######## fifo_byte_shifter ########
Fig. 1: fifo_byte_shifter, I/O nets highlighted
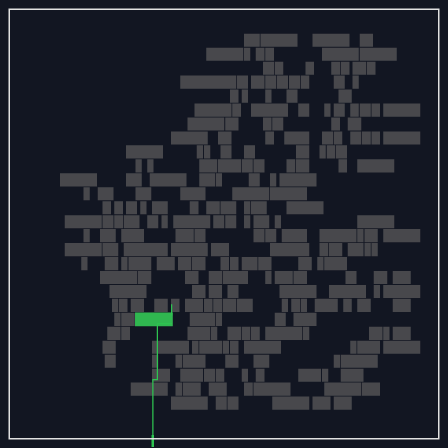

[src/rtl/fifo_byte_shifter.sv]
// Pulls bytes from the FIFO0 head one at a time and shifts them out on an sdo/sclk pair.
// sclk runs at a programmable half-period. Each completed byte raises byte_done and bumps bytes_sent.
module fifo_byte_shifter #(
  parameter int unsigned CLK_DIV   = 2,
  parameter bit          MSB_FIRST = 1'b1,
  parameter bit          CPOL      = 1'b0
) (
  input  logic        clock,
  input  logic        reset_n,
  input  logic        enable,
  input  logic        fifo_empty,
  input  logic [7:0]  fifo_data,
  output logic        fifo_rd,
  output logic        sdo,
  output logic        sclk,
  output logic        busy,
  output logic        byte_done,
  output logic [15:0] bytes_sent
);

  typedef enum logic [1:0] {IDLE, FETCH, SHIFT} state_t;

  localparam logic [7:0] DIV_LAST = 8'(CLK_DIV - 1);

  state_t     state;
  logic [7:0] shreg;
  logic [7:0] div_cnt;
  logic [2:0] bit_cnt;
  logic       phase;
  logic       go;
  logic [7:0] shreg_nxt;

  assign go        = enable & ~fifo_empty;
  assign shreg_nxt = MSB_FIRST ? {shreg[6:0], 1'b0} : {1'b0, shreg[7:1]};

  function automatic logic head_bit(input logic [7:0] b);
    return MSB_FIRST ? b[7] : b[0];
  endfunction

  always_ff @(posedge clock) begin
    if (!reset_n) begin
      state      <= IDLE;
      fifo_rd    <= 1'b0;
      sdo        <= 1'b0;
      sclk       <= CPOL;
      busy       <= 1'b0;
      byte_done  <= 1'b0;
      bytes_sent <= 16'd0;
      shreg      <= 8'd0;
      div_cnt    <= 8'd0;
      bit_cnt    <= 3'd0;
      phase      <= 1'b0;
    end else begin
      fifo_rd   <= 1'b0;
      byte_done <= 1'b0;
      case (state)
        IDLE: begin
          sclk <= CPOL;
          if (go) begin
            state   <= FETCH;
            fifo_rd <= 1'b1;
            busy    <= 1'b1;
          end
        end
        FETCH: begin
          // sdo is loaded straight from the head byte so the first bit is on the wire in the first SHIFT cycle
          shreg   <= fifo_data;
          sdo     <= head_bit(fifo_data);
          bit_cnt <= 3'd0;
          div_cnt <= 8'd0;
          phase   <= 1'b0;
          sclk    <= CPOL;
          state   <= SHIFT;
        end
        SHIFT: begin
          if (div_cnt == DIV_LAST) begin
            div_cnt <= 8'd0;
            if (!phase) begin
              phase <= 1'b1;
              sclk  <= ~CPOL;
            end else begin
              phase   <= 1'b0;
              sclk    <= CPOL;
              shreg   <= shreg_nxt;
              bit_cnt <= bit_cnt + 3'd1;
              if (bit_cnt == 3'd7) begin
                // sdo keeps the last bit while idle or fetching
                byte_done  <= 1'b1;
                bytes_sent <= bytes_sent + 16'd1;
                if (go) begin
                  state   <= FETCH;
                  fifo_rd <= 1'b1;
                end else begin
                  state <= IDLE;
                  busy  <= 1'b0;
                end
              end else begin
                sdo <= head_bit(shreg_nxt);
              end
            end
          end else begin
            div_cnt <= div_cnt + 8'd1;
          end
        end
        default: state <= IDLE;
      endcase
    end
  end

endmodule

[config.mk]
export PLATFORM = sky130hd
export DESIGN_NAME = fifo_byte_shifter
export DESIGN_NICKNAME = d
export VERILOG_FILES = /design/src/rtl/fifo_byte_shifter.sv
export SDC_FILE = /design/constraint.sdc
export NUM_CORES = 1
export LEC_CHECK = 0
export CORE_MARGIN = 3
export CORE_UTILIZATION = 35
export CTS_CLUSTER_DIAMETER = 150
export DETAILED_ROUTE_END_ITERATION = 8
export DONT_BUFFER_PORTS = 1
export RECOVER_POWER = 25
export SLEW_MARGIN = 20
export SYNTH_ARGS = -nofsm -noshare
export SYNTH_HDL_FRONTEND = slang
export SYNTH_SLANG_ARGS = --single-unit
[constraint.sdc]
create_clock -name clock -period 2.13 [get_ports clock]
set_input_delay 0.3195 -clock clock [delete_from_list [all_inputs] [get_ports clock]]
set_output_delay 0.3195 -clock clock [all_outputs]
set_load 0.01 [all_outputs]
######## if_id_bubble_reg_flat ########
<file path="config.mk">
export PLATFORM = sky130hd
export DESIGN_NAME = if_id_bubble_reg_flat
export DESIGN_NICKNAME = d
export VERILOG_FILES = /design/src/rtl/cpu_pkg.sv /design/src/rtl/if_id_bubble_reg_if.sv /design/src/rtl/if_id_bubble_reg_sat_counter.sv /design/src/rtl/if_id_bubble_reg.sv /design/src/flat_wrapper.sv
export SDC_FILE = /design/constraint.sdc
export NUM_CORES = 1
export LEC_CHECK = 0
export CAP_MARGIN = 20
export CORE_ASPECT_RATIO = 0.75
export CORE_MARGIN = 1.5
export CORE_UTILIZATION = 42
export DETAILED_ROUTE_END_ITERATION = 7
export PLACE_DENSITY = 0.76
export SLEW_MARGIN = 20
export SYNTH_ARGS = -nofsm -noshare
export SYNTH_HDL_FRONTEND = slang
export SYNTH_HIERARCHICAL = 1
export SYNTH_SLANG_ARGS = --single-unit
export TNS_END_PERCENT = 50
</file>
<file path="constraint.sdc">
create_clock -name clk -period 2.3 [get_ports clk]
set_clock_uncertainty 0.1 [all_clocks]
set_input_delay 0.46 -clock clk [delete_from_list [all_inputs] [get_ports clk]]
set_output_delay 0.46 -clock clk [all_outputs]
set_load 0.02 [all_outputs]
</file>
<file path="src/rtl/cpu_pkg.sv">
// rtl/cpu_pkg.sv - shared datapath widths and encodings for the pipelined CPU
package cpu_pkg;
  localparam int DW = 32;
  localparam int CNT_W = 32;
  localparam logic [DW-1:0] NOP = 32'h0000_0000;
endpackage

</file>
<file path="src/rtl/if_id_bubble_reg_if.sv">
// rtl/if_id_bubble_reg_if.sv - fetch-to-decode bundle: control, fetched word, registered outputs
interface if_id_bubble_reg_if
  import cpu_pkg::*;
#(
  parameter int DW = cpu_pkg::DW,
  parameter int CNT_W = cpu_pkg::CNT_W
);
  logic halt;
  logic stall;
  logic j_bub;
  logic [DW-1:0] pc_in;
  logic [DW-1:0] ir_in;
  logic [DW-1:0] pc_out;
  logic [DW-1:0] ir_out;
  logic valid_out;
  logic flushed;
  logic [CNT_W-1:0] bub_cnt;
  logic [CNT_W-1:0] stall_cnt;
  logic [CNT_W-1:0] redir_cnt;

  modport master (
    output halt, stall, j_bub, pc_in, ir_in,
    input pc_out, ir_out, valid_out, flushed, bub_cnt, stall_cnt, redir_cnt
  );

  modport slave (
    input halt, stall, j_bub, pc_in, ir_in,
    output pc_out, ir_out, valid_out, flushed, bub_cnt, stall_cnt, redir_cnt
  );
endinterface

</file>
<file path="src/rtl/if_id_bubble_reg_sat_counter.sv">
// rtl/if_id_bubble_reg_sat_counter.sv - enabled up-counter that sticks at all-ones
module sat_counter #(
  parameter int W = 32
) (
  input  logic         clk,
  input  logic         rst,
  input  logic         en,
  output logic [W-1:0] count
);
  always_ff @(posedge clk or posedge rst) begin
    if (rst) begin
      count <= '0;
    end else if (en && (count != {W{1'b1}})) begin
      count <= count + 1'b1;
    end
  end
endmodule

</file>
<file path="src/rtl/if_id_bubble_reg.sv">
// rtl/if_id_bubble_reg.sv - IF/ID pipeline register with stall hold, flush bubbles and statistics
module if_id_bubble_reg
  import cpu_pkg::*;
#(
  parameter int DW = cpu_pkg::DW,
  parameter int CNT_W = cpu_pkg::CNT_W,
  parameter logic [DW-1:0] NOP = cpu_pkg::NOP
) (
  input logic clk,
  input logic rst,
  if_id_bubble_reg_if.slave bus
);
  logic j_bub_d;
  logic bub_en;
  logic stall_en;
  logic redir_en;

  // Counter enables mirror the register priority: halt > j_bub > stall.
  assign bub_en   = !bus.halt && bus.j_bub;
  assign stall_en = !bus.halt && !bus.j_bub && bus.stall;
  assign redir_en = !bus.halt && bus.j_bub && !j_bub_d;

  always_ff @(posedge clk or posedge rst) begin
    if (rst) begin
      bus.pc_out    <= '0;
      bus.ir_out    <= NOP;
      bus.valid_out <= 1'b0;
      bus.flushed   <= 1'b0;
      j_bub_d       <= 1'b0;
    end else if (bus.halt) begin
      bus.flushed <= 1'b0;
    end else begin
      j_bub_d <= bus.j_bub;
      if (bus.j_bub) begin
        bus.pc_out    <= '0;
        bus.ir_out    <= NOP;
        bus.valid_out <= 1'b0;
        bus.flushed   <= 1'b1;
      end else if (bus.stall) begin
        bus.flushed <= 1'b0;
      end else begin
        bus.pc_out    <= bus.pc_in;
        bus.ir_out    <= bus.ir_in;
        bus.valid_out <= 1'b1;
        bus.flushed   <= 1'b0;
      end
    end
  end

  sat_counter #(.W(CNT_W)) u_bub_cnt (
    .clk(clk), .rst(rst), .en(bub_en), .count(bus.bub_cnt)
  );

  sat_counter #(.W(CNT_W)) u_stall_cnt (
    .clk(clk), .rst(rst), .en(stall_en), .count(bus.stall_cnt)
  );

  sat_counter #(.W(CNT_W)) u_redir_cnt (
    .clk(clk), .rst(rst), .en(redir_en), .count(bus.redir_cnt)
  );
endmodule

</file>
<file path="src/flat_wrapper.sv">
// flat-port wrapper written by rule: the top's interface ports become plain ports
module if_id_bubble_reg_flat import cpu_pkg::*;
#(
  parameter int DW = cpu_pkg::DW,
  parameter int CNT_W = cpu_pkg::CNT_W,
  parameter logic [DW-1:0] NOP = cpu_pkg::NOP
)
  (clk, rst, bus_halt, bus_stall, bus_j_bub, bus_pc_in, bus_ir_in, bus_pc_out, bus_ir_out, bus_valid_out, bus_flushed, bus_bub_cnt, bus_stall_cnt, bus_redir_cnt);
  if_id_bubble_reg_if #(.DW(DW), .CNT_W(CNT_W)) bus_i ();
  input logic clk;
  input logic rst;
  input wire logic [$bits(bus_i.halt)-1:0] bus_halt;
  input wire logic [$bits(bus_i.stall)-1:0] bus_stall;
  input wire logic [$bits(bus_i.j_bub)-1:0] bus_j_bub;
  input wire logic [$bits(bus_i.pc_in)-1:0] bus_pc_in;
  input wire logic [$bits(bus_i.ir_in)-1:0] bus_ir_in;
  output wire logic [$bits(bus_i.pc_out)-1:0] bus_pc_out;
  output wire logic [$bits(bus_i.ir_out)-1:0] bus_ir_out;
  output wire logic [$bits(bus_i.valid_out)-1:0] bus_valid_out;
  output wire logic [$bits(bus_i.flushed)-1:0] bus_flushed;
  output wire logic [$bits(bus_i.bub_cnt)-1:0] bus_bub_cnt;
  output wire logic [$bits(bus_i.stall_cnt)-1:0] bus_stall_cnt;
  output wire logic [$bits(bus_i.redir_cnt)-1:0] bus_redir_cnt;
  assign bus_i.halt = bus_halt;
  assign bus_i.stall = bus_stall;
  assign bus_i.j_bub = bus_j_bub;
  assign bus_i.pc_in = bus_pc_in;
  assign bus_i.ir_in = bus_ir_in;
  assign bus_pc_out = bus_i.pc_out;
  assign bus_ir_out = bus_i.ir_out;
  assign bus_valid_out = bus_i.valid_out;
  assign bus_flushed = bus_i.flushed;
  assign bus_bub_cnt = bus_i.bub_cnt;
  assign bus_stall_cnt = bus_i.stall_cnt;
  assign bus_redir_cnt = bus_i.redir_cnt;
  if_id_bubble_reg #(.DW(DW), .CNT_W(CNT_W), .NOP(NOP)) u_core (.clk(clk), .rst(rst), .bus(bus_i));
endmodule
</file>

==> layout pictures side by side <==
Signal wires on met2.
Plate I
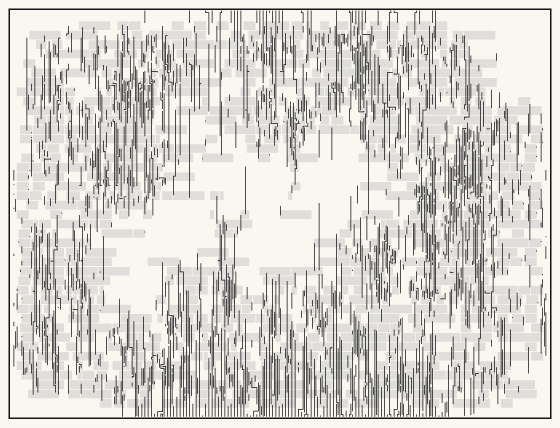
Plate II
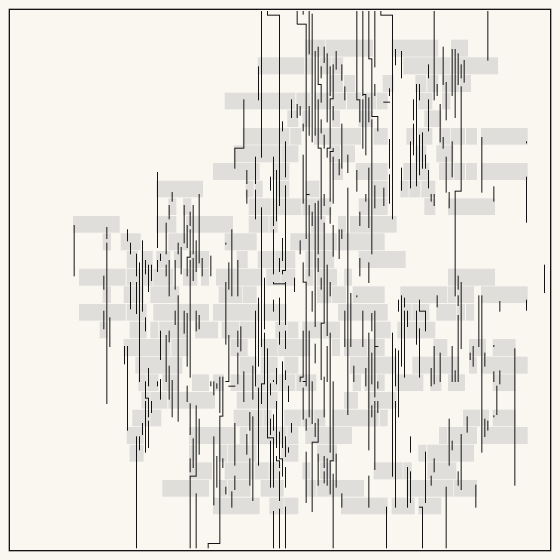
if_id_bubble_reg_flat -> Plate I
fifo_byte_shifter -> Plate II

Key to Plate I:
nets with wire on the layer = 868
share of all routed wire = 46%
longest straight run = 48.4 um
main direction = vertical

Fig. 2: fifo_byte_shifter, the metal 3 layer
Scale bar: 20 um.
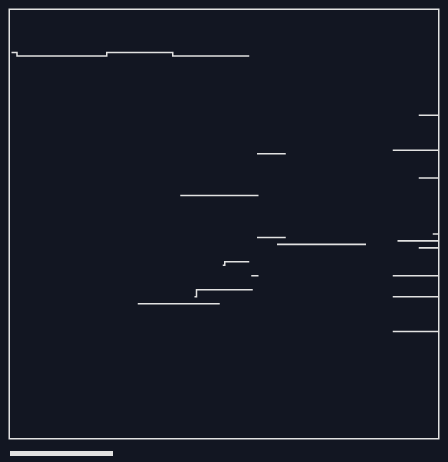
share of all routed wire = 4.1%
main direction = horizontal
nets with wire on the layer = 13
wire length on this layer = 178 um

About Fig. 1:
green -> sdo  # bits 1, direction output, edge bottom, end cells 1, buffers 0, wire 27.6 um
number of I/O port buffers: 0
IO Pins: 33

==> PnR_summary.wiki, fifo_byte_shifter <==
== Run summary ==
{| class="wikitable"
! Metric !! Value
|-
| Result of the run || finished, final reports clean
|-
| Area of the mapped netlist || roughly 2100 um^2
|-
| Endpoint of the worst-slack reg-to-reg timing path || shreg[2]$_SDFFE_PN0P_
|-
| Setup fix buffers added after clock tree synthesis || 0
|-
| Overall chip area || approximately 7000 um^2
|-
| Setup repair after global routing missed its margin || no
|-
| CTS Buf Count || 5
|-
| Share of the yosys chip area belonging to registers || roughly two fifths
|-
| Wire length on met2 || 2120 um
|-
| Total number of vias || 1,677
|-
| DIE WIDTH || ~83 um
|-
| Area added between synthesis and finish || 12.8%
|-
| Layer with the highest usage after global routing || met2
|-
| Kind of cell adding the most delay to the critical path || simple AND/OR/NAND/NOR gates
|-
| Vias in the first global route || approximately 1,600
|-
| Maximum single-stage delay on the critical path || 450 ps
|-
| Top metal layer carrying routed signals || met4
|-
| Highest net fanout along the worst path || 12
|}
## fifo_byte_shifter: area by class of cell
cell class,instances,area (um^2),share of cell area [%]
Sequential cell,42,841,35.5
Tap cell,72,90.1,3.81
Inverter,10,37.5,1.59
Clock buffer,6,72.6,3.07
Clock inverter,2,37.5,1.59
Multi-Input combinational cell,171,1170,49.3
Timing Repair Buffer,16,120,5.08
## fifo_byte_shifter: cell usage in the layout (no fill, tap or decap), types with 8 or more instances in the layout
| cell type | count |
|---|---|
| o21ai_0 | 11 |
| or3_1 | 10 |
| buf_4 | 16 |
| mux2i_1 | 10 |
| nand4_1 | 8 |
| a21oi_1 | 18 |
| inv_1 | 10 |
| nand2_1 | 13 |
| nor2_1 | 20 |
| nand3_1 | 8 |
| dfxtp_1 | 42 |
| ha_1 | 9 |
## fifo_byte_shifter: sequential cells by signal, indices dropped and copies added (netlist names)
register	flops
bytes_sent	16
div_cnt	8
shreg	7
bit_cnt	3
state	2
busy	1
byte_done	1
fifo_rd	1
phase	1
sclk	1
sdo	1
## fifo_byte_shifter: through the flow
stage,utilization (%),hold slack [ps]
after global placement,39.9,458
after CTS,41.8,151
after floorplan,-,468
after detailed placement,39.9,461
after global routing,41.9,147
final,41.9,153
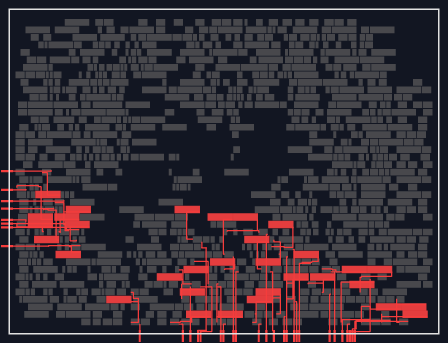
Fig. 3. I/O nets highlighted (if_id_bubble_reg_flat).
red -> bus_pc_out  # bits 32, direction output, edge 24 bottom, 8 left, end cells 32, buffers 32, wire 1,100 um
number of I/O port buffers: 230
IO Pins: 231

==> PnR_summary.wiki, if_id_bubble_reg_flat <==
== Run summary ==
{| class="wikitable"
! Metric !! Value
|-
| Synth Instances || between 600 and 700
|-
| Final core utilization || 64.3%
|-
| Count of maximum capacitance violations || 0
|-
| Final setup violation count || 0
|-
| Met2 Use GR || between 30% and 40%
|-
| Worst Slack Setup Final || 103 ps
|-
| Stages on the worst setup path || 10
|-
| Core region area || about 17,000 um^2
|-
| Count of plain and timing-repair buffers || approximately 290
|-
| Post-placement cell count || 1,133
|-
| Setup WS pre-CTS || -662 ps
|-
| Setup slack of the most critical reg-to-reg path || ~180 ps
|-
| Fill cell instance count of the final layout || 1,331
|-
| Number of hold violations in the final report || 0
|-
| Standard cell with the maximum stage delay on the critical path || or4_4
|-
| Critical-path cell list || clkdlybuf4s15_1 -> nor2b_4 -> nor2b_1 -> buf_4 -> nand3_2 -> or4_4 -> a311oi_4 -> buf_6 -> nand4_1 -> xnor2_1
|-
| Synth logic family || simple AND/OR/NAND/NOR gates
|-
| Area added between synthesis and finish || 48.4%
|-
| Setup crit end kind || flop
|-
| Area occupied by registers || a little over 4000 um^2
|-
| Result of the run || finished, final reports clean
|-
| Syn Area/Cell || 11.2 um^2
|-
| Buffer and inverter count on the worst path || 3
|-
| Flip-flop and latch count after synthesis || 163
|-
| Fraction of power consumed by sequential logic || around 44%
|}
-- if_id_bubble_reg_flat: placed cells by master (no fill, tap or decap), types with 6 or more instances in the layout --
cell / count
nor2_1: 23
a21oi_1: 6
and3_1: 25
xor2_1: 7
clkbuf_16: 17
inv_1: 12
buf_4: 57
nand3_1: 60
xnor2_1: 76
nand4_1: 31
clkdlybuf4s50_1: 227
a22o_1: 34
nand2_1: 56
dfrtp_1: 163
o21ai_0: 60
-- if_id_bubble_reg_flat: cells in the mapped netlist (7+ instances only) --
cell type  count
dfrtp_1      163
xnor2_1       76
nand3_1       62
o21ai_0       60
nand2_1       56
a22o_1        34
nand4_1       31
and3_1        25
nor2_1        24
clkbuf_1      14
inv_1         13
xor2_1         7
-- if_id_bubble_reg_flat: power groups by stage --
stage          clock network (uW)  logic, uW  registers (uW)
2_1_floorplan                   0        434            3630
3_3_place_gp                    0       1470            3380
3_5_place_dp                    0       1490            3380
4_1_cts                      2790       1480            3340
5_1_grt                      2940       1590            3380
6_report                     2730       1470            3340

######## toy_fetch_pcgen ########
Fig. 4: toy_fetch_pcgen, placement by cell class
Fill, decap, tap and diode cells in grey.
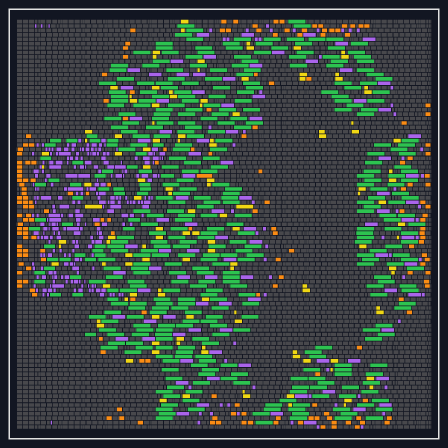

==> src/rtl/toy_fetch_pcgen.sv <==
// Fetch PC generator with credit-limited word fetch and an in-order instruction buffer.
// Stalls after control flow until commit releases it; a redirect flushes and drops wrong-path responses.
module toy_fetch_pcgen #(
  parameter int                    ADDR_WIDTH = 32,
  parameter int                    INST_WIDTH = 32,
  parameter int                    FIFO_DEPTH = 4,
  parameter logic [ADDR_WIDTH-1:0] RST_PC     = 32'h8000_0000
) (
  input  logic                  clk,
  input  logic                  rst_n,
  input  logic                  pc_release_en,
  input  logic                  pc_update_en,
  input  logic [ADDR_WIDTH-1:0] pc_val,
  input  logic                  pc_lock,
  input  logic                  stall_set,
  output logic                  fetch_req_vld,
  input  logic                  fetch_req_rdy,
  output logic [ADDR_WIDTH-1:0] fetch_req_addr,
  input  logic                  fetch_rsp_vld,
  input  logic [INST_WIDTH-1:0] fetch_rsp_data,
  output logic                  inst_vld,
  input  logic                  inst_rdy,
  output logic [INST_WIDTH-1:0] inst_pld,
  output logic [ADDR_WIDTH-1:0] inst_pc
);

  localparam int PTR_W = $clog2(FIFO_DEPTH);
  localparam int CNT_W = PTR_W + 1;
  localparam logic [CNT_W:0] DEPTH_LIM = (CNT_W+1)'(FIFO_DEPTH);

  typedef enum logic {RUN, STALL} state_t;

  state_t                  state_reg, state_next;
  logic [ADDR_WIDTH-1:0]   fetch_pc_reg, fetch_pc_next;
  logic [CNT_W-1:0]        inflight_reg, inflight_next;
  logic [CNT_W-1:0]        drop_cnt_reg, drop_cnt_next;
  logic [CNT_W-1:0]        count_reg, count_next;
  logic [PTR_W-1:0]        wr_ptr_reg, wr_ptr_next;
  logic [PTR_W-1:0]        rd_ptr_reg, rd_ptr_next;
  logic [PTR_W-1:0]        pcq_wr_reg, pcq_wr_next;
  logic [PTR_W-1:0]        pcq_rd_reg, pcq_rd_next;

  logic [ADDR_WIDTH-1:0]   pcq_mem       [FIFO_DEPTH];
  logic [ADDR_WIDTH-1:0]   fifo_pc_mem   [FIFO_DEPTH];
  logic [INST_WIDTH-1:0]   fifo_data_mem [FIFO_DEPTH];

  logic redirect, credit_ok, req_fire, rsp_drop, rsp_push, inst_pop;

  assign redirect  = pc_release_en && pc_update_en;
  // Every outstanding request owns a future FIFO slot, so the buffer cannot overflow.
  assign credit_ok = ({1'b0, inflight_reg} + {1'b0, count_reg}) < DEPTH_LIM;

  assign fetch_req_vld  = rst_n && (state_reg == RUN) && !pc_lock && !redirect && credit_ok;
  assign fetch_req_addr = fetch_pc_reg;
  assign req_fire       = fetch_req_vld && fetch_req_rdy;

  assign rsp_drop = fetch_rsp_vld && (drop_cnt_reg != '0);
  assign rsp_push = fetch_rsp_vld && !rsp_drop && !redirect;

  assign inst_vld = rst_n && (state_reg == RUN) && !pc_lock && (count_reg != '0);
  assign inst_pop = inst_vld && inst_rdy && !redirect;
  assign inst_pld = (count_reg != '0) ? fifo_data_mem[rd_ptr_reg] : '0;
  assign inst_pc  = (count_reg != '0) ? fifo_pc_mem[rd_ptr_reg]   : '0;

  always_comb begin
    state_next = state_reg;
    if (redirect) begin
      state_next = RUN;
    end else begin
      case (state_reg)
        RUN:     if (stall_set)     state_next = STALL;
        STALL:   if (pc_release_en) state_next = RUN;
        default: state_next = RUN;
      endcase
    end
  end

  always_comb begin
    fetch_pc_next = fetch_pc_reg;
    if (redirect)      fetch_pc_next = pc_val & ~ADDR_WIDTH'(3);
    else if (req_fire) fetch_pc_next = fetch_pc_reg + ADDR_WIDTH'(4);

    inflight_next = inflight_reg + CNT_W'(req_fire) - CNT_W'(fetch_rsp_vld);
    // Anything still in flight after a redirect is wrong-path and must be discarded.
    drop_cnt_next = redirect ? inflight_next : drop_cnt_reg - CNT_W'(rsp_drop);

    // PC queue pops on every response, dropped or not, so it stays aligned with memory order.
    pcq_wr_next = pcq_wr_reg + PTR_W'(req_fire);
    pcq_rd_next = pcq_rd_reg + PTR_W'(fetch_rsp_vld);

    wr_ptr_next = wr_ptr_reg + PTR_W'(rsp_push);
    rd_ptr_next = rd_ptr_reg + PTR_W'(inst_pop);
    count_next  = count_reg + CNT_W'(rsp_push) - CNT_W'(inst_pop);
    if (redirect) begin
      wr_ptr_next = '0;
      rd_ptr_next = '0;
      count_next  = '0;
    end
  end

  always_ff @(posedge clk) begin
    if (!rst_n) begin
      state_reg    <= RUN;
      fetch_pc_reg <= RST_PC;
      inflight_reg <= '0;
      drop_cnt_reg <= '0;
      count_reg    <= '0;
      wr_ptr_reg   <= '0;
      rd_ptr_reg   <= '0;
      pcq_wr_reg   <= '0;
      pcq_rd_reg   <= '0;
    end else begin
      state_reg    <= state_next;
      fetch_pc_reg <= fetch_pc_next;
      inflight_reg <= inflight_next;
      drop_cnt_reg <= drop_cnt_next;
      count_reg    <= count_next;
      wr_ptr_reg   <= wr_ptr_next;
      rd_ptr_reg   <= rd_ptr_next;
      pcq_wr_reg   <= pcq_wr_next;
      pcq_rd_reg   <= pcq_rd_next;
    end
  end

  always_ff @(posedge clk) begin
    if (req_fire) pcq_mem[pcq_wr_reg] <= fetch_pc_reg;
    if (rsp_push) begin
      fifo_pc_mem[wr_ptr_reg]   <= pcq_mem[pcq_rd_reg];
      fifo_data_mem[wr_ptr_reg] <= fetch_rsp_data;
    end
  end

endmodule
==> config.mk <==
export PLATFORM = sky130hd
export DESIGN_NAME = toy_fetch_pcgen
export DESIGN_NICKNAME = d
export VERILOG_FILES = /design/src/rtl/toy_fetch_pcgen.sv
export SDC_FILE = /design/constraint.sdc
export NUM_CORES = 1
export LEC_CHECK = 0
export CORE_MARGIN = 4
export CORE_UTILIZATION = 25
export CTS_BUF_LIST = sky130_fd_sc_hd__clkbuf_2 sky130_fd_sc_hd__clkbuf_4 sky130_fd_sc_hd__clkbuf_8
export CTS_CLUSTER_SIZE = 20
export DETAILED_ROUTE_END_ITERATION = 7
export PLACE_DENSITY_LB_ADDON = 0.3
export SLEW_MARGIN = 20
export SYNTH_ARGS = -nofsm -noshare
export SYNTH_HDL_FRONTEND = slang
export SYNTH_SLANG_ARGS = --single-unit
==> constraint.sdc <==
create_clock -name clk -period 7.46 [get_ports clk]
set_input_delay 1.492 -clock clk [delete_from_list [all_inputs] [get_ports clk]]
set_output_delay 1.492 -clock clk [all_outputs]
set_load 0.02 [all_outputs]
######## frame_buf_scheduler ########
===== src/rtl/frame_buf_scheduler_pkg.sv =====
// Shared types for the camera ping-pong buffer path.
// Buffer/reader state encodings used by scheduler, writer and reader.
package frame_buf_scheduler_pkg;

   typedef enum logic [1:0] {
      BUF_FREE    = 2'd0,
      BUF_WRITING = 2'd1,
      BUF_FULL    = 2'd2,
      BUF_READING = 2'd3
   } buf_state_e;

   typedef enum logic [1:0] {
      RD_IDLE   = 2'd0,
      RD_START  = 2'd1,
      RD_ACTIVE = 2'd2
   } rd_state_e;

   function automatic logic [1:0] full_vec(
      input buf_state_e b0,
      input buf_state_e b1
   );
      return {b1 == BUF_FULL, b0 == BUF_FULL};
   endfunction

   function automatic logic [1:0] free_vec(
      input buf_state_e b0,
      input buf_state_e b1
   );
      return {b1 == BUF_FREE, b0 == BUF_FREE};
   endfunction

endpackage


===== src/rtl/frame_buf_scheduler.sv =====
// Ping-pong scheduler for the two camera input buffers.
// Allocates write buffers, hands FULL buffers to the reader, counts drops.
module frame_buf_scheduler
   import frame_buf_scheduler_pkg::*;
#(
   parameter bit OVERWRITE = 1'b1,
   parameter int DROP_W    = 16
) (
   input  logic              iClk,
   input  logic              wRsn,
   input  logic              iWrFrmStart,
   input  logic              iWrFrmDone,
   input  logic              iRdReady,
   input  logic              iRdFrmDone,
   output logic              oWrBufSel,
   output logic              oWrAllow,
   output logic              oRdBufSel,
   output logic              oRdStart,
   output logic              oRdBusy,
   output logic [1:0]        oBufFull,
   output logic [DROP_W-1:0] oDropCnt
);

   buf_state_e        st_q [2];
   buf_state_e        st_d [2];
   rd_state_e         rd_q, rd_d;
   logic              wr_sel_q, wr_sel_d;
   logic              wr_allow_q, wr_allow_d;
   logic              rd_sel_q, rd_sel_d;
   logic              age_q, age_d;
   logic              pref_q, pref_d;
   logic [DROP_W-1:0] drop_q, drop_d;

   logic [1:0] full_q, fullw, freew, fullf;
   logic       pick, alloc, do_alloc, drop_inc, older;

   assign full_q = full_vec(st_q[0], st_q[1]);
   // Both FULL with no prior pair means the one just completed is newer.
   assign older  = (&full_q) ? age_q : ~wr_sel_q;

   always_comb begin
      st_d       = st_q;
      rd_d       = rd_q;
      wr_sel_d   = wr_sel_q;
      wr_allow_d = wr_allow_q;
      rd_sel_d   = rd_sel_q;
      age_d      = age_q;
      pref_d     = pref_q;
      drop_inc   = 1'b0;
      pick       = 1'b0;
      alloc      = 1'b0;
      do_alloc   = 1'b0;
      freew      = '0;
      fullw      = '0;
      fullf      = '0;

      if (rd_q == RD_ACTIVE && iRdFrmDone) begin
         st_d[rd_sel_q] = BUF_FREE;
         rd_d           = RD_IDLE;
      end
      if (rd_q == RD_START) begin
         rd_d = RD_ACTIVE;
      end

      if (iWrFrmDone && wr_allow_q) begin
         st_d[wr_sel_q] = BUF_FULL;
         wr_allow_d     = 1'b0;
      end

      if (rd_q == RD_IDLE && iRdReady && |full_q) begin
         pick        = (&full_q) ? age_q : full_q[1];
         rd_sel_d    = pick;
         st_d[pick]  = BUF_READING;
         rd_d        = RD_START;
      end

      if (iWrFrmStart) begin
         for (int i = 0; i < 2; i++) begin
            if (st_d[i] == BUF_WRITING) begin
               st_d[i]  = BUF_FREE;
               drop_inc = 1'b1;
            end
         end
         freew = free_vec(st_d[0], st_d[1]);
         fullw = full_vec(st_d[0], st_d[1]);
         if (&freew) begin
            do_alloc = 1'b1;
            alloc    = pref_q;
         end else if (|freew) begin
            do_alloc = 1'b1;
            alloc    = freew[1];
         end else if (OVERWRITE && |fullw) begin
            do_alloc = 1'b1;
            alloc    = (&fullw) ? older : fullw[1];
            drop_inc = 1'b1;
         end else begin
            drop_inc = 1'b1;
         end
         if (do_alloc) begin
            st_d[alloc] = BUF_WRITING;
            wr_sel_d    = alloc;
            wr_allow_d  = 1'b1;
            pref_d      = ~alloc;
         end else begin
            wr_allow_d  = 1'b0;
         end
      end

      fullf = full_vec(st_d[0], st_d[1]);
      if (&fullf) begin
         age_d = older;
      end else if (|fullf) begin
         age_d = fullf[1];
      end
   end

   assign drop_d = (drop_inc && !(&drop_q)) ?
                   drop_q + 1'b1 : drop_q;

   always_ff @(posedge iClk or negedge wRsn) begin
      if (!wRsn) begin
         st_q[0]    <= BUF_FREE;
         st_q[1]    <= BUF_FREE;
         rd_q       <= RD_IDLE;
         wr_sel_q   <= 1'b0;
         wr_allow_q <= 1'b0;
         rd_sel_q   <= 1'b0;
         age_q      <= 1'b0;
         pref_q     <= 1'b0;
         drop_q     <= '0;
      end else begin
         st_q       <= st_d;
         rd_q       <= rd_d;
         wr_sel_q   <= wr_sel_d;
         wr_allow_q <= wr_allow_d;
         rd_sel_q   <= rd_sel_d;
         age_q      <= age_d;
         pref_q     <= pref_d;
         drop_q     <= drop_d;
      end
   end

   assign oWrBufSel = wr_sel_q;
   assign oWrAllow  = wr_allow_q;
   assign oRdBufSel = rd_sel_q;
   assign oRdStart  = (rd_q == RD_START);
   assign oRdBusy   = (rd_q != RD_IDLE);
   assign oBufFull  = full_q;
   assign oDropCnt  = drop_q;

endmodule


===== config.mk =====
export PLATFORM = sky130hd
export DESIGN_NAME = frame_buf_scheduler
export DESIGN_NICKNAME = d
export VERILOG_FILES = /design/src/rtl/frame_buf_scheduler_pkg.sv /design/src/rtl/frame_buf_scheduler.sv
export SDC_FILE = /design/constraint.sdc
export NUM_CORES = 1
export LEC_CHECK = 0
export ABC_AREA = 1
export CORE_AREA = 4 4 65 67
export CTS_CLUSTER_DIAMETER = 30
export DETAILED_ROUTE_END_ITERATION = 7
export DIE_AREA = 0 0 69 71
export MAX_ROUTING_LAYER = met4
export PLACE_DENSITY_LB_ADDON = 0.2
export SLEW_MARGIN = 20
export SYNTH_ARGS = -nofsm -noshare
export SYNTH_HDL_FRONTEND = slang
export SYNTH_SLANG_ARGS = --single-unit

===== constraint.sdc =====
create_clock -name iClk -period 1.4 [get_ports iClk]
set_input_delay 0.14 -clock iClk [delete_from_list [all_inputs] [get_ports iClk]]
set_output_delay 0.14 -clock iClk [all_outputs]
set_load 0.01 [all_outputs]

######## fft_butterfly_flat ########
**config.mk**
```make
export PLATFORM = sky130hd
export DESIGN_NAME = fft_butterfly_flat
export DESIGN_NICKNAME = d
export VERILOG_FILES = /design/src/rtl/fft_pkg.sv /design/src/rtl/axi_ctr_intrf.sv /design/src/rtl/fft_cmul.sv /design/src/rtl/fft_butterfly.sv /design/src/flat_wrapper.sv
export SDC_FILE = /design/constraint.sdc
export NUM_CORES = 1
export LEC_CHECK = 0
export ABC_AREA = 1
export CORE_ASPECT_RATIO = 0.6
export CORE_MARGIN = 4
export CORE_UTILIZATION = 29
export CTS_BUF_LIST = sky130_fd_sc_hd__clkbuf_4 sky130_fd_sc_hd__clkbuf_8
export DETAILED_ROUTE_END_ITERATION = 10
export GPL_ROUTABILITY_DRIVEN = 1
export PLACE_DENSITY = 0.43
export SETUP_SLACK_MARGIN = 0.15
export SLEW_MARGIN = 20
export SYNTH_ARGS = -nofsm -noshare
export SYNTH_HDL_FRONTEND = slang
export SYNTH_SLANG_ARGS = --single-unit
```
**constraint.sdc**
```tcl
create_clock -name clk_i -period 4.5 [get_ports clk_i]
set_clock_uncertainty 0.05 [all_clocks]
set_input_delay 0.9 -clock clk_i [delete_from_list [all_inputs] [get_ports clk_i]]
set_output_delay 0.9 -clock clk_i [all_outputs]
set_load 0.01 [all_outputs]
```
**src/rtl/fft_pkg.sv**
```systemverilog
// rtl/fft_pkg.sv - shared lane indices, sideband type and width helpers for the FFT butterfly
package fft_pkg;

  localparam int A_RE = 0;
  localparam int A_IM = 1;
  localparam int B_RE = 2;
  localparam int B_IM = 3;

  localparam int X_RE = 0;
  localparam int X_IM = 1;
  localparam int Y_RE = 2;
  localparam int Y_IM = 3;

  localparam int W_RE = 0;
  localparam int W_IM = 1;

  // Real/imaginary slots of a two-lane complex pair
  localparam int C_RE = 0;
  localparam int C_IM = 1;

  typedef struct packed {
    logic valid;
    logic last;
  } beat_ctl_t;

  // Half an LSB of the Q1.(w-1) product scaling, for round-half-up
  function automatic int round_offset(input int w);
    return 1 << (w - 2);
  endfunction

  function automatic bit width_is_legal(input int w);
    return (w == 8) || (w == 16);
  endfunction

endpackage

```
**src/rtl/axi_ctr_intrf.sv**
```systemverilog
// rtl/axi_ctr_intrf.sv - valid/ready/last control handshake shared by stream ports
interface axi_ctr_intrf;
  logic tvalid;
  logic tready;
  logic tlast;

  modport s_axis (input tvalid, input tlast, output tready);
  modport m_axis (output tvalid, output tlast, input tready);
endinterface

```
**src/rtl/fft_cmul.sv**
```systemverilog
// rtl/fft_cmul.sv - twiddle multiply: S1 registers products, S2 registers rounded/saturated t
module fft_cmul
  import fft_pkg::*;
#(
  parameter int width = 8
) (
  input  logic                   clk_i,
  input  logic                   rst_i,
  input  logic                   en_i,
  input  logic [0:1][width-1:0]  b_i,
  input  logic [0:1][width-1:0]  w_i,
  output logic [0:1][width:0]    t_o,
  output logic                   clamp_o
);

  localparam int FW = 2 * width + 1;
  localparam logic signed [FW-1:0] RND = FW'(round_offset(width));

  logic signed [2*width-1:0] prod_q [4];
  logic signed [2*width-1:0] prod_d [4];
  logic [0:1][width:0]       t_q;
  logic [0:1][width:0]       t_d;
  logic                      clamp_q;
  logic                      clamp_d;
  logic                      clamp_re;
  logic                      clamp_im;

  // Returns {clamp, t}: shift by width-1 keeps the top width+2 bits, which
  // fit width+1 bits exactly when the two top bits agree.
  function automatic logic [width+1:0] round_sat(input logic signed [FW-1:0] full);
    logic [FW-1:0] r;
    r = full + RND;
    if (r[FW-1] != r[FW-2]) begin
      return {1'b1, r[FW-1], {width{~r[FW-1]}}};
    end
    return {1'b0, r[FW-2:width-1]};
  endfunction

  always_comb begin
    prod_d[0] = $signed(b_i[C_RE]) * $signed(w_i[W_RE]);
    prod_d[1] = $signed(b_i[C_IM]) * $signed(w_i[W_IM]);
    prod_d[2] = $signed(b_i[C_RE]) * $signed(w_i[W_IM]);
    prod_d[3] = $signed(b_i[C_IM]) * $signed(w_i[W_RE]);
    {clamp_re, t_d[C_RE]} = round_sat(FW'(prod_q[0]) - FW'(prod_q[1]));
    {clamp_im, t_d[C_IM]} = round_sat(FW'(prod_q[2]) + FW'(prod_q[3]));
    clamp_d = clamp_re | clamp_im;
  end

  always_ff @(posedge clk_i) begin
    if (rst_i) begin
      prod_q  <= '{default: '0};
      t_q     <= '0;
      clamp_q <= 1'b0;
    end else if (en_i) begin
      prod_q  <= prod_d;
      t_q     <= t_d;
      clamp_q <= clamp_d;
    end
  end

  assign t_o     = t_q;
  assign clamp_o = clamp_q;

endmodule

```
**src/rtl/fft_butterfly.sv**
```systemverilog
// rtl/fft_butterfly.sv - 3-stage radix-2 DIT butterfly with frame clamp reporting
module fft_butterfly
  import fft_pkg::*;
#(
  parameter int width = 8
) (
  input  logic                  clk_i,
  input  logic                  rst_i,
  axi_ctr_intrf.s_axis          s_axis,
  axi_ctr_intrf.m_axis          m_axis,
  input  logic [0:3][width-1:0] data_i,
  input  logic [0:1][width-1:0] tw_i,
  output logic [0:3][width:0]   data_o,
  output logic                  frame_clamp_o
);

  if (!width_is_legal(width)) begin : g_bad_width
    $fatal(1, "fft_butterfly: width must be 8 or 16");
  end

  logic                  en;
  logic                  out_hs;
  beat_ctl_t             ctl_s1_q;
  beat_ctl_t             ctl_s2_q;
  beat_ctl_t             ctl_s3_q;
  logic [0:1][width-1:0] a_s1_q;
  logic [0:1][width-1:0] a_s2_q;
  logic [0:1][width:0]   t_s2;
  logic                  clamp_s2;
  logic                  clamp_s3_q;
  logic [0:3][width:0]   data_s3_q;
  logic [0:3][width:0]   data_s3_d;
  logic                  sticky_q;
  logic                  sticky_d;

  // One enable for the whole pipe: a bubble in S3 or a taker downstream
  assign en            = !ctl_s3_q.valid | m_axis.tready;
  assign s_axis.tready = en;
  assign out_hs        = ctl_s3_q.valid & m_axis.tready;

  fft_cmul #(.width(width)) u_cmul (
    .clk_i   (clk_i),
    .rst_i   (rst_i),
    .en_i    (en),
    .b_i     ({data_i[B_RE], data_i[B_IM]}),
    .w_i     (tw_i),
    .t_o     (t_s2),
    .clamp_o (clamp_s2)
  );

  // (a +/- t) >> 1 in width+2 bits; the halving makes the result fit width+1
  function automatic logic [width:0] half_sum(input logic [width-1:0] a,
                                              input logic [width:0]   t,
                                              input logic             sub);
    logic [width+1:0] ax;
    logic [width+1:0] tx;
    logic [width+1:0] s;
    ax = {{2{a[width-1]}}, a};
    tx = {t[width], t};
    s  = sub ? (ax - tx) : (ax + tx);
    return s[width+1:1];
  endfunction

  always_comb begin
    data_s3_d[X_RE] = half_sum(a_s2_q[C_RE], t_s2[C_RE], 1'b0);
    data_s3_d[X_IM] = half_sum(a_s2_q[C_IM], t_s2[C_IM], 1'b0);
    data_s3_d[Y_RE] = half_sum(a_s2_q[C_RE], t_s2[C_RE], 1'b1);
    data_s3_d[Y_IM] = half_sum(a_s2_q[C_IM], t_s2[C_IM], 1'b1);

    // A clamp on the tlast beat belongs to the closing frame, reported via the OR below
    sticky_d = sticky_q;
    if (out_hs) begin
      sticky_d = ctl_s3_q.last ? 1'b0 : (sticky_q | clamp_s3_q);
    end
  end

  always_ff @(posedge clk_i) begin
    if (rst_i) begin
      ctl_s1_q   <= '0;
      ctl_s2_q   <= '0;
      ctl_s3_q   <= '0;
      a_s1_q     <= '0;
      a_s2_q     <= '0;
      clamp_s3_q <= 1'b0;
      data_s3_q  <= '0;
      sticky_q   <= 1'b0;
    end else begin
      if (en) begin
        ctl_s1_q.valid <= s_axis.tvalid;
        ctl_s1_q.last  <= s_axis.tvalid & s_axis.tlast;
        a_s1_q[C_RE]   <= data_i[A_RE];
        a_s1_q[C_IM]   <= data_i[A_IM];
        ctl_s2_q       <= ctl_s1_q;
        a_s2_q         <= a_s1_q;
        ctl_s3_q       <= ctl_s2_q;
        clamp_s3_q     <= clamp_s2;
        data_s3_q      <= data_s3_d;
      end
      sticky_q <= sticky_d;
    end
  end

  assign m_axis.tvalid = ctl_s3_q.valid;
  assign m_axis.tlast  = ctl_s3_q.last;
  assign data_o        = data_s3_q;
  assign frame_clamp_o = ctl_s3_q.valid & ctl_s3_q.last & (sticky_q | clamp_s3_q);

endmodule
```
**src/flat_wrapper.sv**
```systemverilog
// flat-port wrapper written by rule: the top's interface ports become plain ports
module fft_butterfly_flat import fft_pkg::*;
#(
  parameter int width = 8
)
  (clk_i, rst_i, data_i, tw_i, data_o, frame_clamp_o, s_axis_tvalid, s_axis_tlast, s_axis_tready, m_axis_tvalid, m_axis_tlast, m_axis_tready);
  axi_ctr_intrf s_axis_i ();
  axi_ctr_intrf m_axis_i ();
  input  logic clk_i;
  input  logic rst_i;
  input  logic [0:3][width-1:0] data_i;
  input  logic [0:1][width-1:0] tw_i;
  output logic [0:3][width:0] data_o;
  output logic frame_clamp_o;
  input wire logic [$bits(s_axis_i.tvalid)-1:0] s_axis_tvalid;
  input wire logic [$bits(s_axis_i.tlast)-1:0] s_axis_tlast;
  output wire logic [$bits(s_axis_i.tready)-1:0] s_axis_tready;
  output wire logic [$bits(m_axis_i.tvalid)-1:0] m_axis_tvalid;
  output wire logic [$bits(m_axis_i.tlast)-1:0] m_axis_tlast;
  input wire logic [$bits(m_axis_i.tready)-1:0] m_axis_tready;
  assign s_axis_i.tvalid = s_axis_tvalid;
  assign s_axis_i.tlast = s_axis_tlast;
  assign s_axis_tready = s_axis_i.tready;
  assign m_axis_tvalid = m_axis_i.tvalid;
  assign m_axis_tlast = m_axis_i.tlast;
  assign m_axis_i.tready = m_axis_tready;
  fft_butterfly #(.width(width)) u_core (.clk_i(clk_i), .rst_i(rst_i), .s_axis(s_axis_i), .m_axis(m_axis_i), .data_i(data_i), .tw_i(tw_i), .data_o(data_o), .frame_clamp_o(frame_clamp_o));
endmodule
```
######## data_access_unit ########
**config.mk**
```make
export PLATFORM = sky130hd
export DESIGN_NAME = data_access_unit
export DESIGN_NICKNAME = d
export VERILOG_FILES = /design/src/rtl/data_access_unit_pkg.sv /design/src/rtl/data_access_unit_store_align.sv /design/src/rtl/data_access_unit.sv
export SDC_FILE = /design/constraint.sdc
export NUM_CORES = 1
export LEC_CHECK = 0
export ABC_AREA = 1
export CAP_MARGIN = 40
export CORE_UTILIZATION = 25
export DETAILED_ROUTE_END_ITERATION = 12
export SYNTH_ARGS = -nofsm -noshare
export SYNTH_HDL_FRONTEND = slang
export SYNTH_SLANG_ARGS = --single-unit
```
**constraint.sdc**
```tcl
create_clock -name clk -period 3.3 [get_ports clk]
set_input_delay 0.99 -clock clk [delete_from_list [all_inputs] [get_ports clk]]
set_output_delay 0.99 -clock clk [all_outputs]
set_load 0.01 [all_outputs]
```
**src/rtl/data_access_unit_pkg.sv**
```systemverilog
// Shared definitions for the data access unit: store/load type codes, access sizes, FSM states.
package data_access_unit_pkg;

    typedef enum logic [2:0] {
        ST_SW  = 3'b000,
        ST_SB  = 3'b001,
        ST_SH  = 3'b010,
        ST_SWL = 3'b011,
        ST_SWR = 3'b100
    } store_type_e;

    typedef enum logic [2:0] {
        LT_LW  = 3'b000,
        LT_LB  = 3'b001,
        LT_LH  = 3'b010,
        LT_LWL = 3'b011,
        LT_LWR = 3'b100,
        LT_LBU = 3'b101,
        LT_LHU = 3'b110
    } load_type_e;

    localparam logic [1:0] SIZE_BYTE = 2'd0;
    localparam logic [1:0] SIZE_HALF = 2'd1;
    localparam logic [1:0] SIZE_WORD = 2'd2;

    typedef enum logic [1:0] {
        S_IDLE = 2'd0,
        S_REQ  = 2'd1,
        S_WAIT = 2'd2,
        S_DONE = 2'd3
    } state_e;

    // Byte and halfword stores carry the unaligned address; word-class stores are word aligned.
    function automatic logic store_full_addr(input logic [2:0] st);
        return (st == ST_SB) || (st == ST_SH);
    endfunction

endpackage

```
**src/rtl/data_access_unit_store_align.sv**
```systemverilog
// Store alignment: derives access size, byte strobes and lane-shifted write data per store type.
module store_align
    import data_access_unit_pkg::*;
(
    input  logic [2:0]  i_type,
    input  logic [1:0]  i_addr_lo,
    input  logic [31:0] i_rt,
    output logic [1:0]  o_size,
    output logic [3:0]  o_wstrb,
    output logic [31:0] o_wdata
);

    always_comb begin
        o_size  = SIZE_WORD;
        o_wstrb = 4'b1111;
        o_wdata = i_rt;
        case (i_type)
            ST_SB: begin
                o_size  = SIZE_BYTE;
                o_wstrb = 4'b0001 << i_addr_lo;
                o_wdata = {4{i_rt[7:0]}};
            end
            ST_SH: begin
                o_size  = SIZE_HALF;
                o_wstrb = i_addr_lo[1] ? 4'b1100 : 4'b0011;
                o_wdata = {2{i_rt[15:0]}};
            end
            ST_SWL: begin
                case (i_addr_lo)
                    2'b00: begin o_wstrb = 4'b0001; o_wdata = {24'b0, i_rt[31:24]}; end
                    2'b01: begin o_wstrb = 4'b0011; o_wdata = {16'b0, i_rt[31:16]}; end
                    2'b10: begin o_wstrb = 4'b0111; o_wdata = {8'b0, i_rt[31:8]};   end
                    default: begin o_wstrb = 4'b1111; o_wdata = i_rt;               end
                endcase
            end
            ST_SWR: begin
                case (i_addr_lo)
                    2'b00: begin o_wstrb = 4'b1111; o_wdata = i_rt;                 end
                    2'b01: begin o_wstrb = 4'b1110; o_wdata = {i_rt[23:0], 8'b0};   end
                    2'b10: begin o_wstrb = 4'b1100; o_wdata = {i_rt[15:0], 16'b0};  end
                    default: begin o_wstrb = 4'b1000; o_wdata = {i_rt[7:0], 24'b0}; end
                endcase
            end
            default: ;
        endcase
    end

endmodule

```
**src/rtl/data_access_unit.sv**
```systemverilog
// Data-RAM access unit: issues load/store requests over a req/addr_ok/data_ok port and stalls the pipe.
// Optional ADDR_ERR_CHECK_EN adds misalignment detection (exe_Load_type in, mem_addr_err out).
module data_access_unit
    import data_access_unit_pkg::*;
#(
    parameter int ADDR_W = 32,
    parameter int DATA_W = 32
) (
    input  logic              clk,
    input  logic              rst,
    input  logic              exe_valid,
    input  logic              exe_Abortion,
    input  logic              pipe_stall,
    input  logic              exe_out_Mem_read,
    input  logic              exe_out_Mem_write,
    input  logic [2:0]        exe_Store_type,
    input  logic [ADDR_W-1:0] exe_ALU_out,
    input  logic [DATA_W-1:0] exe_rdata2,
    output logic              data_req,
    output logic              data_wr,
    output logic [1:0]        data_size,
    output logic [ADDR_W-1:0] data_addr,
    output logic [3:0]        data_wstrb,
    output logic [DATA_W-1:0] data_wdata,
    input  logic              data_addr_ok,
    input  logic              data_data_ok,
    input  logic [DATA_W-1:0] data_rdata,
    output logic [DATA_W-1:0] mem_in_data,
    output logic              data_wait
`ifdef ADDR_ERR_CHECK_EN
    ,
    input  logic [2:0]        exe_Load_type,
    output logic              mem_addr_err
`endif
);

    state_e            r_state;
    state_e            w_state_nxt;
    logic              r_discard;
    logic              w_discard_nxt;
    logic              w_access;
    logic              w_misaligned;
    logic              w_issue;
    logic              w_launch;
    logic              w_complete;
    logic              w_capture;
    logic              w_wr;
    logic [1:0]        w_st_size;
    logic [3:0]        w_st_wstrb;
    logic [31:0]       w_st_wdata;
    logic [1:0]        w_size;
    logic [3:0]        w_wstrb;
    logic [DATA_W-1:0] w_wdata;
    logic [ADDR_W-1:0] w_addr;

    assign w_access = exe_valid & (exe_out_Mem_read | exe_out_Mem_write) & ~exe_Abortion;
    assign w_issue  = w_access & ~w_misaligned;
    assign w_wr     = exe_out_Mem_write & ~exe_out_Mem_read;

    store_align u_store_align (
        .i_type    (exe_Store_type),
        .i_addr_lo (exe_ALU_out[1:0]),
        .i_rt      (exe_rdata2),
        .o_size    (w_st_size),
        .o_wstrb   (w_st_wstrb),
        .o_wdata   (w_st_wdata)
    );

    always_comb begin
        w_size  = SIZE_WORD;
        w_wstrb = '0;
        w_wdata = '0;
        w_addr  = {exe_ALU_out[ADDR_W-1:2], 2'b00};
        if (w_wr) begin
            w_size  = w_st_size;
            w_wstrb = w_st_wstrb;
            w_wdata = w_st_wdata;
            if (store_full_addr(exe_Store_type)) begin
                w_addr = exe_ALU_out;
            end
        end
    end

    always_ff @(posedge clk) begin
        if (rst) begin
            r_state   <= S_IDLE;
            r_discard <= 1'b0;
        end else begin
            r_state   <= w_state_nxt;
            r_discard <= w_discard_nxt;
        end
    end

    // An abort after addr_ok cannot cancel the bus transfer; r_discard remembers to drop its result.
    always_comb begin
        w_state_nxt   = r_state;
        w_discard_nxt = r_discard;
        w_launch      = 1'b0;
        data_wait     = 1'b0;
        case (r_state)
            S_IDLE: begin
                w_discard_nxt = 1'b0;
                data_wait     = w_issue;
                if (w_issue) begin
                    w_launch    = 1'b1;
                    w_state_nxt = S_REQ;
                end
            end
            S_REQ: begin
                data_wait = 1'b1;
                if (data_addr_ok) begin
                    if (data_data_ok) begin
                        data_wait   = 1'b0;
                        w_state_nxt = (pipe_stall & ~exe_Abortion) ? S_DONE : S_IDLE;
                    end else begin
                        w_state_nxt   = S_WAIT;
                        w_discard_nxt = exe_Abortion;
                    end
                end else if (exe_Abortion) begin
                    w_state_nxt = S_IDLE;
                end
            end
            S_WAIT: begin
                data_wait = 1'b1;
                if (exe_Abortion) begin
                    w_discard_nxt = 1'b1;
                end
                if (data_data_ok) begin
                    data_wait     = 1'b0;
                    w_discard_nxt = 1'b0;
                    w_state_nxt   = (pipe_stall & ~(r_discard | exe_Abortion)) ? S_DONE : S_IDLE;
                end
            end
            S_DONE: begin
                if (!pipe_stall) begin
                    w_state_nxt = S_IDLE;
                end
            end
            default: w_state_nxt = S_IDLE;
        endcase
    end

    assign w_complete = ((r_state == S_REQ) & data_addr_ok & data_data_ok) |
                        ((r_state == S_WAIT) & data_data_ok);
    assign w_capture  = w_complete & ~data_wr & ~(r_discard | exe_Abortion);

    always_ff @(posedge clk) begin
        if (rst) begin
            data_req    <= 1'b0;
            data_wr     <= 1'b0;
            data_size   <= '0;
            data_addr   <= '0;
            data_wstrb  <= '0;
            data_wdata  <= '0;
            mem_in_data <= '0;
        end else begin
            if (w_launch) begin
                data_req   <= 1'b1;
                data_wr    <= w_wr;
                data_size  <= w_size;
                data_addr  <= w_addr;
                data_wstrb <= w_wstrb;
                data_wdata <= w_wdata;
            end else if ((r_state == S_REQ) && (data_addr_ok || exe_Abortion)) begin
                data_req <= 1'b0;
            end
            if (w_capture) begin
                mem_in_data <= data_rdata;
            end
        end
    end

`ifdef ADDR_ERR_CHECK_EN
    logic r_addr_err;

    assign w_misaligned = w_access & (exe_out_Mem_read ?
        (((exe_Load_type == LT_LW) & (exe_ALU_out[1:0] != 2'b00)) |
         (((exe_Load_type == LT_LH) | (exe_Load_type == LT_LHU)) & exe_ALU_out[0])) :
        (((exe_Store_type == ST_SW) & (exe_ALU_out[1:0] != 2'b00)) |
         ((exe_Store_type == ST_SH) & exe_ALU_out[0])));

    always_ff @(posedge clk) begin
        if (rst) begin
            r_addr_err <= 1'b0;
        end else begin
            r_addr_err <= (r_state == S_IDLE) & w_misaligned;
        end
    end

    assign mem_addr_err = r_addr_err;
`else
    assign w_misaligned = 1'b0;
`endif

endmodule

```
Fig. 5: toy_fetch_pcgen, the metal 3 layer
Scale bar: 100 um.
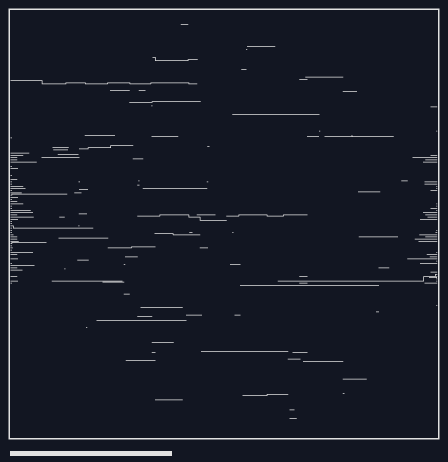
wire length on this layer = 1,940 um
share of all routed wire = 5.1%
nets with wire on the layer = 113
longest straight run = 89.9 um
met3 routing resource usage after global routing: 2.86%
total number of vias: 8,384
Detailed Route WL: 37,900 um

About Fig. 4:
yellow -> clock drivers and dummy loads  # cells 126, share of their area 7.5%
green -> registers  # cells 416, share of their area 62%
orange -> remaining buffers and delay cells  # cells 180, share of their area 9.1%
purple -> remaining logic cells  # cells 397, share of their area 22%

==> PnR_summary.wiki, toy_fetch_pcgen <==
== Run summary ==
{| class="wikitable"
! Metric !! Value
|-
| Worst R2R Start || count_reg[2]$_SDFF_PP0_
|-
| Tap cell count || 855
|-
| Clock tree from TritonCTS || yes
|-
| Highest net fanout along the worst path || approximately 43
|-
| Worst slew margin relative to its limit || a little over a third
|-
| Number of enable flip-flop cells || between 300 and 400
|-
| Number of design-rule violations left by the first detailed-router iteration || ~420
|-
| Xor and xnor fraction of the mapped netlist area || under 10%
|-
| Seq area share || between 50 and 60%
|-
| Number of distinct library cells after synthesis || approximately 47
|-
| Fill cell instance count of the final layout || 6,326
|-
| Vias in the first global route || about 9,200
|-
| Tally of nets with antenna violations remaining after routing || 0
|-
| Initial antenna violation count || 1
|-
| Max Root-Sink Buffers || 3
|-
| 1st-pass router iterations || 4
|-
| Core region area || around 65,000 um^2
|-
| Ratio of final minimum period to clock period || between 60 and 70%
|-
| Hpwl dp || between 20,000 and 25,000 um
|-
| Result of the run || finished, final reports clean
|-
| Share of the yosys chip area belonging to registers || 73.2%
|-
| Most frequent cells in the layout || 368 x edfxtp_1, 164 x clkdlybuf4s50_1, 92 x mux4_2
|-
| Register with the highest flop count || fifo_data_mem
|-
| Max-slew violation count || 0
|}
-- toy_fetch_pcgen: layer usage --
| layer | GRT usage (%) | up-vias |
|---|---|---|
| met2 | 17.4 | 211 |
| met3 | 2.86 | 69 |
| met4 | 4.11 | 0 |
| li1 | - | 3828 |
| met5 | 0 | - |
| met1 | 14.3 | 4276 |
-- toy_fetch_pcgen: worst max-delay path, stage by stage --
cell	delay (ps)
clkdlybuf4s50_1	450
buf_4	350
nor3b_4	440
nor2b_1	250
clkdlybuf4s50_1	640
-- toy_fetch_pcgen: through the flow --
step / utilization [%] / instance area [um^2] / cells / total power (uW) / hold WS [ps]
5_1_grt: 31.8 / 20600 / 1974 / 5720 / 609
6_report: 31.8 / 20600 / 1975 / 5440 / 582
3_3_place_gp: 29.5 / 19100 / 1847 / 3420 / 548
3_5_place_dp: 29.5 / 19100 / 1847 / 3430 / 571
2_1_floorplan: - / 16400 / 858 / 3120 / 529
4_1_cts: 31.7 / 20500 / 1973 / 5560 / 587
-- toy_fetch_pcgen: power by group --
group | total, uW | internal (uW) | switching (uW)
Combinational | 634 | 296 | 338
Clock | 2080 | 1180 | 899
Sequential | 2730 | 2660 | 69.1
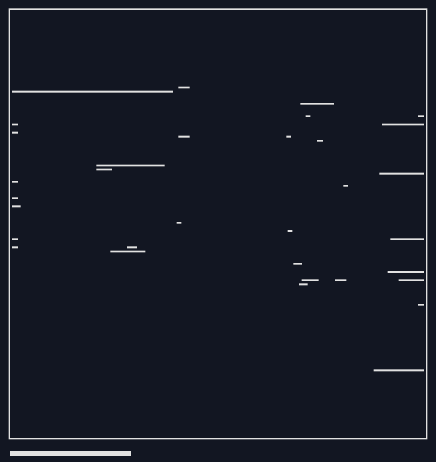
Fig. 6. The metal 3 layer (frame_buf_scheduler).
Scale bar: 20 um.
wire length on this layer = 107 um
main direction = horizontal
total number of vias: 1,676
met3 routing resource usage after global routing: 2.13%
Detailed Route WL: 4380 um

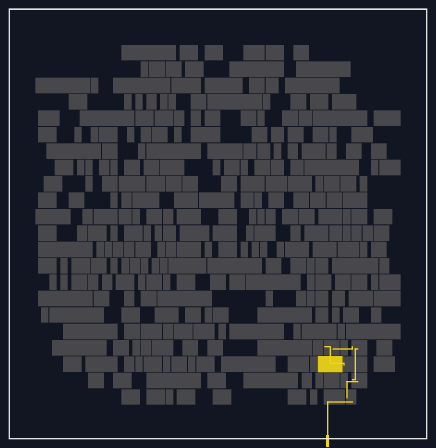
Fig. 7. I/O nets highlighted (frame_buf_scheduler).
yellow -> oRdBusy  # bits 1, direction output, edge bottom, end cells 1, buffers 4, wire 30.2 um
number of I/O port buffers: 28
IO Pins: 29

==> PnR_summary.wiki, frame_buf_scheduler <==
== Run summary ==
{| class="wikitable"
! Metric !! Value
|-
| Result of the run || complete, but fails checks
|-
| Failing checks || negative setup slack
|-
| Fill cell instance count of the final layout || 300
|-
| CTS Buf Count || 3
|-
| Vias in the first global route || 1,774
|-
| Floorplan die height || slightly above 70 um
|-
| Post-synthesis simple-gate area fraction || 32.8%
|-
| Worst Slack Setup Final || -354 ps
|-
| Fraction of layout cells with a size suffix above 1 || a little over two fifths
|-
| Post-placement cell count || ~330
|-
| Synthesis Warnings || 0
|-
| Number of enable flip-flop cells || 0
|-
| Final setup violation count || 25
|-
| Synth logic family || simple AND/OR/NAND/NOR gates
|-
| Kind of launch point of the worst setup path || flop
|-
| Arrival time at the worst endpoint || 1910 ps
|-
| Total negative slack for setup checks || -6590 ps
|-
| Clock tree from TritonCTS || yes
|-
| Global routing met1 resource utilization || between 20% and 30%
|-
| Worst hold margin || between 200 and 250 ps
|-
| Capturing element of the worst setup path || st_q[0]$_DFF_PN0_
|-
| Syn Area/Cell || ~8.3 um^2
|-
| Worst hold path class || input pin to async pin
|-
| Synth Instances || 200
|-
| Clock share of power || 9.9%
|}
[frame_buf_scheduler: state kept, by name, indices dropped and copies added (netlist names)]
register   flops
oDropCnt      16
rd_q           2
pref_q         1
st_q           4
oRdBufSel      1
age_q          1
oWrBufSel      1
oWrAllow       1
[frame_buf_scheduler: repair_timing]
| item | in CTS | in global routing |
|---|---|---|
| gates resized | 45 | 24 |
| gates cloned | 0 | 0 |
| pin swaps | 9 | 19 |
| endpoints found under the setup margin | 43 | 28 |
| buffers inserted | 12 | 3 |
[frame_buf_scheduler: cell usage after synthesis, drive strengths merged, types with 3 or more instances]
library cell / instances
nor2: 13
xnor2: 9
o211ai: 4
buf: 3
nand2: 61
nand3: 29
inv: 25
xor2: 6
a21oi: 4
o21ai: 7
dfrtp: 27
[frame_buf_scheduler: worst max-delay path, delay by kind of cell (launching register included)]
kind,cells,cell delay (ps)
buffers and inverters,2,290
flip-flops,1,390
AND/OR/NAND/NOR,6,500
AND-OR/OR-AND,3,470
[frame_buf_scheduler: routing by layer]
metal  part of all wire, %  wire [um]
met5                     0          0
met1                    42       1830
met2                    53       2310
met4                   3.0        131
met3                   2.4        106
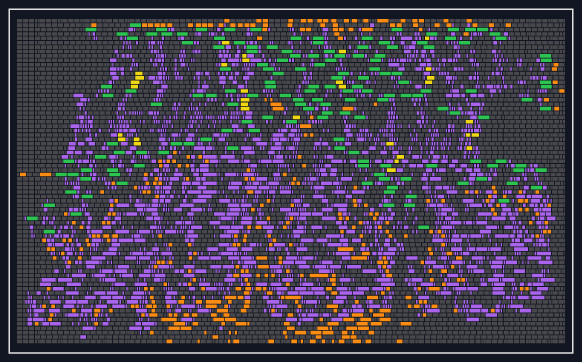
Fig. 8. Placement by cell class (fft_butterfly_flat).
Fill, decap, tap and diode cells in grey.
orange -> remaining buffers and delay cells  # cells 389, share of their area 15%
green -> registers  # cells 159, share of their area 13%
purple -> remaining logic cells  # cells 2,565, share of their area 71%
yellow -> clock drivers and dummy loads  # cells 32, share of their area 1.6%
Seq area share: 12.0%
final core utilization: 38.9%
core region area: 68,300 um^2
total number of placement rows: 74
final design instance area without fill: 26,600 um^2

==> PnR_summary.wiki, fft_butterfly_flat <==
== Run summary ==
{| class="wikitable"
! Metric !! Value
|-
| Result of the run || finished, final reports clean
|-
| Most Frequent Cell on Critical Path || inv_1
|-
| Setup slack of the most critical reg-to-reg path || between 1000 and 1500 ps
|-
| Non-Clock Inverter Count || about 760
|-
| Vias in the first global route || between 15,000 and 20,000
|-
| Tally of nets with antenna violations remaining after routing || 0
|-
| Synth Area in Compound Gates || between 10% and 20%
|-
| # resized after CTS || between 200 and 250
|-
| Top metal layer carrying routed signals || met4
|-
| Number of enable flip-flop cells || 0
|-
| Met2 Use GR || 25.9%
|-
| Post-synth ARST share || 0%
|-
| Most frequent cell after synthesis || inv_1
|-
| Number of flip-flops in the largest register || 64
|-
| Syn Area/Cell || 7.10 um^2
|-
| Worst r2r path cells || 16
|-
| Total negative slack for setup checks || 0 ps
|-
| Routed vias/inst || between 4 and 5
|-
| Root Buffer || clkbuf_8
|-
| Post-synthesis simple-gate area fraction || about a fifth
|-
| Most frequent cells after synthesis || 755 x inv_1, 562 x nand2_1, 224 x fa_1
|-
| Tap cell count || between 900 and 1,000
|-
| First-pass GRT wire length || between 100,000 and 150,000 um
|-
| Xor and xnor fraction of the mapped netlist area || approximately 2.5%
|-
| Share of the yosys chip area belonging to registers || around 16%
|}
## fft_butterfly_flat: worst paths after layout
| path | end | startpoint |
|---|---|---|
| worst max-delay path | u_core.u_cmul.prod_q[47]$_SDFFE_PP0P_ | tw_i[6] |
| worst min register to register | u_core.ctl_s1_q[0]$_SDFFE_PP0P_ | u_core.ctl_s1_q[0]$_SDFFE_PP0P_ |
| worst max register to register | u_core.u_cmul.t_o[5]$_SDFFE_PP0P_ | u_core.u_cmul.prod_q[24]$_SDFFE_PP0P_ |
| worst min-delay path | u_core.ctl_s1_q[0]$_SDFFE_PP0P_ | u_core.ctl_s1_q[0]$_SDFFE_PP0P_ |
## fft_butterfly_flat: where the power goes
group / switching [uW] / total [uW] / internal (uW)
Combinational: 7690 / 13800 / 6090
Sequential: 256 / 2100 / 1840
Clock: 688 / 1130 / 438
## fft_butterfly_flat: per-stage QoR
step	cells	setup WS, ps	hold slack, ps
6_report	4057	101	420
5_1_grt	4057	-14.7	435
4_1_cts	4034	124	422
3_5_place_dp	3925	-890	407
3_3_place_gp	3925	-944	402
2_1_floorplan	2835	-12.2	385
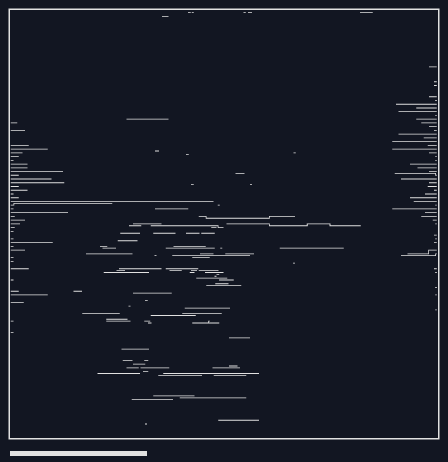
Fig. 9. The metal 3 layer (data_access_unit).
Scale bar: 50 um.
longest straight run = 73.4 um
nets with wire on the layer = 146
main direction = horizontal
wire length on this layer = 1,280 um
Detailed Route WL: 21,400 um
total number of vias: 6,638
met3 routing resource usage after global routing: 2.78%

==> PnR_summary.wiki, data_access_unit <==
== Run summary ==
{| class="wikitable"
! Metric !! Value
|-
| Result of the run || finished, final reports clean
|-
| Power per Cell Area || roughly 360 nW/um^2
|-
| Standard cell with the maximum stage delay on the critical path || clkdlybuf4s50_1
|-
| Maximum number of pins on one net before global-route repair || 74
|-
| Final net count || around 1,200
|-
| Overall chip area || between 20,000 and 25,000 um^2
|-
| Root Buffer || clkbuf_16
|-
| Leakage Power || around 0.0034 uW
|-
| Syn Area/Cell || roughly 6.3 um^2
|-
| Most frequent cells after synthesis || 250 x nand2_1, 141 x nand3_1, 107 x a21oi_1, 107 x dfxtp_1, 82 x nor2_1
|-
| Synth Instances || approximately 940
|-
| Post-placement cell count || roughly 1,400
|-
| Hold-critical path depth || 2
|-
| Number of hold violations in the final report || 0
|-
| Fill cell instance count of the final layout || roughly 2,400
|-
| Seq area share || 24.7%
|-
| Tap cell count || roughly 310
|-
| Clock buffers and inverters, area share || under 10%
|-
| Start-to-end type of the worst setup path || input pin to primary output
|-
| Main flop type after synthesis || dfxtp_1
|-
| Most frequent logic cell in the layout || nand2_1
|-
| Count of plain and timing-repair buffers || between 200 and 250
|}
## data_access_unit: cells by family (layout without fill, tap and decap cells)
kind of cell	Yosys count	count (layout)	synth area share, %
buffers and inverters	146	343	10.3
AOI/OAI and AO/OA	184	184	16.2
and+or+nand+nor	497	497	35.9
DFF	107	107	36.3
adders and majority gates	6	6	1.27
## data_access_unit: sequential cells by signal (all words and copies together) (netlist names)
| signal | cells |
|---|---|
| data_wstrb | 4 |
| data_addr | 32 |
| data_wr | 1 |
| data_req | 1 |
| r_state | 2 |
| mem_in_data | 32 |
| data_wdata | 32 |
| data_size | 2 |
| r_discard | 1 |
## data_access_unit: metal layers
layer	global-route usage, %	vias up
met5	0	-
met3	2.78	32
met4	7.33	0
li1	-	3437
met2	26.5	243
met1	24.3	2926
## data_access_unit: report_power, final
part | switching, uW | internal (uW)
Combinational | 395 | 322
Clock | 534 | 528
Sequential | 24.1 | 1340
## data_access_unit: repair_timing
action,4_1_cts,5_1_grt
resized,1,0
setup endpoints to repair,1,0
hold endpoints to repair,0,0
## data_access_unit: critical path: cells and delay by family
kind,cells,cell delay [ps]
simple gates,2,250
compound gates,1,130
buf+inv,3,810

######## apb_master_bridge ########
Fig. 10: apb_master_bridge, I/O nets highlighted
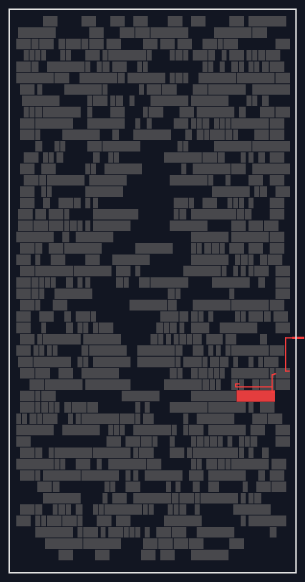

===== src/rtl/apb_master_bridge.sv =====
// APB3 requester: turns one valid/ready command into a single SETUP+ACCESS transfer
// and returns read data, slave error and timeout status on a valid/ready response port.
module apb_master_bridge #(
    parameter int ADDR_W  = 12,
    parameter int DATA_W  = 32,
    parameter int TIMEOUT = 16
) (
    input  logic              pclk,
    input  logic              prst_n,
    input  logic              cmd_valid,
    output logic              cmd_ready,
    input  logic              cmd_write,
    input  logic [ADDR_W-1:0] cmd_addr,
    input  logic [DATA_W-1:0] cmd_wdata,
    output logic              rsp_valid,
    input  logic              rsp_ready,
    output logic [DATA_W-1:0] rsp_rdata,
    output logic              rsp_err,
    output logic              rsp_timeout,
    output logic              busy,
    output logic [ADDR_W-1:0] paddr,
    output logic              psel,
    output logic              penable,
    output logic              pwrite,
    output logic [DATA_W-1:0] pwdata,
    input  logic [DATA_W-1:0] prdata,
    input  logic              pready,
    input  logic              pslverr
);

    typedef enum logic [1:0] {IDLE, SETUP, ACCESS, RESP} state_t;

    // A zero TIMEOUT still needs a 1-bit counter so the declarations stay legal.
    localparam int              CNT_W    = (TIMEOUT > 0) ? $clog2(TIMEOUT + 1) : 1;
    localparam bit              TO_EN    = (TIMEOUT != 0);
    localparam logic [CNT_W-1:0] CNT_LAST = (TIMEOUT > 0) ? CNT_W'(TIMEOUT - 1) : '0;
    localparam logic [CNT_W-1:0] CNT_MAX  = '1;

    state_t              state_q, state_d;
    logic [ADDR_W-1:0]   paddr_q, paddr_d;
    logic [DATA_W-1:0]   pwdata_q, pwdata_d;
    logic [DATA_W-1:0]   rsp_rdata_q, rsp_rdata_d;
    logic [CNT_W-1:0]    cnt_q, cnt_d;
    logic                pwrite_q, pwrite_d;
    logic                psel_q, psel_d;
    logic                penable_q, penable_d;
    logic                rsp_valid_q, rsp_valid_d;
    logic                rsp_err_q, rsp_err_d;
    logic                rsp_timeout_q, rsp_timeout_d;
    logic                busy_q, busy_d;

    // NOTE: every *_d gets its hold value first, so no path through the case leaves
    // a signal unassigned and no latch is inferred.
    always_comb begin
        state_d       = state_q;
        paddr_d       = paddr_q;
        pwdata_d      = pwdata_q;
        pwrite_d      = pwrite_q;
        psel_d        = psel_q;
        penable_d     = penable_q;
        cnt_d         = cnt_q;
        rsp_valid_d   = rsp_valid_q;
        rsp_rdata_d   = rsp_rdata_q;
        rsp_err_d     = rsp_err_q;
        rsp_timeout_d = rsp_timeout_q;

        unique case (state_q)
            IDLE: begin
                if (cmd_valid) begin
                    paddr_d   = cmd_addr;
                    pwrite_d  = cmd_write;
                    pwdata_d  = cmd_write ? cmd_wdata : '0;
                    psel_d    = 1'b1;
                    penable_d = 1'b0;
                    state_d   = SETUP;
                end
            end
            SETUP: begin
                penable_d = 1'b1;
                cnt_d     = '0;
                state_d   = ACCESS;
            end
            ACCESS: begin
                // A completing pready wins over a timeout landing on the same edge.
                if (pready) begin
                    rsp_rdata_d   = pwrite_q ? '0 : prdata;
                    rsp_err_d     = pslverr;
                    rsp_timeout_d = 1'b0;
                    psel_d        = 1'b0;
                    penable_d     = 1'b0;
                    rsp_valid_d   = 1'b1;
                    state_d       = RESP;
                end else if (TO_EN && cnt_q == CNT_LAST) begin
                    rsp_rdata_d   = '0;
                    rsp_err_d     = 1'b1;
                    rsp_timeout_d = 1'b1;
                    psel_d        = 1'b0;
                    penable_d     = 1'b0;
                    rsp_valid_d   = 1'b1;
                    state_d       = RESP;
                end else if (cnt_q != CNT_MAX) begin
                    cnt_d = cnt_q + CNT_W'(1);
                end
            end
            RESP: begin
                if (rsp_ready) begin
                    rsp_valid_d = 1'b0;
                    state_d     = IDLE;
                end
            end
            default: state_d = IDLE;
        endcase

        busy_d = (state_d != IDLE);
    end

    // NOTE: sequential state is written with non-blocking assignments only, so every
    // flop samples the values computed before this edge.
    always_ff @(posedge pclk or negedge prst_n) begin
        if (!prst_n) begin
            state_q       <= IDLE;
            paddr_q       <= '0;
            pwdata_q      <= '0;
            pwrite_q      <= 1'b0;
            psel_q        <= 1'b0;
            penable_q     <= 1'b0;
            cnt_q         <= '0;
            rsp_valid_q   <= 1'b0;
            rsp_rdata_q   <= '0;
            rsp_err_q     <= 1'b0;
            rsp_timeout_q <= 1'b0;
            busy_q        <= 1'b0;
        end else begin
            state_q       <= state_d;
            paddr_q       <= paddr_d;
            pwdata_q      <= pwdata_d;
            pwrite_q      <= pwrite_d;
            psel_q        <= psel_d;
            penable_q     <= penable_d;
            cnt_q         <= cnt_d;
            rsp_valid_q   <= rsp_valid_d;
            rsp_rdata_q   <= rsp_rdata_d;
            rsp_err_q     <= rsp_err_d;
            rsp_timeout_q <= rsp_timeout_d;
            busy_q        <= busy_d;
        end
    end

    assign cmd_ready   = (state_q == IDLE);
    assign rsp_valid   = rsp_valid_q;
    assign rsp_rdata   = rsp_rdata_q;
    assign rsp_err     = rsp_err_q;
    assign rsp_timeout = rsp_timeout_q;
    assign busy        = busy_q;
    assign paddr       = paddr_q;
    assign psel        = psel_q;
    assign penable     = penable_q;
    assign pwrite      = pwrite_q;
    assign pwdata      = pwdata_q;

endmodule


===== config.mk =====
export PLATFORM = sky130hd
export DESIGN_NAME = apb_master_bridge
export DESIGN_NICKNAME = d
export VERILOG_FILES = /design/src/rtl/apb_master_bridge.sv
export SDC_FILE = /design/constraint.sdc
export NUM_CORES = 1
export LEC_CHECK = 0
export ABC_AREA = 1
export CAP_MARGIN = 5
export CORE_ASPECT_RATIO = 2
export CORE_UTILIZATION = 42
export DETAILED_ROUTE_END_ITERATION = 6
export GPL_ROUTABILITY_DRIVEN = 1
export PLACE_DENSITY_LB_ADDON = 0.15
export RECOVER_POWER = 50
export SYNTH_ARGS = -nofsm -noshare
export SYNTH_HDL_FRONTEND = slang
export SYNTH_SLANG_ARGS = --single-unit

===== constraint.sdc =====
create_clock -name pclk -period 2.1 [get_ports pclk]
set_input_delay 0.42 -clock pclk [delete_from_list [all_inputs] [get_ports pclk]]
set_output_delay 0.42 -clock pclk [all_outputs]
set_load 0.01 [all_outputs]

######## spmv_operand_feeder_flat ########
<file path="src/rtl/spmv_operand_feeder_if.sv">
// Operand-feeder bus bundle.
//
// Groups every non-clock/reset signal of spmv_operand_feeder:
//   job control : i_start, i_row_ptr (17 CSR pointers, top entry = nnz),
//                 o_row_ptr, o_done
//   element mem : o_mem_en, o_elem_addr -> i_val_data, i_col_data (1-cycle latency)
//   vector mem  : o_vec_en, o_vec_addr  -> i_vec_data (1-cycle latency)
//   core side   : o_read_data_A, o_read_data_B, o_count, o_start, i_core_done
//   debug       : dbg_state (FSM state encoding)
//   optional    : o_err, present only when FEEDER_BOUNDS_CHECK_EN is defined
//
// Handshake semantics: there is no valid/ready pair on this bus. Memory
// reads are strobe-based (data is valid exactly one cycle after the strobe,
// no back-pressure); i_start is a level sampled only in IDLE; i_core_done is
// a level sampled only while the feeder waits in DRAIN.
//
// Modports: master = the feeder, slave = memories / core / job controller.
interface spmv_operand_feeder_if #(
  parameter int DATA_W = 16,
  parameter int ADDR_W = 8
);
  logic                  i_start;
  logic [17*ADDR_W-1:0]  i_row_ptr;
  logic                  o_mem_en;
  logic [ADDR_W-1:0]     o_elem_addr;
  logic [DATA_W-1:0]     i_val_data;
  logic [ADDR_W-1:0]     i_col_data;
  logic                  o_vec_en;
  logic [3:0]            o_vec_addr;
  logic [DATA_W-1:0]     i_vec_data;
  logic [DATA_W-1:0]     o_read_data_A;
  logic [DATA_W-1:0]     o_read_data_B;
  logic [ADDR_W-1:0]     o_count;
  logic [17*ADDR_W-1:0]  o_row_ptr;
  logic                  o_start;
  logic                  i_core_done;
  logic                  o_done;
  logic [2:0]            dbg_state;
`ifdef FEEDER_BOUNDS_CHECK_EN
  logic                  o_err;
`endif

  modport master (
`ifdef FEEDER_BOUNDS_CHECK_EN
    output o_err,
`endif
    input  i_start, i_row_ptr, i_val_data, i_col_data, i_vec_data, i_core_done,
    output o_mem_en, o_elem_addr, o_vec_en, o_vec_addr, o_read_data_A,
    output o_read_data_B, o_count, o_row_ptr, o_start, o_done, dbg_state
  );

  modport slave (
`ifdef FEEDER_BOUNDS_CHECK_EN
    input  o_err,
`endif
    output i_start, i_row_ptr, i_val_data, i_col_data, i_vec_data, i_core_done,
    input  o_mem_en, o_elem_addr, o_vec_en, o_vec_addr, o_read_data_A,
    input  o_read_data_B, o_count, o_row_ptr, o_start, o_done, dbg_state
  );
endinterface

</file>
<file path="src/rtl/spmv_operand_feeder.sv">
// spmv_operand_feeder
//
// Walks the nonzero elements of one CSR job and presents (value, x[col])
// FP16 operand pairs to the SpMV core, one pair every 4 cycles:
//   FETCH  : read value/column memories at element e
//   INDEX  : value and column arrive; read dense vector at column
//   VECTOR : vector element arrives; pair, count=e+1 and o_start registered
//   WAIT   : loop back to FETCH while e < nnz, else DRAIN
// DRAIN waits (no timeout) for i_core_done, DONE pulses o_done once.
// A job with nnz = 0 goes straight to DONE.
//
// Ports:
//   i_clk  - sole clock, rising edge
//   i_rstn - asynchronous active-low reset, clears all state and outputs
//   bus    - spmv_operand_feeder_if.master (see the interface file)
//
// Optional feature: define FEEDER_BOUNDS_CHECK_EN to reject column indices
// >= 16 (B forced to 0, no vector read, sticky o_err cleared on job start).
// Without it, i_col_data[7:4] is ignored.
//
// Only DATA_W = 16 and ADDR_W = 8 are supported.
module spmv_operand_feeder #(
  parameter int DATA_W = 16,
  parameter int ADDR_W = 8
) (
  input  logic                  i_clk,
  input  logic                  i_rstn,
  spmv_operand_feeder_if.master bus
);
  localparam int RP_W = 17 * ADDR_W;

  typedef enum logic [2:0] {
    S_IDLE   = 3'd0,
    S_FETCH  = 3'd1,
    S_INDEX  = 3'd2,
    S_VECTOR = 3'd3,
    S_WAIT   = 3'd4,
    S_DRAIN  = 3'd5,
    S_DONE   = 3'd6
  } state_t;

  state_t            state;
  logic [ADDR_W-1:0] elem_idx;
  logic [DATA_W-1:0] val_q;
  logic [RP_W-1:0]   row_ptr_q;
  logic [DATA_W-1:0] data_a_q;
  logic [DATA_W-1:0] data_b_q;
  logic [ADDR_W-1:0] count_q;
  logic              start_q;
  logic              done_q;
  logic [ADDR_W-1:0] nnz;
  logic              col_ok;

  // nnz comes from the captured pointers so a changing i_row_ptr mid-job
  // has no effect.
  assign nnz = row_ptr_q[RP_W-1 -: ADDR_W];

`ifdef FEEDER_BOUNDS_CHECK_EN
  logic bad_col_q;
  logic err_q;
  assign col_ok    = (bus.i_col_data[ADDR_W-1:4] == '0);
  assign bus.o_err = err_q;
`else
  logic unused_col_hi;
  assign col_ok        = 1'b1;
  assign unused_col_hi = ^bus.i_col_data[ADDR_W-1:4];
`endif

  // Memory strobes are decoded from the registered state: the vector
  // address depends on column data that only arrives during INDEX, so it
  // cannot be registered one cycle ahead. Gated to 0 outside their states.
  assign bus.o_mem_en    = (state == S_FETCH);
  assign bus.o_elem_addr = (state == S_FETCH) ? elem_idx : '0;
  assign bus.o_vec_en    = (state == S_INDEX) && col_ok;
  assign bus.o_vec_addr  = bus.o_vec_en ? bus.i_col_data[3:0] : 4'd0;

  assign bus.o_read_data_A = data_a_q;
  assign bus.o_read_data_B = data_b_q;
  assign bus.o_count       = count_q;
  assign bus.o_row_ptr     = row_ptr_q;
  assign bus.o_start       = start_q;
  assign bus.o_done        = done_q;
  assign bus.dbg_state     = state;

  always_ff @(posedge i_clk or negedge i_rstn) begin
    if (!i_rstn) begin
      state     <= S_IDLE;
      elem_idx  <= '0;
      val_q     <= '0;
      row_ptr_q <= '0;
      data_a_q  <= '0;
      data_b_q  <= '0;
      count_q   <= '0;
      start_q   <= 1'b0;
      done_q    <= 1'b0;
`ifdef FEEDER_BOUNDS_CHECK_EN
      bad_col_q <= 1'b0;
      err_q     <= 1'b0;
`endif
    end else begin
      case (state)
        S_IDLE: begin
          if (bus.i_start) begin
            row_ptr_q <= bus.i_row_ptr;
            elem_idx  <= '0;
`ifdef FEEDER_BOUNDS_CHECK_EN
            err_q     <= 1'b0;
`endif
            if (bus.i_row_ptr[RP_W-1 -: ADDR_W] != '0) begin
              state <= S_FETCH;
            end else begin
              // Empty job: no core start, completion pulse next cycle.
              state   <= S_DONE;
              done_q  <= 1'b1;
              start_q <= 1'b0;
            end
          end
        end
        S_FETCH: state <= S_INDEX;
        S_INDEX: begin
          val_q <= bus.i_val_data;
`ifdef FEEDER_BOUNDS_CHECK_EN
          bad_col_q <= !col_ok;
          if (!col_ok) err_q <= 1'b1;
`endif
          state <= S_VECTOR;
        end
        S_VECTOR: begin
          data_a_q <= val_q;
`ifdef FEEDER_BOUNDS_CHECK_EN
          data_b_q <= bad_col_q ? '0 : bus.i_vec_data;
`else
          data_b_q <= bus.i_vec_data;
`endif
          count_q  <= elem_idx + 1'b1;
          elem_idx <= elem_idx + 1'b1;
          start_q  <= 1'b1;
          state    <= S_WAIT;
        end
        // elem_idx already holds the number of elements presented.
        S_WAIT: state <= (elem_idx < nnz) ? S_FETCH : S_DRAIN;
        S_DRAIN: begin
          if (bus.i_core_done) begin
            state   <= S_DONE;
            done_q  <= 1'b1;
            start_q <= 1'b0;
          end
        end
        S_DONE: begin
          done_q <= 1'b0;
          state  <= S_IDLE;
        end
        default: state <= S_IDLE;
      endcase
    end
  end
endmodule

</file>
<file path="src/flat_wrapper.sv">
// flat-port wrapper written by rule: the top's interface ports become plain ports
module spmv_operand_feeder_flat 
#(
  parameter int DATA_W = 16,
  parameter int ADDR_W = 8
)
  (i_clk, i_rstn, bus_i_start, bus_i_row_ptr, bus_i_val_data, bus_i_col_data, bus_i_vec_data, bus_i_core_done, bus_o_mem_en, bus_o_elem_addr, bus_o_vec_en, bus_o_vec_addr, bus_o_read_data_A, bus_o_read_data_B, bus_o_count, bus_o_row_ptr, bus_o_start, bus_o_done, bus_dbg_state);
  spmv_operand_feeder_if #(.DATA_W(DATA_W), .ADDR_W(ADDR_W)) bus_i ();
  input  logic i_clk;
  input  logic i_rstn;
  input wire logic [$bits(bus_i.i_start)-1:0] bus_i_start;
  input wire logic [$bits(bus_i.i_row_ptr)-1:0] bus_i_row_ptr;
  input wire logic [$bits(bus_i.i_val_data)-1:0] bus_i_val_data;
  input wire logic [$bits(bus_i.i_col_data)-1:0] bus_i_col_data;
  input wire logic [$bits(bus_i.i_vec_data)-1:0] bus_i_vec_data;
  input wire logic [$bits(bus_i.i_core_done)-1:0] bus_i_core_done;
  output wire logic [$bits(bus_i.o_mem_en)-1:0] bus_o_mem_en;
  output wire logic [$bits(bus_i.o_elem_addr)-1:0] bus_o_elem_addr;
  output wire logic [$bits(bus_i.o_vec_en)-1:0] bus_o_vec_en;
  output wire logic [$bits(bus_i.o_vec_addr)-1:0] bus_o_vec_addr;
  output wire logic [$bits(bus_i.o_read_data_A)-1:0] bus_o_read_data_A;
  output wire logic [$bits(bus_i.o_read_data_B)-1:0] bus_o_read_data_B;
  output wire logic [$bits(bus_i.o_count)-1:0] bus_o_count;
  output wire logic [$bits(bus_i.o_row_ptr)-1:0] bus_o_row_ptr;
  output wire logic [$bits(bus_i.o_start)-1:0] bus_o_start;
  output wire logic [$bits(bus_i.o_done)-1:0] bus_o_done;
  output wire logic [$bits(bus_i.dbg_state)-1:0] bus_dbg_state;
  assign bus_i.i_start = bus_i_start;
  assign bus_i.i_row_ptr = bus_i_row_ptr;
  assign bus_i.i_val_data = bus_i_val_data;
  assign bus_i.i_col_data = bus_i_col_data;
  assign bus_i.i_vec_data = bus_i_vec_data;
  assign bus_i.i_core_done = bus_i_core_done;
  assign bus_o_mem_en = bus_i.o_mem_en;
  assign bus_o_elem_addr = bus_i.o_elem_addr;
  assign bus_o_vec_en = bus_i.o_vec_en;
  assign bus_o_vec_addr = bus_i.o_vec_addr;
  assign bus_o_read_data_A = bus_i.o_read_data_A;
  assign bus_o_read_data_B = bus_i.o_read_data_B;
  assign bus_o_count = bus_i.o_count;
  assign bus_o_row_ptr = bus_i.o_row_ptr;
  assign bus_o_start = bus_i.o_start;
  assign bus_o_done = bus_i.o_done;
  assign bus_dbg_state = bus_i.dbg_state;
  spmv_operand_feeder #(.DATA_W(DATA_W), .ADDR_W(ADDR_W)) u_core (.i_clk(i_clk), .i_rstn(i_rstn), .bus(bus_i));
endmodule
</file>
<file path="config.mk">
export PLATFORM = sky130hd
export DESIGN_NAME = spmv_operand_feeder_flat
export DESIGN_NICKNAME = d
export VERILOG_FILES = /design/src/rtl/spmv_operand_feeder_if.sv /design/src/rtl/spmv_operand_feeder.sv /design/src/flat_wrapper.sv
export SDC_FILE = /design/constraint.sdc
export NUM_CORES = 1
export LEC_CHECK = 0
export CAP_MARGIN = 30
export CORE_UTILIZATION = 38
export CTS_CLUSTER_DIAMETER = 80
export DETAILED_ROUTE_END_ITERATION = 7
export PLACE_DENSITY_LB_ADDON = 0.25
export SETUP_SLACK_MARGIN = 0.15
export SYNTH_ARGS = -nofsm -noshare
export SYNTH_HDL_FRONTEND = slang
export SYNTH_SLANG_ARGS = --single-unit
</file>
<file path="constraint.sdc">
create_clock -name i_clk -period 1.9 [get_ports i_clk]
set_clock_uncertainty 0.2 [all_clocks]
set_input_delay 0.38 -clock i_clk [delete_from_list [all_inputs] [get_ports i_clk]]
set_output_delay 0.38 -clock i_clk [all_outputs]
set_load 0.01 [all_outputs]
</file>

==> gallery <==
Placement by cell class.
Fill, decap, tap and diode cells in grey.
(a)
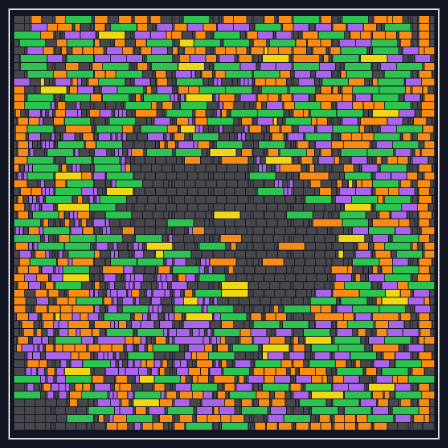
(b)
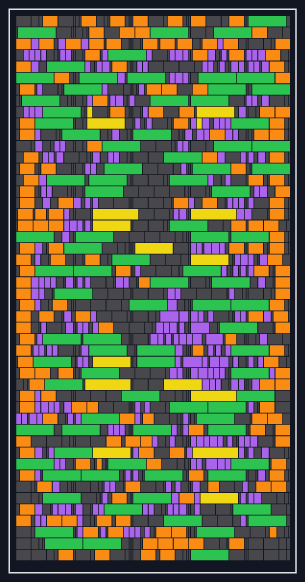
spmv_operand_feeder_flat is (a).
apb_master_bridge is (b).
Of these, most cells: (a)
Of these, most sequential cells: (a)

Key to (a):
orange -> remaining buffers and delay cells  # cells 462, share of their area 34%
purple -> remaining logic cells  # cells 384, share of their area 25%
green -> registers  # cells 205, share of their area 36%
yellow -> clock drivers and dummy loads  # cells 40, share of their area 5.6%

Fig. 11: spmv_operand_feeder_flat, signal wires on met2
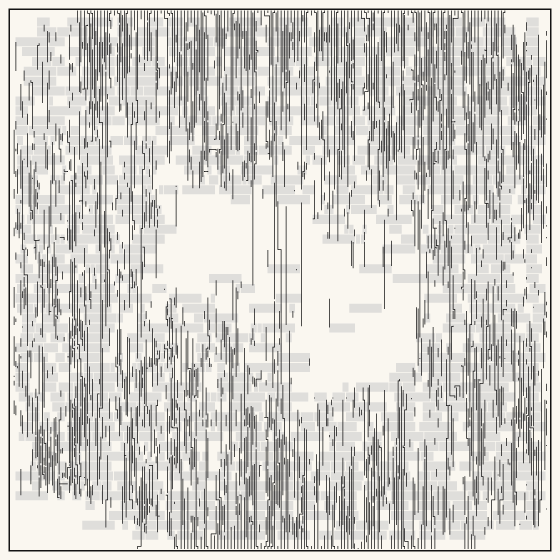
wire length on this layer = 14,300 um
nets with wire on the layer = 1,167
main direction = vertical
longest straight run = 75.1 um
Detailed Route WL: 27,600 um
met2 Use GR: 38.4%
total number of vias: 6,639

==> PnR_summary.wiki, spmv_operand_feeder_flat <==
== Run summary ==
{| class="wikitable"
! Metric !! Value
|-
| Final setup violation count || roughly 160
|-
| Met3 routing resource usage after global routing || about 4.8%
|-
| Tally of nets with antenna violations remaining after routing || 0
|-
| Core region area || 21,100 um^2
|-
| Worst r2r path cells || 7
|-
| Most frequent cell after synthesis || dfrtp_1
|-
| Stages on the worst setup path || 7
|-
| Number of antenna repair diodes || 0
|-
| Share of the yosys chip area belonging to registers || 62.6%
|-
| Post-synth ARST share || 100%
|-
| Peak ir drop on the vdd network || around 940 uV
|-
| Comb area share || 23.8%
|-
| Setup WS pre-CTS || -385 ps
|-
| DRC violations left || 0
|-
| Failing checks || negative setup slack
|-
| Hpwl dp || about 18,000 um
|-
| Floorplan die height || roughly 150 um
|-
| Top achievable clock speed || between 0.4 and 0.5 GHz
|-
| Capturing element of the worst setup path || u_core.bus.o_row_ptr[43]$_DFFE_PN0P_
|-
| Result of the run || complete, but fails checks
|-
| Cell count listed in synth_stat.txt || just over 600
|-
| Setup repair after global routing missed its margin || yes
|-
| Post-synthesis net count || 811
|-
| Worst Slack Setup Final || -298 ps
|-
| Number of design-rule violations left by the first detailed-router iteration || around 220
|-
| Sequential cells || between 200 and 250
|-
| Final core utilization || around 69%
|-
| Number of hold violations in the final report || 0
|}
-- spmv_operand_feeder_flat: cell families after synthesis --
family / count (synthesis) / synth area share (%)
AND-OR/OR-AND: 42 / 2.99
flip-flops: 205 / 62.6
adder cells (fa/ha/maj): 8 / 1.22
AND/OR/NAND/NOR: 173 / 9.16
multiplexers: 145 / 19.9
buffers and inverters: 44 / 3.42
XOR/XNOR: 6 / 0.642
-- spmv_operand_feeder_flat: cell usage in the layout (no fill, tap or decap), drive strengths merged, types with 2 or more instances in the layout --
cell type      synthesis  layout
o31ai                  2       2
clkdlybuf4s15          0      53
mux2                 145     145
buf                   23     111
xor2                   2       2
nand2                128     128
clkinv                 0       3
nand4                  3       3
and2                   3       3
ha                     8       8
dfrtp                205     205
o22ai                  2       2
nand3                  4       4
xnor2                  4       4
inv                   10      10
o21ai                 22      22
nor2                   8       8
bufinv                 0       2
a21oi                  7       7
clkdlybuf4s50          0     174
clkbuf                11      98
nand3b                 2       2
nand2b                 3       3
and3                  14      14
dlymetal6s2s           0      59
nor2b                  2       2
nor4                   2       2
nor3                   2       2
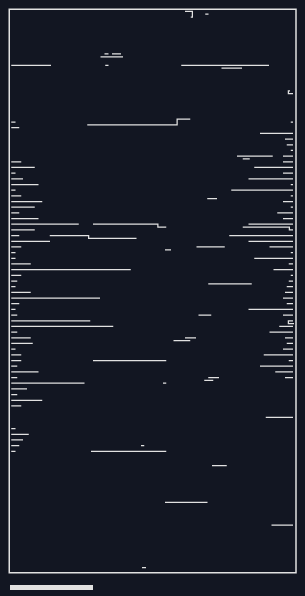
Fig. 12. The metal 3 layer (apb_master_bridge).
Scale bar: 20 um.
wire length on this layer = 647 um
share of all routed wire = 6.7%
Detailed Route WL: 9700 um
met3 routing resource usage after global routing: 6.67%

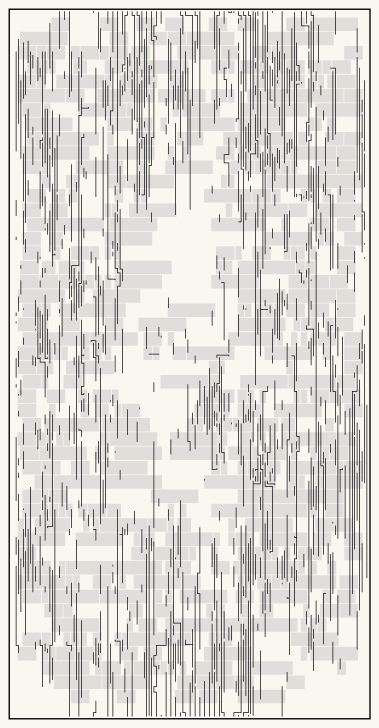
Fig. 13. Signal wires on met2 (apb_master_bridge).
share of all routed wire = 52%
wire length on this layer = 5,080 um
longest straight run = 39.3 um
nets with wire on the layer = 538
total number of vias: 3,346
met2 Use GR: 37.3%

About Fig. 10:
red -> rsp_err  # bits 1, direction output, edge right, end cells 1, buffers 1, wire 26.7 um
number of I/O port buffers: 166
IO Pins: 167

==> PnR_summary.wiki, apb_master_bridge <==
== Run summary ==
{| class="wikitable"
! Metric !! Value
|-
| Final GP Congestion || ~0.8
|-
| Worst hold path class || input pin to async pin
|-
| Fill cell instance count of the final layout || approximately 690
|-
| Group with the largest share of power || combinational cells
|-
| Max-slew violation count || 0
|-
| DRC violations left || 0
|-
| Most frequent logic cell in the layout || nand2_1
|-
| Area added between synthesis and finish || 55.3%
|-
| Area reported by Yosys stat || 3690 um^2
|-
| Int Pwr || ~5500 uW
|-
| Initial standard-cell utilization of the core || 43.0%
|-
| Final core utilization || about two thirds
|-
| 1st-pass router iterations || 4
|-
| Share of the yosys chip area belonging to registers || between 60% and 70%
|-
| Pin slew with the least headroom to its limit || 1080 ps
|-
| Kind of cell adding the most delay to the critical path || buffers and inverters
|-
| Number of design-rule violations left by the first detailed-router iteration || around 270
|-
| Critical-path cell list || nor2_1 -> clkdlybuf4s50_1
|-
| Result of the run || finished, final reports clean
|-
| Aggregate global-route resource usage || ~22%
|-
| Top achievable clock speed || between 0.5 and 0.6 GHz
|-
| Hold_buf cts || 0
|-
| Main flop type after synthesis || dfrtp_1
|-
| Setup WS pre-CTS || between 200 and 250 ps
|-
| Final global-route overflow total || 0
|-
| Area share of the leading cell type in the synthesized netlist || 61.0%
|-
| Most frequent cell after synthesis || nand2_1
|-
| Standard cell with the maximum stage delay on the critical path || clkdlybuf4s50_1
|}
==> apb_master_bridge: per-layer routing <==
metal  track usage (%)  wire [um]
met5                 0          0
met3              6.67        646
met4              7.99        182
met1              26.1       3790
met2              37.3       5080
==> apb_master_bridge: registers in the layout (all words and copies together), names as in the netlist, 2 cells and up <==
name,count
pwdata,32
cnt_q,5
rsp_rdata,32
state_q,2
paddr,12
==> apb_master_bridge: cells by family (layout without fill, tap and decap cells) <==
kind of cell             Yosys count  in the layout  synth area share [%]
AND/OR/NAND/NOR                  268            268                  30.5
flip-flops                        90             90                  61.0
buffers and inverters             37            204                  6.06
AND-OR/OR-AND                     10             10                  1.42
adder cells (fa/ha/maj)            3              3                  1.02
==> apb_master_bridge: cell type report <==
cell class / instances / area, um^2 / share of cell area (%)
Sequential cell: 90 / 2250 / 39.3
Timing Repair Buffer: 175 / 1720 / 30.0
Multi-Input combinational cell: 281 / 1210 / 21.0
Clock buffer: 11 / 233 / 4.06
Clock inverter: 5 / 150 / 2.62
Tap cell: 100 / 125 / 2.18
Inverter: 13 / 48.8 / 0.851

######## memwb_stage_flat ########
Fig. 14: memwb_stage_flat, placement by cell class
Fill, decap, tap and diode cells in grey.
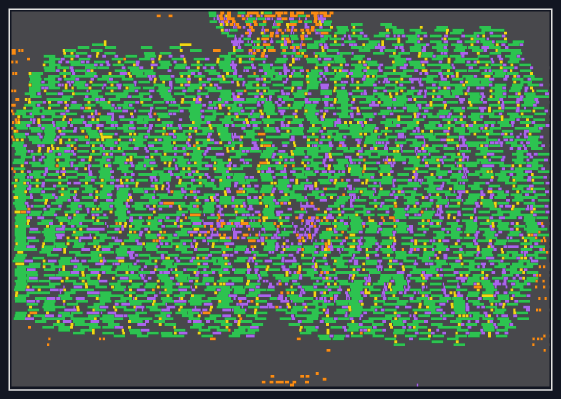

==> config.mk <==
export PLATFORM = sky130hd
export DESIGN_NAME = memwb_stage_flat
export DESIGN_NICKNAME = d
export VERILOG_FILES = /design/src/rtl/memwb_stage_if.sv /design/src/rtl/memwb_stage.sv /design/src/flat_wrapper.sv
export SDC_FILE = /design/constraint.sdc
export NUM_CORES = 2
export LEC_CHECK = 0
export ABC_AREA = 0
export CAP_MARGIN = 20
export CORE_ASPECT_RATIO = 0.7
export CORE_MARGIN = 1
export CORE_UTILIZATION = 45
export CTS_BUF_LIST = sky130_fd_sc_hd__clkbuf_4
export DETAILED_ROUTE_END_ITERATION = 6
export RECOVER_POWER = 100
export SETUP_SLACK_MARGIN = 0.05
export SYNTH_ARGS = -nofsm -noshare
export SYNTH_HDL_FRONTEND = slang
export SYNTH_SLANG_ARGS = --single-unit
==> constraint.sdc <==
create_clock -name clk -period 10.43 [get_ports clk]
set_input_delay 1.043 -clock clk [delete_from_list [all_inputs] [get_ports clk]]
set_output_delay 1.043 -clock clk [all_outputs]
set_load 0.01 [all_outputs]
==> src/rtl/memwb_stage_if.sv <==
// EX/MEM -> MEM/WB bus bundle for memwb_stage.
// master = upstream pipeline / writeback side, slave = the stage itself.
interface memwb_stage_if;
  logic [3:0]  ctrl_MEM;
  logic [31:0] ALU_out_MEM;
  logic [31:0] write_data_MEM;
  logic [4:0]  reg_dst_MEM;
  logic        mem_stall;
  logic [1:0]  ctrl_WB;
  logic [31:0] read_data_WB;
  logic [31:0] ALU_out_WB;
  logic [4:0]  reg_dst_WB;
  logic        misalign_WB;

  modport master (
    output ctrl_MEM, ALU_out_MEM, write_data_MEM, reg_dst_MEM,
    input  mem_stall, ctrl_WB, read_data_WB, ALU_out_WB, reg_dst_WB, misalign_WB
  );

  modport slave (
    input  ctrl_MEM, ALU_out_MEM, write_data_MEM, reg_dst_MEM,
    output mem_stall, ctrl_WB, read_data_WB, ALU_out_WB, reg_dst_WB, misalign_WB
  );
endinterface

==> src/rtl/memwb_stage.sv <==
// MEM stage with fixed-latency data memory and MEM/WB pipeline register.
// Optional MEM_MISALIGN_CHECK_EN: flags misaligned accesses, suppresses stores, returns 0.
//
// state | meaning
// IDLE  | no access in flight; ALU ops and zero-latency accesses commit here
// BUSY  | access in flight; cnt counts remaining stall cycles, commit at cnt==0
module memwb_stage #(
  parameter int MEM_WORDS   = 64,
  parameter int MEM_LATENCY = 2
) (
  input  logic         clk,
  input  logic         reset,
  memwb_stage_if.slave bus
);
  localparam int IDX_W = $clog2(MEM_WORDS);
  localparam logic [3:0] LAT_M1 = (MEM_LATENCY > 0) ? 4'(MEM_LATENCY - 1) : 4'd0;

  typedef enum logic {IDLE, BUSY} state_t;

  state_t      state_q, state_d;
  logic [3:0]  cnt_q, cnt_d;
  logic [31:0] mem [MEM_WORDS];

  logic             access, is_store, misal, commit, stall, mem_we;
  logic [IDX_W-1:0] idx;
  logic [31:0]      rdata;

  logic [1:0]  ctrl_wb_q, ctrl_wb_d;
  logic [31:0] read_data_wb_q, read_data_wb_d;
  logic [31:0] alu_out_wb_q, alu_out_wb_d;
  logic [4:0]  reg_dst_wb_q, reg_dst_wb_d;
  logic        misalign_wb_q, misalign_wb_d;

  logic unused_addr_bits;
  assign unused_addr_bits = ^{bus.ALU_out_MEM[31:IDX_W+2], bus.ALU_out_MEM[1:0]};

  always_comb begin
    access   = bus.ctrl_MEM[1] | bus.ctrl_MEM[0];
    is_store = bus.ctrl_MEM[0];
    idx      = bus.ALU_out_MEM[IDX_W+1:2];
`ifdef MEM_MISALIGN_CHECK_EN
    misal    = access & (bus.ALU_out_MEM[1:0] != 2'b00);
`else
    misal    = 1'b0;
`endif
    rdata    = misal ? 32'h0 : mem[idx];
  end

  always_comb begin
    state_d = state_q;
    cnt_d   = cnt_q;
    stall   = 1'b0;
    commit  = 1'b0;
    unique case (state_q)
      IDLE: begin
        if (access && (MEM_LATENCY > 0)) begin
          state_d = BUSY;
          cnt_d   = LAT_M1;
          stall   = 1'b1;
        end else begin
          commit  = 1'b1;
        end
      end
      BUSY: begin
        if (cnt_q != 4'd0) begin
          cnt_d = cnt_q - 4'd1;
          stall = 1'b1;
        end else begin
          state_d = IDLE;
          commit  = 1'b1;
        end
      end
      default: state_d = IDLE;
    endcase
  end

  // Reset gates the write so an interrupted completion cycle never lands in memory.
  assign mem_we = commit & is_store & ~misal & ~reset;

  always_comb begin
    ctrl_wb_d      = 2'b00;
    misalign_wb_d  = 1'b0;
    read_data_wb_d = read_data_wb_q;
    alu_out_wb_d   = alu_out_wb_q;
    reg_dst_wb_d   = reg_dst_wb_q;
    if (!stall) begin
      ctrl_wb_d      = bus.ctrl_MEM[3:2];
      misalign_wb_d  = misal;
      read_data_wb_d = rdata;
      alu_out_wb_d   = bus.ALU_out_MEM;
      reg_dst_wb_d   = bus.reg_dst_MEM;
    end
  end

  always_ff @(posedge clk) begin
    if (reset) begin
      state_q        <= IDLE;
      cnt_q          <= 4'd0;
      ctrl_wb_q      <= 2'b00;
      read_data_wb_q <= 32'h0;
      alu_out_wb_q   <= 32'h0;
      reg_dst_wb_q   <= 5'd0;
      misalign_wb_q  <= 1'b0;
    end else begin
      state_q        <= state_d;
      cnt_q          <= cnt_d;
      ctrl_wb_q      <= ctrl_wb_d;
      read_data_wb_q <= read_data_wb_d;
      alu_out_wb_q   <= alu_out_wb_d;
      reg_dst_wb_q   <= reg_dst_wb_d;
      misalign_wb_q  <= misalign_wb_d;
    end
  end

  always_ff @(posedge clk) begin
    if (mem_we) mem[idx] <= bus.write_data_MEM;
  end

  assign bus.mem_stall    = stall;
  assign bus.ctrl_WB      = ctrl_wb_q;
  assign bus.read_data_WB = read_data_wb_q;
  assign bus.ALU_out_WB   = alu_out_wb_q;
  assign bus.reg_dst_WB   = reg_dst_wb_q;
  assign bus.misalign_WB  = misalign_wb_q;
endmodule

==> src/flat_wrapper.sv <==
// flat-port wrapper written by rule: the top's interface ports become plain ports
module memwb_stage_flat 
#(
  parameter int MEM_WORDS   = 64,
  parameter int MEM_LATENCY = 2
)
  (clk, reset, bus_ctrl_MEM, bus_ALU_out_MEM, bus_write_data_MEM, bus_reg_dst_MEM, bus_mem_stall, bus_ctrl_WB, bus_read_data_WB, bus_ALU_out_WB, bus_reg_dst_WB, bus_misalign_WB);
  memwb_stage_if bus_i ();
  input  logic clk;
  input  logic reset;
  input wire logic [$bits(bus_i.ctrl_MEM)-1:0] bus_ctrl_MEM;
  input wire logic [$bits(bus_i.ALU_out_MEM)-1:0] bus_ALU_out_MEM;
  input wire logic [$bits(bus_i.write_data_MEM)-1:0] bus_write_data_MEM;
  input wire logic [$bits(bus_i.reg_dst_MEM)-1:0] bus_reg_dst_MEM;
  output wire logic [$bits(bus_i.mem_stall)-1:0] bus_mem_stall;
  output wire logic [$bits(bus_i.ctrl_WB)-1:0] bus_ctrl_WB;
  output wire logic [$bits(bus_i.read_data_WB)-1:0] bus_read_data_WB;
  output wire logic [$bits(bus_i.ALU_out_WB)-1:0] bus_ALU_out_WB;
  output wire logic [$bits(bus_i.reg_dst_WB)-1:0] bus_reg_dst_WB;
  output wire logic [$bits(bus_i.misalign_WB)-1:0] bus_misalign_WB;
  assign bus_i.ctrl_MEM = bus_ctrl_MEM;
  assign bus_i.ALU_out_MEM = bus_ALU_out_MEM;
  assign bus_i.write_data_MEM = bus_write_data_MEM;
  assign bus_i.reg_dst_MEM = bus_reg_dst_MEM;
  assign bus_mem_stall = bus_i.mem_stall;
  assign bus_ctrl_WB = bus_i.ctrl_WB;
  assign bus_read_data_WB = bus_i.read_data_WB;
  assign bus_ALU_out_WB = bus_i.ALU_out_WB;
  assign bus_reg_dst_WB = bus_i.reg_dst_WB;
  assign bus_misalign_WB = bus_i.misalign_WB;
  memwb_stage #(.MEM_WORDS(MEM_WORDS), .MEM_LATENCY(MEM_LATENCY)) u_core (.clk(clk), .reset(reset), .bus(bus_i));
endmodule
######## systolic_bs_array ########
<file path="src/rtl/systolic_bs_array.sv">
// systolic_bs_array: output-stationary ROWS x COLS bit-serial MAC array with input skew, job FSM and result drain.
// Define SYSTOLIC_SAT_EN for saturating accumulators and the sticky ovf output.
module systolic_bs_array #(
  parameter int ROWS = 4,
  parameter int COLS = 4,
  parameter int ACT_WIDTH = 16,
  parameter int ACC_WIDTH = 32,
  parameter int MAX_PREC = 8,
  localparam int IW = ROWS * COLS > 1 ? $clog2(ROWS * COLS) : 1
) (
  input  logic                      clk,
  input  logic                      rst,
  input  logic                      start,
  input  logic [15:0]               k_len,
  input  logic [3:0]                precision,
  input  logic                      in_valid,
  output logic                      in_ready,
  input  logic [ROWS*ACT_WIDTH-1:0] act_in,
  input  logic [COLS-1:0]           w_in,
  output logic                      out_valid,
  input  logic                      out_ready,
  output logic [ACC_WIDTH-1:0]      out_data,
  output logic [IW-1:0]             out_idx,
`ifdef SYSTOLIC_SAT_EN
  output logic                      ovf,
`endif
  output logic                      busy,
  output logic                      done
);
  localparam int BW = MAX_PREC > 1 ? $clog2(MAX_PREC) : 1;
  localparam int PW = $clog2(MAX_PREC + 1);
  localparam int WB = BW + 2;
  localparam int FW = $clog2(ROWS + COLS + 1);
  localparam int N = ROWS * COLS;
`ifdef SYSTOLIC_SAT_EN
  localparam int SW = ACC_WIDTH + ACT_WIDTH + MAX_PREC + 1;
  localparam logic signed [SW-1:0] AMAX = {{(SW-ACC_WIDTH+1){1'b0}}, {(ACC_WIDTH-1){1'b1}}};
  localparam logic signed [SW-1:0] AMIN = {{(SW-ACC_WIDTH+1){1'b1}}, {(ACC_WIDTH-1){1'b0}}};
`else
  localparam int SW = ACC_WIDTH;
`endif
  localparam logic [2:0] S_IDLE = 3'd0, S_CLEAR = 3'd1, S_FEED = 3'd2, S_FLUSH = 3'd3, S_DRAIN = 3'd4;

  logic [2:0] state;
  logic [PW-1:0] prec_q;
  logic [15:0] kq, step;
  logic [BW-1:0] beat, plast;
  logic [FW-1:0] fl;
  logic [IW-1:0] idx;
  logic take, last_b;
  logic signed [ACT_WIDTH-1:0] act_e [ROWS];
  logic [WB-1:0] w_e [COLS];
  logic signed [ACT_WIDTH-1:0] a_h [ROWS][COLS];
  logic [WB-1:0] w_v [ROWS][COLS];
  logic signed [ACC_WIDTH-1:0] acc_all [N];
`ifdef SYSTOLIC_SAT_EN
  logic ovf_all [N];
  assign ovf = out_valid ? ovf_all[idx] : 1'b0;
`endif

  assign plast = BW'(prec_q - PW'(1));
  assign last_b = beat == plast;
  assign take = in_valid && state == S_FEED;
  assign busy = state != S_IDLE;
  assign in_ready = state == S_FEED;
  assign out_valid = state == S_DRAIN;
  assign out_idx = idx;
  assign out_data = out_valid ? acc_all[idx] : '0;

  always_ff @(posedge clk)
    if (!rst) begin
      state <= S_IDLE;
      prec_q <= '0;
      kq <= '0;
      beat <= '0;
      step <= '0;
      fl <= '0;
      idx <= '0;
      done <= 1'b0;
    end else begin
      done <= 1'b0;
      case (state)
        S_IDLE: if (start) begin
          state <= S_CLEAR;
          kq <= k_len;
          prec_q <= (precision == 4'd0 || 32'(precision) > MAX_PREC) ? PW'(MAX_PREC) : PW'(precision);
        end
        S_CLEAR: begin
          state <= kq == 16'd0 ? S_FLUSH : S_FEED;
          beat <= '0;
          step <= '0;
          fl <= '0;
        end
        S_FEED: if (take) begin
          beat <= last_b ? '0 : beat + BW'(1);
          if (last_b) step <= step + 16'd1;
          if (last_b && step == kq - 16'd1) state <= S_FLUSH;
        end
        S_FLUSH: begin
          fl <= fl + FW'(1);
          if (fl == FW'(ROWS + COLS - 1)) begin
            state <= S_DRAIN;
            idx <= '0;
          end
        end
        S_DRAIN: if (out_ready) begin
          idx <= idx + IW'(1);
          if (idx == IW'(N - 1)) begin
            state <= S_IDLE;
            done <= 1'b1;
          end
        end
        default: state <= S_IDLE;
      endcase
    end

  // activations are captured on beat 0 and replayed from hold for the rest of the step
  for (genvar i = 0; i < ROWS; i++) begin : g_row
    logic signed [ACT_WIDTH-1:0] hold;
    logic signed [ACT_WIDTH-1:0] sk [i+1];
    always_ff @(posedge clk)
      if (!rst) begin
        hold <= '0;
        for (int d = 0; d <= i; d++) sk[d] <= '0;
      end else begin
        if (take && beat == '0) hold <= act_in[i*ACT_WIDTH +: ACT_WIDTH];
        sk[0] <= beat == '0 ? act_in[i*ACT_WIDTH +: ACT_WIDTH] : hold;
        for (int d = 1; d <= i; d++) sk[d] <= sk[d-1];
      end
    assign act_e[i] = sk[i];
  end

  for (genvar j = 0; j < COLS; j++) begin : g_col
    logic [WB-1:0] sk [j+1];
    always_ff @(posedge clk)
      if (!rst) begin
        for (int d = 0; d <= j; d++) sk[d] <= '0;
      end else begin
        sk[0] <= {take, beat, w_in[j]};
        for (int d = 1; d <= j; d++) sk[d] <= sk[d-1];
      end
    assign w_e[j] = sk[j];
  end

  for (genvar i = 0; i < ROWS; i++) begin : g_pr
    for (genvar j = 0; j < COLS; j++) begin : g_pc
      logic signed [ACT_WIDTH-1:0] a_x, a_o;
      logic [WB-1:0] w_x, w_o;
      logic signed [ACC_WIDTH-1:0] acc, nxt;
      logic signed [SW-1:0] term, sum;
      if (j == 0) begin : g_a
        assign a_x = act_e[i];
      end else begin : g_a
        assign a_x = a_h[i][j-1];
      end
      if (i == 0) begin : g_w
        assign w_x = w_e[j];
      end else begin : g_w
        assign w_x = w_v[i-1][j];
      end
      // the top weight bit of a step carries negative weight
      assign term = SW'(a_x) <<< w_x[BW:1];
      assign sum = w_x[BW:1] == plast ? SW'(acc) - term : SW'(acc) + term;
`ifdef SYSTOLIC_SAT_EN
      logic ov_q;
      assign nxt = sum > AMAX ? AMAX[ACC_WIDTH-1:0] : sum < AMIN ? AMIN[ACC_WIDTH-1:0] : sum[ACC_WIDTH-1:0];
      always_ff @(posedge clk)
        ov_q <= (!rst || state == S_CLEAR) ? 1'b0 : ov_q | (w_x[WB-1] & w_x[0] & (sum > AMAX || sum < AMIN));
      assign ovf_all[i*COLS+j] = ov_q;
`else
      assign nxt = sum;
`endif
      always_ff @(posedge clk)
        if (!rst) begin
          a_o <= '0;
          w_o <= '0;
          acc <= '0;
        end else begin
          a_o <= a_x;
          w_o <= w_x;
          acc <= state == S_CLEAR ? '0 : (w_x[WB-1] & w_x[0]) ? nxt : acc;
        end
      assign a_h[i][j] = a_o;
      assign w_v[i][j] = w_o;
      assign acc_all[i*COLS+j] = acc;
    end
  end
endmodule

</file>
<file path="config.mk">
export PLATFORM = sky130hd
export DESIGN_NAME = systolic_bs_array
export DESIGN_NICKNAME = d
export VERILOG_FILES = /design/src/rtl/systolic_bs_array.sv
export SDC_FILE = /design/constraint.sdc
export NUM_CORES = 2
export LEC_CHECK = 0
export CELL_PAD_IN_SITES_DETAIL_PLACEMENT = 1
export CELL_PAD_IN_SITES_GLOBAL_PLACEMENT = 2
export CORE_MARGIN = 2
export CORE_UTILIZATION = 42
export CTS_CLUSTER_DIAMETER = 100
export DETAILED_ROUTE_END_ITERATION = 10
export GPL_TIMING_DRIVEN = 0
export PLACE_DENSITY = 0.9
export SLEW_MARGIN = 10
export SYNTH_ARGS = -nofsm -noshare
export SYNTH_HDL_FRONTEND = slang
export SYNTH_SLANG_ARGS = --single-unit
</file>
<file path="constraint.sdc">
create_clock -name clk -period 18.3 [get_ports clk]
set_input_delay 4.575 -clock clk [delete_from_list [all_inputs] [get_ports clk]]
set_output_delay 4.575 -clock clk [all_outputs]
set_load 0.03 [all_outputs]
</file>

==> layout pictures side by side <==
The metal 3 layer.
picture 1
Scale bar: 200 um.
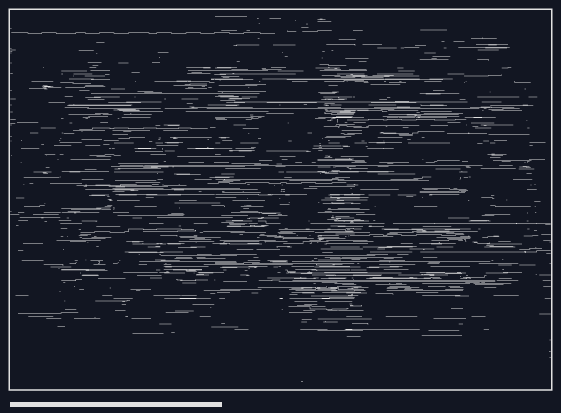
picture 2
Scale bar: 100 um.
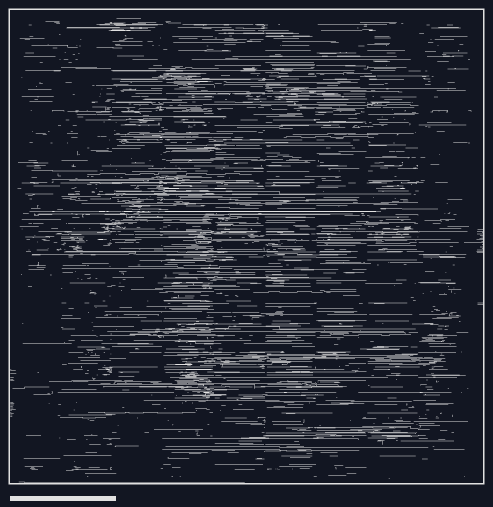
systolic_bs_array -> picture 2
memwb_stage_flat -> picture 1

Key to picture 2:
main direction = horizontal
nets with wire on the layer = 1,318
share of all routed wire = 9.4%

Fig. 15: systolic_bs_array, I/O nets highlighted
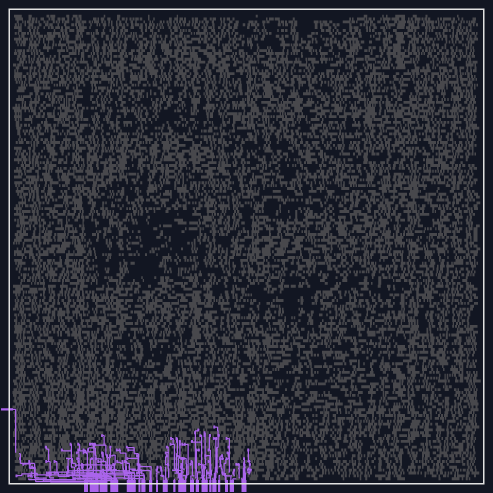
purple -> act_in  # bits 64, direction input, edge 63 bottom, 1 left, end cells 128, buffers 64, wire 3,040 um
IO Pins: 133
number of I/O port buffers: 131

==> PnR_summary.wiki, systolic_bs_array <==
== Run summary ==
{| class="wikitable"
! Metric !! Value
|-
| Hold_buf cts || 0
|-
| Number of distinct library cells after synthesis || 114
|-
| Result of the run || complete, but fails checks
|-
| Synth Area in Compound Gates || around a fifth
|-
| Count of maximum capacitance violations || 2
|-
| Final design instance area without fill || a little over 90,000 um^2
|-
| Failing checks || max-capacitance violations, max-slew violations
|-
| Area occupied by registers || about 21,000 um^2
|-
| Max-slew violation count || 5
|-
| Most frequent cell after synthesis || nand2_1
|-
| Ranking of synthesized cells by area || dfxtp_1 25%, ha_1 7.9%, a21oi_1 7.7%, mux4_2 7.2%, nand2_1 6.8%
|-
| Worst-path clk slew || roughly 60 ps
|-
| Maximum number of pins on one net before global-route repair || 17
|-
| Wire length on met2 || around 180,000 um
|-
| Post-placement cell count || about 13,000
|-
| Synthesis Warnings || 0
|-
| Comb area share || between 60% and 70%
|-
| Clock buffers || between 150 and 200
|-
| Seq area share || 22.2%
|-
| Synth logic family || AND-OR/OR-AND gates
|-
| Root Buffer || clkbuf_16
|-
| Ratio of final minimum period to clock period || 57.7%
|-
| Capturing element of the worst setup path || out_data[28]
|}
==> systolic_bs_array: worst min-delay path by stage <==
stage,startpoint,end,slack (ps),depth (start not counted)
floorplan,g_col[1].sk[0][0]$_SDFF_PN0_,g_col[1].sk[0][5]$_SDFF_PN0_,410,1
global placement,g_col[2].sk[0][0]$_SDFF_PN0_,g_col[2].sk[0][5]$_SDFF_PN0_,420,1
detailed placement,g_row[3].sk[0][1]$_SDFF_PN0_,g_row[3].sk[1][1]$_SDFF_PN0_,420,1
CTS,g_row[1].sk[0][4]$_SDFF_PN0_,g_row[1].sk[0][20]$_SDFF_PN0_,420,1
global route,g_row[1].sk[0][0]$_SDFF_PN0_,g_row[1].sk[0][16]$_SDFF_PN0_,440,1
finish,g_row[1].sk[0][4]$_SDFF_PN0_,g_row[1].sk[0][20]$_SDFF_PN0_,410,1
==> systolic_bs_array: power breakdown <==
part	total, uW	internal, uW	switching [uW]	leakage [uW]
logic	2830	1000	1820	0.0261
registers	2380	2300	80.8	0.00832
clock network	2870	1640	1220	0.00228
total	8070	4950	3130	0.0367
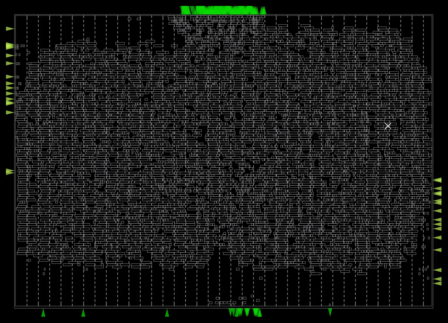
Fig. 16. Cell placement (memwb_stage_flat).
number of cells in the finished layout apart from fillers: 7,691
sequential cells: 2,124
total number of placement rows: 130
fill cell instance count of the final layout: 14,655

Notes on Fig. 14 above:
orange -> remaining buffers and delay cells  # cells 303, share of their area 2.7%
green -> registers  # cells 2,124, share of their area 71%
purple -> remaining logic cells  # cells 2,016, share of their area 19%
yellow -> clock drivers and dummy loads  # cells 859, share of their area 6.9%
core region area: 179,000 um^2
Seq area share: 68.7%

==> PnR_summary.wiki, memwb_stage_flat <==
== Run summary ==
{| class="wikitable"
! Metric !! Value
|-
| Result of the run || complete, but fails checks
|-
| Failing checks || design-rule violations, max-capacitance violations, max-slew violations
|-
| Layer with the highest usage after global routing || met1
|-
| Final net count || about 5,000
|-
| Number of distinct library cells after synthesis || 57
|-
| DRC violations left || 8
|-
| Clock tree from TritonCTS || yes
|-
| Root Buffer || clkbuf_4
|-
| Setup WS pre-CTS || 4680 ps
|-
| Wire length on met2 || between 100,000 and 150,000 um
|-
| Area reported by Yosys stat || between 80,000 and 90,000 um^2
|-
| Hold-critical path depth || 3
|-
| Count of maximum capacitance violations || roughly 70
|-
| Share of the yosys chip area belonging to registers || between 70% and 80%
|-
| Setup slack of the most critical reg-to-reg path || about 3000 ps
|-
| Max-slew violation count || roughly 3,000
|-
| Total number of vias || 46,423
|-
| Number of antenna repair diodes || 13
|-
| Endpoint of the worst-slack reg-to-reg timing path || u_core.mem[33][18]$_DFFE_PP_
|-
| Non-Clock Inverter Count || roughly 64
|-
| Flip-flop and latch count after synthesis || ~2,100
|}
[memwb_stage_flat: per-stage QoR]
step | cells | power [uW]
after floorplan | 4473 | 10200
after global placement | 6812 | 10700
after detailed placement | 6814 | 10700
after CTS | 7673 | 17200
after global routing | 7687 | 17700
final | 7691 | 17100
[memwb_stage_flat: power breakdown]
part	leakage, uW	internal, uW	switching [uW]
Clock	0.00367	3320	3220
Sequential	0.0190	9410	44.6
Combinational	0.00752	352	742
Total	0.0302	13100	4000
[memwb_stage_flat: kinds of logic (layout without fill, tap and decap cells)]
family          after synthesis  in the layout  share of synthesized area [%]
flops                      2124           2124                           77.5
compound gates              993            993                           10.0
mux                         551            551                           7.93
simple gates                404            404                           2.27
buf+inv                     397           1226                           2.25
xor+xnor                      2              2                         0.0215
fa+ha+maj                     1              1                         0.0154
other cells                   1             14                        0.00461
[memwb_stage_flat: registers in the layout, summed over array words and instances, names as in the netlist]
register and count:
u_core.bus.ctrl_WB 2, u_core.state_q 1, u_core.cnt_q 4, u_core.mem 2048, u_core.bus.reg_dst_WB 5, u_core.bus.read_data_WB 32, u_core.bus.ALU_out_WB 32

######## ascon_perm_sequencer ########
Fig. 17: ascon_perm_sequencer, I/O nets highlighted
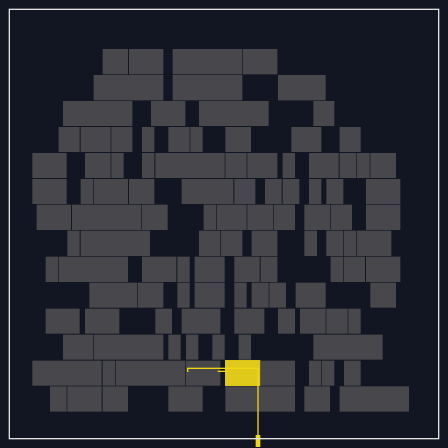

## src/rtl/ascon_perm_sequencer.sv

```systemverilog
// Top-level control FSM for the Ascon AEAD core: init, AD, domain separation, message, final, tag.
// Optional abort input enabled with `define ASCON_SEQ_ABORT_EN.
module ascon_perm_sequencer #(
  parameter int unsigned SEL_W   = 3,
  parameter int unsigned ROUND_W = 4
) (
  input  logic             clk_i,
  input  logic             rst_i,
  input  logic             start_i,
  input  logic             has_ad_i,
  input  logic             ad_valid_i,
  input  logic             ad_last_i,
  output logic             ad_ready_o,
  input  logic             msg_valid_i,
  input  logic             msg_last_i,
  output logic             msg_ready_o,
  output logic             tag_valid_o,
  input  logic             tag_ready_i,
  output logic             rc_load_o,
  output logic             rc_en_o,
  output logic             rc_sel_p12_o,
  input  logic             n_last_rnd_i,
  output logic             perm_en_o,
  output logic [SEL_W-1:0] state_sel_o,
  output logic             busy_o,
  output logic             done_o
`ifdef ASCON_SEQ_ABORT_EN
  ,
  input  logic             abort_i
`endif
);

  if (ROUND_W < 4 || SEL_W < 3) begin : g_param_check
    $error("ROUND_W must index 12 rounds and SEL_W must encode 7 selects");
  end

  localparam logic [2:0] SelNone    = 3'd0;
  localparam logic [2:0] SelIv      = 3'd1;
  localparam logic [2:0] SelKeyInit = 3'd2;
  localparam logic [2:0] SelAdXor   = 3'd3;
  localparam logic [2:0] SelDsep    = 3'd4;
  localparam logic [2:0] SelMsgXor  = 3'd5;
  localparam logic [2:0] SelKeyFin  = 3'd6;

  typedef enum logic [3:0] {
    StIdle, StLoadIv, StPermInit, StKeyInit, StWaitAd, StPermAd,
    StDsep, StWaitMsg, StPermMsg, StKeyFin, StPermFin, StTagOut
  } state_e;

  state_e     state_q, state_d;
  logic       last_q, last_d;
  logic       has_ad_q, has_ad_d;
  logic       ad_last_q, ad_last_d;
  logic [2:0] sel;

  function automatic logic is_perm(state_e s);
    return (s == StPermInit) || (s == StPermAd) || (s == StPermMsg) || (s == StPermFin);
  endfunction

  assign state_sel_o = SEL_W'(sel);

  always_comb begin
    state_d      = state_q;
    last_d       = last_q;
    has_ad_d     = has_ad_q;
    ad_last_d    = ad_last_q;
    sel          = SelNone;
    rc_load_o    = 1'b0;
    rc_en_o      = 1'b0;
    rc_sel_p12_o = 1'b0;
    done_o       = 1'b0;
    case (state_q)
      StIdle: begin
        if (start_i) begin
          state_d  = StLoadIv;
          has_ad_d = has_ad_i;
        end
      end
      StLoadIv: begin
        sel          = SelIv;
        rc_load_o    = 1'b1;
        rc_en_o      = 1'b1;
        rc_sel_p12_o = 1'b1;
        state_d      = StPermInit;
      end
      StPermInit, StPermAd, StPermMsg, StPermFin: begin
        rc_en_o = 1'b1;
        last_d  = n_last_rnd_i;
        // last_q marks the round after the counter's second-to-last flag: the final round
        if (last_q) begin
          last_d = 1'b0;
          case (state_q)
            StPermInit: state_d = StKeyInit;
            StPermAd:   state_d = ad_last_q ? StDsep : StWaitAd;
            StPermMsg:  state_d = StWaitMsg;
            default:    state_d = StTagOut;
          endcase
        end
      end
      StKeyInit: begin
        sel     = SelKeyInit;
        state_d = has_ad_q ? StWaitAd : StDsep;
      end
      StWaitAd: begin
        if (ad_valid_i) begin
          sel       = SelAdXor;
          rc_load_o = 1'b1;
          rc_en_o   = 1'b1;
          ad_last_d = ad_last_i;
          state_d   = StPermAd;
        end
      end
      StDsep: begin
        sel     = SelDsep;
        state_d = StWaitMsg;
      end
      StWaitMsg: begin
        if (msg_valid_i) begin
          sel = SelMsgXor;
          if (msg_last_i) begin
            state_d = StKeyFin;
          end else begin
            rc_load_o = 1'b1;
            rc_en_o   = 1'b1;
            state_d   = StPermMsg;
          end
        end
      end
      StKeyFin: begin
        sel          = SelKeyFin;
        rc_load_o    = 1'b1;
        rc_en_o      = 1'b1;
        rc_sel_p12_o = 1'b1;
        state_d      = StPermFin;
      end
      StTagOut: begin
        if (tag_ready_i) begin
          done_o  = 1'b1;
          state_d = StIdle;
        end
      end
      default: state_d = StIdle;
    endcase
`ifdef ASCON_SEQ_ABORT_EN
    if (abort_i) begin
      state_d  = StIdle;
      last_d   = 1'b0;
      has_ad_d = has_ad_q;
      done_o   = 1'b0;
    end
`endif
  end

  // Moore outputs are registered from the next state so they line up with state_q
  always_ff @(posedge clk_i) begin
    if (rst_i) begin
      state_q     <= StIdle;
      last_q      <= 1'b0;
      has_ad_q    <= 1'b0;
      ad_last_q   <= 1'b0;
      busy_o      <= 1'b0;
      ad_ready_o  <= 1'b0;
      msg_ready_o <= 1'b0;
      tag_valid_o <= 1'b0;
      perm_en_o   <= 1'b0;
    end else begin
      state_q     <= state_d;
      last_q      <= last_d;
      has_ad_q    <= has_ad_d;
      ad_last_q   <= ad_last_d;
      busy_o      <= (state_d != StIdle);
      ad_ready_o  <= (state_d == StWaitAd);
      msg_ready_o <= (state_d == StWaitMsg);
      tag_valid_o <= (state_d == StTagOut);
      perm_en_o   <= is_perm(state_d);
    end
  end

endmodule

```

## config.mk

```make
export PLATFORM = sky130hd
export DESIGN_NAME = ascon_perm_sequencer
export DESIGN_NICKNAME = d
export VERILOG_FILES = /design/src/rtl/ascon_perm_sequencer.sv
export SDC_FILE = /design/constraint.sdc
export NUM_CORES = 1
export LEC_CHECK = 0
export CAP_MARGIN = 0
export CORE_MARGIN = 2
export CORE_UTILIZATION = 44
export DETAILED_ROUTE_END_ITERATION = 7
export HOLD_SLACK_MARGIN = 0.02
export PLACE_DENSITY = 0.72
export SYNTH_ARGS = -nofsm -noshare
export SYNTH_HDL_FRONTEND = slang
export SYNTH_SLANG_ARGS = --single-unit
```

## constraint.sdc

```tcl
create_clock -name clk_i -period 2.7 [get_ports clk_i]
set_clock_uncertainty 0.15 [all_clocks]
set_input_delay 0.405 -clock clk_i [delete_from_list [all_inputs] [get_ports clk_i]]
set_output_delay 0.405 -clock clk_i [all_outputs]
set_load 0.05 [all_outputs]
```

######## pipearch_modify_flat ########
$ cat config.mk
export PLATFORM = sky130hd
export DESIGN_NAME = pipearch_modify_flat
export DESIGN_NICKNAME = d
export VERILOG_FILES = /design/src/rtl/pipearch_pkg.sv /design/src/rtl/fifobram_interface.sv /design/src/rtl/pipearch_modify_datapath.sv /design/src/rtl/pipearch_modify.sv /design/src/flat_wrapper.sv
export SDC_FILE = /design/constraint.sdc
export NUM_CORES = 2
export LEC_CHECK = 0
export ABC_AREA = 0
export CAP_MARGIN = 20
export CORE_UTILIZATION = 42
export DETAILED_ROUTE_END_ITERATION = 7
export GPL_TIMING_DRIVEN = 0
export PLACE_DENSITY = 0.7
export SLEW_MARGIN = 20
export SYNTH_ARGS = -nofsm -noshare
export SYNTH_HDL_FRONTEND = slang
export SYNTH_SLANG_ARGS = --single-unit
$ cat constraint.sdc
create_clock -name clk -period 8 [get_ports clk]
set_input_delay 2.4 -clock clk [delete_from_list [all_inputs] [get_ports clk]]
set_output_delay 2.4 -clock clk [all_outputs]
set_load 0.005 [all_outputs]
$ cat src/rtl/pipearch_pkg.sv
// Shared types and constants for the pipearch modify stage.
package pipearch_pkg;

    typedef enum logic [1:0] {
        IDLE  = 2'd0,
        RUN   = 2'd1,
        DRAIN = 2'd2
    } t_modify_state;

    localparam logic        MODIFY_LINREG = 1'b0;
    localparam logic        MODIFY_HINGE  = 1'b1;
    localparam logic [31:0] FIXED_ONE     = 32'h00010000;

    // Signed fixed-point multiply: full 64-bit product, arithmetic shift
    // (rounds toward -inf), low 32 bits kept with no saturation.
    function automatic logic [31:0] q_mul(input logic [31:0] a,
                                          input logic [31:0] b,
                                          input int          frac);
        logic signed [63:0] prod;
        prod = 64'($signed(a)) * 64'($signed(b));
        return 32'(prod >>> frac);
    endfunction

endpackage

$ cat src/rtl/fifobram_interface.sv
// FIFO/BRAM port bundle: read side (re/rvalid/rdata/empty) and write side
// (we/wdata/almostfull). Read data follows re by one cycle.
interface fifobram_interface;
    logic        re;
    logic        rvalid;
    logic [31:0] rdata;
    logic        empty;
    logic        we;
    logic [31:0] wdata;
    logic        almostfull;

    modport fifo_read  (output re, input rvalid, input rdata, input empty);
    modport fifo_write (output we, output wdata, input almostfull);
endinterface

$ cat src/rtl/pipearch_modify_datapath.sv
// Two-stage gradient datapath: S1 forms the residual / hinge subgradient,
// S2 scales it by the step size.
module pipearch_modify_datapath
    import pipearch_pkg::*;
#(
    parameter int FRAC_BITS = 16
) (
    input  logic        clk,
    input  logic        resetn,
    input  logic        in_vld,
    input  logic        mode,
    input  logic [31:0] step,
    input  logic [31:0] dot,
    input  logic [31:0] label,
    output logic        out_vld,
    output logic [31:0] out_data
);

    localparam int STAGES = 2;

    logic [STAGES:1] vld_pipe;
    logic [31:0]     margin;
    logic [31:0]     diff_nxt;
    logic [31:0]     s1_diff;

    // S1 combinational: residual for linreg, -label inside the margin for hinge
    always_comb begin
        margin   = label[31] ? -dot : dot;
        diff_nxt = dot - label;
        if (mode == MODIFY_HINGE)
            diff_nxt = ($signed(margin) < $signed(FIXED_ONE)) ? -label : '0;
    end

    // Valid shift register plus the S1/S2 data registers
    always_ff @(posedge clk) begin
        if (!resetn) begin
            vld_pipe <= '0;
            s1_diff  <= '0;
            out_data <= '0;
        end else begin
            vld_pipe <= {vld_pipe[STAGES-1:1], in_vld};
            if (in_vld)
                s1_diff <= diff_nxt;
            if (vld_pipe[1])
                out_data <= q_mul(s1_diff, step, FRAC_BITS);
        end
    end

    assign out_vld = vld_pipe[STAGES];

endmodule

$ cat src/rtl/pipearch_modify.sv
// Modify stage: reads dot results and labels in lockstep, emits one
// step-scaled gradient scalar per sample, pulses op_done when all are written.
module pipearch_modify
    import pipearch_pkg::*;
#(
    parameter int FRAC_BITS        = 16,
    parameter int NUM_VALUES_WIDTH = 16
) (
    input  logic                    clk,
    input  logic                    resetn,
    input  logic                    op_start,
    output logic                    op_done,
    input  logic [31:0]             regs0,
    input  logic [31:0]             regs1,
    fifobram_interface.fifo_read    dot_input,
    fifobram_interface.fifo_read    labels_input,
    fifobram_interface.fifo_write   modify_output
);

    t_modify_state               state;
    logic [NUM_VALUES_WIDTH-1:0] num_values;
    logic [NUM_VALUES_WIDTH-1:0] requested;
    logic [NUM_VALUES_WIDTH-1:0] written;
    logic [NUM_VALUES_WIDTH-1:0] written_nxt;
    logic                        mode;
    logic [31:0]                 step;
    logic                        rd_fire;
    logic                        dp_in_vld;
    logic                        dp_vld;
    logic [31:0]                 dp_data;
    logic                        unused_regs0;

    assign unused_regs0 = ^regs0[31:17];

    // Reads are combinational so empty/almostfull are honoured in the same
    // cycle; a registered re would over-read a FIFO holding one entry.
    // Gating with resetn keeps the FIFOs untouched while reset is held.
    assign rd_fire = resetn && (state == RUN) && !dot_input.empty && !labels_input.empty
                     && !modify_output.almostfull && (requested < num_values);

    assign dot_input.re    = rd_fire;
    assign labels_input.re = rd_fire;

    // Late rvalids from reads issued before a reset are dropped in IDLE
    assign dp_in_vld   = dot_input.rvalid && labels_input.rvalid && (state != IDLE);
    assign written_nxt = written + NUM_VALUES_WIDTH'(dp_vld);

    pipearch_modify_datapath #(
        .FRAC_BITS (FRAC_BITS)
    ) u_datapath (
        .clk      (clk),
        .resetn   (resetn),
        .in_vld   (dp_in_vld),
        .mode     (mode),
        .step     (step),
        .dot      (dot_input.rdata),
        .label    (labels_input.rdata),
        .out_vld  (dp_vld),
        .out_data (dp_data)
    );

    assign modify_output.we    = dp_vld;
    assign modify_output.wdata = dp_data;

    // Operation FSM and request/write counters; op_done lands the cycle
    // after the final write
    always_ff @(posedge clk) begin
        if (!resetn) begin
            state      <= IDLE;
            op_done    <= 1'b0;
            num_values <= '0;
            requested  <= '0;
            written    <= '0;
            mode       <= MODIFY_LINREG;
            step       <= '0;
        end else begin
            op_done <= 1'b0;
            written <= written_nxt;
            case (state)
                IDLE: begin
                    if (op_start) begin
                        num_values <= regs0[NUM_VALUES_WIDTH-1:0];
                        mode       <= regs0[16];
                        step       <= regs1;
                        requested  <= '0;
                        written    <= '0;
                        state      <= RUN;
                    end
                end
                RUN: begin
                    if (rd_fire)
                        requested <= requested + 1'b1;
                    if (requested == num_values)
                        state <= DRAIN;
                end
                DRAIN: begin
                    if (written_nxt == num_values) begin
                        op_done <= 1'b1;
                        state   <= IDLE;
                    end
                end
                default: state <= IDLE;
            endcase
        end
    end

endmodule

$ cat src/flat_wrapper.sv
// flat-port wrapper written by rule: the top's interface ports become plain ports
module pipearch_modify_flat import pipearch_pkg::*;
#(
    parameter int FRAC_BITS        = 16,
    parameter int NUM_VALUES_WIDTH = 16
)
  (clk, resetn, op_start, op_done, regs0, regs1, dot_input_re, dot_input_rvalid, dot_input_rdata, dot_input_empty, labels_input_re, labels_input_rvalid, labels_input_rdata, labels_input_empty, modify_output_we, modify_output_wdata, modify_output_almostfull);
  fifobram_interface dot_input_i ();
  fifobram_interface labels_input_i ();
  fifobram_interface modify_output_i ();
  input  logic clk;
  input  logic resetn;
  input  logic op_start;
  output logic op_done;
  input  logic [31:0] regs0;
  input  logic [31:0] regs1;
  output wire logic [$bits(dot_input_i.re)-1:0] dot_input_re;
  input wire logic [$bits(dot_input_i.rvalid)-1:0] dot_input_rvalid;
  input wire logic [$bits(dot_input_i.rdata)-1:0] dot_input_rdata;
  input wire logic [$bits(dot_input_i.empty)-1:0] dot_input_empty;
  output wire logic [$bits(labels_input_i.re)-1:0] labels_input_re;
  input wire logic [$bits(labels_input_i.rvalid)-1:0] labels_input_rvalid;
  input wire logic [$bits(labels_input_i.rdata)-1:0] labels_input_rdata;
  input wire logic [$bits(labels_input_i.empty)-1:0] labels_input_empty;
  output wire logic [$bits(modify_output_i.we)-1:0] modify_output_we;
  output wire logic [$bits(modify_output_i.wdata)-1:0] modify_output_wdata;
  input wire logic [$bits(modify_output_i.almostfull)-1:0] modify_output_almostfull;
  assign dot_input_re = dot_input_i.re;
  assign dot_input_i.rvalid = dot_input_rvalid;
  assign dot_input_i.rdata = dot_input_rdata;
  assign dot_input_i.empty = dot_input_empty;
  assign labels_input_re = labels_input_i.re;
  assign labels_input_i.rvalid = labels_input_rvalid;
  assign labels_input_i.rdata = labels_input_rdata;
  assign labels_input_i.empty = labels_input_empty;
  assign modify_output_we = modify_output_i.we;
  assign modify_output_wdata = modify_output_i.wdata;
  assign modify_output_i.almostfull = modify_output_almostfull;
  pipearch_modify #(.FRAC_BITS(FRAC_BITS), .NUM_VALUES_WIDTH(NUM_VALUES_WIDTH)) u_core (.clk(clk), .resetn(resetn), .op_start(op_start), .op_done(op_done), .regs0(regs0), .regs1(regs1), .dot_input(dot_input_i), .labels_input(labels_input_i), .modify_output(modify_output_i));
endmodule
######## iot_tx ########
===== src/rtl/iot_pkg.sv =====
// Shared definitions for the iot_tx word-to-byte serialiser.
// The optional checksum byte (macro IOT_TX_CHKSUM_EN) uses word_xor below.
package iot_pkg;
    localparam int DW = 128;
    localparam int BW = 8;
    localparam int BYTES_PER_WORD = DW / BW;

    typedef enum logic [1:0] {
        IDLE,
        SEND,
        CHK
    } state_t;

    function automatic logic [BW-1:0] word_byte(input logic [DW-1:0] word, input logic [3:0] k);
        return word[k*BW +: BW];
    endfunction

    function automatic logic [BW-1:0] word_xor(input logic [DW-1:0] word);
        logic [BW-1:0] acc;
        acc = '0;
        for (int i = 0; i < BYTES_PER_WORD; i++) begin
            acc = acc ^ word[i*BW +: BW];
        end
        return acc;
    endfunction
endpackage


===== src/rtl/iot_tx_fifo.sv =====
// Two-entry word FIFO feeding the serialiser; exposes the head and the
// entry behind it so the next frame can start without a gap.
module iot_tx_fifo
    import iot_pkg::*;
(
    input  logic          clk,
    input  logic          rst,
    input  logic          push,
    input  logic          pop,
    input  logic [DW-1:0] din,
    output logic [DW-1:0] head,
    output logic [DW-1:0] second,
    output logic [1:0]    count
);
    logic [DW-1:0] mem [2];
    logic          rd_ptr;
    logic          wr_ptr;
    logic          do_push;
    logic          do_pop;

    assign do_push = push && (count != 2'd2);
    assign do_pop  = pop && (count != 2'd0);

    always_ff @(posedge clk) begin
        if (rst) begin
            rd_ptr <= 1'b0;
            wr_ptr <= 1'b0;
            count  <= 2'd0;
        end else begin
            if (do_push) begin
                mem[wr_ptr] <= din;
                wr_ptr      <= ~wr_ptr;
            end
            if (do_pop) begin
                rd_ptr <= ~rd_ptr;
            end
            count <= count + {1'b0, do_push} - {1'b0, do_pop};
        end
    end

    assign head   = mem[rd_ptr];
    assign second = mem[~rd_ptr];
endmodule


===== src/rtl/iot_tx.sv =====
// Serialises 128-bit words into LSB-first byte frames with downstream stall.
// Define IOT_TX_CHKSUM_EN to append an XOR checksum byte to every frame.
module iot_tx
    import iot_pkg::*;
(
    input  logic          clk,
    input  logic          rst,
    input  logic          din_valid,
    input  logic [DW-1:0] din,
    output logic          din_ready,
    input  logic          busy,
    output logic          out_en,
    output logic [BW-1:0] tx_data,
    output logic          tx_last,
    output logic [7:0]    words_sent
);
    localparam logic [3:0] LAST_IDX = 4'(BYTES_PER_WORD - 1);
`ifdef IOT_TX_CHKSUM_EN
    localparam logic CHK_EN = 1'b1;
`else
    localparam logic CHK_EN = 1'b0;
`endif

    state_t        state;
    state_t        next_state;
    logic [3:0]    idx;
    logic [3:0]    next_idx;
    logic          next_out_en;
    logic [BW-1:0] next_data;
    logic          next_last;
    logic          push;
    logic          pop;
    logic          transfer;
    logic [DW-1:0] head;
    logic [DW-1:0] second;
    logic [1:0]    count;
    logic          follow_valid;
    logic [DW-1:0] follow_word;

    assign din_ready = (count != 2'd2);
    assign push      = din_valid & din_ready;
    assign transfer  = out_en & ~busy;

    iot_tx_fifo u_fifo (
        .clk    (clk),
        .rst    (rst),
        .push   (push),
        .pop    (pop),
        .din    (din),
        .head   (head),
        .second (second),
        .count  (count)
    );

    // Word that becomes head once the current one pops: the queued one, or a same-edge push.
    assign follow_valid = (count == 2'd2) || push;
    assign follow_word  = (count == 2'd2) ? second : din;

    always_comb begin
        next_state  = state;
        next_idx    = idx;
        next_out_en = out_en;
        next_data   = tx_data;
        next_last   = tx_last;
        pop         = 1'b0;
        case (state)
            IDLE: begin
                if (count != 2'd0) begin
                    next_state  = SEND;
                    next_idx    = 4'd0;
                    next_out_en = 1'b1;
                    next_data   = word_byte(head, 4'd0);
                    next_last   = 1'b0;
                end
            end
            SEND: begin
                if (transfer) begin
                    if (idx == LAST_IDX) begin
`ifdef IOT_TX_CHKSUM_EN
                        next_state = CHK;
                        next_data  = word_xor(head);
                        next_last  = 1'b1;
`else
                        pop = 1'b1;
`endif
                    end else begin
                        next_idx  = idx + 4'd1;
                        next_data = word_byte(head, idx + 4'd1);
                        next_last = !CHK_EN && ((idx + 4'd1) == LAST_IDX);
                    end
                end
            end
`ifdef IOT_TX_CHKSUM_EN
            CHK: begin
                if (transfer) begin
                    pop = 1'b1;
                end
            end
`endif
            default: begin
                next_state = IDLE;
            end
        endcase
        if (pop) begin
            next_idx = 4'd0;
            if (follow_valid) begin
                next_state  = SEND;
                next_out_en = 1'b1;
                next_data   = word_byte(follow_word, 4'd0);
                next_last   = 1'b0;
            end else begin
                next_state  = IDLE;
                next_out_en = 1'b0;
                next_data   = '0;
                next_last   = 1'b0;
            end
        end
    end

    always_ff @(posedge clk) begin
        if (rst) begin
            state      <= IDLE;
            idx        <= 4'd0;
            out_en     <= 1'b0;
            tx_data    <= '0;
            tx_last    <= 1'b0;
            words_sent <= 8'd0;
        end else begin
            state   <= next_state;
            idx     <= next_idx;
            out_en  <= next_out_en;
            tx_data <= next_data;
            tx_last <= next_last;
            if (pop) begin
                words_sent <= words_sent + 8'd1;
            end
        end
    end
endmodule


===== config.mk =====
export PLATFORM = sky130hd
export DESIGN_NAME = iot_tx
export DESIGN_NICKNAME = d
export VERILOG_FILES = /design/src/rtl/iot_pkg.sv /design/src/rtl/iot_tx_fifo.sv /design/src/rtl/iot_tx.sv
export SDC_FILE = /design/constraint.sdc
export NUM_CORES = 1
export LEC_CHECK = 0
export CAP_MARGIN = 20
export CORE_MARGIN = 5
export CORE_UTILIZATION = 35
export CTS_BUF_LIST = sky130_fd_sc_hd__clkbuf_16
export DETAILED_ROUTE_END_ITERATION = 8
export PLACE_DENSITY = 0.58
export SETUP_SLACK_MARGIN = 0.1
export SYNTH_ARGS = -nofsm -noshare
export SYNTH_HDL_FRONTEND = slang
export SYNTH_SLANG_ARGS = --single-unit

===== constraint.sdc =====
create_clock -name clk -period 21.1 [get_ports clk]
set_input_delay 4.22 -clock clk [delete_from_list [all_inputs] [get_ports clk]]
set_output_delay 4.22 -clock clk [all_outputs]
set_load 0.01 [all_outputs]

######## muldiv_unit ########
### config.mk
export PLATFORM = sky130hd
export DESIGN_NAME = muldiv_unit
export DESIGN_NICKNAME = d
export VERILOG_FILES = /design/src/rtl/muldiv_unit.sv
export SDC_FILE = /design/constraint.sdc
export NUM_CORES = 1
export LEC_CHECK = 0
export CAP_MARGIN = 20
export CORE_MARGIN = 2
export CORE_UTILIZATION = 40
export DETAILED_ROUTE_END_ITERATION = 10
export GPL_TIMING_DRIVEN = 0
export SLEW_MARGIN = 20
export SYNTH_ARGS = -nofsm -noshare
export SYNTH_HDL_FRONTEND = slang
export SYNTH_SLANG_ARGS = --single-unit
### constraint.sdc
create_clock -name clk -period 3.5 [get_ports clk]
set_input_delay 0.35 -clock clk [delete_from_list [all_inputs] [get_ports clk]]
set_output_delay 0.35 -clock clk [all_outputs]
set_load 0.02 [all_outputs]
### src/rtl/muldiv_unit.sv
// Iterative signed/unsigned multiply-divide unit with start/busy/done handshake,
// abort, and internal HI/LO result registers (one result bit per CALC cycle).
module muldiv_unit #(
  parameter int WIDTH = 32
) (
  input  logic             clk,
  input  logic             rst,
  input  logic             start,
  input  logic [1:0]       op,
  input  logic [WIDTH-1:0] a,
  input  logic [WIDTH-1:0] b,
  input  logic             abort,
  output logic             busy,
  output logic             done,
  output logic             div_zero,
  output logic [WIDTH-1:0] hi,
  output logic [WIDTH-1:0] lo
);

  localparam int CW = $clog2(WIDTH) + 1;

  typedef enum logic [1:0] {
    S_IDLE = 2'd0,
    S_PREP = 2'd1,
    S_CALC = 2'd2,
    S_FIN  = 2'd3
  } state_t;

  state_t             state_q, state_d;
  logic [1:0]         op_q, op_d;
  logic [WIDTH-1:0]   a_q, a_d;
  logic [WIDTH-1:0]   b_q, b_d;
  logic [2*WIDTH-1:0] acc_q, acc_d;
  logic [WIDTH-1:0]   dvs_q, dvs_d;
  logic [CW-1:0]      cnt_q, cnt_d;
  logic               qsign_q, qsign_d;
  logic               rsign_q, rsign_d;
  logic               dz_q, dz_d;
  logic               busy_q, busy_d;
  logic               done_q, done_d;
  logic               div_zero_q, div_zero_d;
  logic [WIDTH-1:0]   hi_q, hi_d;
  logic [WIDTH-1:0]   lo_q, lo_d;

  logic [WIDTH:0]     mul_sum;
  logic [2*WIDTH-1:0] mul_next;
  logic [WIDTH:0]     div_sh;
  logic [WIDTH:0]     div_diff;
  logic [2*WIDTH-1:0] div_next;
  logic [2*WIDTH-1:0] prod_fin;
  logic [WIDTH-1:0]   quo_fin;
  logic [WIDTH-1:0]   rem_fin;
  logic               sgn_mode;

  // Magnitude of v when it is a signed operand; most-negative maps to 2^(WIDTH-1).
  function automatic logic [WIDTH-1:0] mag(input logic [WIDTH-1:0] v, input logic sgn);
    return (sgn && v[WIDTH-1]) ? -v : v;
  endfunction

  assign sgn_mode = ~op_q[0];

  // acc holds {upper partial product, remaining multiplier bits}; the sum keeps its carry.
  assign mul_sum  = {1'b0, acc_q[2*WIDTH-1:WIDTH]} + (acc_q[0] ? {1'b0, dvs_q} : {(WIDTH+1){1'b0}});
  assign mul_next = {mul_sum, acc_q[WIDTH-1:1]};

  // acc holds {partial remainder, dividend/quotient}; a borrow means the trial subtract failed.
  assign div_sh   = {acc_q[2*WIDTH-1:WIDTH], acc_q[WIDTH-1]};
  assign div_diff = div_sh - {1'b0, dvs_q};
  assign div_next = {(div_diff[WIDTH] ? div_sh[WIDTH-1:0] : div_diff[WIDTH-1:0]),
                     acc_q[WIDTH-2:0], ~div_diff[WIDTH]};

  assign prod_fin = qsign_q ? -acc_q : acc_q;
  assign quo_fin  = qsign_q ? -acc_q[WIDTH-1:0] : acc_q[WIDTH-1:0];
  assign rem_fin  = rsign_q ? -acc_q[2*WIDTH-1:WIDTH] : acc_q[2*WIDTH-1:WIDTH];

  // Next-state and datapath update for the whole FSM.
  always_comb begin
    state_d    = state_q;
    op_d       = op_q;
    a_d        = a_q;
    b_d        = b_q;
    acc_d      = acc_q;
    dvs_d      = dvs_q;
    cnt_d      = cnt_q;
    qsign_d    = qsign_q;
    rsign_d    = rsign_q;
    dz_d       = dz_q;
    busy_d     = busy_q;
    done_d     = 1'b0;
    div_zero_d = 1'b0;
    hi_d       = hi_q;
    lo_d       = lo_q;

    case (state_q)
      S_IDLE: begin
        if (start) begin
          state_d = S_PREP;
          busy_d  = 1'b1;
          op_d    = op;
          a_d     = a;
          b_d     = b;
        end else begin
          busy_d  = 1'b0;
        end
      end
      S_PREP: begin
        acc_d   = {{WIDTH{1'b0}}, mag(a_q, sgn_mode)};
        dvs_d   = mag(b_q, sgn_mode);
        cnt_d   = {CW{1'b0}};
        qsign_d = sgn_mode & (a_q[WIDTH-1] ^ b_q[WIDTH-1]);
        rsign_d = sgn_mode & a_q[WIDTH-1];
        dz_d    = op_q[1] && (b_q == {WIDTH{1'b0}});
        if (op_q[1] && (b_q == {WIDTH{1'b0}})) begin
          state_d = S_FIN;
        end else begin
          state_d = S_CALC;
        end
      end
      S_CALC: begin
        acc_d = op_q[1] ? div_next : mul_next;
        cnt_d = cnt_q + CW'(1);
        if (cnt_q == CW'(WIDTH - 1)) begin
          state_d = S_FIN;
        end else begin
          state_d = S_CALC;
        end
      end
      S_FIN: begin
        state_d    = S_IDLE;
        busy_d     = 1'b0;
        done_d     = 1'b1;
        div_zero_d = dz_q;
        if (dz_q) begin
          hi_d = a_q;
          lo_d = {WIDTH{1'b1}};
        end else if (op_q[1]) begin
          hi_d = rem_fin;
          lo_d = quo_fin;
        end else begin
          hi_d = prod_fin[2*WIDTH-1:WIDTH];
          lo_d = prod_fin[WIDTH-1:0];
        end
      end
      default: begin
        state_d = S_IDLE;
        busy_d  = 1'b0;
      end
    endcase

    // Abort wins over everything, including FIN completion.
    if (abort && (state_q != S_IDLE)) begin
      state_d    = S_IDLE;
      busy_d     = 1'b0;
      done_d     = 1'b0;
      div_zero_d = 1'b0;
      hi_d       = hi_q;
      lo_d       = lo_q;
    end else begin
      state_d    = state_d;
    end
  end

  // State and output registers with asynchronous active-low reset.
  always_ff @(posedge clk or negedge rst) begin
    if (!rst) begin
      state_q    <= S_IDLE;
      op_q       <= 2'd0;
      a_q        <= {WIDTH{1'b0}};
      b_q        <= {WIDTH{1'b0}};
      acc_q      <= {(2*WIDTH){1'b0}};
      dvs_q      <= {WIDTH{1'b0}};
      cnt_q      <= {CW{1'b0}};
      qsign_q    <= 1'b0;
      rsign_q    <= 1'b0;
      dz_q       <= 1'b0;
      busy_q     <= 1'b0;
      done_q     <= 1'b0;
      div_zero_q <= 1'b0;
      hi_q       <= {WIDTH{1'b0}};
      lo_q       <= {WIDTH{1'b0}};
    end else begin
      state_q    <= state_d;
      op_q       <= op_d;
      a_q        <= a_d;
      b_q        <= b_d;
      acc_q      <= acc_d;
      dvs_q      <= dvs_d;
      cnt_q      <= cnt_d;
      qsign_q    <= qsign_d;
      rsign_q    <= rsign_d;
      dz_q       <= dz_d;
      busy_q     <= busy_d;
      done_q     <= done_d;
      div_zero_q <= div_zero_d;
      hi_q       <= hi_d;
      lo_q       <= lo_d;
    end
  end

  assign busy     = busy_q;
  assign done     = done_q;
  assign div_zero = div_zero_q;
  assign hi       = hi_q;
  assign lo       = lo_q;

endmodule

Fig. 18: iot_tx, I/O nets highlighted
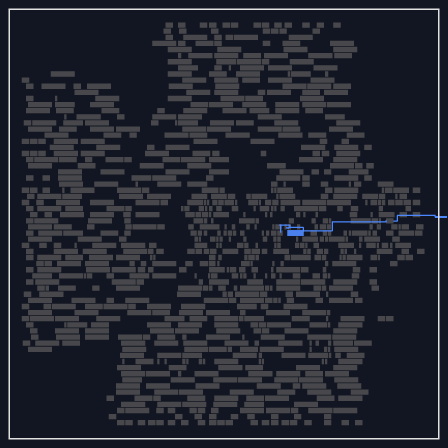
blue -> out_en  # bits 1, direction output, edge right, end cells 1, buffers 1, wire 82.9 um
IO Pins: 151
number of I/O port buffers: 150

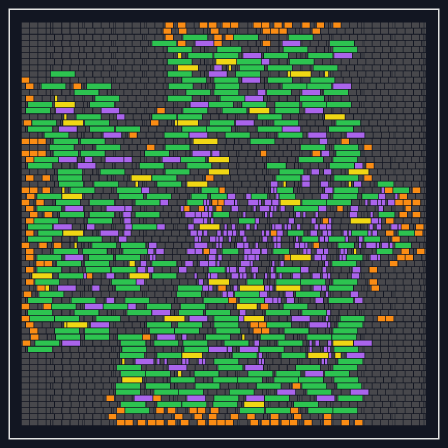
Fig. 19. Placement by cell class (iot_tx).
Fill, decap, tap and diode cells in grey.
green -> registers  # cells 284, share of their area 60%
yellow -> clock drivers and dummy loads  # cells 54, share of their area 6.9%
orange -> remaining buffers and delay cells  # cells 165, share of their area 12%
purple -> remaining logic cells  # cells 318, share of their area 21%
final design instance area without fill: 14,300 um^2
core region area: 32,300 um^2

==> PnR_summary.wiki, iot_tx <==
== Run summary ==
{| class="wikitable"
! Metric !! Value
|-
| Detailed Route WL || roughly 26,000 um
|-
| WP data required || between 20,000 and 25,000 ps
|-
| Sequential-cell power consumption || between 600 and 700 uW
|-
| Standard cell with the maximum stage delay on the critical path || clkdlybuf4s50_1
|-
| Result of the run || finished, final reports clean
|-
| Flip-flop and latch count after synthesis || approximately 280
|-
| Worst R2R Start || idx[0]$_SDFFE_PP0P_
|-
| Endpoint of the worst-slack reg-to-reg timing path || tx_data[7]$_SDFFE_PP0P_
|-
| Number of cells in the finished layout apart from fillers || 1,263
|-
| Most Frequent Cell on Critical Path || buf_4
|-
| Most frequent cells after synthesis || 256 x edfxtp_1, 53 x mux4_2, 50 x mux2i_1
|-
| Highest net fanout along the worst path || between 40 and 50
|-
| Setup fix buffers added after clock tree synthesis || 0
|-
| Root Buffer || clkbuf_16
|-
| Overall chip area || about 36,000 um^2
|-
| Count of plain and timing-repair buffers || around 170
|-
| Number of hold violations in the final report || 0
|-
| Worst slew margin relative to its limit || between 40% and 50%
|-
| Comb area share || just over 20%
|-
| Critical-path cell list || clkdlybuf4s50_1 -> nand2_1 -> nor3b_2 -> buf_4 -> buf_4
|-
| Non-Clock Inverter Count || 7
|-
| Per-cell routed wire length || between 20 and 25 um
|-
| Final global-route overflow total || 0
|-
| Worst-skew pair later-pin latency || roughly 540 ps
|-
| Synth Area in Compound Gates || 4.61%
|-
| Met3 routing resource usage after global routing || 2.71%
|-
| Group with the largest share of power || sequential cells
|-
| Cell count listed in synth_stat.txt || about 640
|}
[iot_tx: worst max path at each step]
stage | cells after the start | slack (ps) | from | to
6_report | 5 | 14630 | din_valid | u_fifo.mem[1][24]$_DFFE_PP_
3_5_place_dp | 5 | 14060 | din_valid | u_fifo.mem[1][24]$_DFFE_PP_
3_3_place_gp | 5 | 14090 | din_valid | u_fifo.mem[1][24]$_DFFE_PP_
4_1_cts | 5 | 14630 | din_valid | u_fifo.mem[1][16]$_DFFE_PP_
2_1_floorplan | 3 | 6340 | din_valid | u_fifo.mem[1][0]$_DFFE_PP_
5_1_grt | 5 | 14510 | din_valid | u_fifo.mem[1][102]$_DFFE_PP_
[iot_tx: sequential cells by signal (all words and copies together) (netlist names), 2 cells and up, named ones only]
name          cells
idx               4
tx_data           8
u_fifo.count      2
u_fifo.mem      256
words_sent        8
[iot_tx: per-stage QoR]
step | total power, uW | setup slack [ps]
finish | 1260 | 14630
global route | 1310 | 14510
CTS | 1270 | 14630
detailed placement | 768 | 14060
global placement | 766 | 14090
floorplan | 717 | 6340
[iot_tx: tightest hold or removal path, cell delays in order (launching register included)]
cell and delay, ps:
dfxtp_1 320, nor2_1 100, nor3_1 50
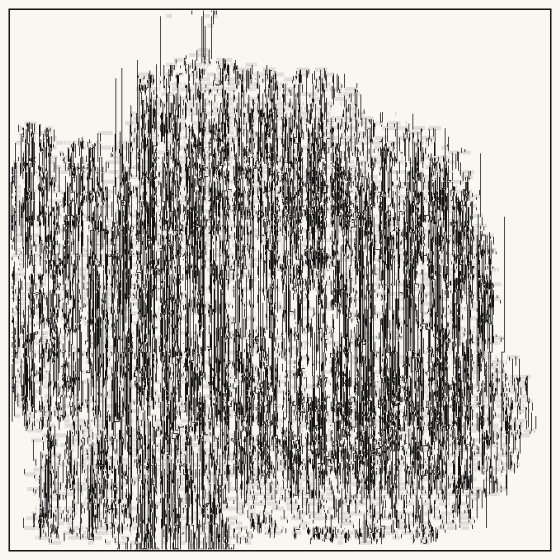
Fig. 20. Signal wires on met2 (pipearch_modify_flat).
longest straight run = 113 um
wire length on this layer = 61.7 mm

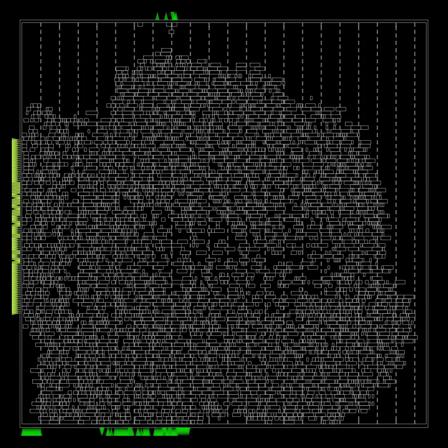
Fig. 21. Cell placement (pipearch_modify_flat).
sequential cells: 150
Seq area share: 7.37%
tap cell count: 1,165
total number of placement rows: 109

==> PnR_summary.wiki, pipearch_modify_flat <==
== Run summary ==
{| class="wikitable"
! Metric !! Value
|-
| Buffer and inverter count on the worst path || 3
|-
| Area of the mapped netlist || between 30,000 and 40,000 um^2
|-
| Biggest area consumer among cell classes || multi-input combinational cells
|-
| DRC violations left || 0
|-
| Final global-route overflow total || 0
|-
| Wire length on met2 || around 62,000 um
|-
| Floorplan die height || 301 um
|-
| Flip-flop and latch count after synthesis || 150
|-
| Arrival time at the worst endpoint || 8320 ps
|-
| Result of the run || finished, final reports clean
|-
| Hold Path Origin || u_core.u_datapath.out_data[8]$_SDFFE_PN0P_
|-
| IO Pins || 172
|-
| Kind of cell adding the most delay to the critical path || adder cells
|-
| Top achievable clock speed || about 0.13 GHz
|-
| Met2 Use GR || 49.0%
|-
| Hold-critical path depth || 2
|-
| Most frequent logic cell in the layout || inv_1
|-
| Aggregate global-route resource usage || 31.5%
|-
| Multi-In Gates || roughly 3,000
|-
| Synth logic family || adder cells
|-
| Highest net fanout along the worst path || 10
|-
| Group with the largest share of power || combinational cells
|-
| Routed wl met3 || roughly 16,000 um
|-
| Power per Cell Area || 85.8 nW/um^2
|-
| Leakage Power || between 0.015 and 0.02 uW
|-
| Tally of nets with antenna violations remaining after routing || 0
|-
| Met3 routing resource usage after global routing || under 10%
|-
| Number of antenna repair diodes || 7
|-
| Combinational power share || roughly 52%
|-
| Max-slew violation count || 0
|}
[pipearch_modify_flat: through the flow]
stage | utilization [%] | instances | worst slack, ps | setup TNS (ps) | area [um^2]
global placement | 45.9 | 5579 | -2170 | -36470 | 40600
finish | 47.5 | 5611 | 50.8 | 0 | 42100
global route | 47.5 | 5604 | -14.2 | -25.3 | 42000
floorplan | - | 4260 | 762 | 0 | 37600
CTS | 47.1 | 5601 | 2.64 | 0 | 41700
detailed placement | 45.9 | 5580 | -1620 | -21420 | 40600
[pipearch_modify_flat: cell usage after synthesis (all sizes together), types with 13 or more instances]
cell	instances	share of area, %
a21o	39	0.78
nor4	15	0.31
xor2	46	1.1
inv	896	8.9
nand2b	13	0.22
a21oi	92	1.2
and2	441	7.3
o21a	23	0.46
xnor2	101	2.4
and3	20	0.33
nand3	35	0.47
ha	214	7.1
nor3	34	0.54
clkbuf	223	2.2
nand4	35	0.60
nor2b	33	0.55
dfxtp	150	8.0
fa	839	45
a21boi	53	1.1
nand2	615	6.1
nor2	99	0.99
o21ai	78	1.0
mux2i	18	0.48
[pipearch_modify_flat: timing repair]
item	in CTS	in global routing
gates resized	270	221
buffers inserted	1	4
cloned	0	0
endpoints found under the setup margin	25	20
pin swaps	1	7
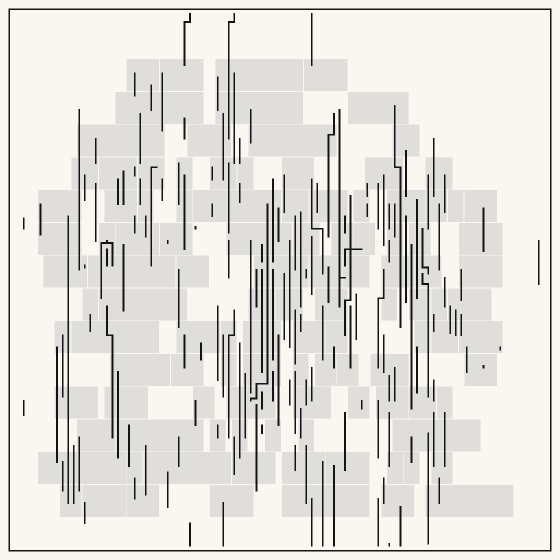
Fig. 22. Signal wires on met2 (ascon_perm_sequencer).
main direction = vertical
wire length on this layer = 705 um
longest straight run = 23.8 um

## Picture notes: Fig. 17
yellow -> ad_last_i  # bits 1, direction input, edge bottom, end cells 1, buffers 1, wire 15.6 um
IO Pins: 22
number of I/O port buffers: 21

==> PnR_summary.wiki, ascon_perm_sequencer <==
== Run summary ==
{| class="wikitable"
! Metric !! Value
|-
| Result of the run || finished, final reports clean
|-
| Top achievable clock speed || between 0.4 and 0.5 GHz
|-
| Detailed Route WL || 1600 um
|-
| Hold_buf cts || 0
|-
| Largest area contributor in the synthesized netlist || dfxtp_1
|-
| Placement Cell Area || between 900 and 1000 um^2
|-
| Final net count || 124
|-
| Setup fix buffers added after clock tree synthesis || 0
|-
| Ratio of final minimum period to clock period || between 80% and 90%
|-
| Synth Instances || roughly 91
|-
| Final GP Congestion || approximately 0.78
|-
| Area of the mapped netlist || roughly 730 um^2
|-
| Number of cells in the finished layout apart from fillers || 129
|-
| Setup crit end kind || primary output
|-
| Core region area || between 1500 and 2000 um^2
|-
| Clock tree from TritonCTS || yes
|-
| Vias in the first global route || 620
|}
==> ascon_perm_sequencer: critical path, cell delays in order, from the launching register on <==
cell     delay (ps)
dfxtp_1         590
and2b_1         290
a31oi_1         320
nand3_1         180
buf_12          180
==> ascon_perm_sequencer: power groups by stage <==
stage                     logic [uW]  clock network [uW]  registers (uW)
after global placement           186                   0             199
final                            186                 140             195
after CTS                        187                 145             195
after detailed placement         186                   0             199
after global routing             199                 150             197
after floorplan                  107                   0             210
==> ascon_perm_sequencer: cells by family (layout without fill, tap and decap cells) <==
kind of cell | after synthesis | after routing | share of synthesized area [%]
buffers and inverters | 10 | 32 | 8.86
AND/OR/NAND/NOR | 47 | 47 | 33.9
flip-flops | 12 | 12 | 32.7
AND-OR/OR-AND | 17 | 17 | 17.7
multiplexers | 4 | 4 | 5.62
XOR/XNOR | 1 | 1 | 1.19
==> ascon_perm_sequencer: cell type report <==
class,count,area [um^2]
multi-input cells,69,429
inverters,3,11.3
flip-flops and latches,12,240
clock buffers,4,36.3
fillers,139,542
repair buffers,25,263
well taps,16,20.0
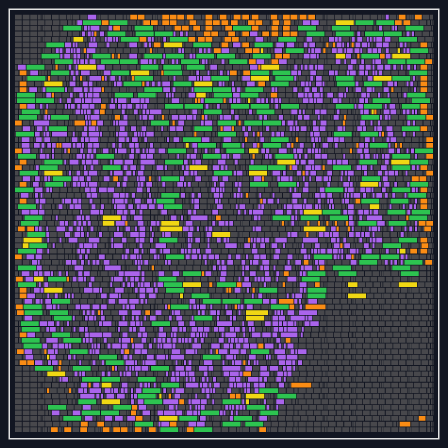
Fig. 23. Placement by cell class (muldiv_unit).
Fill, decap, tap and diode cells in grey.
green -> registers  # cells 240, share of their area 30%
orange -> remaining buffers and delay cells  # cells 257, share of their area 10%
purple -> remaining logic cells  # cells 1,616, share of their area 54%
yellow -> clock drivers and dummy loads  # cells 53, share of their area 5.2%
final core utilization: 49.1%
core region area: 41,700 um^2
Seq area share: 29.4%
final design instance area without fill: 20,500 um^2
total number of placement rows: 75

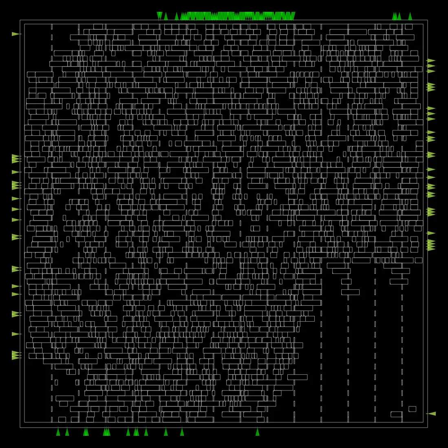
Fig. 24. Cell placement (muldiv_unit).
tap cell count: 539
number of cells in the finished layout apart from fillers: 2,705
fill cell instance count of the final layout: 4,101
sequential cells: 240

==> PnR_summary.wiki, muldiv_unit <==
== Run summary ==
{| class="wikitable"
! Metric !! Value
|-
| Number of hold violations in the final report || 0
|-
| Worst r2r path cells || 12
|-
| Layer with the highest usage after global routing || met2
|-
| Failing checks || negative setup slack
|-
| # resized after CTS || 48
|-
| Yosys adder share || under 10%
|-
| Final setup violation count || 5
|-
| Share of the yosys chip area belonging to registers || 35.8%
|-
| Worst Slack Setup Final || -61.7 ps
|-
| Fraction of power consumed by sequential logic || about 26%
|-
| Setup repair after global routing missed its margin || yes
|-
| Xor and xnor fraction of the mapped netlist area || just over 9%
|-
| Top achievable clock speed || roughly 0.28 GHz
|-
| Fraction of layout cells with a size suffix above 1 || between 10% and 20%
|-
| Synth Area in Compound Gates || 22.1%
|-
| Result of the run || complete, but fails checks
|-
| Ranking of synthesized cells by area || dfrtp_1 36%, xnor2_1 5.6%, a21oi_1 5.6%, ha_1 5.4%, mux2_2 5.0%
|-
| Number of antenna repair diodes || 0
|-
| Final net count || 2,290
|-
| Area of the mapped netlist || between 15,000 and 20,000 um^2
|-
| Critical Path Start || dvs_q[0]$_DFFE_PN0N_
|-
| Max-slew violation count || 0
|}
[muldiv_unit: cell type report]
class / count / area, um^2
Tap cell: 539 / 674
Inverter: 96 / 363
Clock buffer: 44 / 883
Buffer: 98 / 412
Sequential cell: 240 / 6010
Multi-Input combinational cell: 1520 / 10400
Timing Repair Buffer: 159 / 1590
Clock inverter: 9 / 139
Fill cell: 4101 / 21200
[muldiv_unit: registers in the layout, summed over array words and instances, names as in the netlist]
signal / count
a_q: 32
acc_q: 64
b_q: 32
busy: 1
cnt_q: 6
div_zero: 1
done: 1
dvs_q: 32
dz_q: 1
hi: 32
lo: 32
op_q: 2
qsign_q: 1
rsign_q: 1
state_q: 2
[muldiv_unit: through the flow]
step	cells	setup WS [ps]	TNS [ps]	util, %	power, uW
floorplan	1958	40.0	0	-	13700
global placement	2633	-8670	-2115660	45.2	18100
detailed placement	2635	-1100	-41890	45.3	18200
CTS	2700	-47.5	-167	48.4	21800
global route	2705	-120	-809	49.1	23800
finish	2705	-61.7	-147	49.1	22200

==> layout pictures side by side <==
The metal 3 layer.
image #1
Scale bar: 50 um.
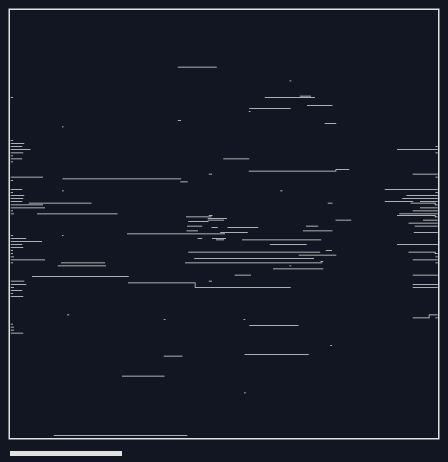
image #2
Scale bar: 10 um.
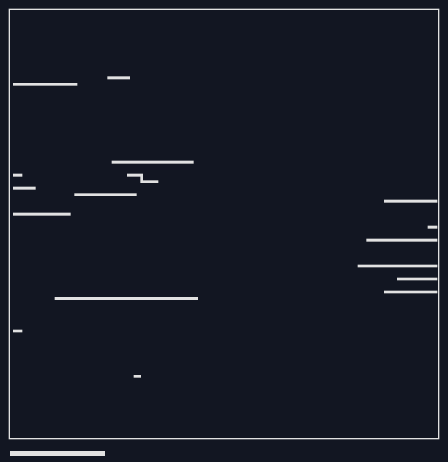
image #3
Scale bar: 50 um.
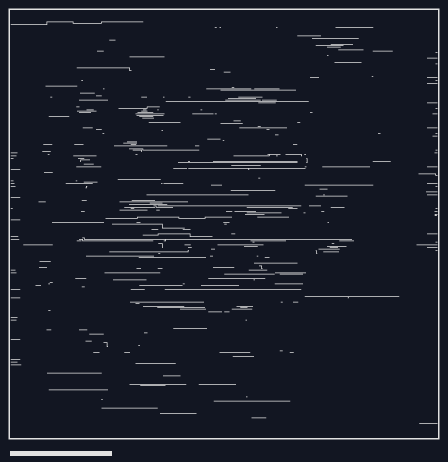
image #4
Scale bar: 100 um.
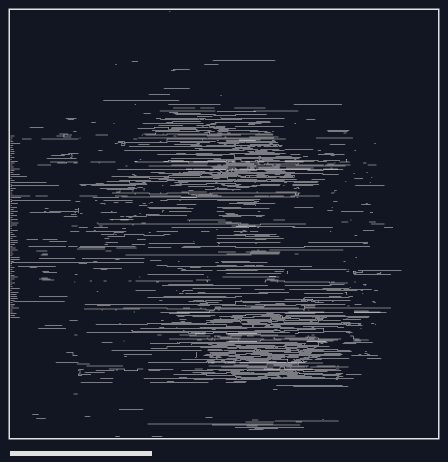
pipearch_modify_flat -> image #4
ascon_perm_sequencer -> image #2
muldiv_unit -> image #3
iot_tx -> image #1
The one with the largest die is image #4.

Key to image #2:
wire length on this layer = 81.2 um
longest straight run = 14.7 um
nets with wire on the layer = 14
share of all routed wire = 5.1%


######## score_bcd_counter ########
Fig. 25: score_bcd_counter, cell placement
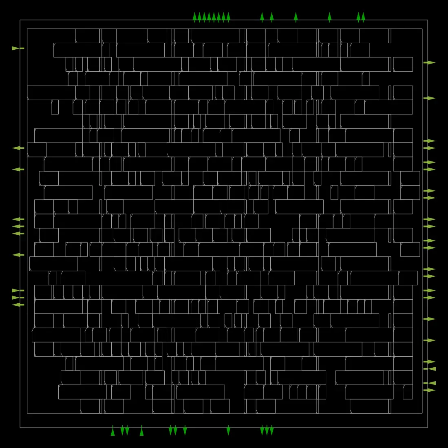
Fig. 26: score_bcd_counter, signal wires on met2
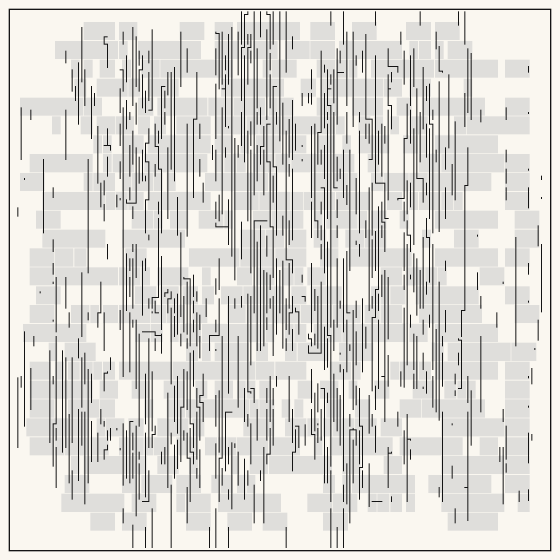
$ cat src/rtl/score_bcd_counter.sv
// score_bcd_counter
//   Score keeper for Dino Run. Qualifying distance ticks go through a prescaler.
//   Each prescaler wrap adds 1 to a packed BCD score, and the score stops at all
//   9s. A game_over pulse copies the score into the session high score when the
//   score is greater. disp_o is a registered copy of either the score or the high
//   score, and each of its nibbles drives one 7-segment decoder.
//
// Ports
//   clk_i        system clock
//   rst_ni       asynchronous active-low reset; clears all state, including high
//   clear_i      synchronous clear of score, prescaler and new_high (new game)
//   run_i        game active; inc_i is ignored while low
//   inc_i        one-cycle distance tick
//   game_over_i  one-cycle pulse; commits the score to high if the score is greater
//   show_high_i  1: disp_o follows the high score, 0: disp_o follows the live score
//   score_o      live score, packed BCD, digit0 in [3:0]
//   high_o       high score, packed BCD
//   disp_o       display value, one cycle behind the selected register
//   new_high_o   the last game_over raised the high score
//   saturated_o  the score is all 9s
//
// Control priority on each edge: clear_i, then game_over_i, then the tick.
// When game_over_i is high, inc_i in the same cycle is dropped.

module score_bcd_counter #(
  parameter int NUM_DIGITS = 4,
  parameter int PRESCALE   = 8
) (
  input  logic                    clk_i,
  input  logic                    rst_ni,
  input  logic                    clear_i,
  input  logic                    run_i,
  input  logic                    inc_i,
  input  logic                    game_over_i,
  input  logic                    show_high_i,
  output logic [4*NUM_DIGITS-1:0] score_o,
  output logic [4*NUM_DIGITS-1:0] high_o,
  output logic [4*NUM_DIGITS-1:0] disp_o,
  output logic                    new_high_o,
  output logic                    saturated_o
);

  localparam int W    = 4 * NUM_DIGITS;
  localparam int PS_W = (PRESCALE > 1) ? $clog2(PRESCALE) : 1;
  localparam logic [PS_W-1:0] PS_MAX = PS_W'(PRESCALE - 1);

  logic [W-1:0]    score_q;
  logic [W-1:0]    high_q;
  logic [W-1:0]    disp_q;
  logic [PS_W-1:0] pre_q;
  logic            new_high_q;

  logic [W-1:0]    score_inc;
  logic            all_nines;
  logic            tick;
  logic            pre_wrap;
  logic            score_gt_high;
  logic            carry;

  assign tick     = inc_i & run_i & ~clear_i & ~game_over_i;
  assign pre_wrap = (pre_q == PS_MAX);

  // Every digit is 0..9, so comparing the packed vectors as unsigned binary
  // gives the same result as comparing digit by digit from the MSD.
  assign score_gt_high = (score_q > high_q);

  // Ripple BCD increment. A digit at 9 becomes 0 and passes the carry on.
  always_comb begin
    score_inc = score_q;
    carry     = 1'b1;
    for (int i = 0; i < NUM_DIGITS; i++) begin
      if (carry) begin
        if (score_q[4*i +: 4] == 4'd9) begin
          score_inc[4*i +: 4] = 4'd0;
        end else begin
          score_inc[4*i +: 4] = score_q[4*i +: 4] + 4'd1;
          carry               = 1'b0;
        end
      end
    end
  end

  always_comb begin
    all_nines = 1'b1;
    for (int i = 0; i < NUM_DIGITS; i++) begin
      if (score_q[4*i +: 4] != 4'd9) all_nines = 1'b0;
    end
  end

  always_ff @(posedge clk_i or negedge rst_ni) begin
    if (!rst_ni) begin
      score_q    <= '0;
      high_q     <= '0;
      disp_q     <= '0;
      pre_q      <= '0;
      new_high_q <= 1'b0;
    end else begin
      // The display samples the registered values, so it trails them by one cycle.
      disp_q <= show_high_i ? high_q : score_q;

      if (clear_i) begin
        score_q    <= '0;
        pre_q      <= '0;
        new_high_q <= 1'b0;
      end else if (game_over_i) begin
        if (score_gt_high) begin
          high_q     <= score_q;
          new_high_q <= 1'b1;
        end else begin
          new_high_q <= 1'b0;
        end
      end else if (tick) begin
        if (pre_wrap) begin
          pre_q <= '0;
          // At all 9s the score holds, but the prescaler keeps cycling.
          if (!all_nines) score_q <= score_inc;
        end else begin
          pre_q <= pre_q + PS_W'(1);
        end
      end
    end
  end

  assign score_o     = score_q;
  assign high_o      = high_q;
  assign disp_o      = disp_q;
  assign new_high_o  = new_high_q;
  assign saturated_o = all_nines;

endmodule

$ cat config.mk
export PLATFORM = sky130hd
export DESIGN_NAME = score_bcd_counter
export DESIGN_NICKNAME = d
export VERILOG_FILES = /design/src/rtl/score_bcd_counter.sv
export SDC_FILE = /design/constraint.sdc
export NUM_CORES = 1
export LEC_CHECK = 0
export CORE_UTILIZATION = 52
export DETAILED_ROUTE_END_ITERATION = 6
export PLACE_DENSITY_LB_ADDON = 0.12
export SLEW_MARGIN = 20
export SYNTH_ARGS = -nofsm -noshare
export SYNTH_HDL_FRONTEND = slang
export SYNTH_SLANG_ARGS = --single-unit
$ cat constraint.sdc
create_clock -name clk_i -period 2.5 [get_ports clk_i]
set_input_delay 0.5 -clock clk_i [delete_from_list [all_inputs] [get_ports clk_i]]
set_output_delay 0.5 -clock clk_i [all_outputs]
set_load 0.02 [all_outputs]
==> PnR_summary.wiki <==
== Run summary ==
{| class="wikitable"
! Metric !! Value
|-
| Result of the run || finished, final reports clean
|-
| Synthesis Warnings || 0
|-
| IO Pins || approximately 57
|-
| Highest net fanout along the worst path || 6
|-
| Total number of vias || roughly 2,700
|-
| Worst-skew pair later-pin latency || 310 ps
|-
| Maximum number of pins on one net before global-route repair || between 50 and 60
|-
| Cell count listed in synth_stat.txt || about 320
|-
| Worst hold path class || input pin to async pin
|-
| Aggregate global-route resource usage || a little over a quarter
|-
| Most frequent cells after synthesis || 52 x dfrtp_1, 34 x inv_1, 31 x nand2_1
|-
| Worst-path clk slew || roughly 90 ps
|-
| DIE WIDTH || about 80 um
|-
| Setup fix buffers added after clock tree synthesis || 0
|-
| Fraction of power consumed by sequential logic || 56.4%
|-
| Area added between synthesis and finish || 27.5%
|-
| Tool warning count || 29
|-
| Endpoint of the worst-slack reg-to-reg timing path || high_o[1]$_DFFE_PN0P_
|-
| Start-to-end type of the worst setup path || flop to primary output
|-
| Final design instance area without fill || between 3000 and 4000 um^2
|-
| Per-cell routed wire length || between 15 and 20 um
|-
| Setup repair after global routing missed its margin || no
|-
| Overall chip area || 6060 um^2
|-
| Clock tree from TritonCTS || yes
|-
| Setup WS pre-CTS || 166 ps
|-
| Synth logic family || simple AND/OR/NAND/NOR gates
|-
| Fraction of layout cells with a size suffix above 1 || 8.57%
|-
| Post-synth ARST share || 100%
|-
| Top metal layer carrying routed signals || met4
|}
About Fig. 25:
number of cells in the finished layout apart from fillers: 457
fill cell instance count of the final layout: 450

About Fig. 26:
share of all routed wire = 47%
longest straight run = 38.8 um

## critical path: cells and delay by family (launching register included)
family	cells	cell delay (ps)
flops	1	470
fa+ha+maj	1	210
buf+inv	3	580
simple gates	2	290
## area by class of cell
| type | count | area [um^2] | share of cell area [%] |
|---|---|---|---|
| clock buffer | 6 | 82.6 | 2.17 |
| clock inverter | 2 | 15.0 | 0.394 |
| inverter | 35 | 131 | 3.44 |
| multi-input combinational | 216 | 1480 | 38.8 |
| sequential | 52 | 1300 | 34.1 |
| tap | 72 | 90.1 | 2.36 |
| timing repair buffer | 74 | 714 | 18.7 |
## flip-flops by register name (all words and copies together) (netlist names)
register / flops
disp_o: 16
high_o: 16
new_high_o: 1
pre_q: 3
score_o: 16
## metrics by stage
stage          hold slack [ps]  util, %
2_1_floorplan              204        -
3_3_place_gp               483     67.1
3_5_place_dp               479     67.1
4_1_cts                    182     68.8
5_1_grt                    184     68.8
6_report                   166     68.8
## repair_timing
item	4_1_cts	5_1_grt
setup endpoints to repair	1	0
gates resized	1	0
endpoints found under the hold margin	0	0
## per-layer routing
metal / GRT usage, % / vias up
met5: 0 / -
met4: 7.17 / 0
met3: 3.65 / 8
met2: 39.7 / 77
met1: 39.1 / 1285
li1: - / 1290


==> notes/layouts.md <==
Pictures saved along the way, in no particular order.

Cell placement.
panel A
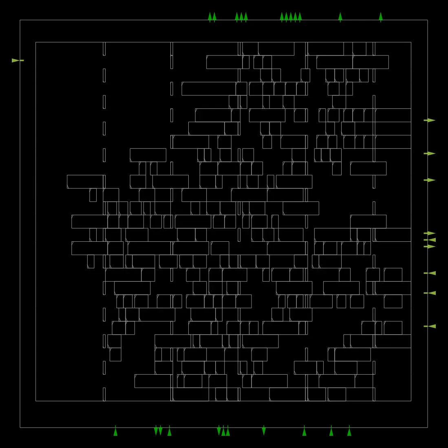
panel B
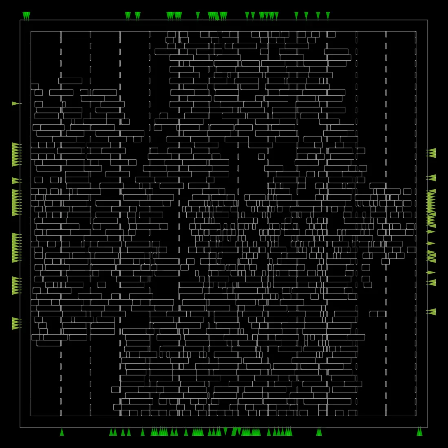
panel C
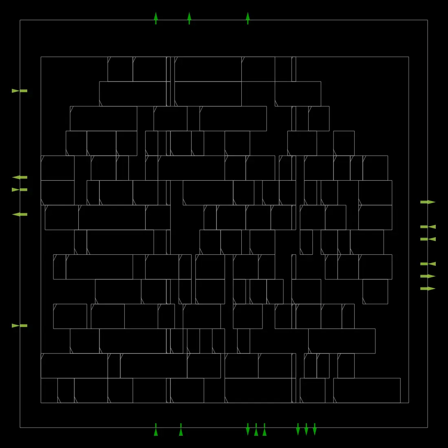
panel D
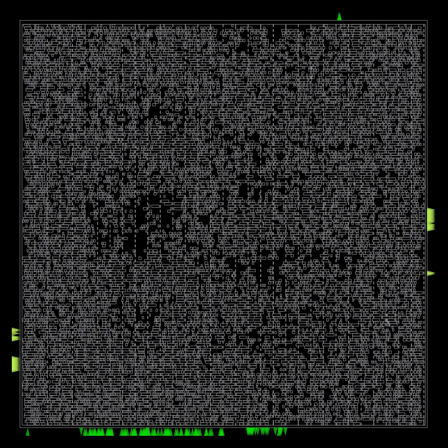
panel E
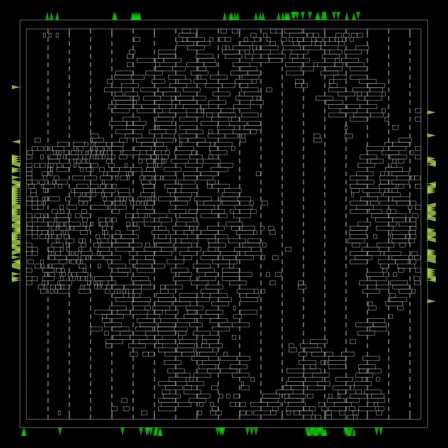
panel F
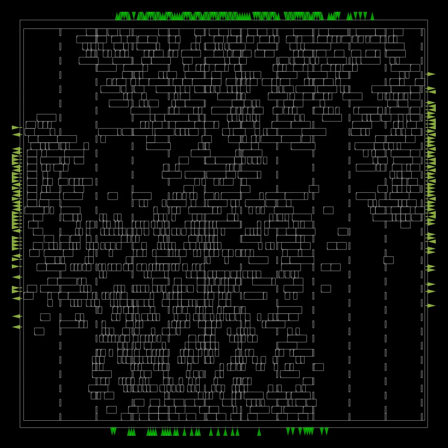
iot_tx is panel B.
data_access_unit is panel F.
systolic_bs_array is panel D.
ascon_perm_sequencer is panel C.
fifo_byte_shifter is panel A.
toy_fetch_pcgen is panel E.
- most sequential cells: panel D


==> screenshots <==
Cell placement.
shot_01.png
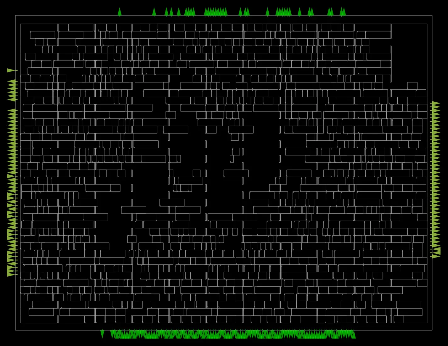
shot_02.png
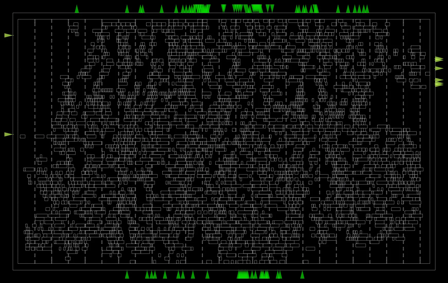
shot_03.png
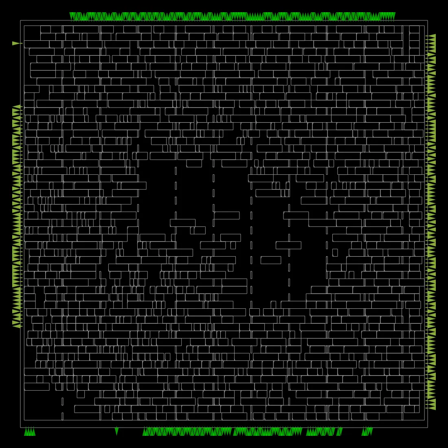
shot_04.png
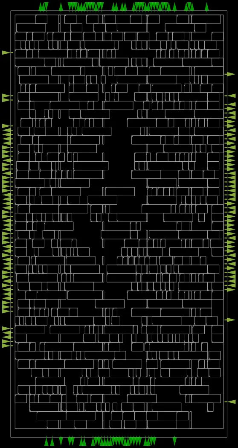
shot_05.png
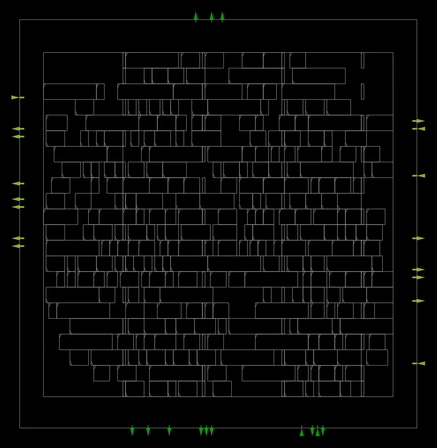
shot_05.png: frame_buf_scheduler
shot_04.png: apb_master_bridge
shot_02.png: fft_butterfly_flat
shot_03.png: spmv_operand_feeder_flat
shot_01.png: if_id_bubble_reg_flat

Power is estimated from default activity; no workload was simulated.
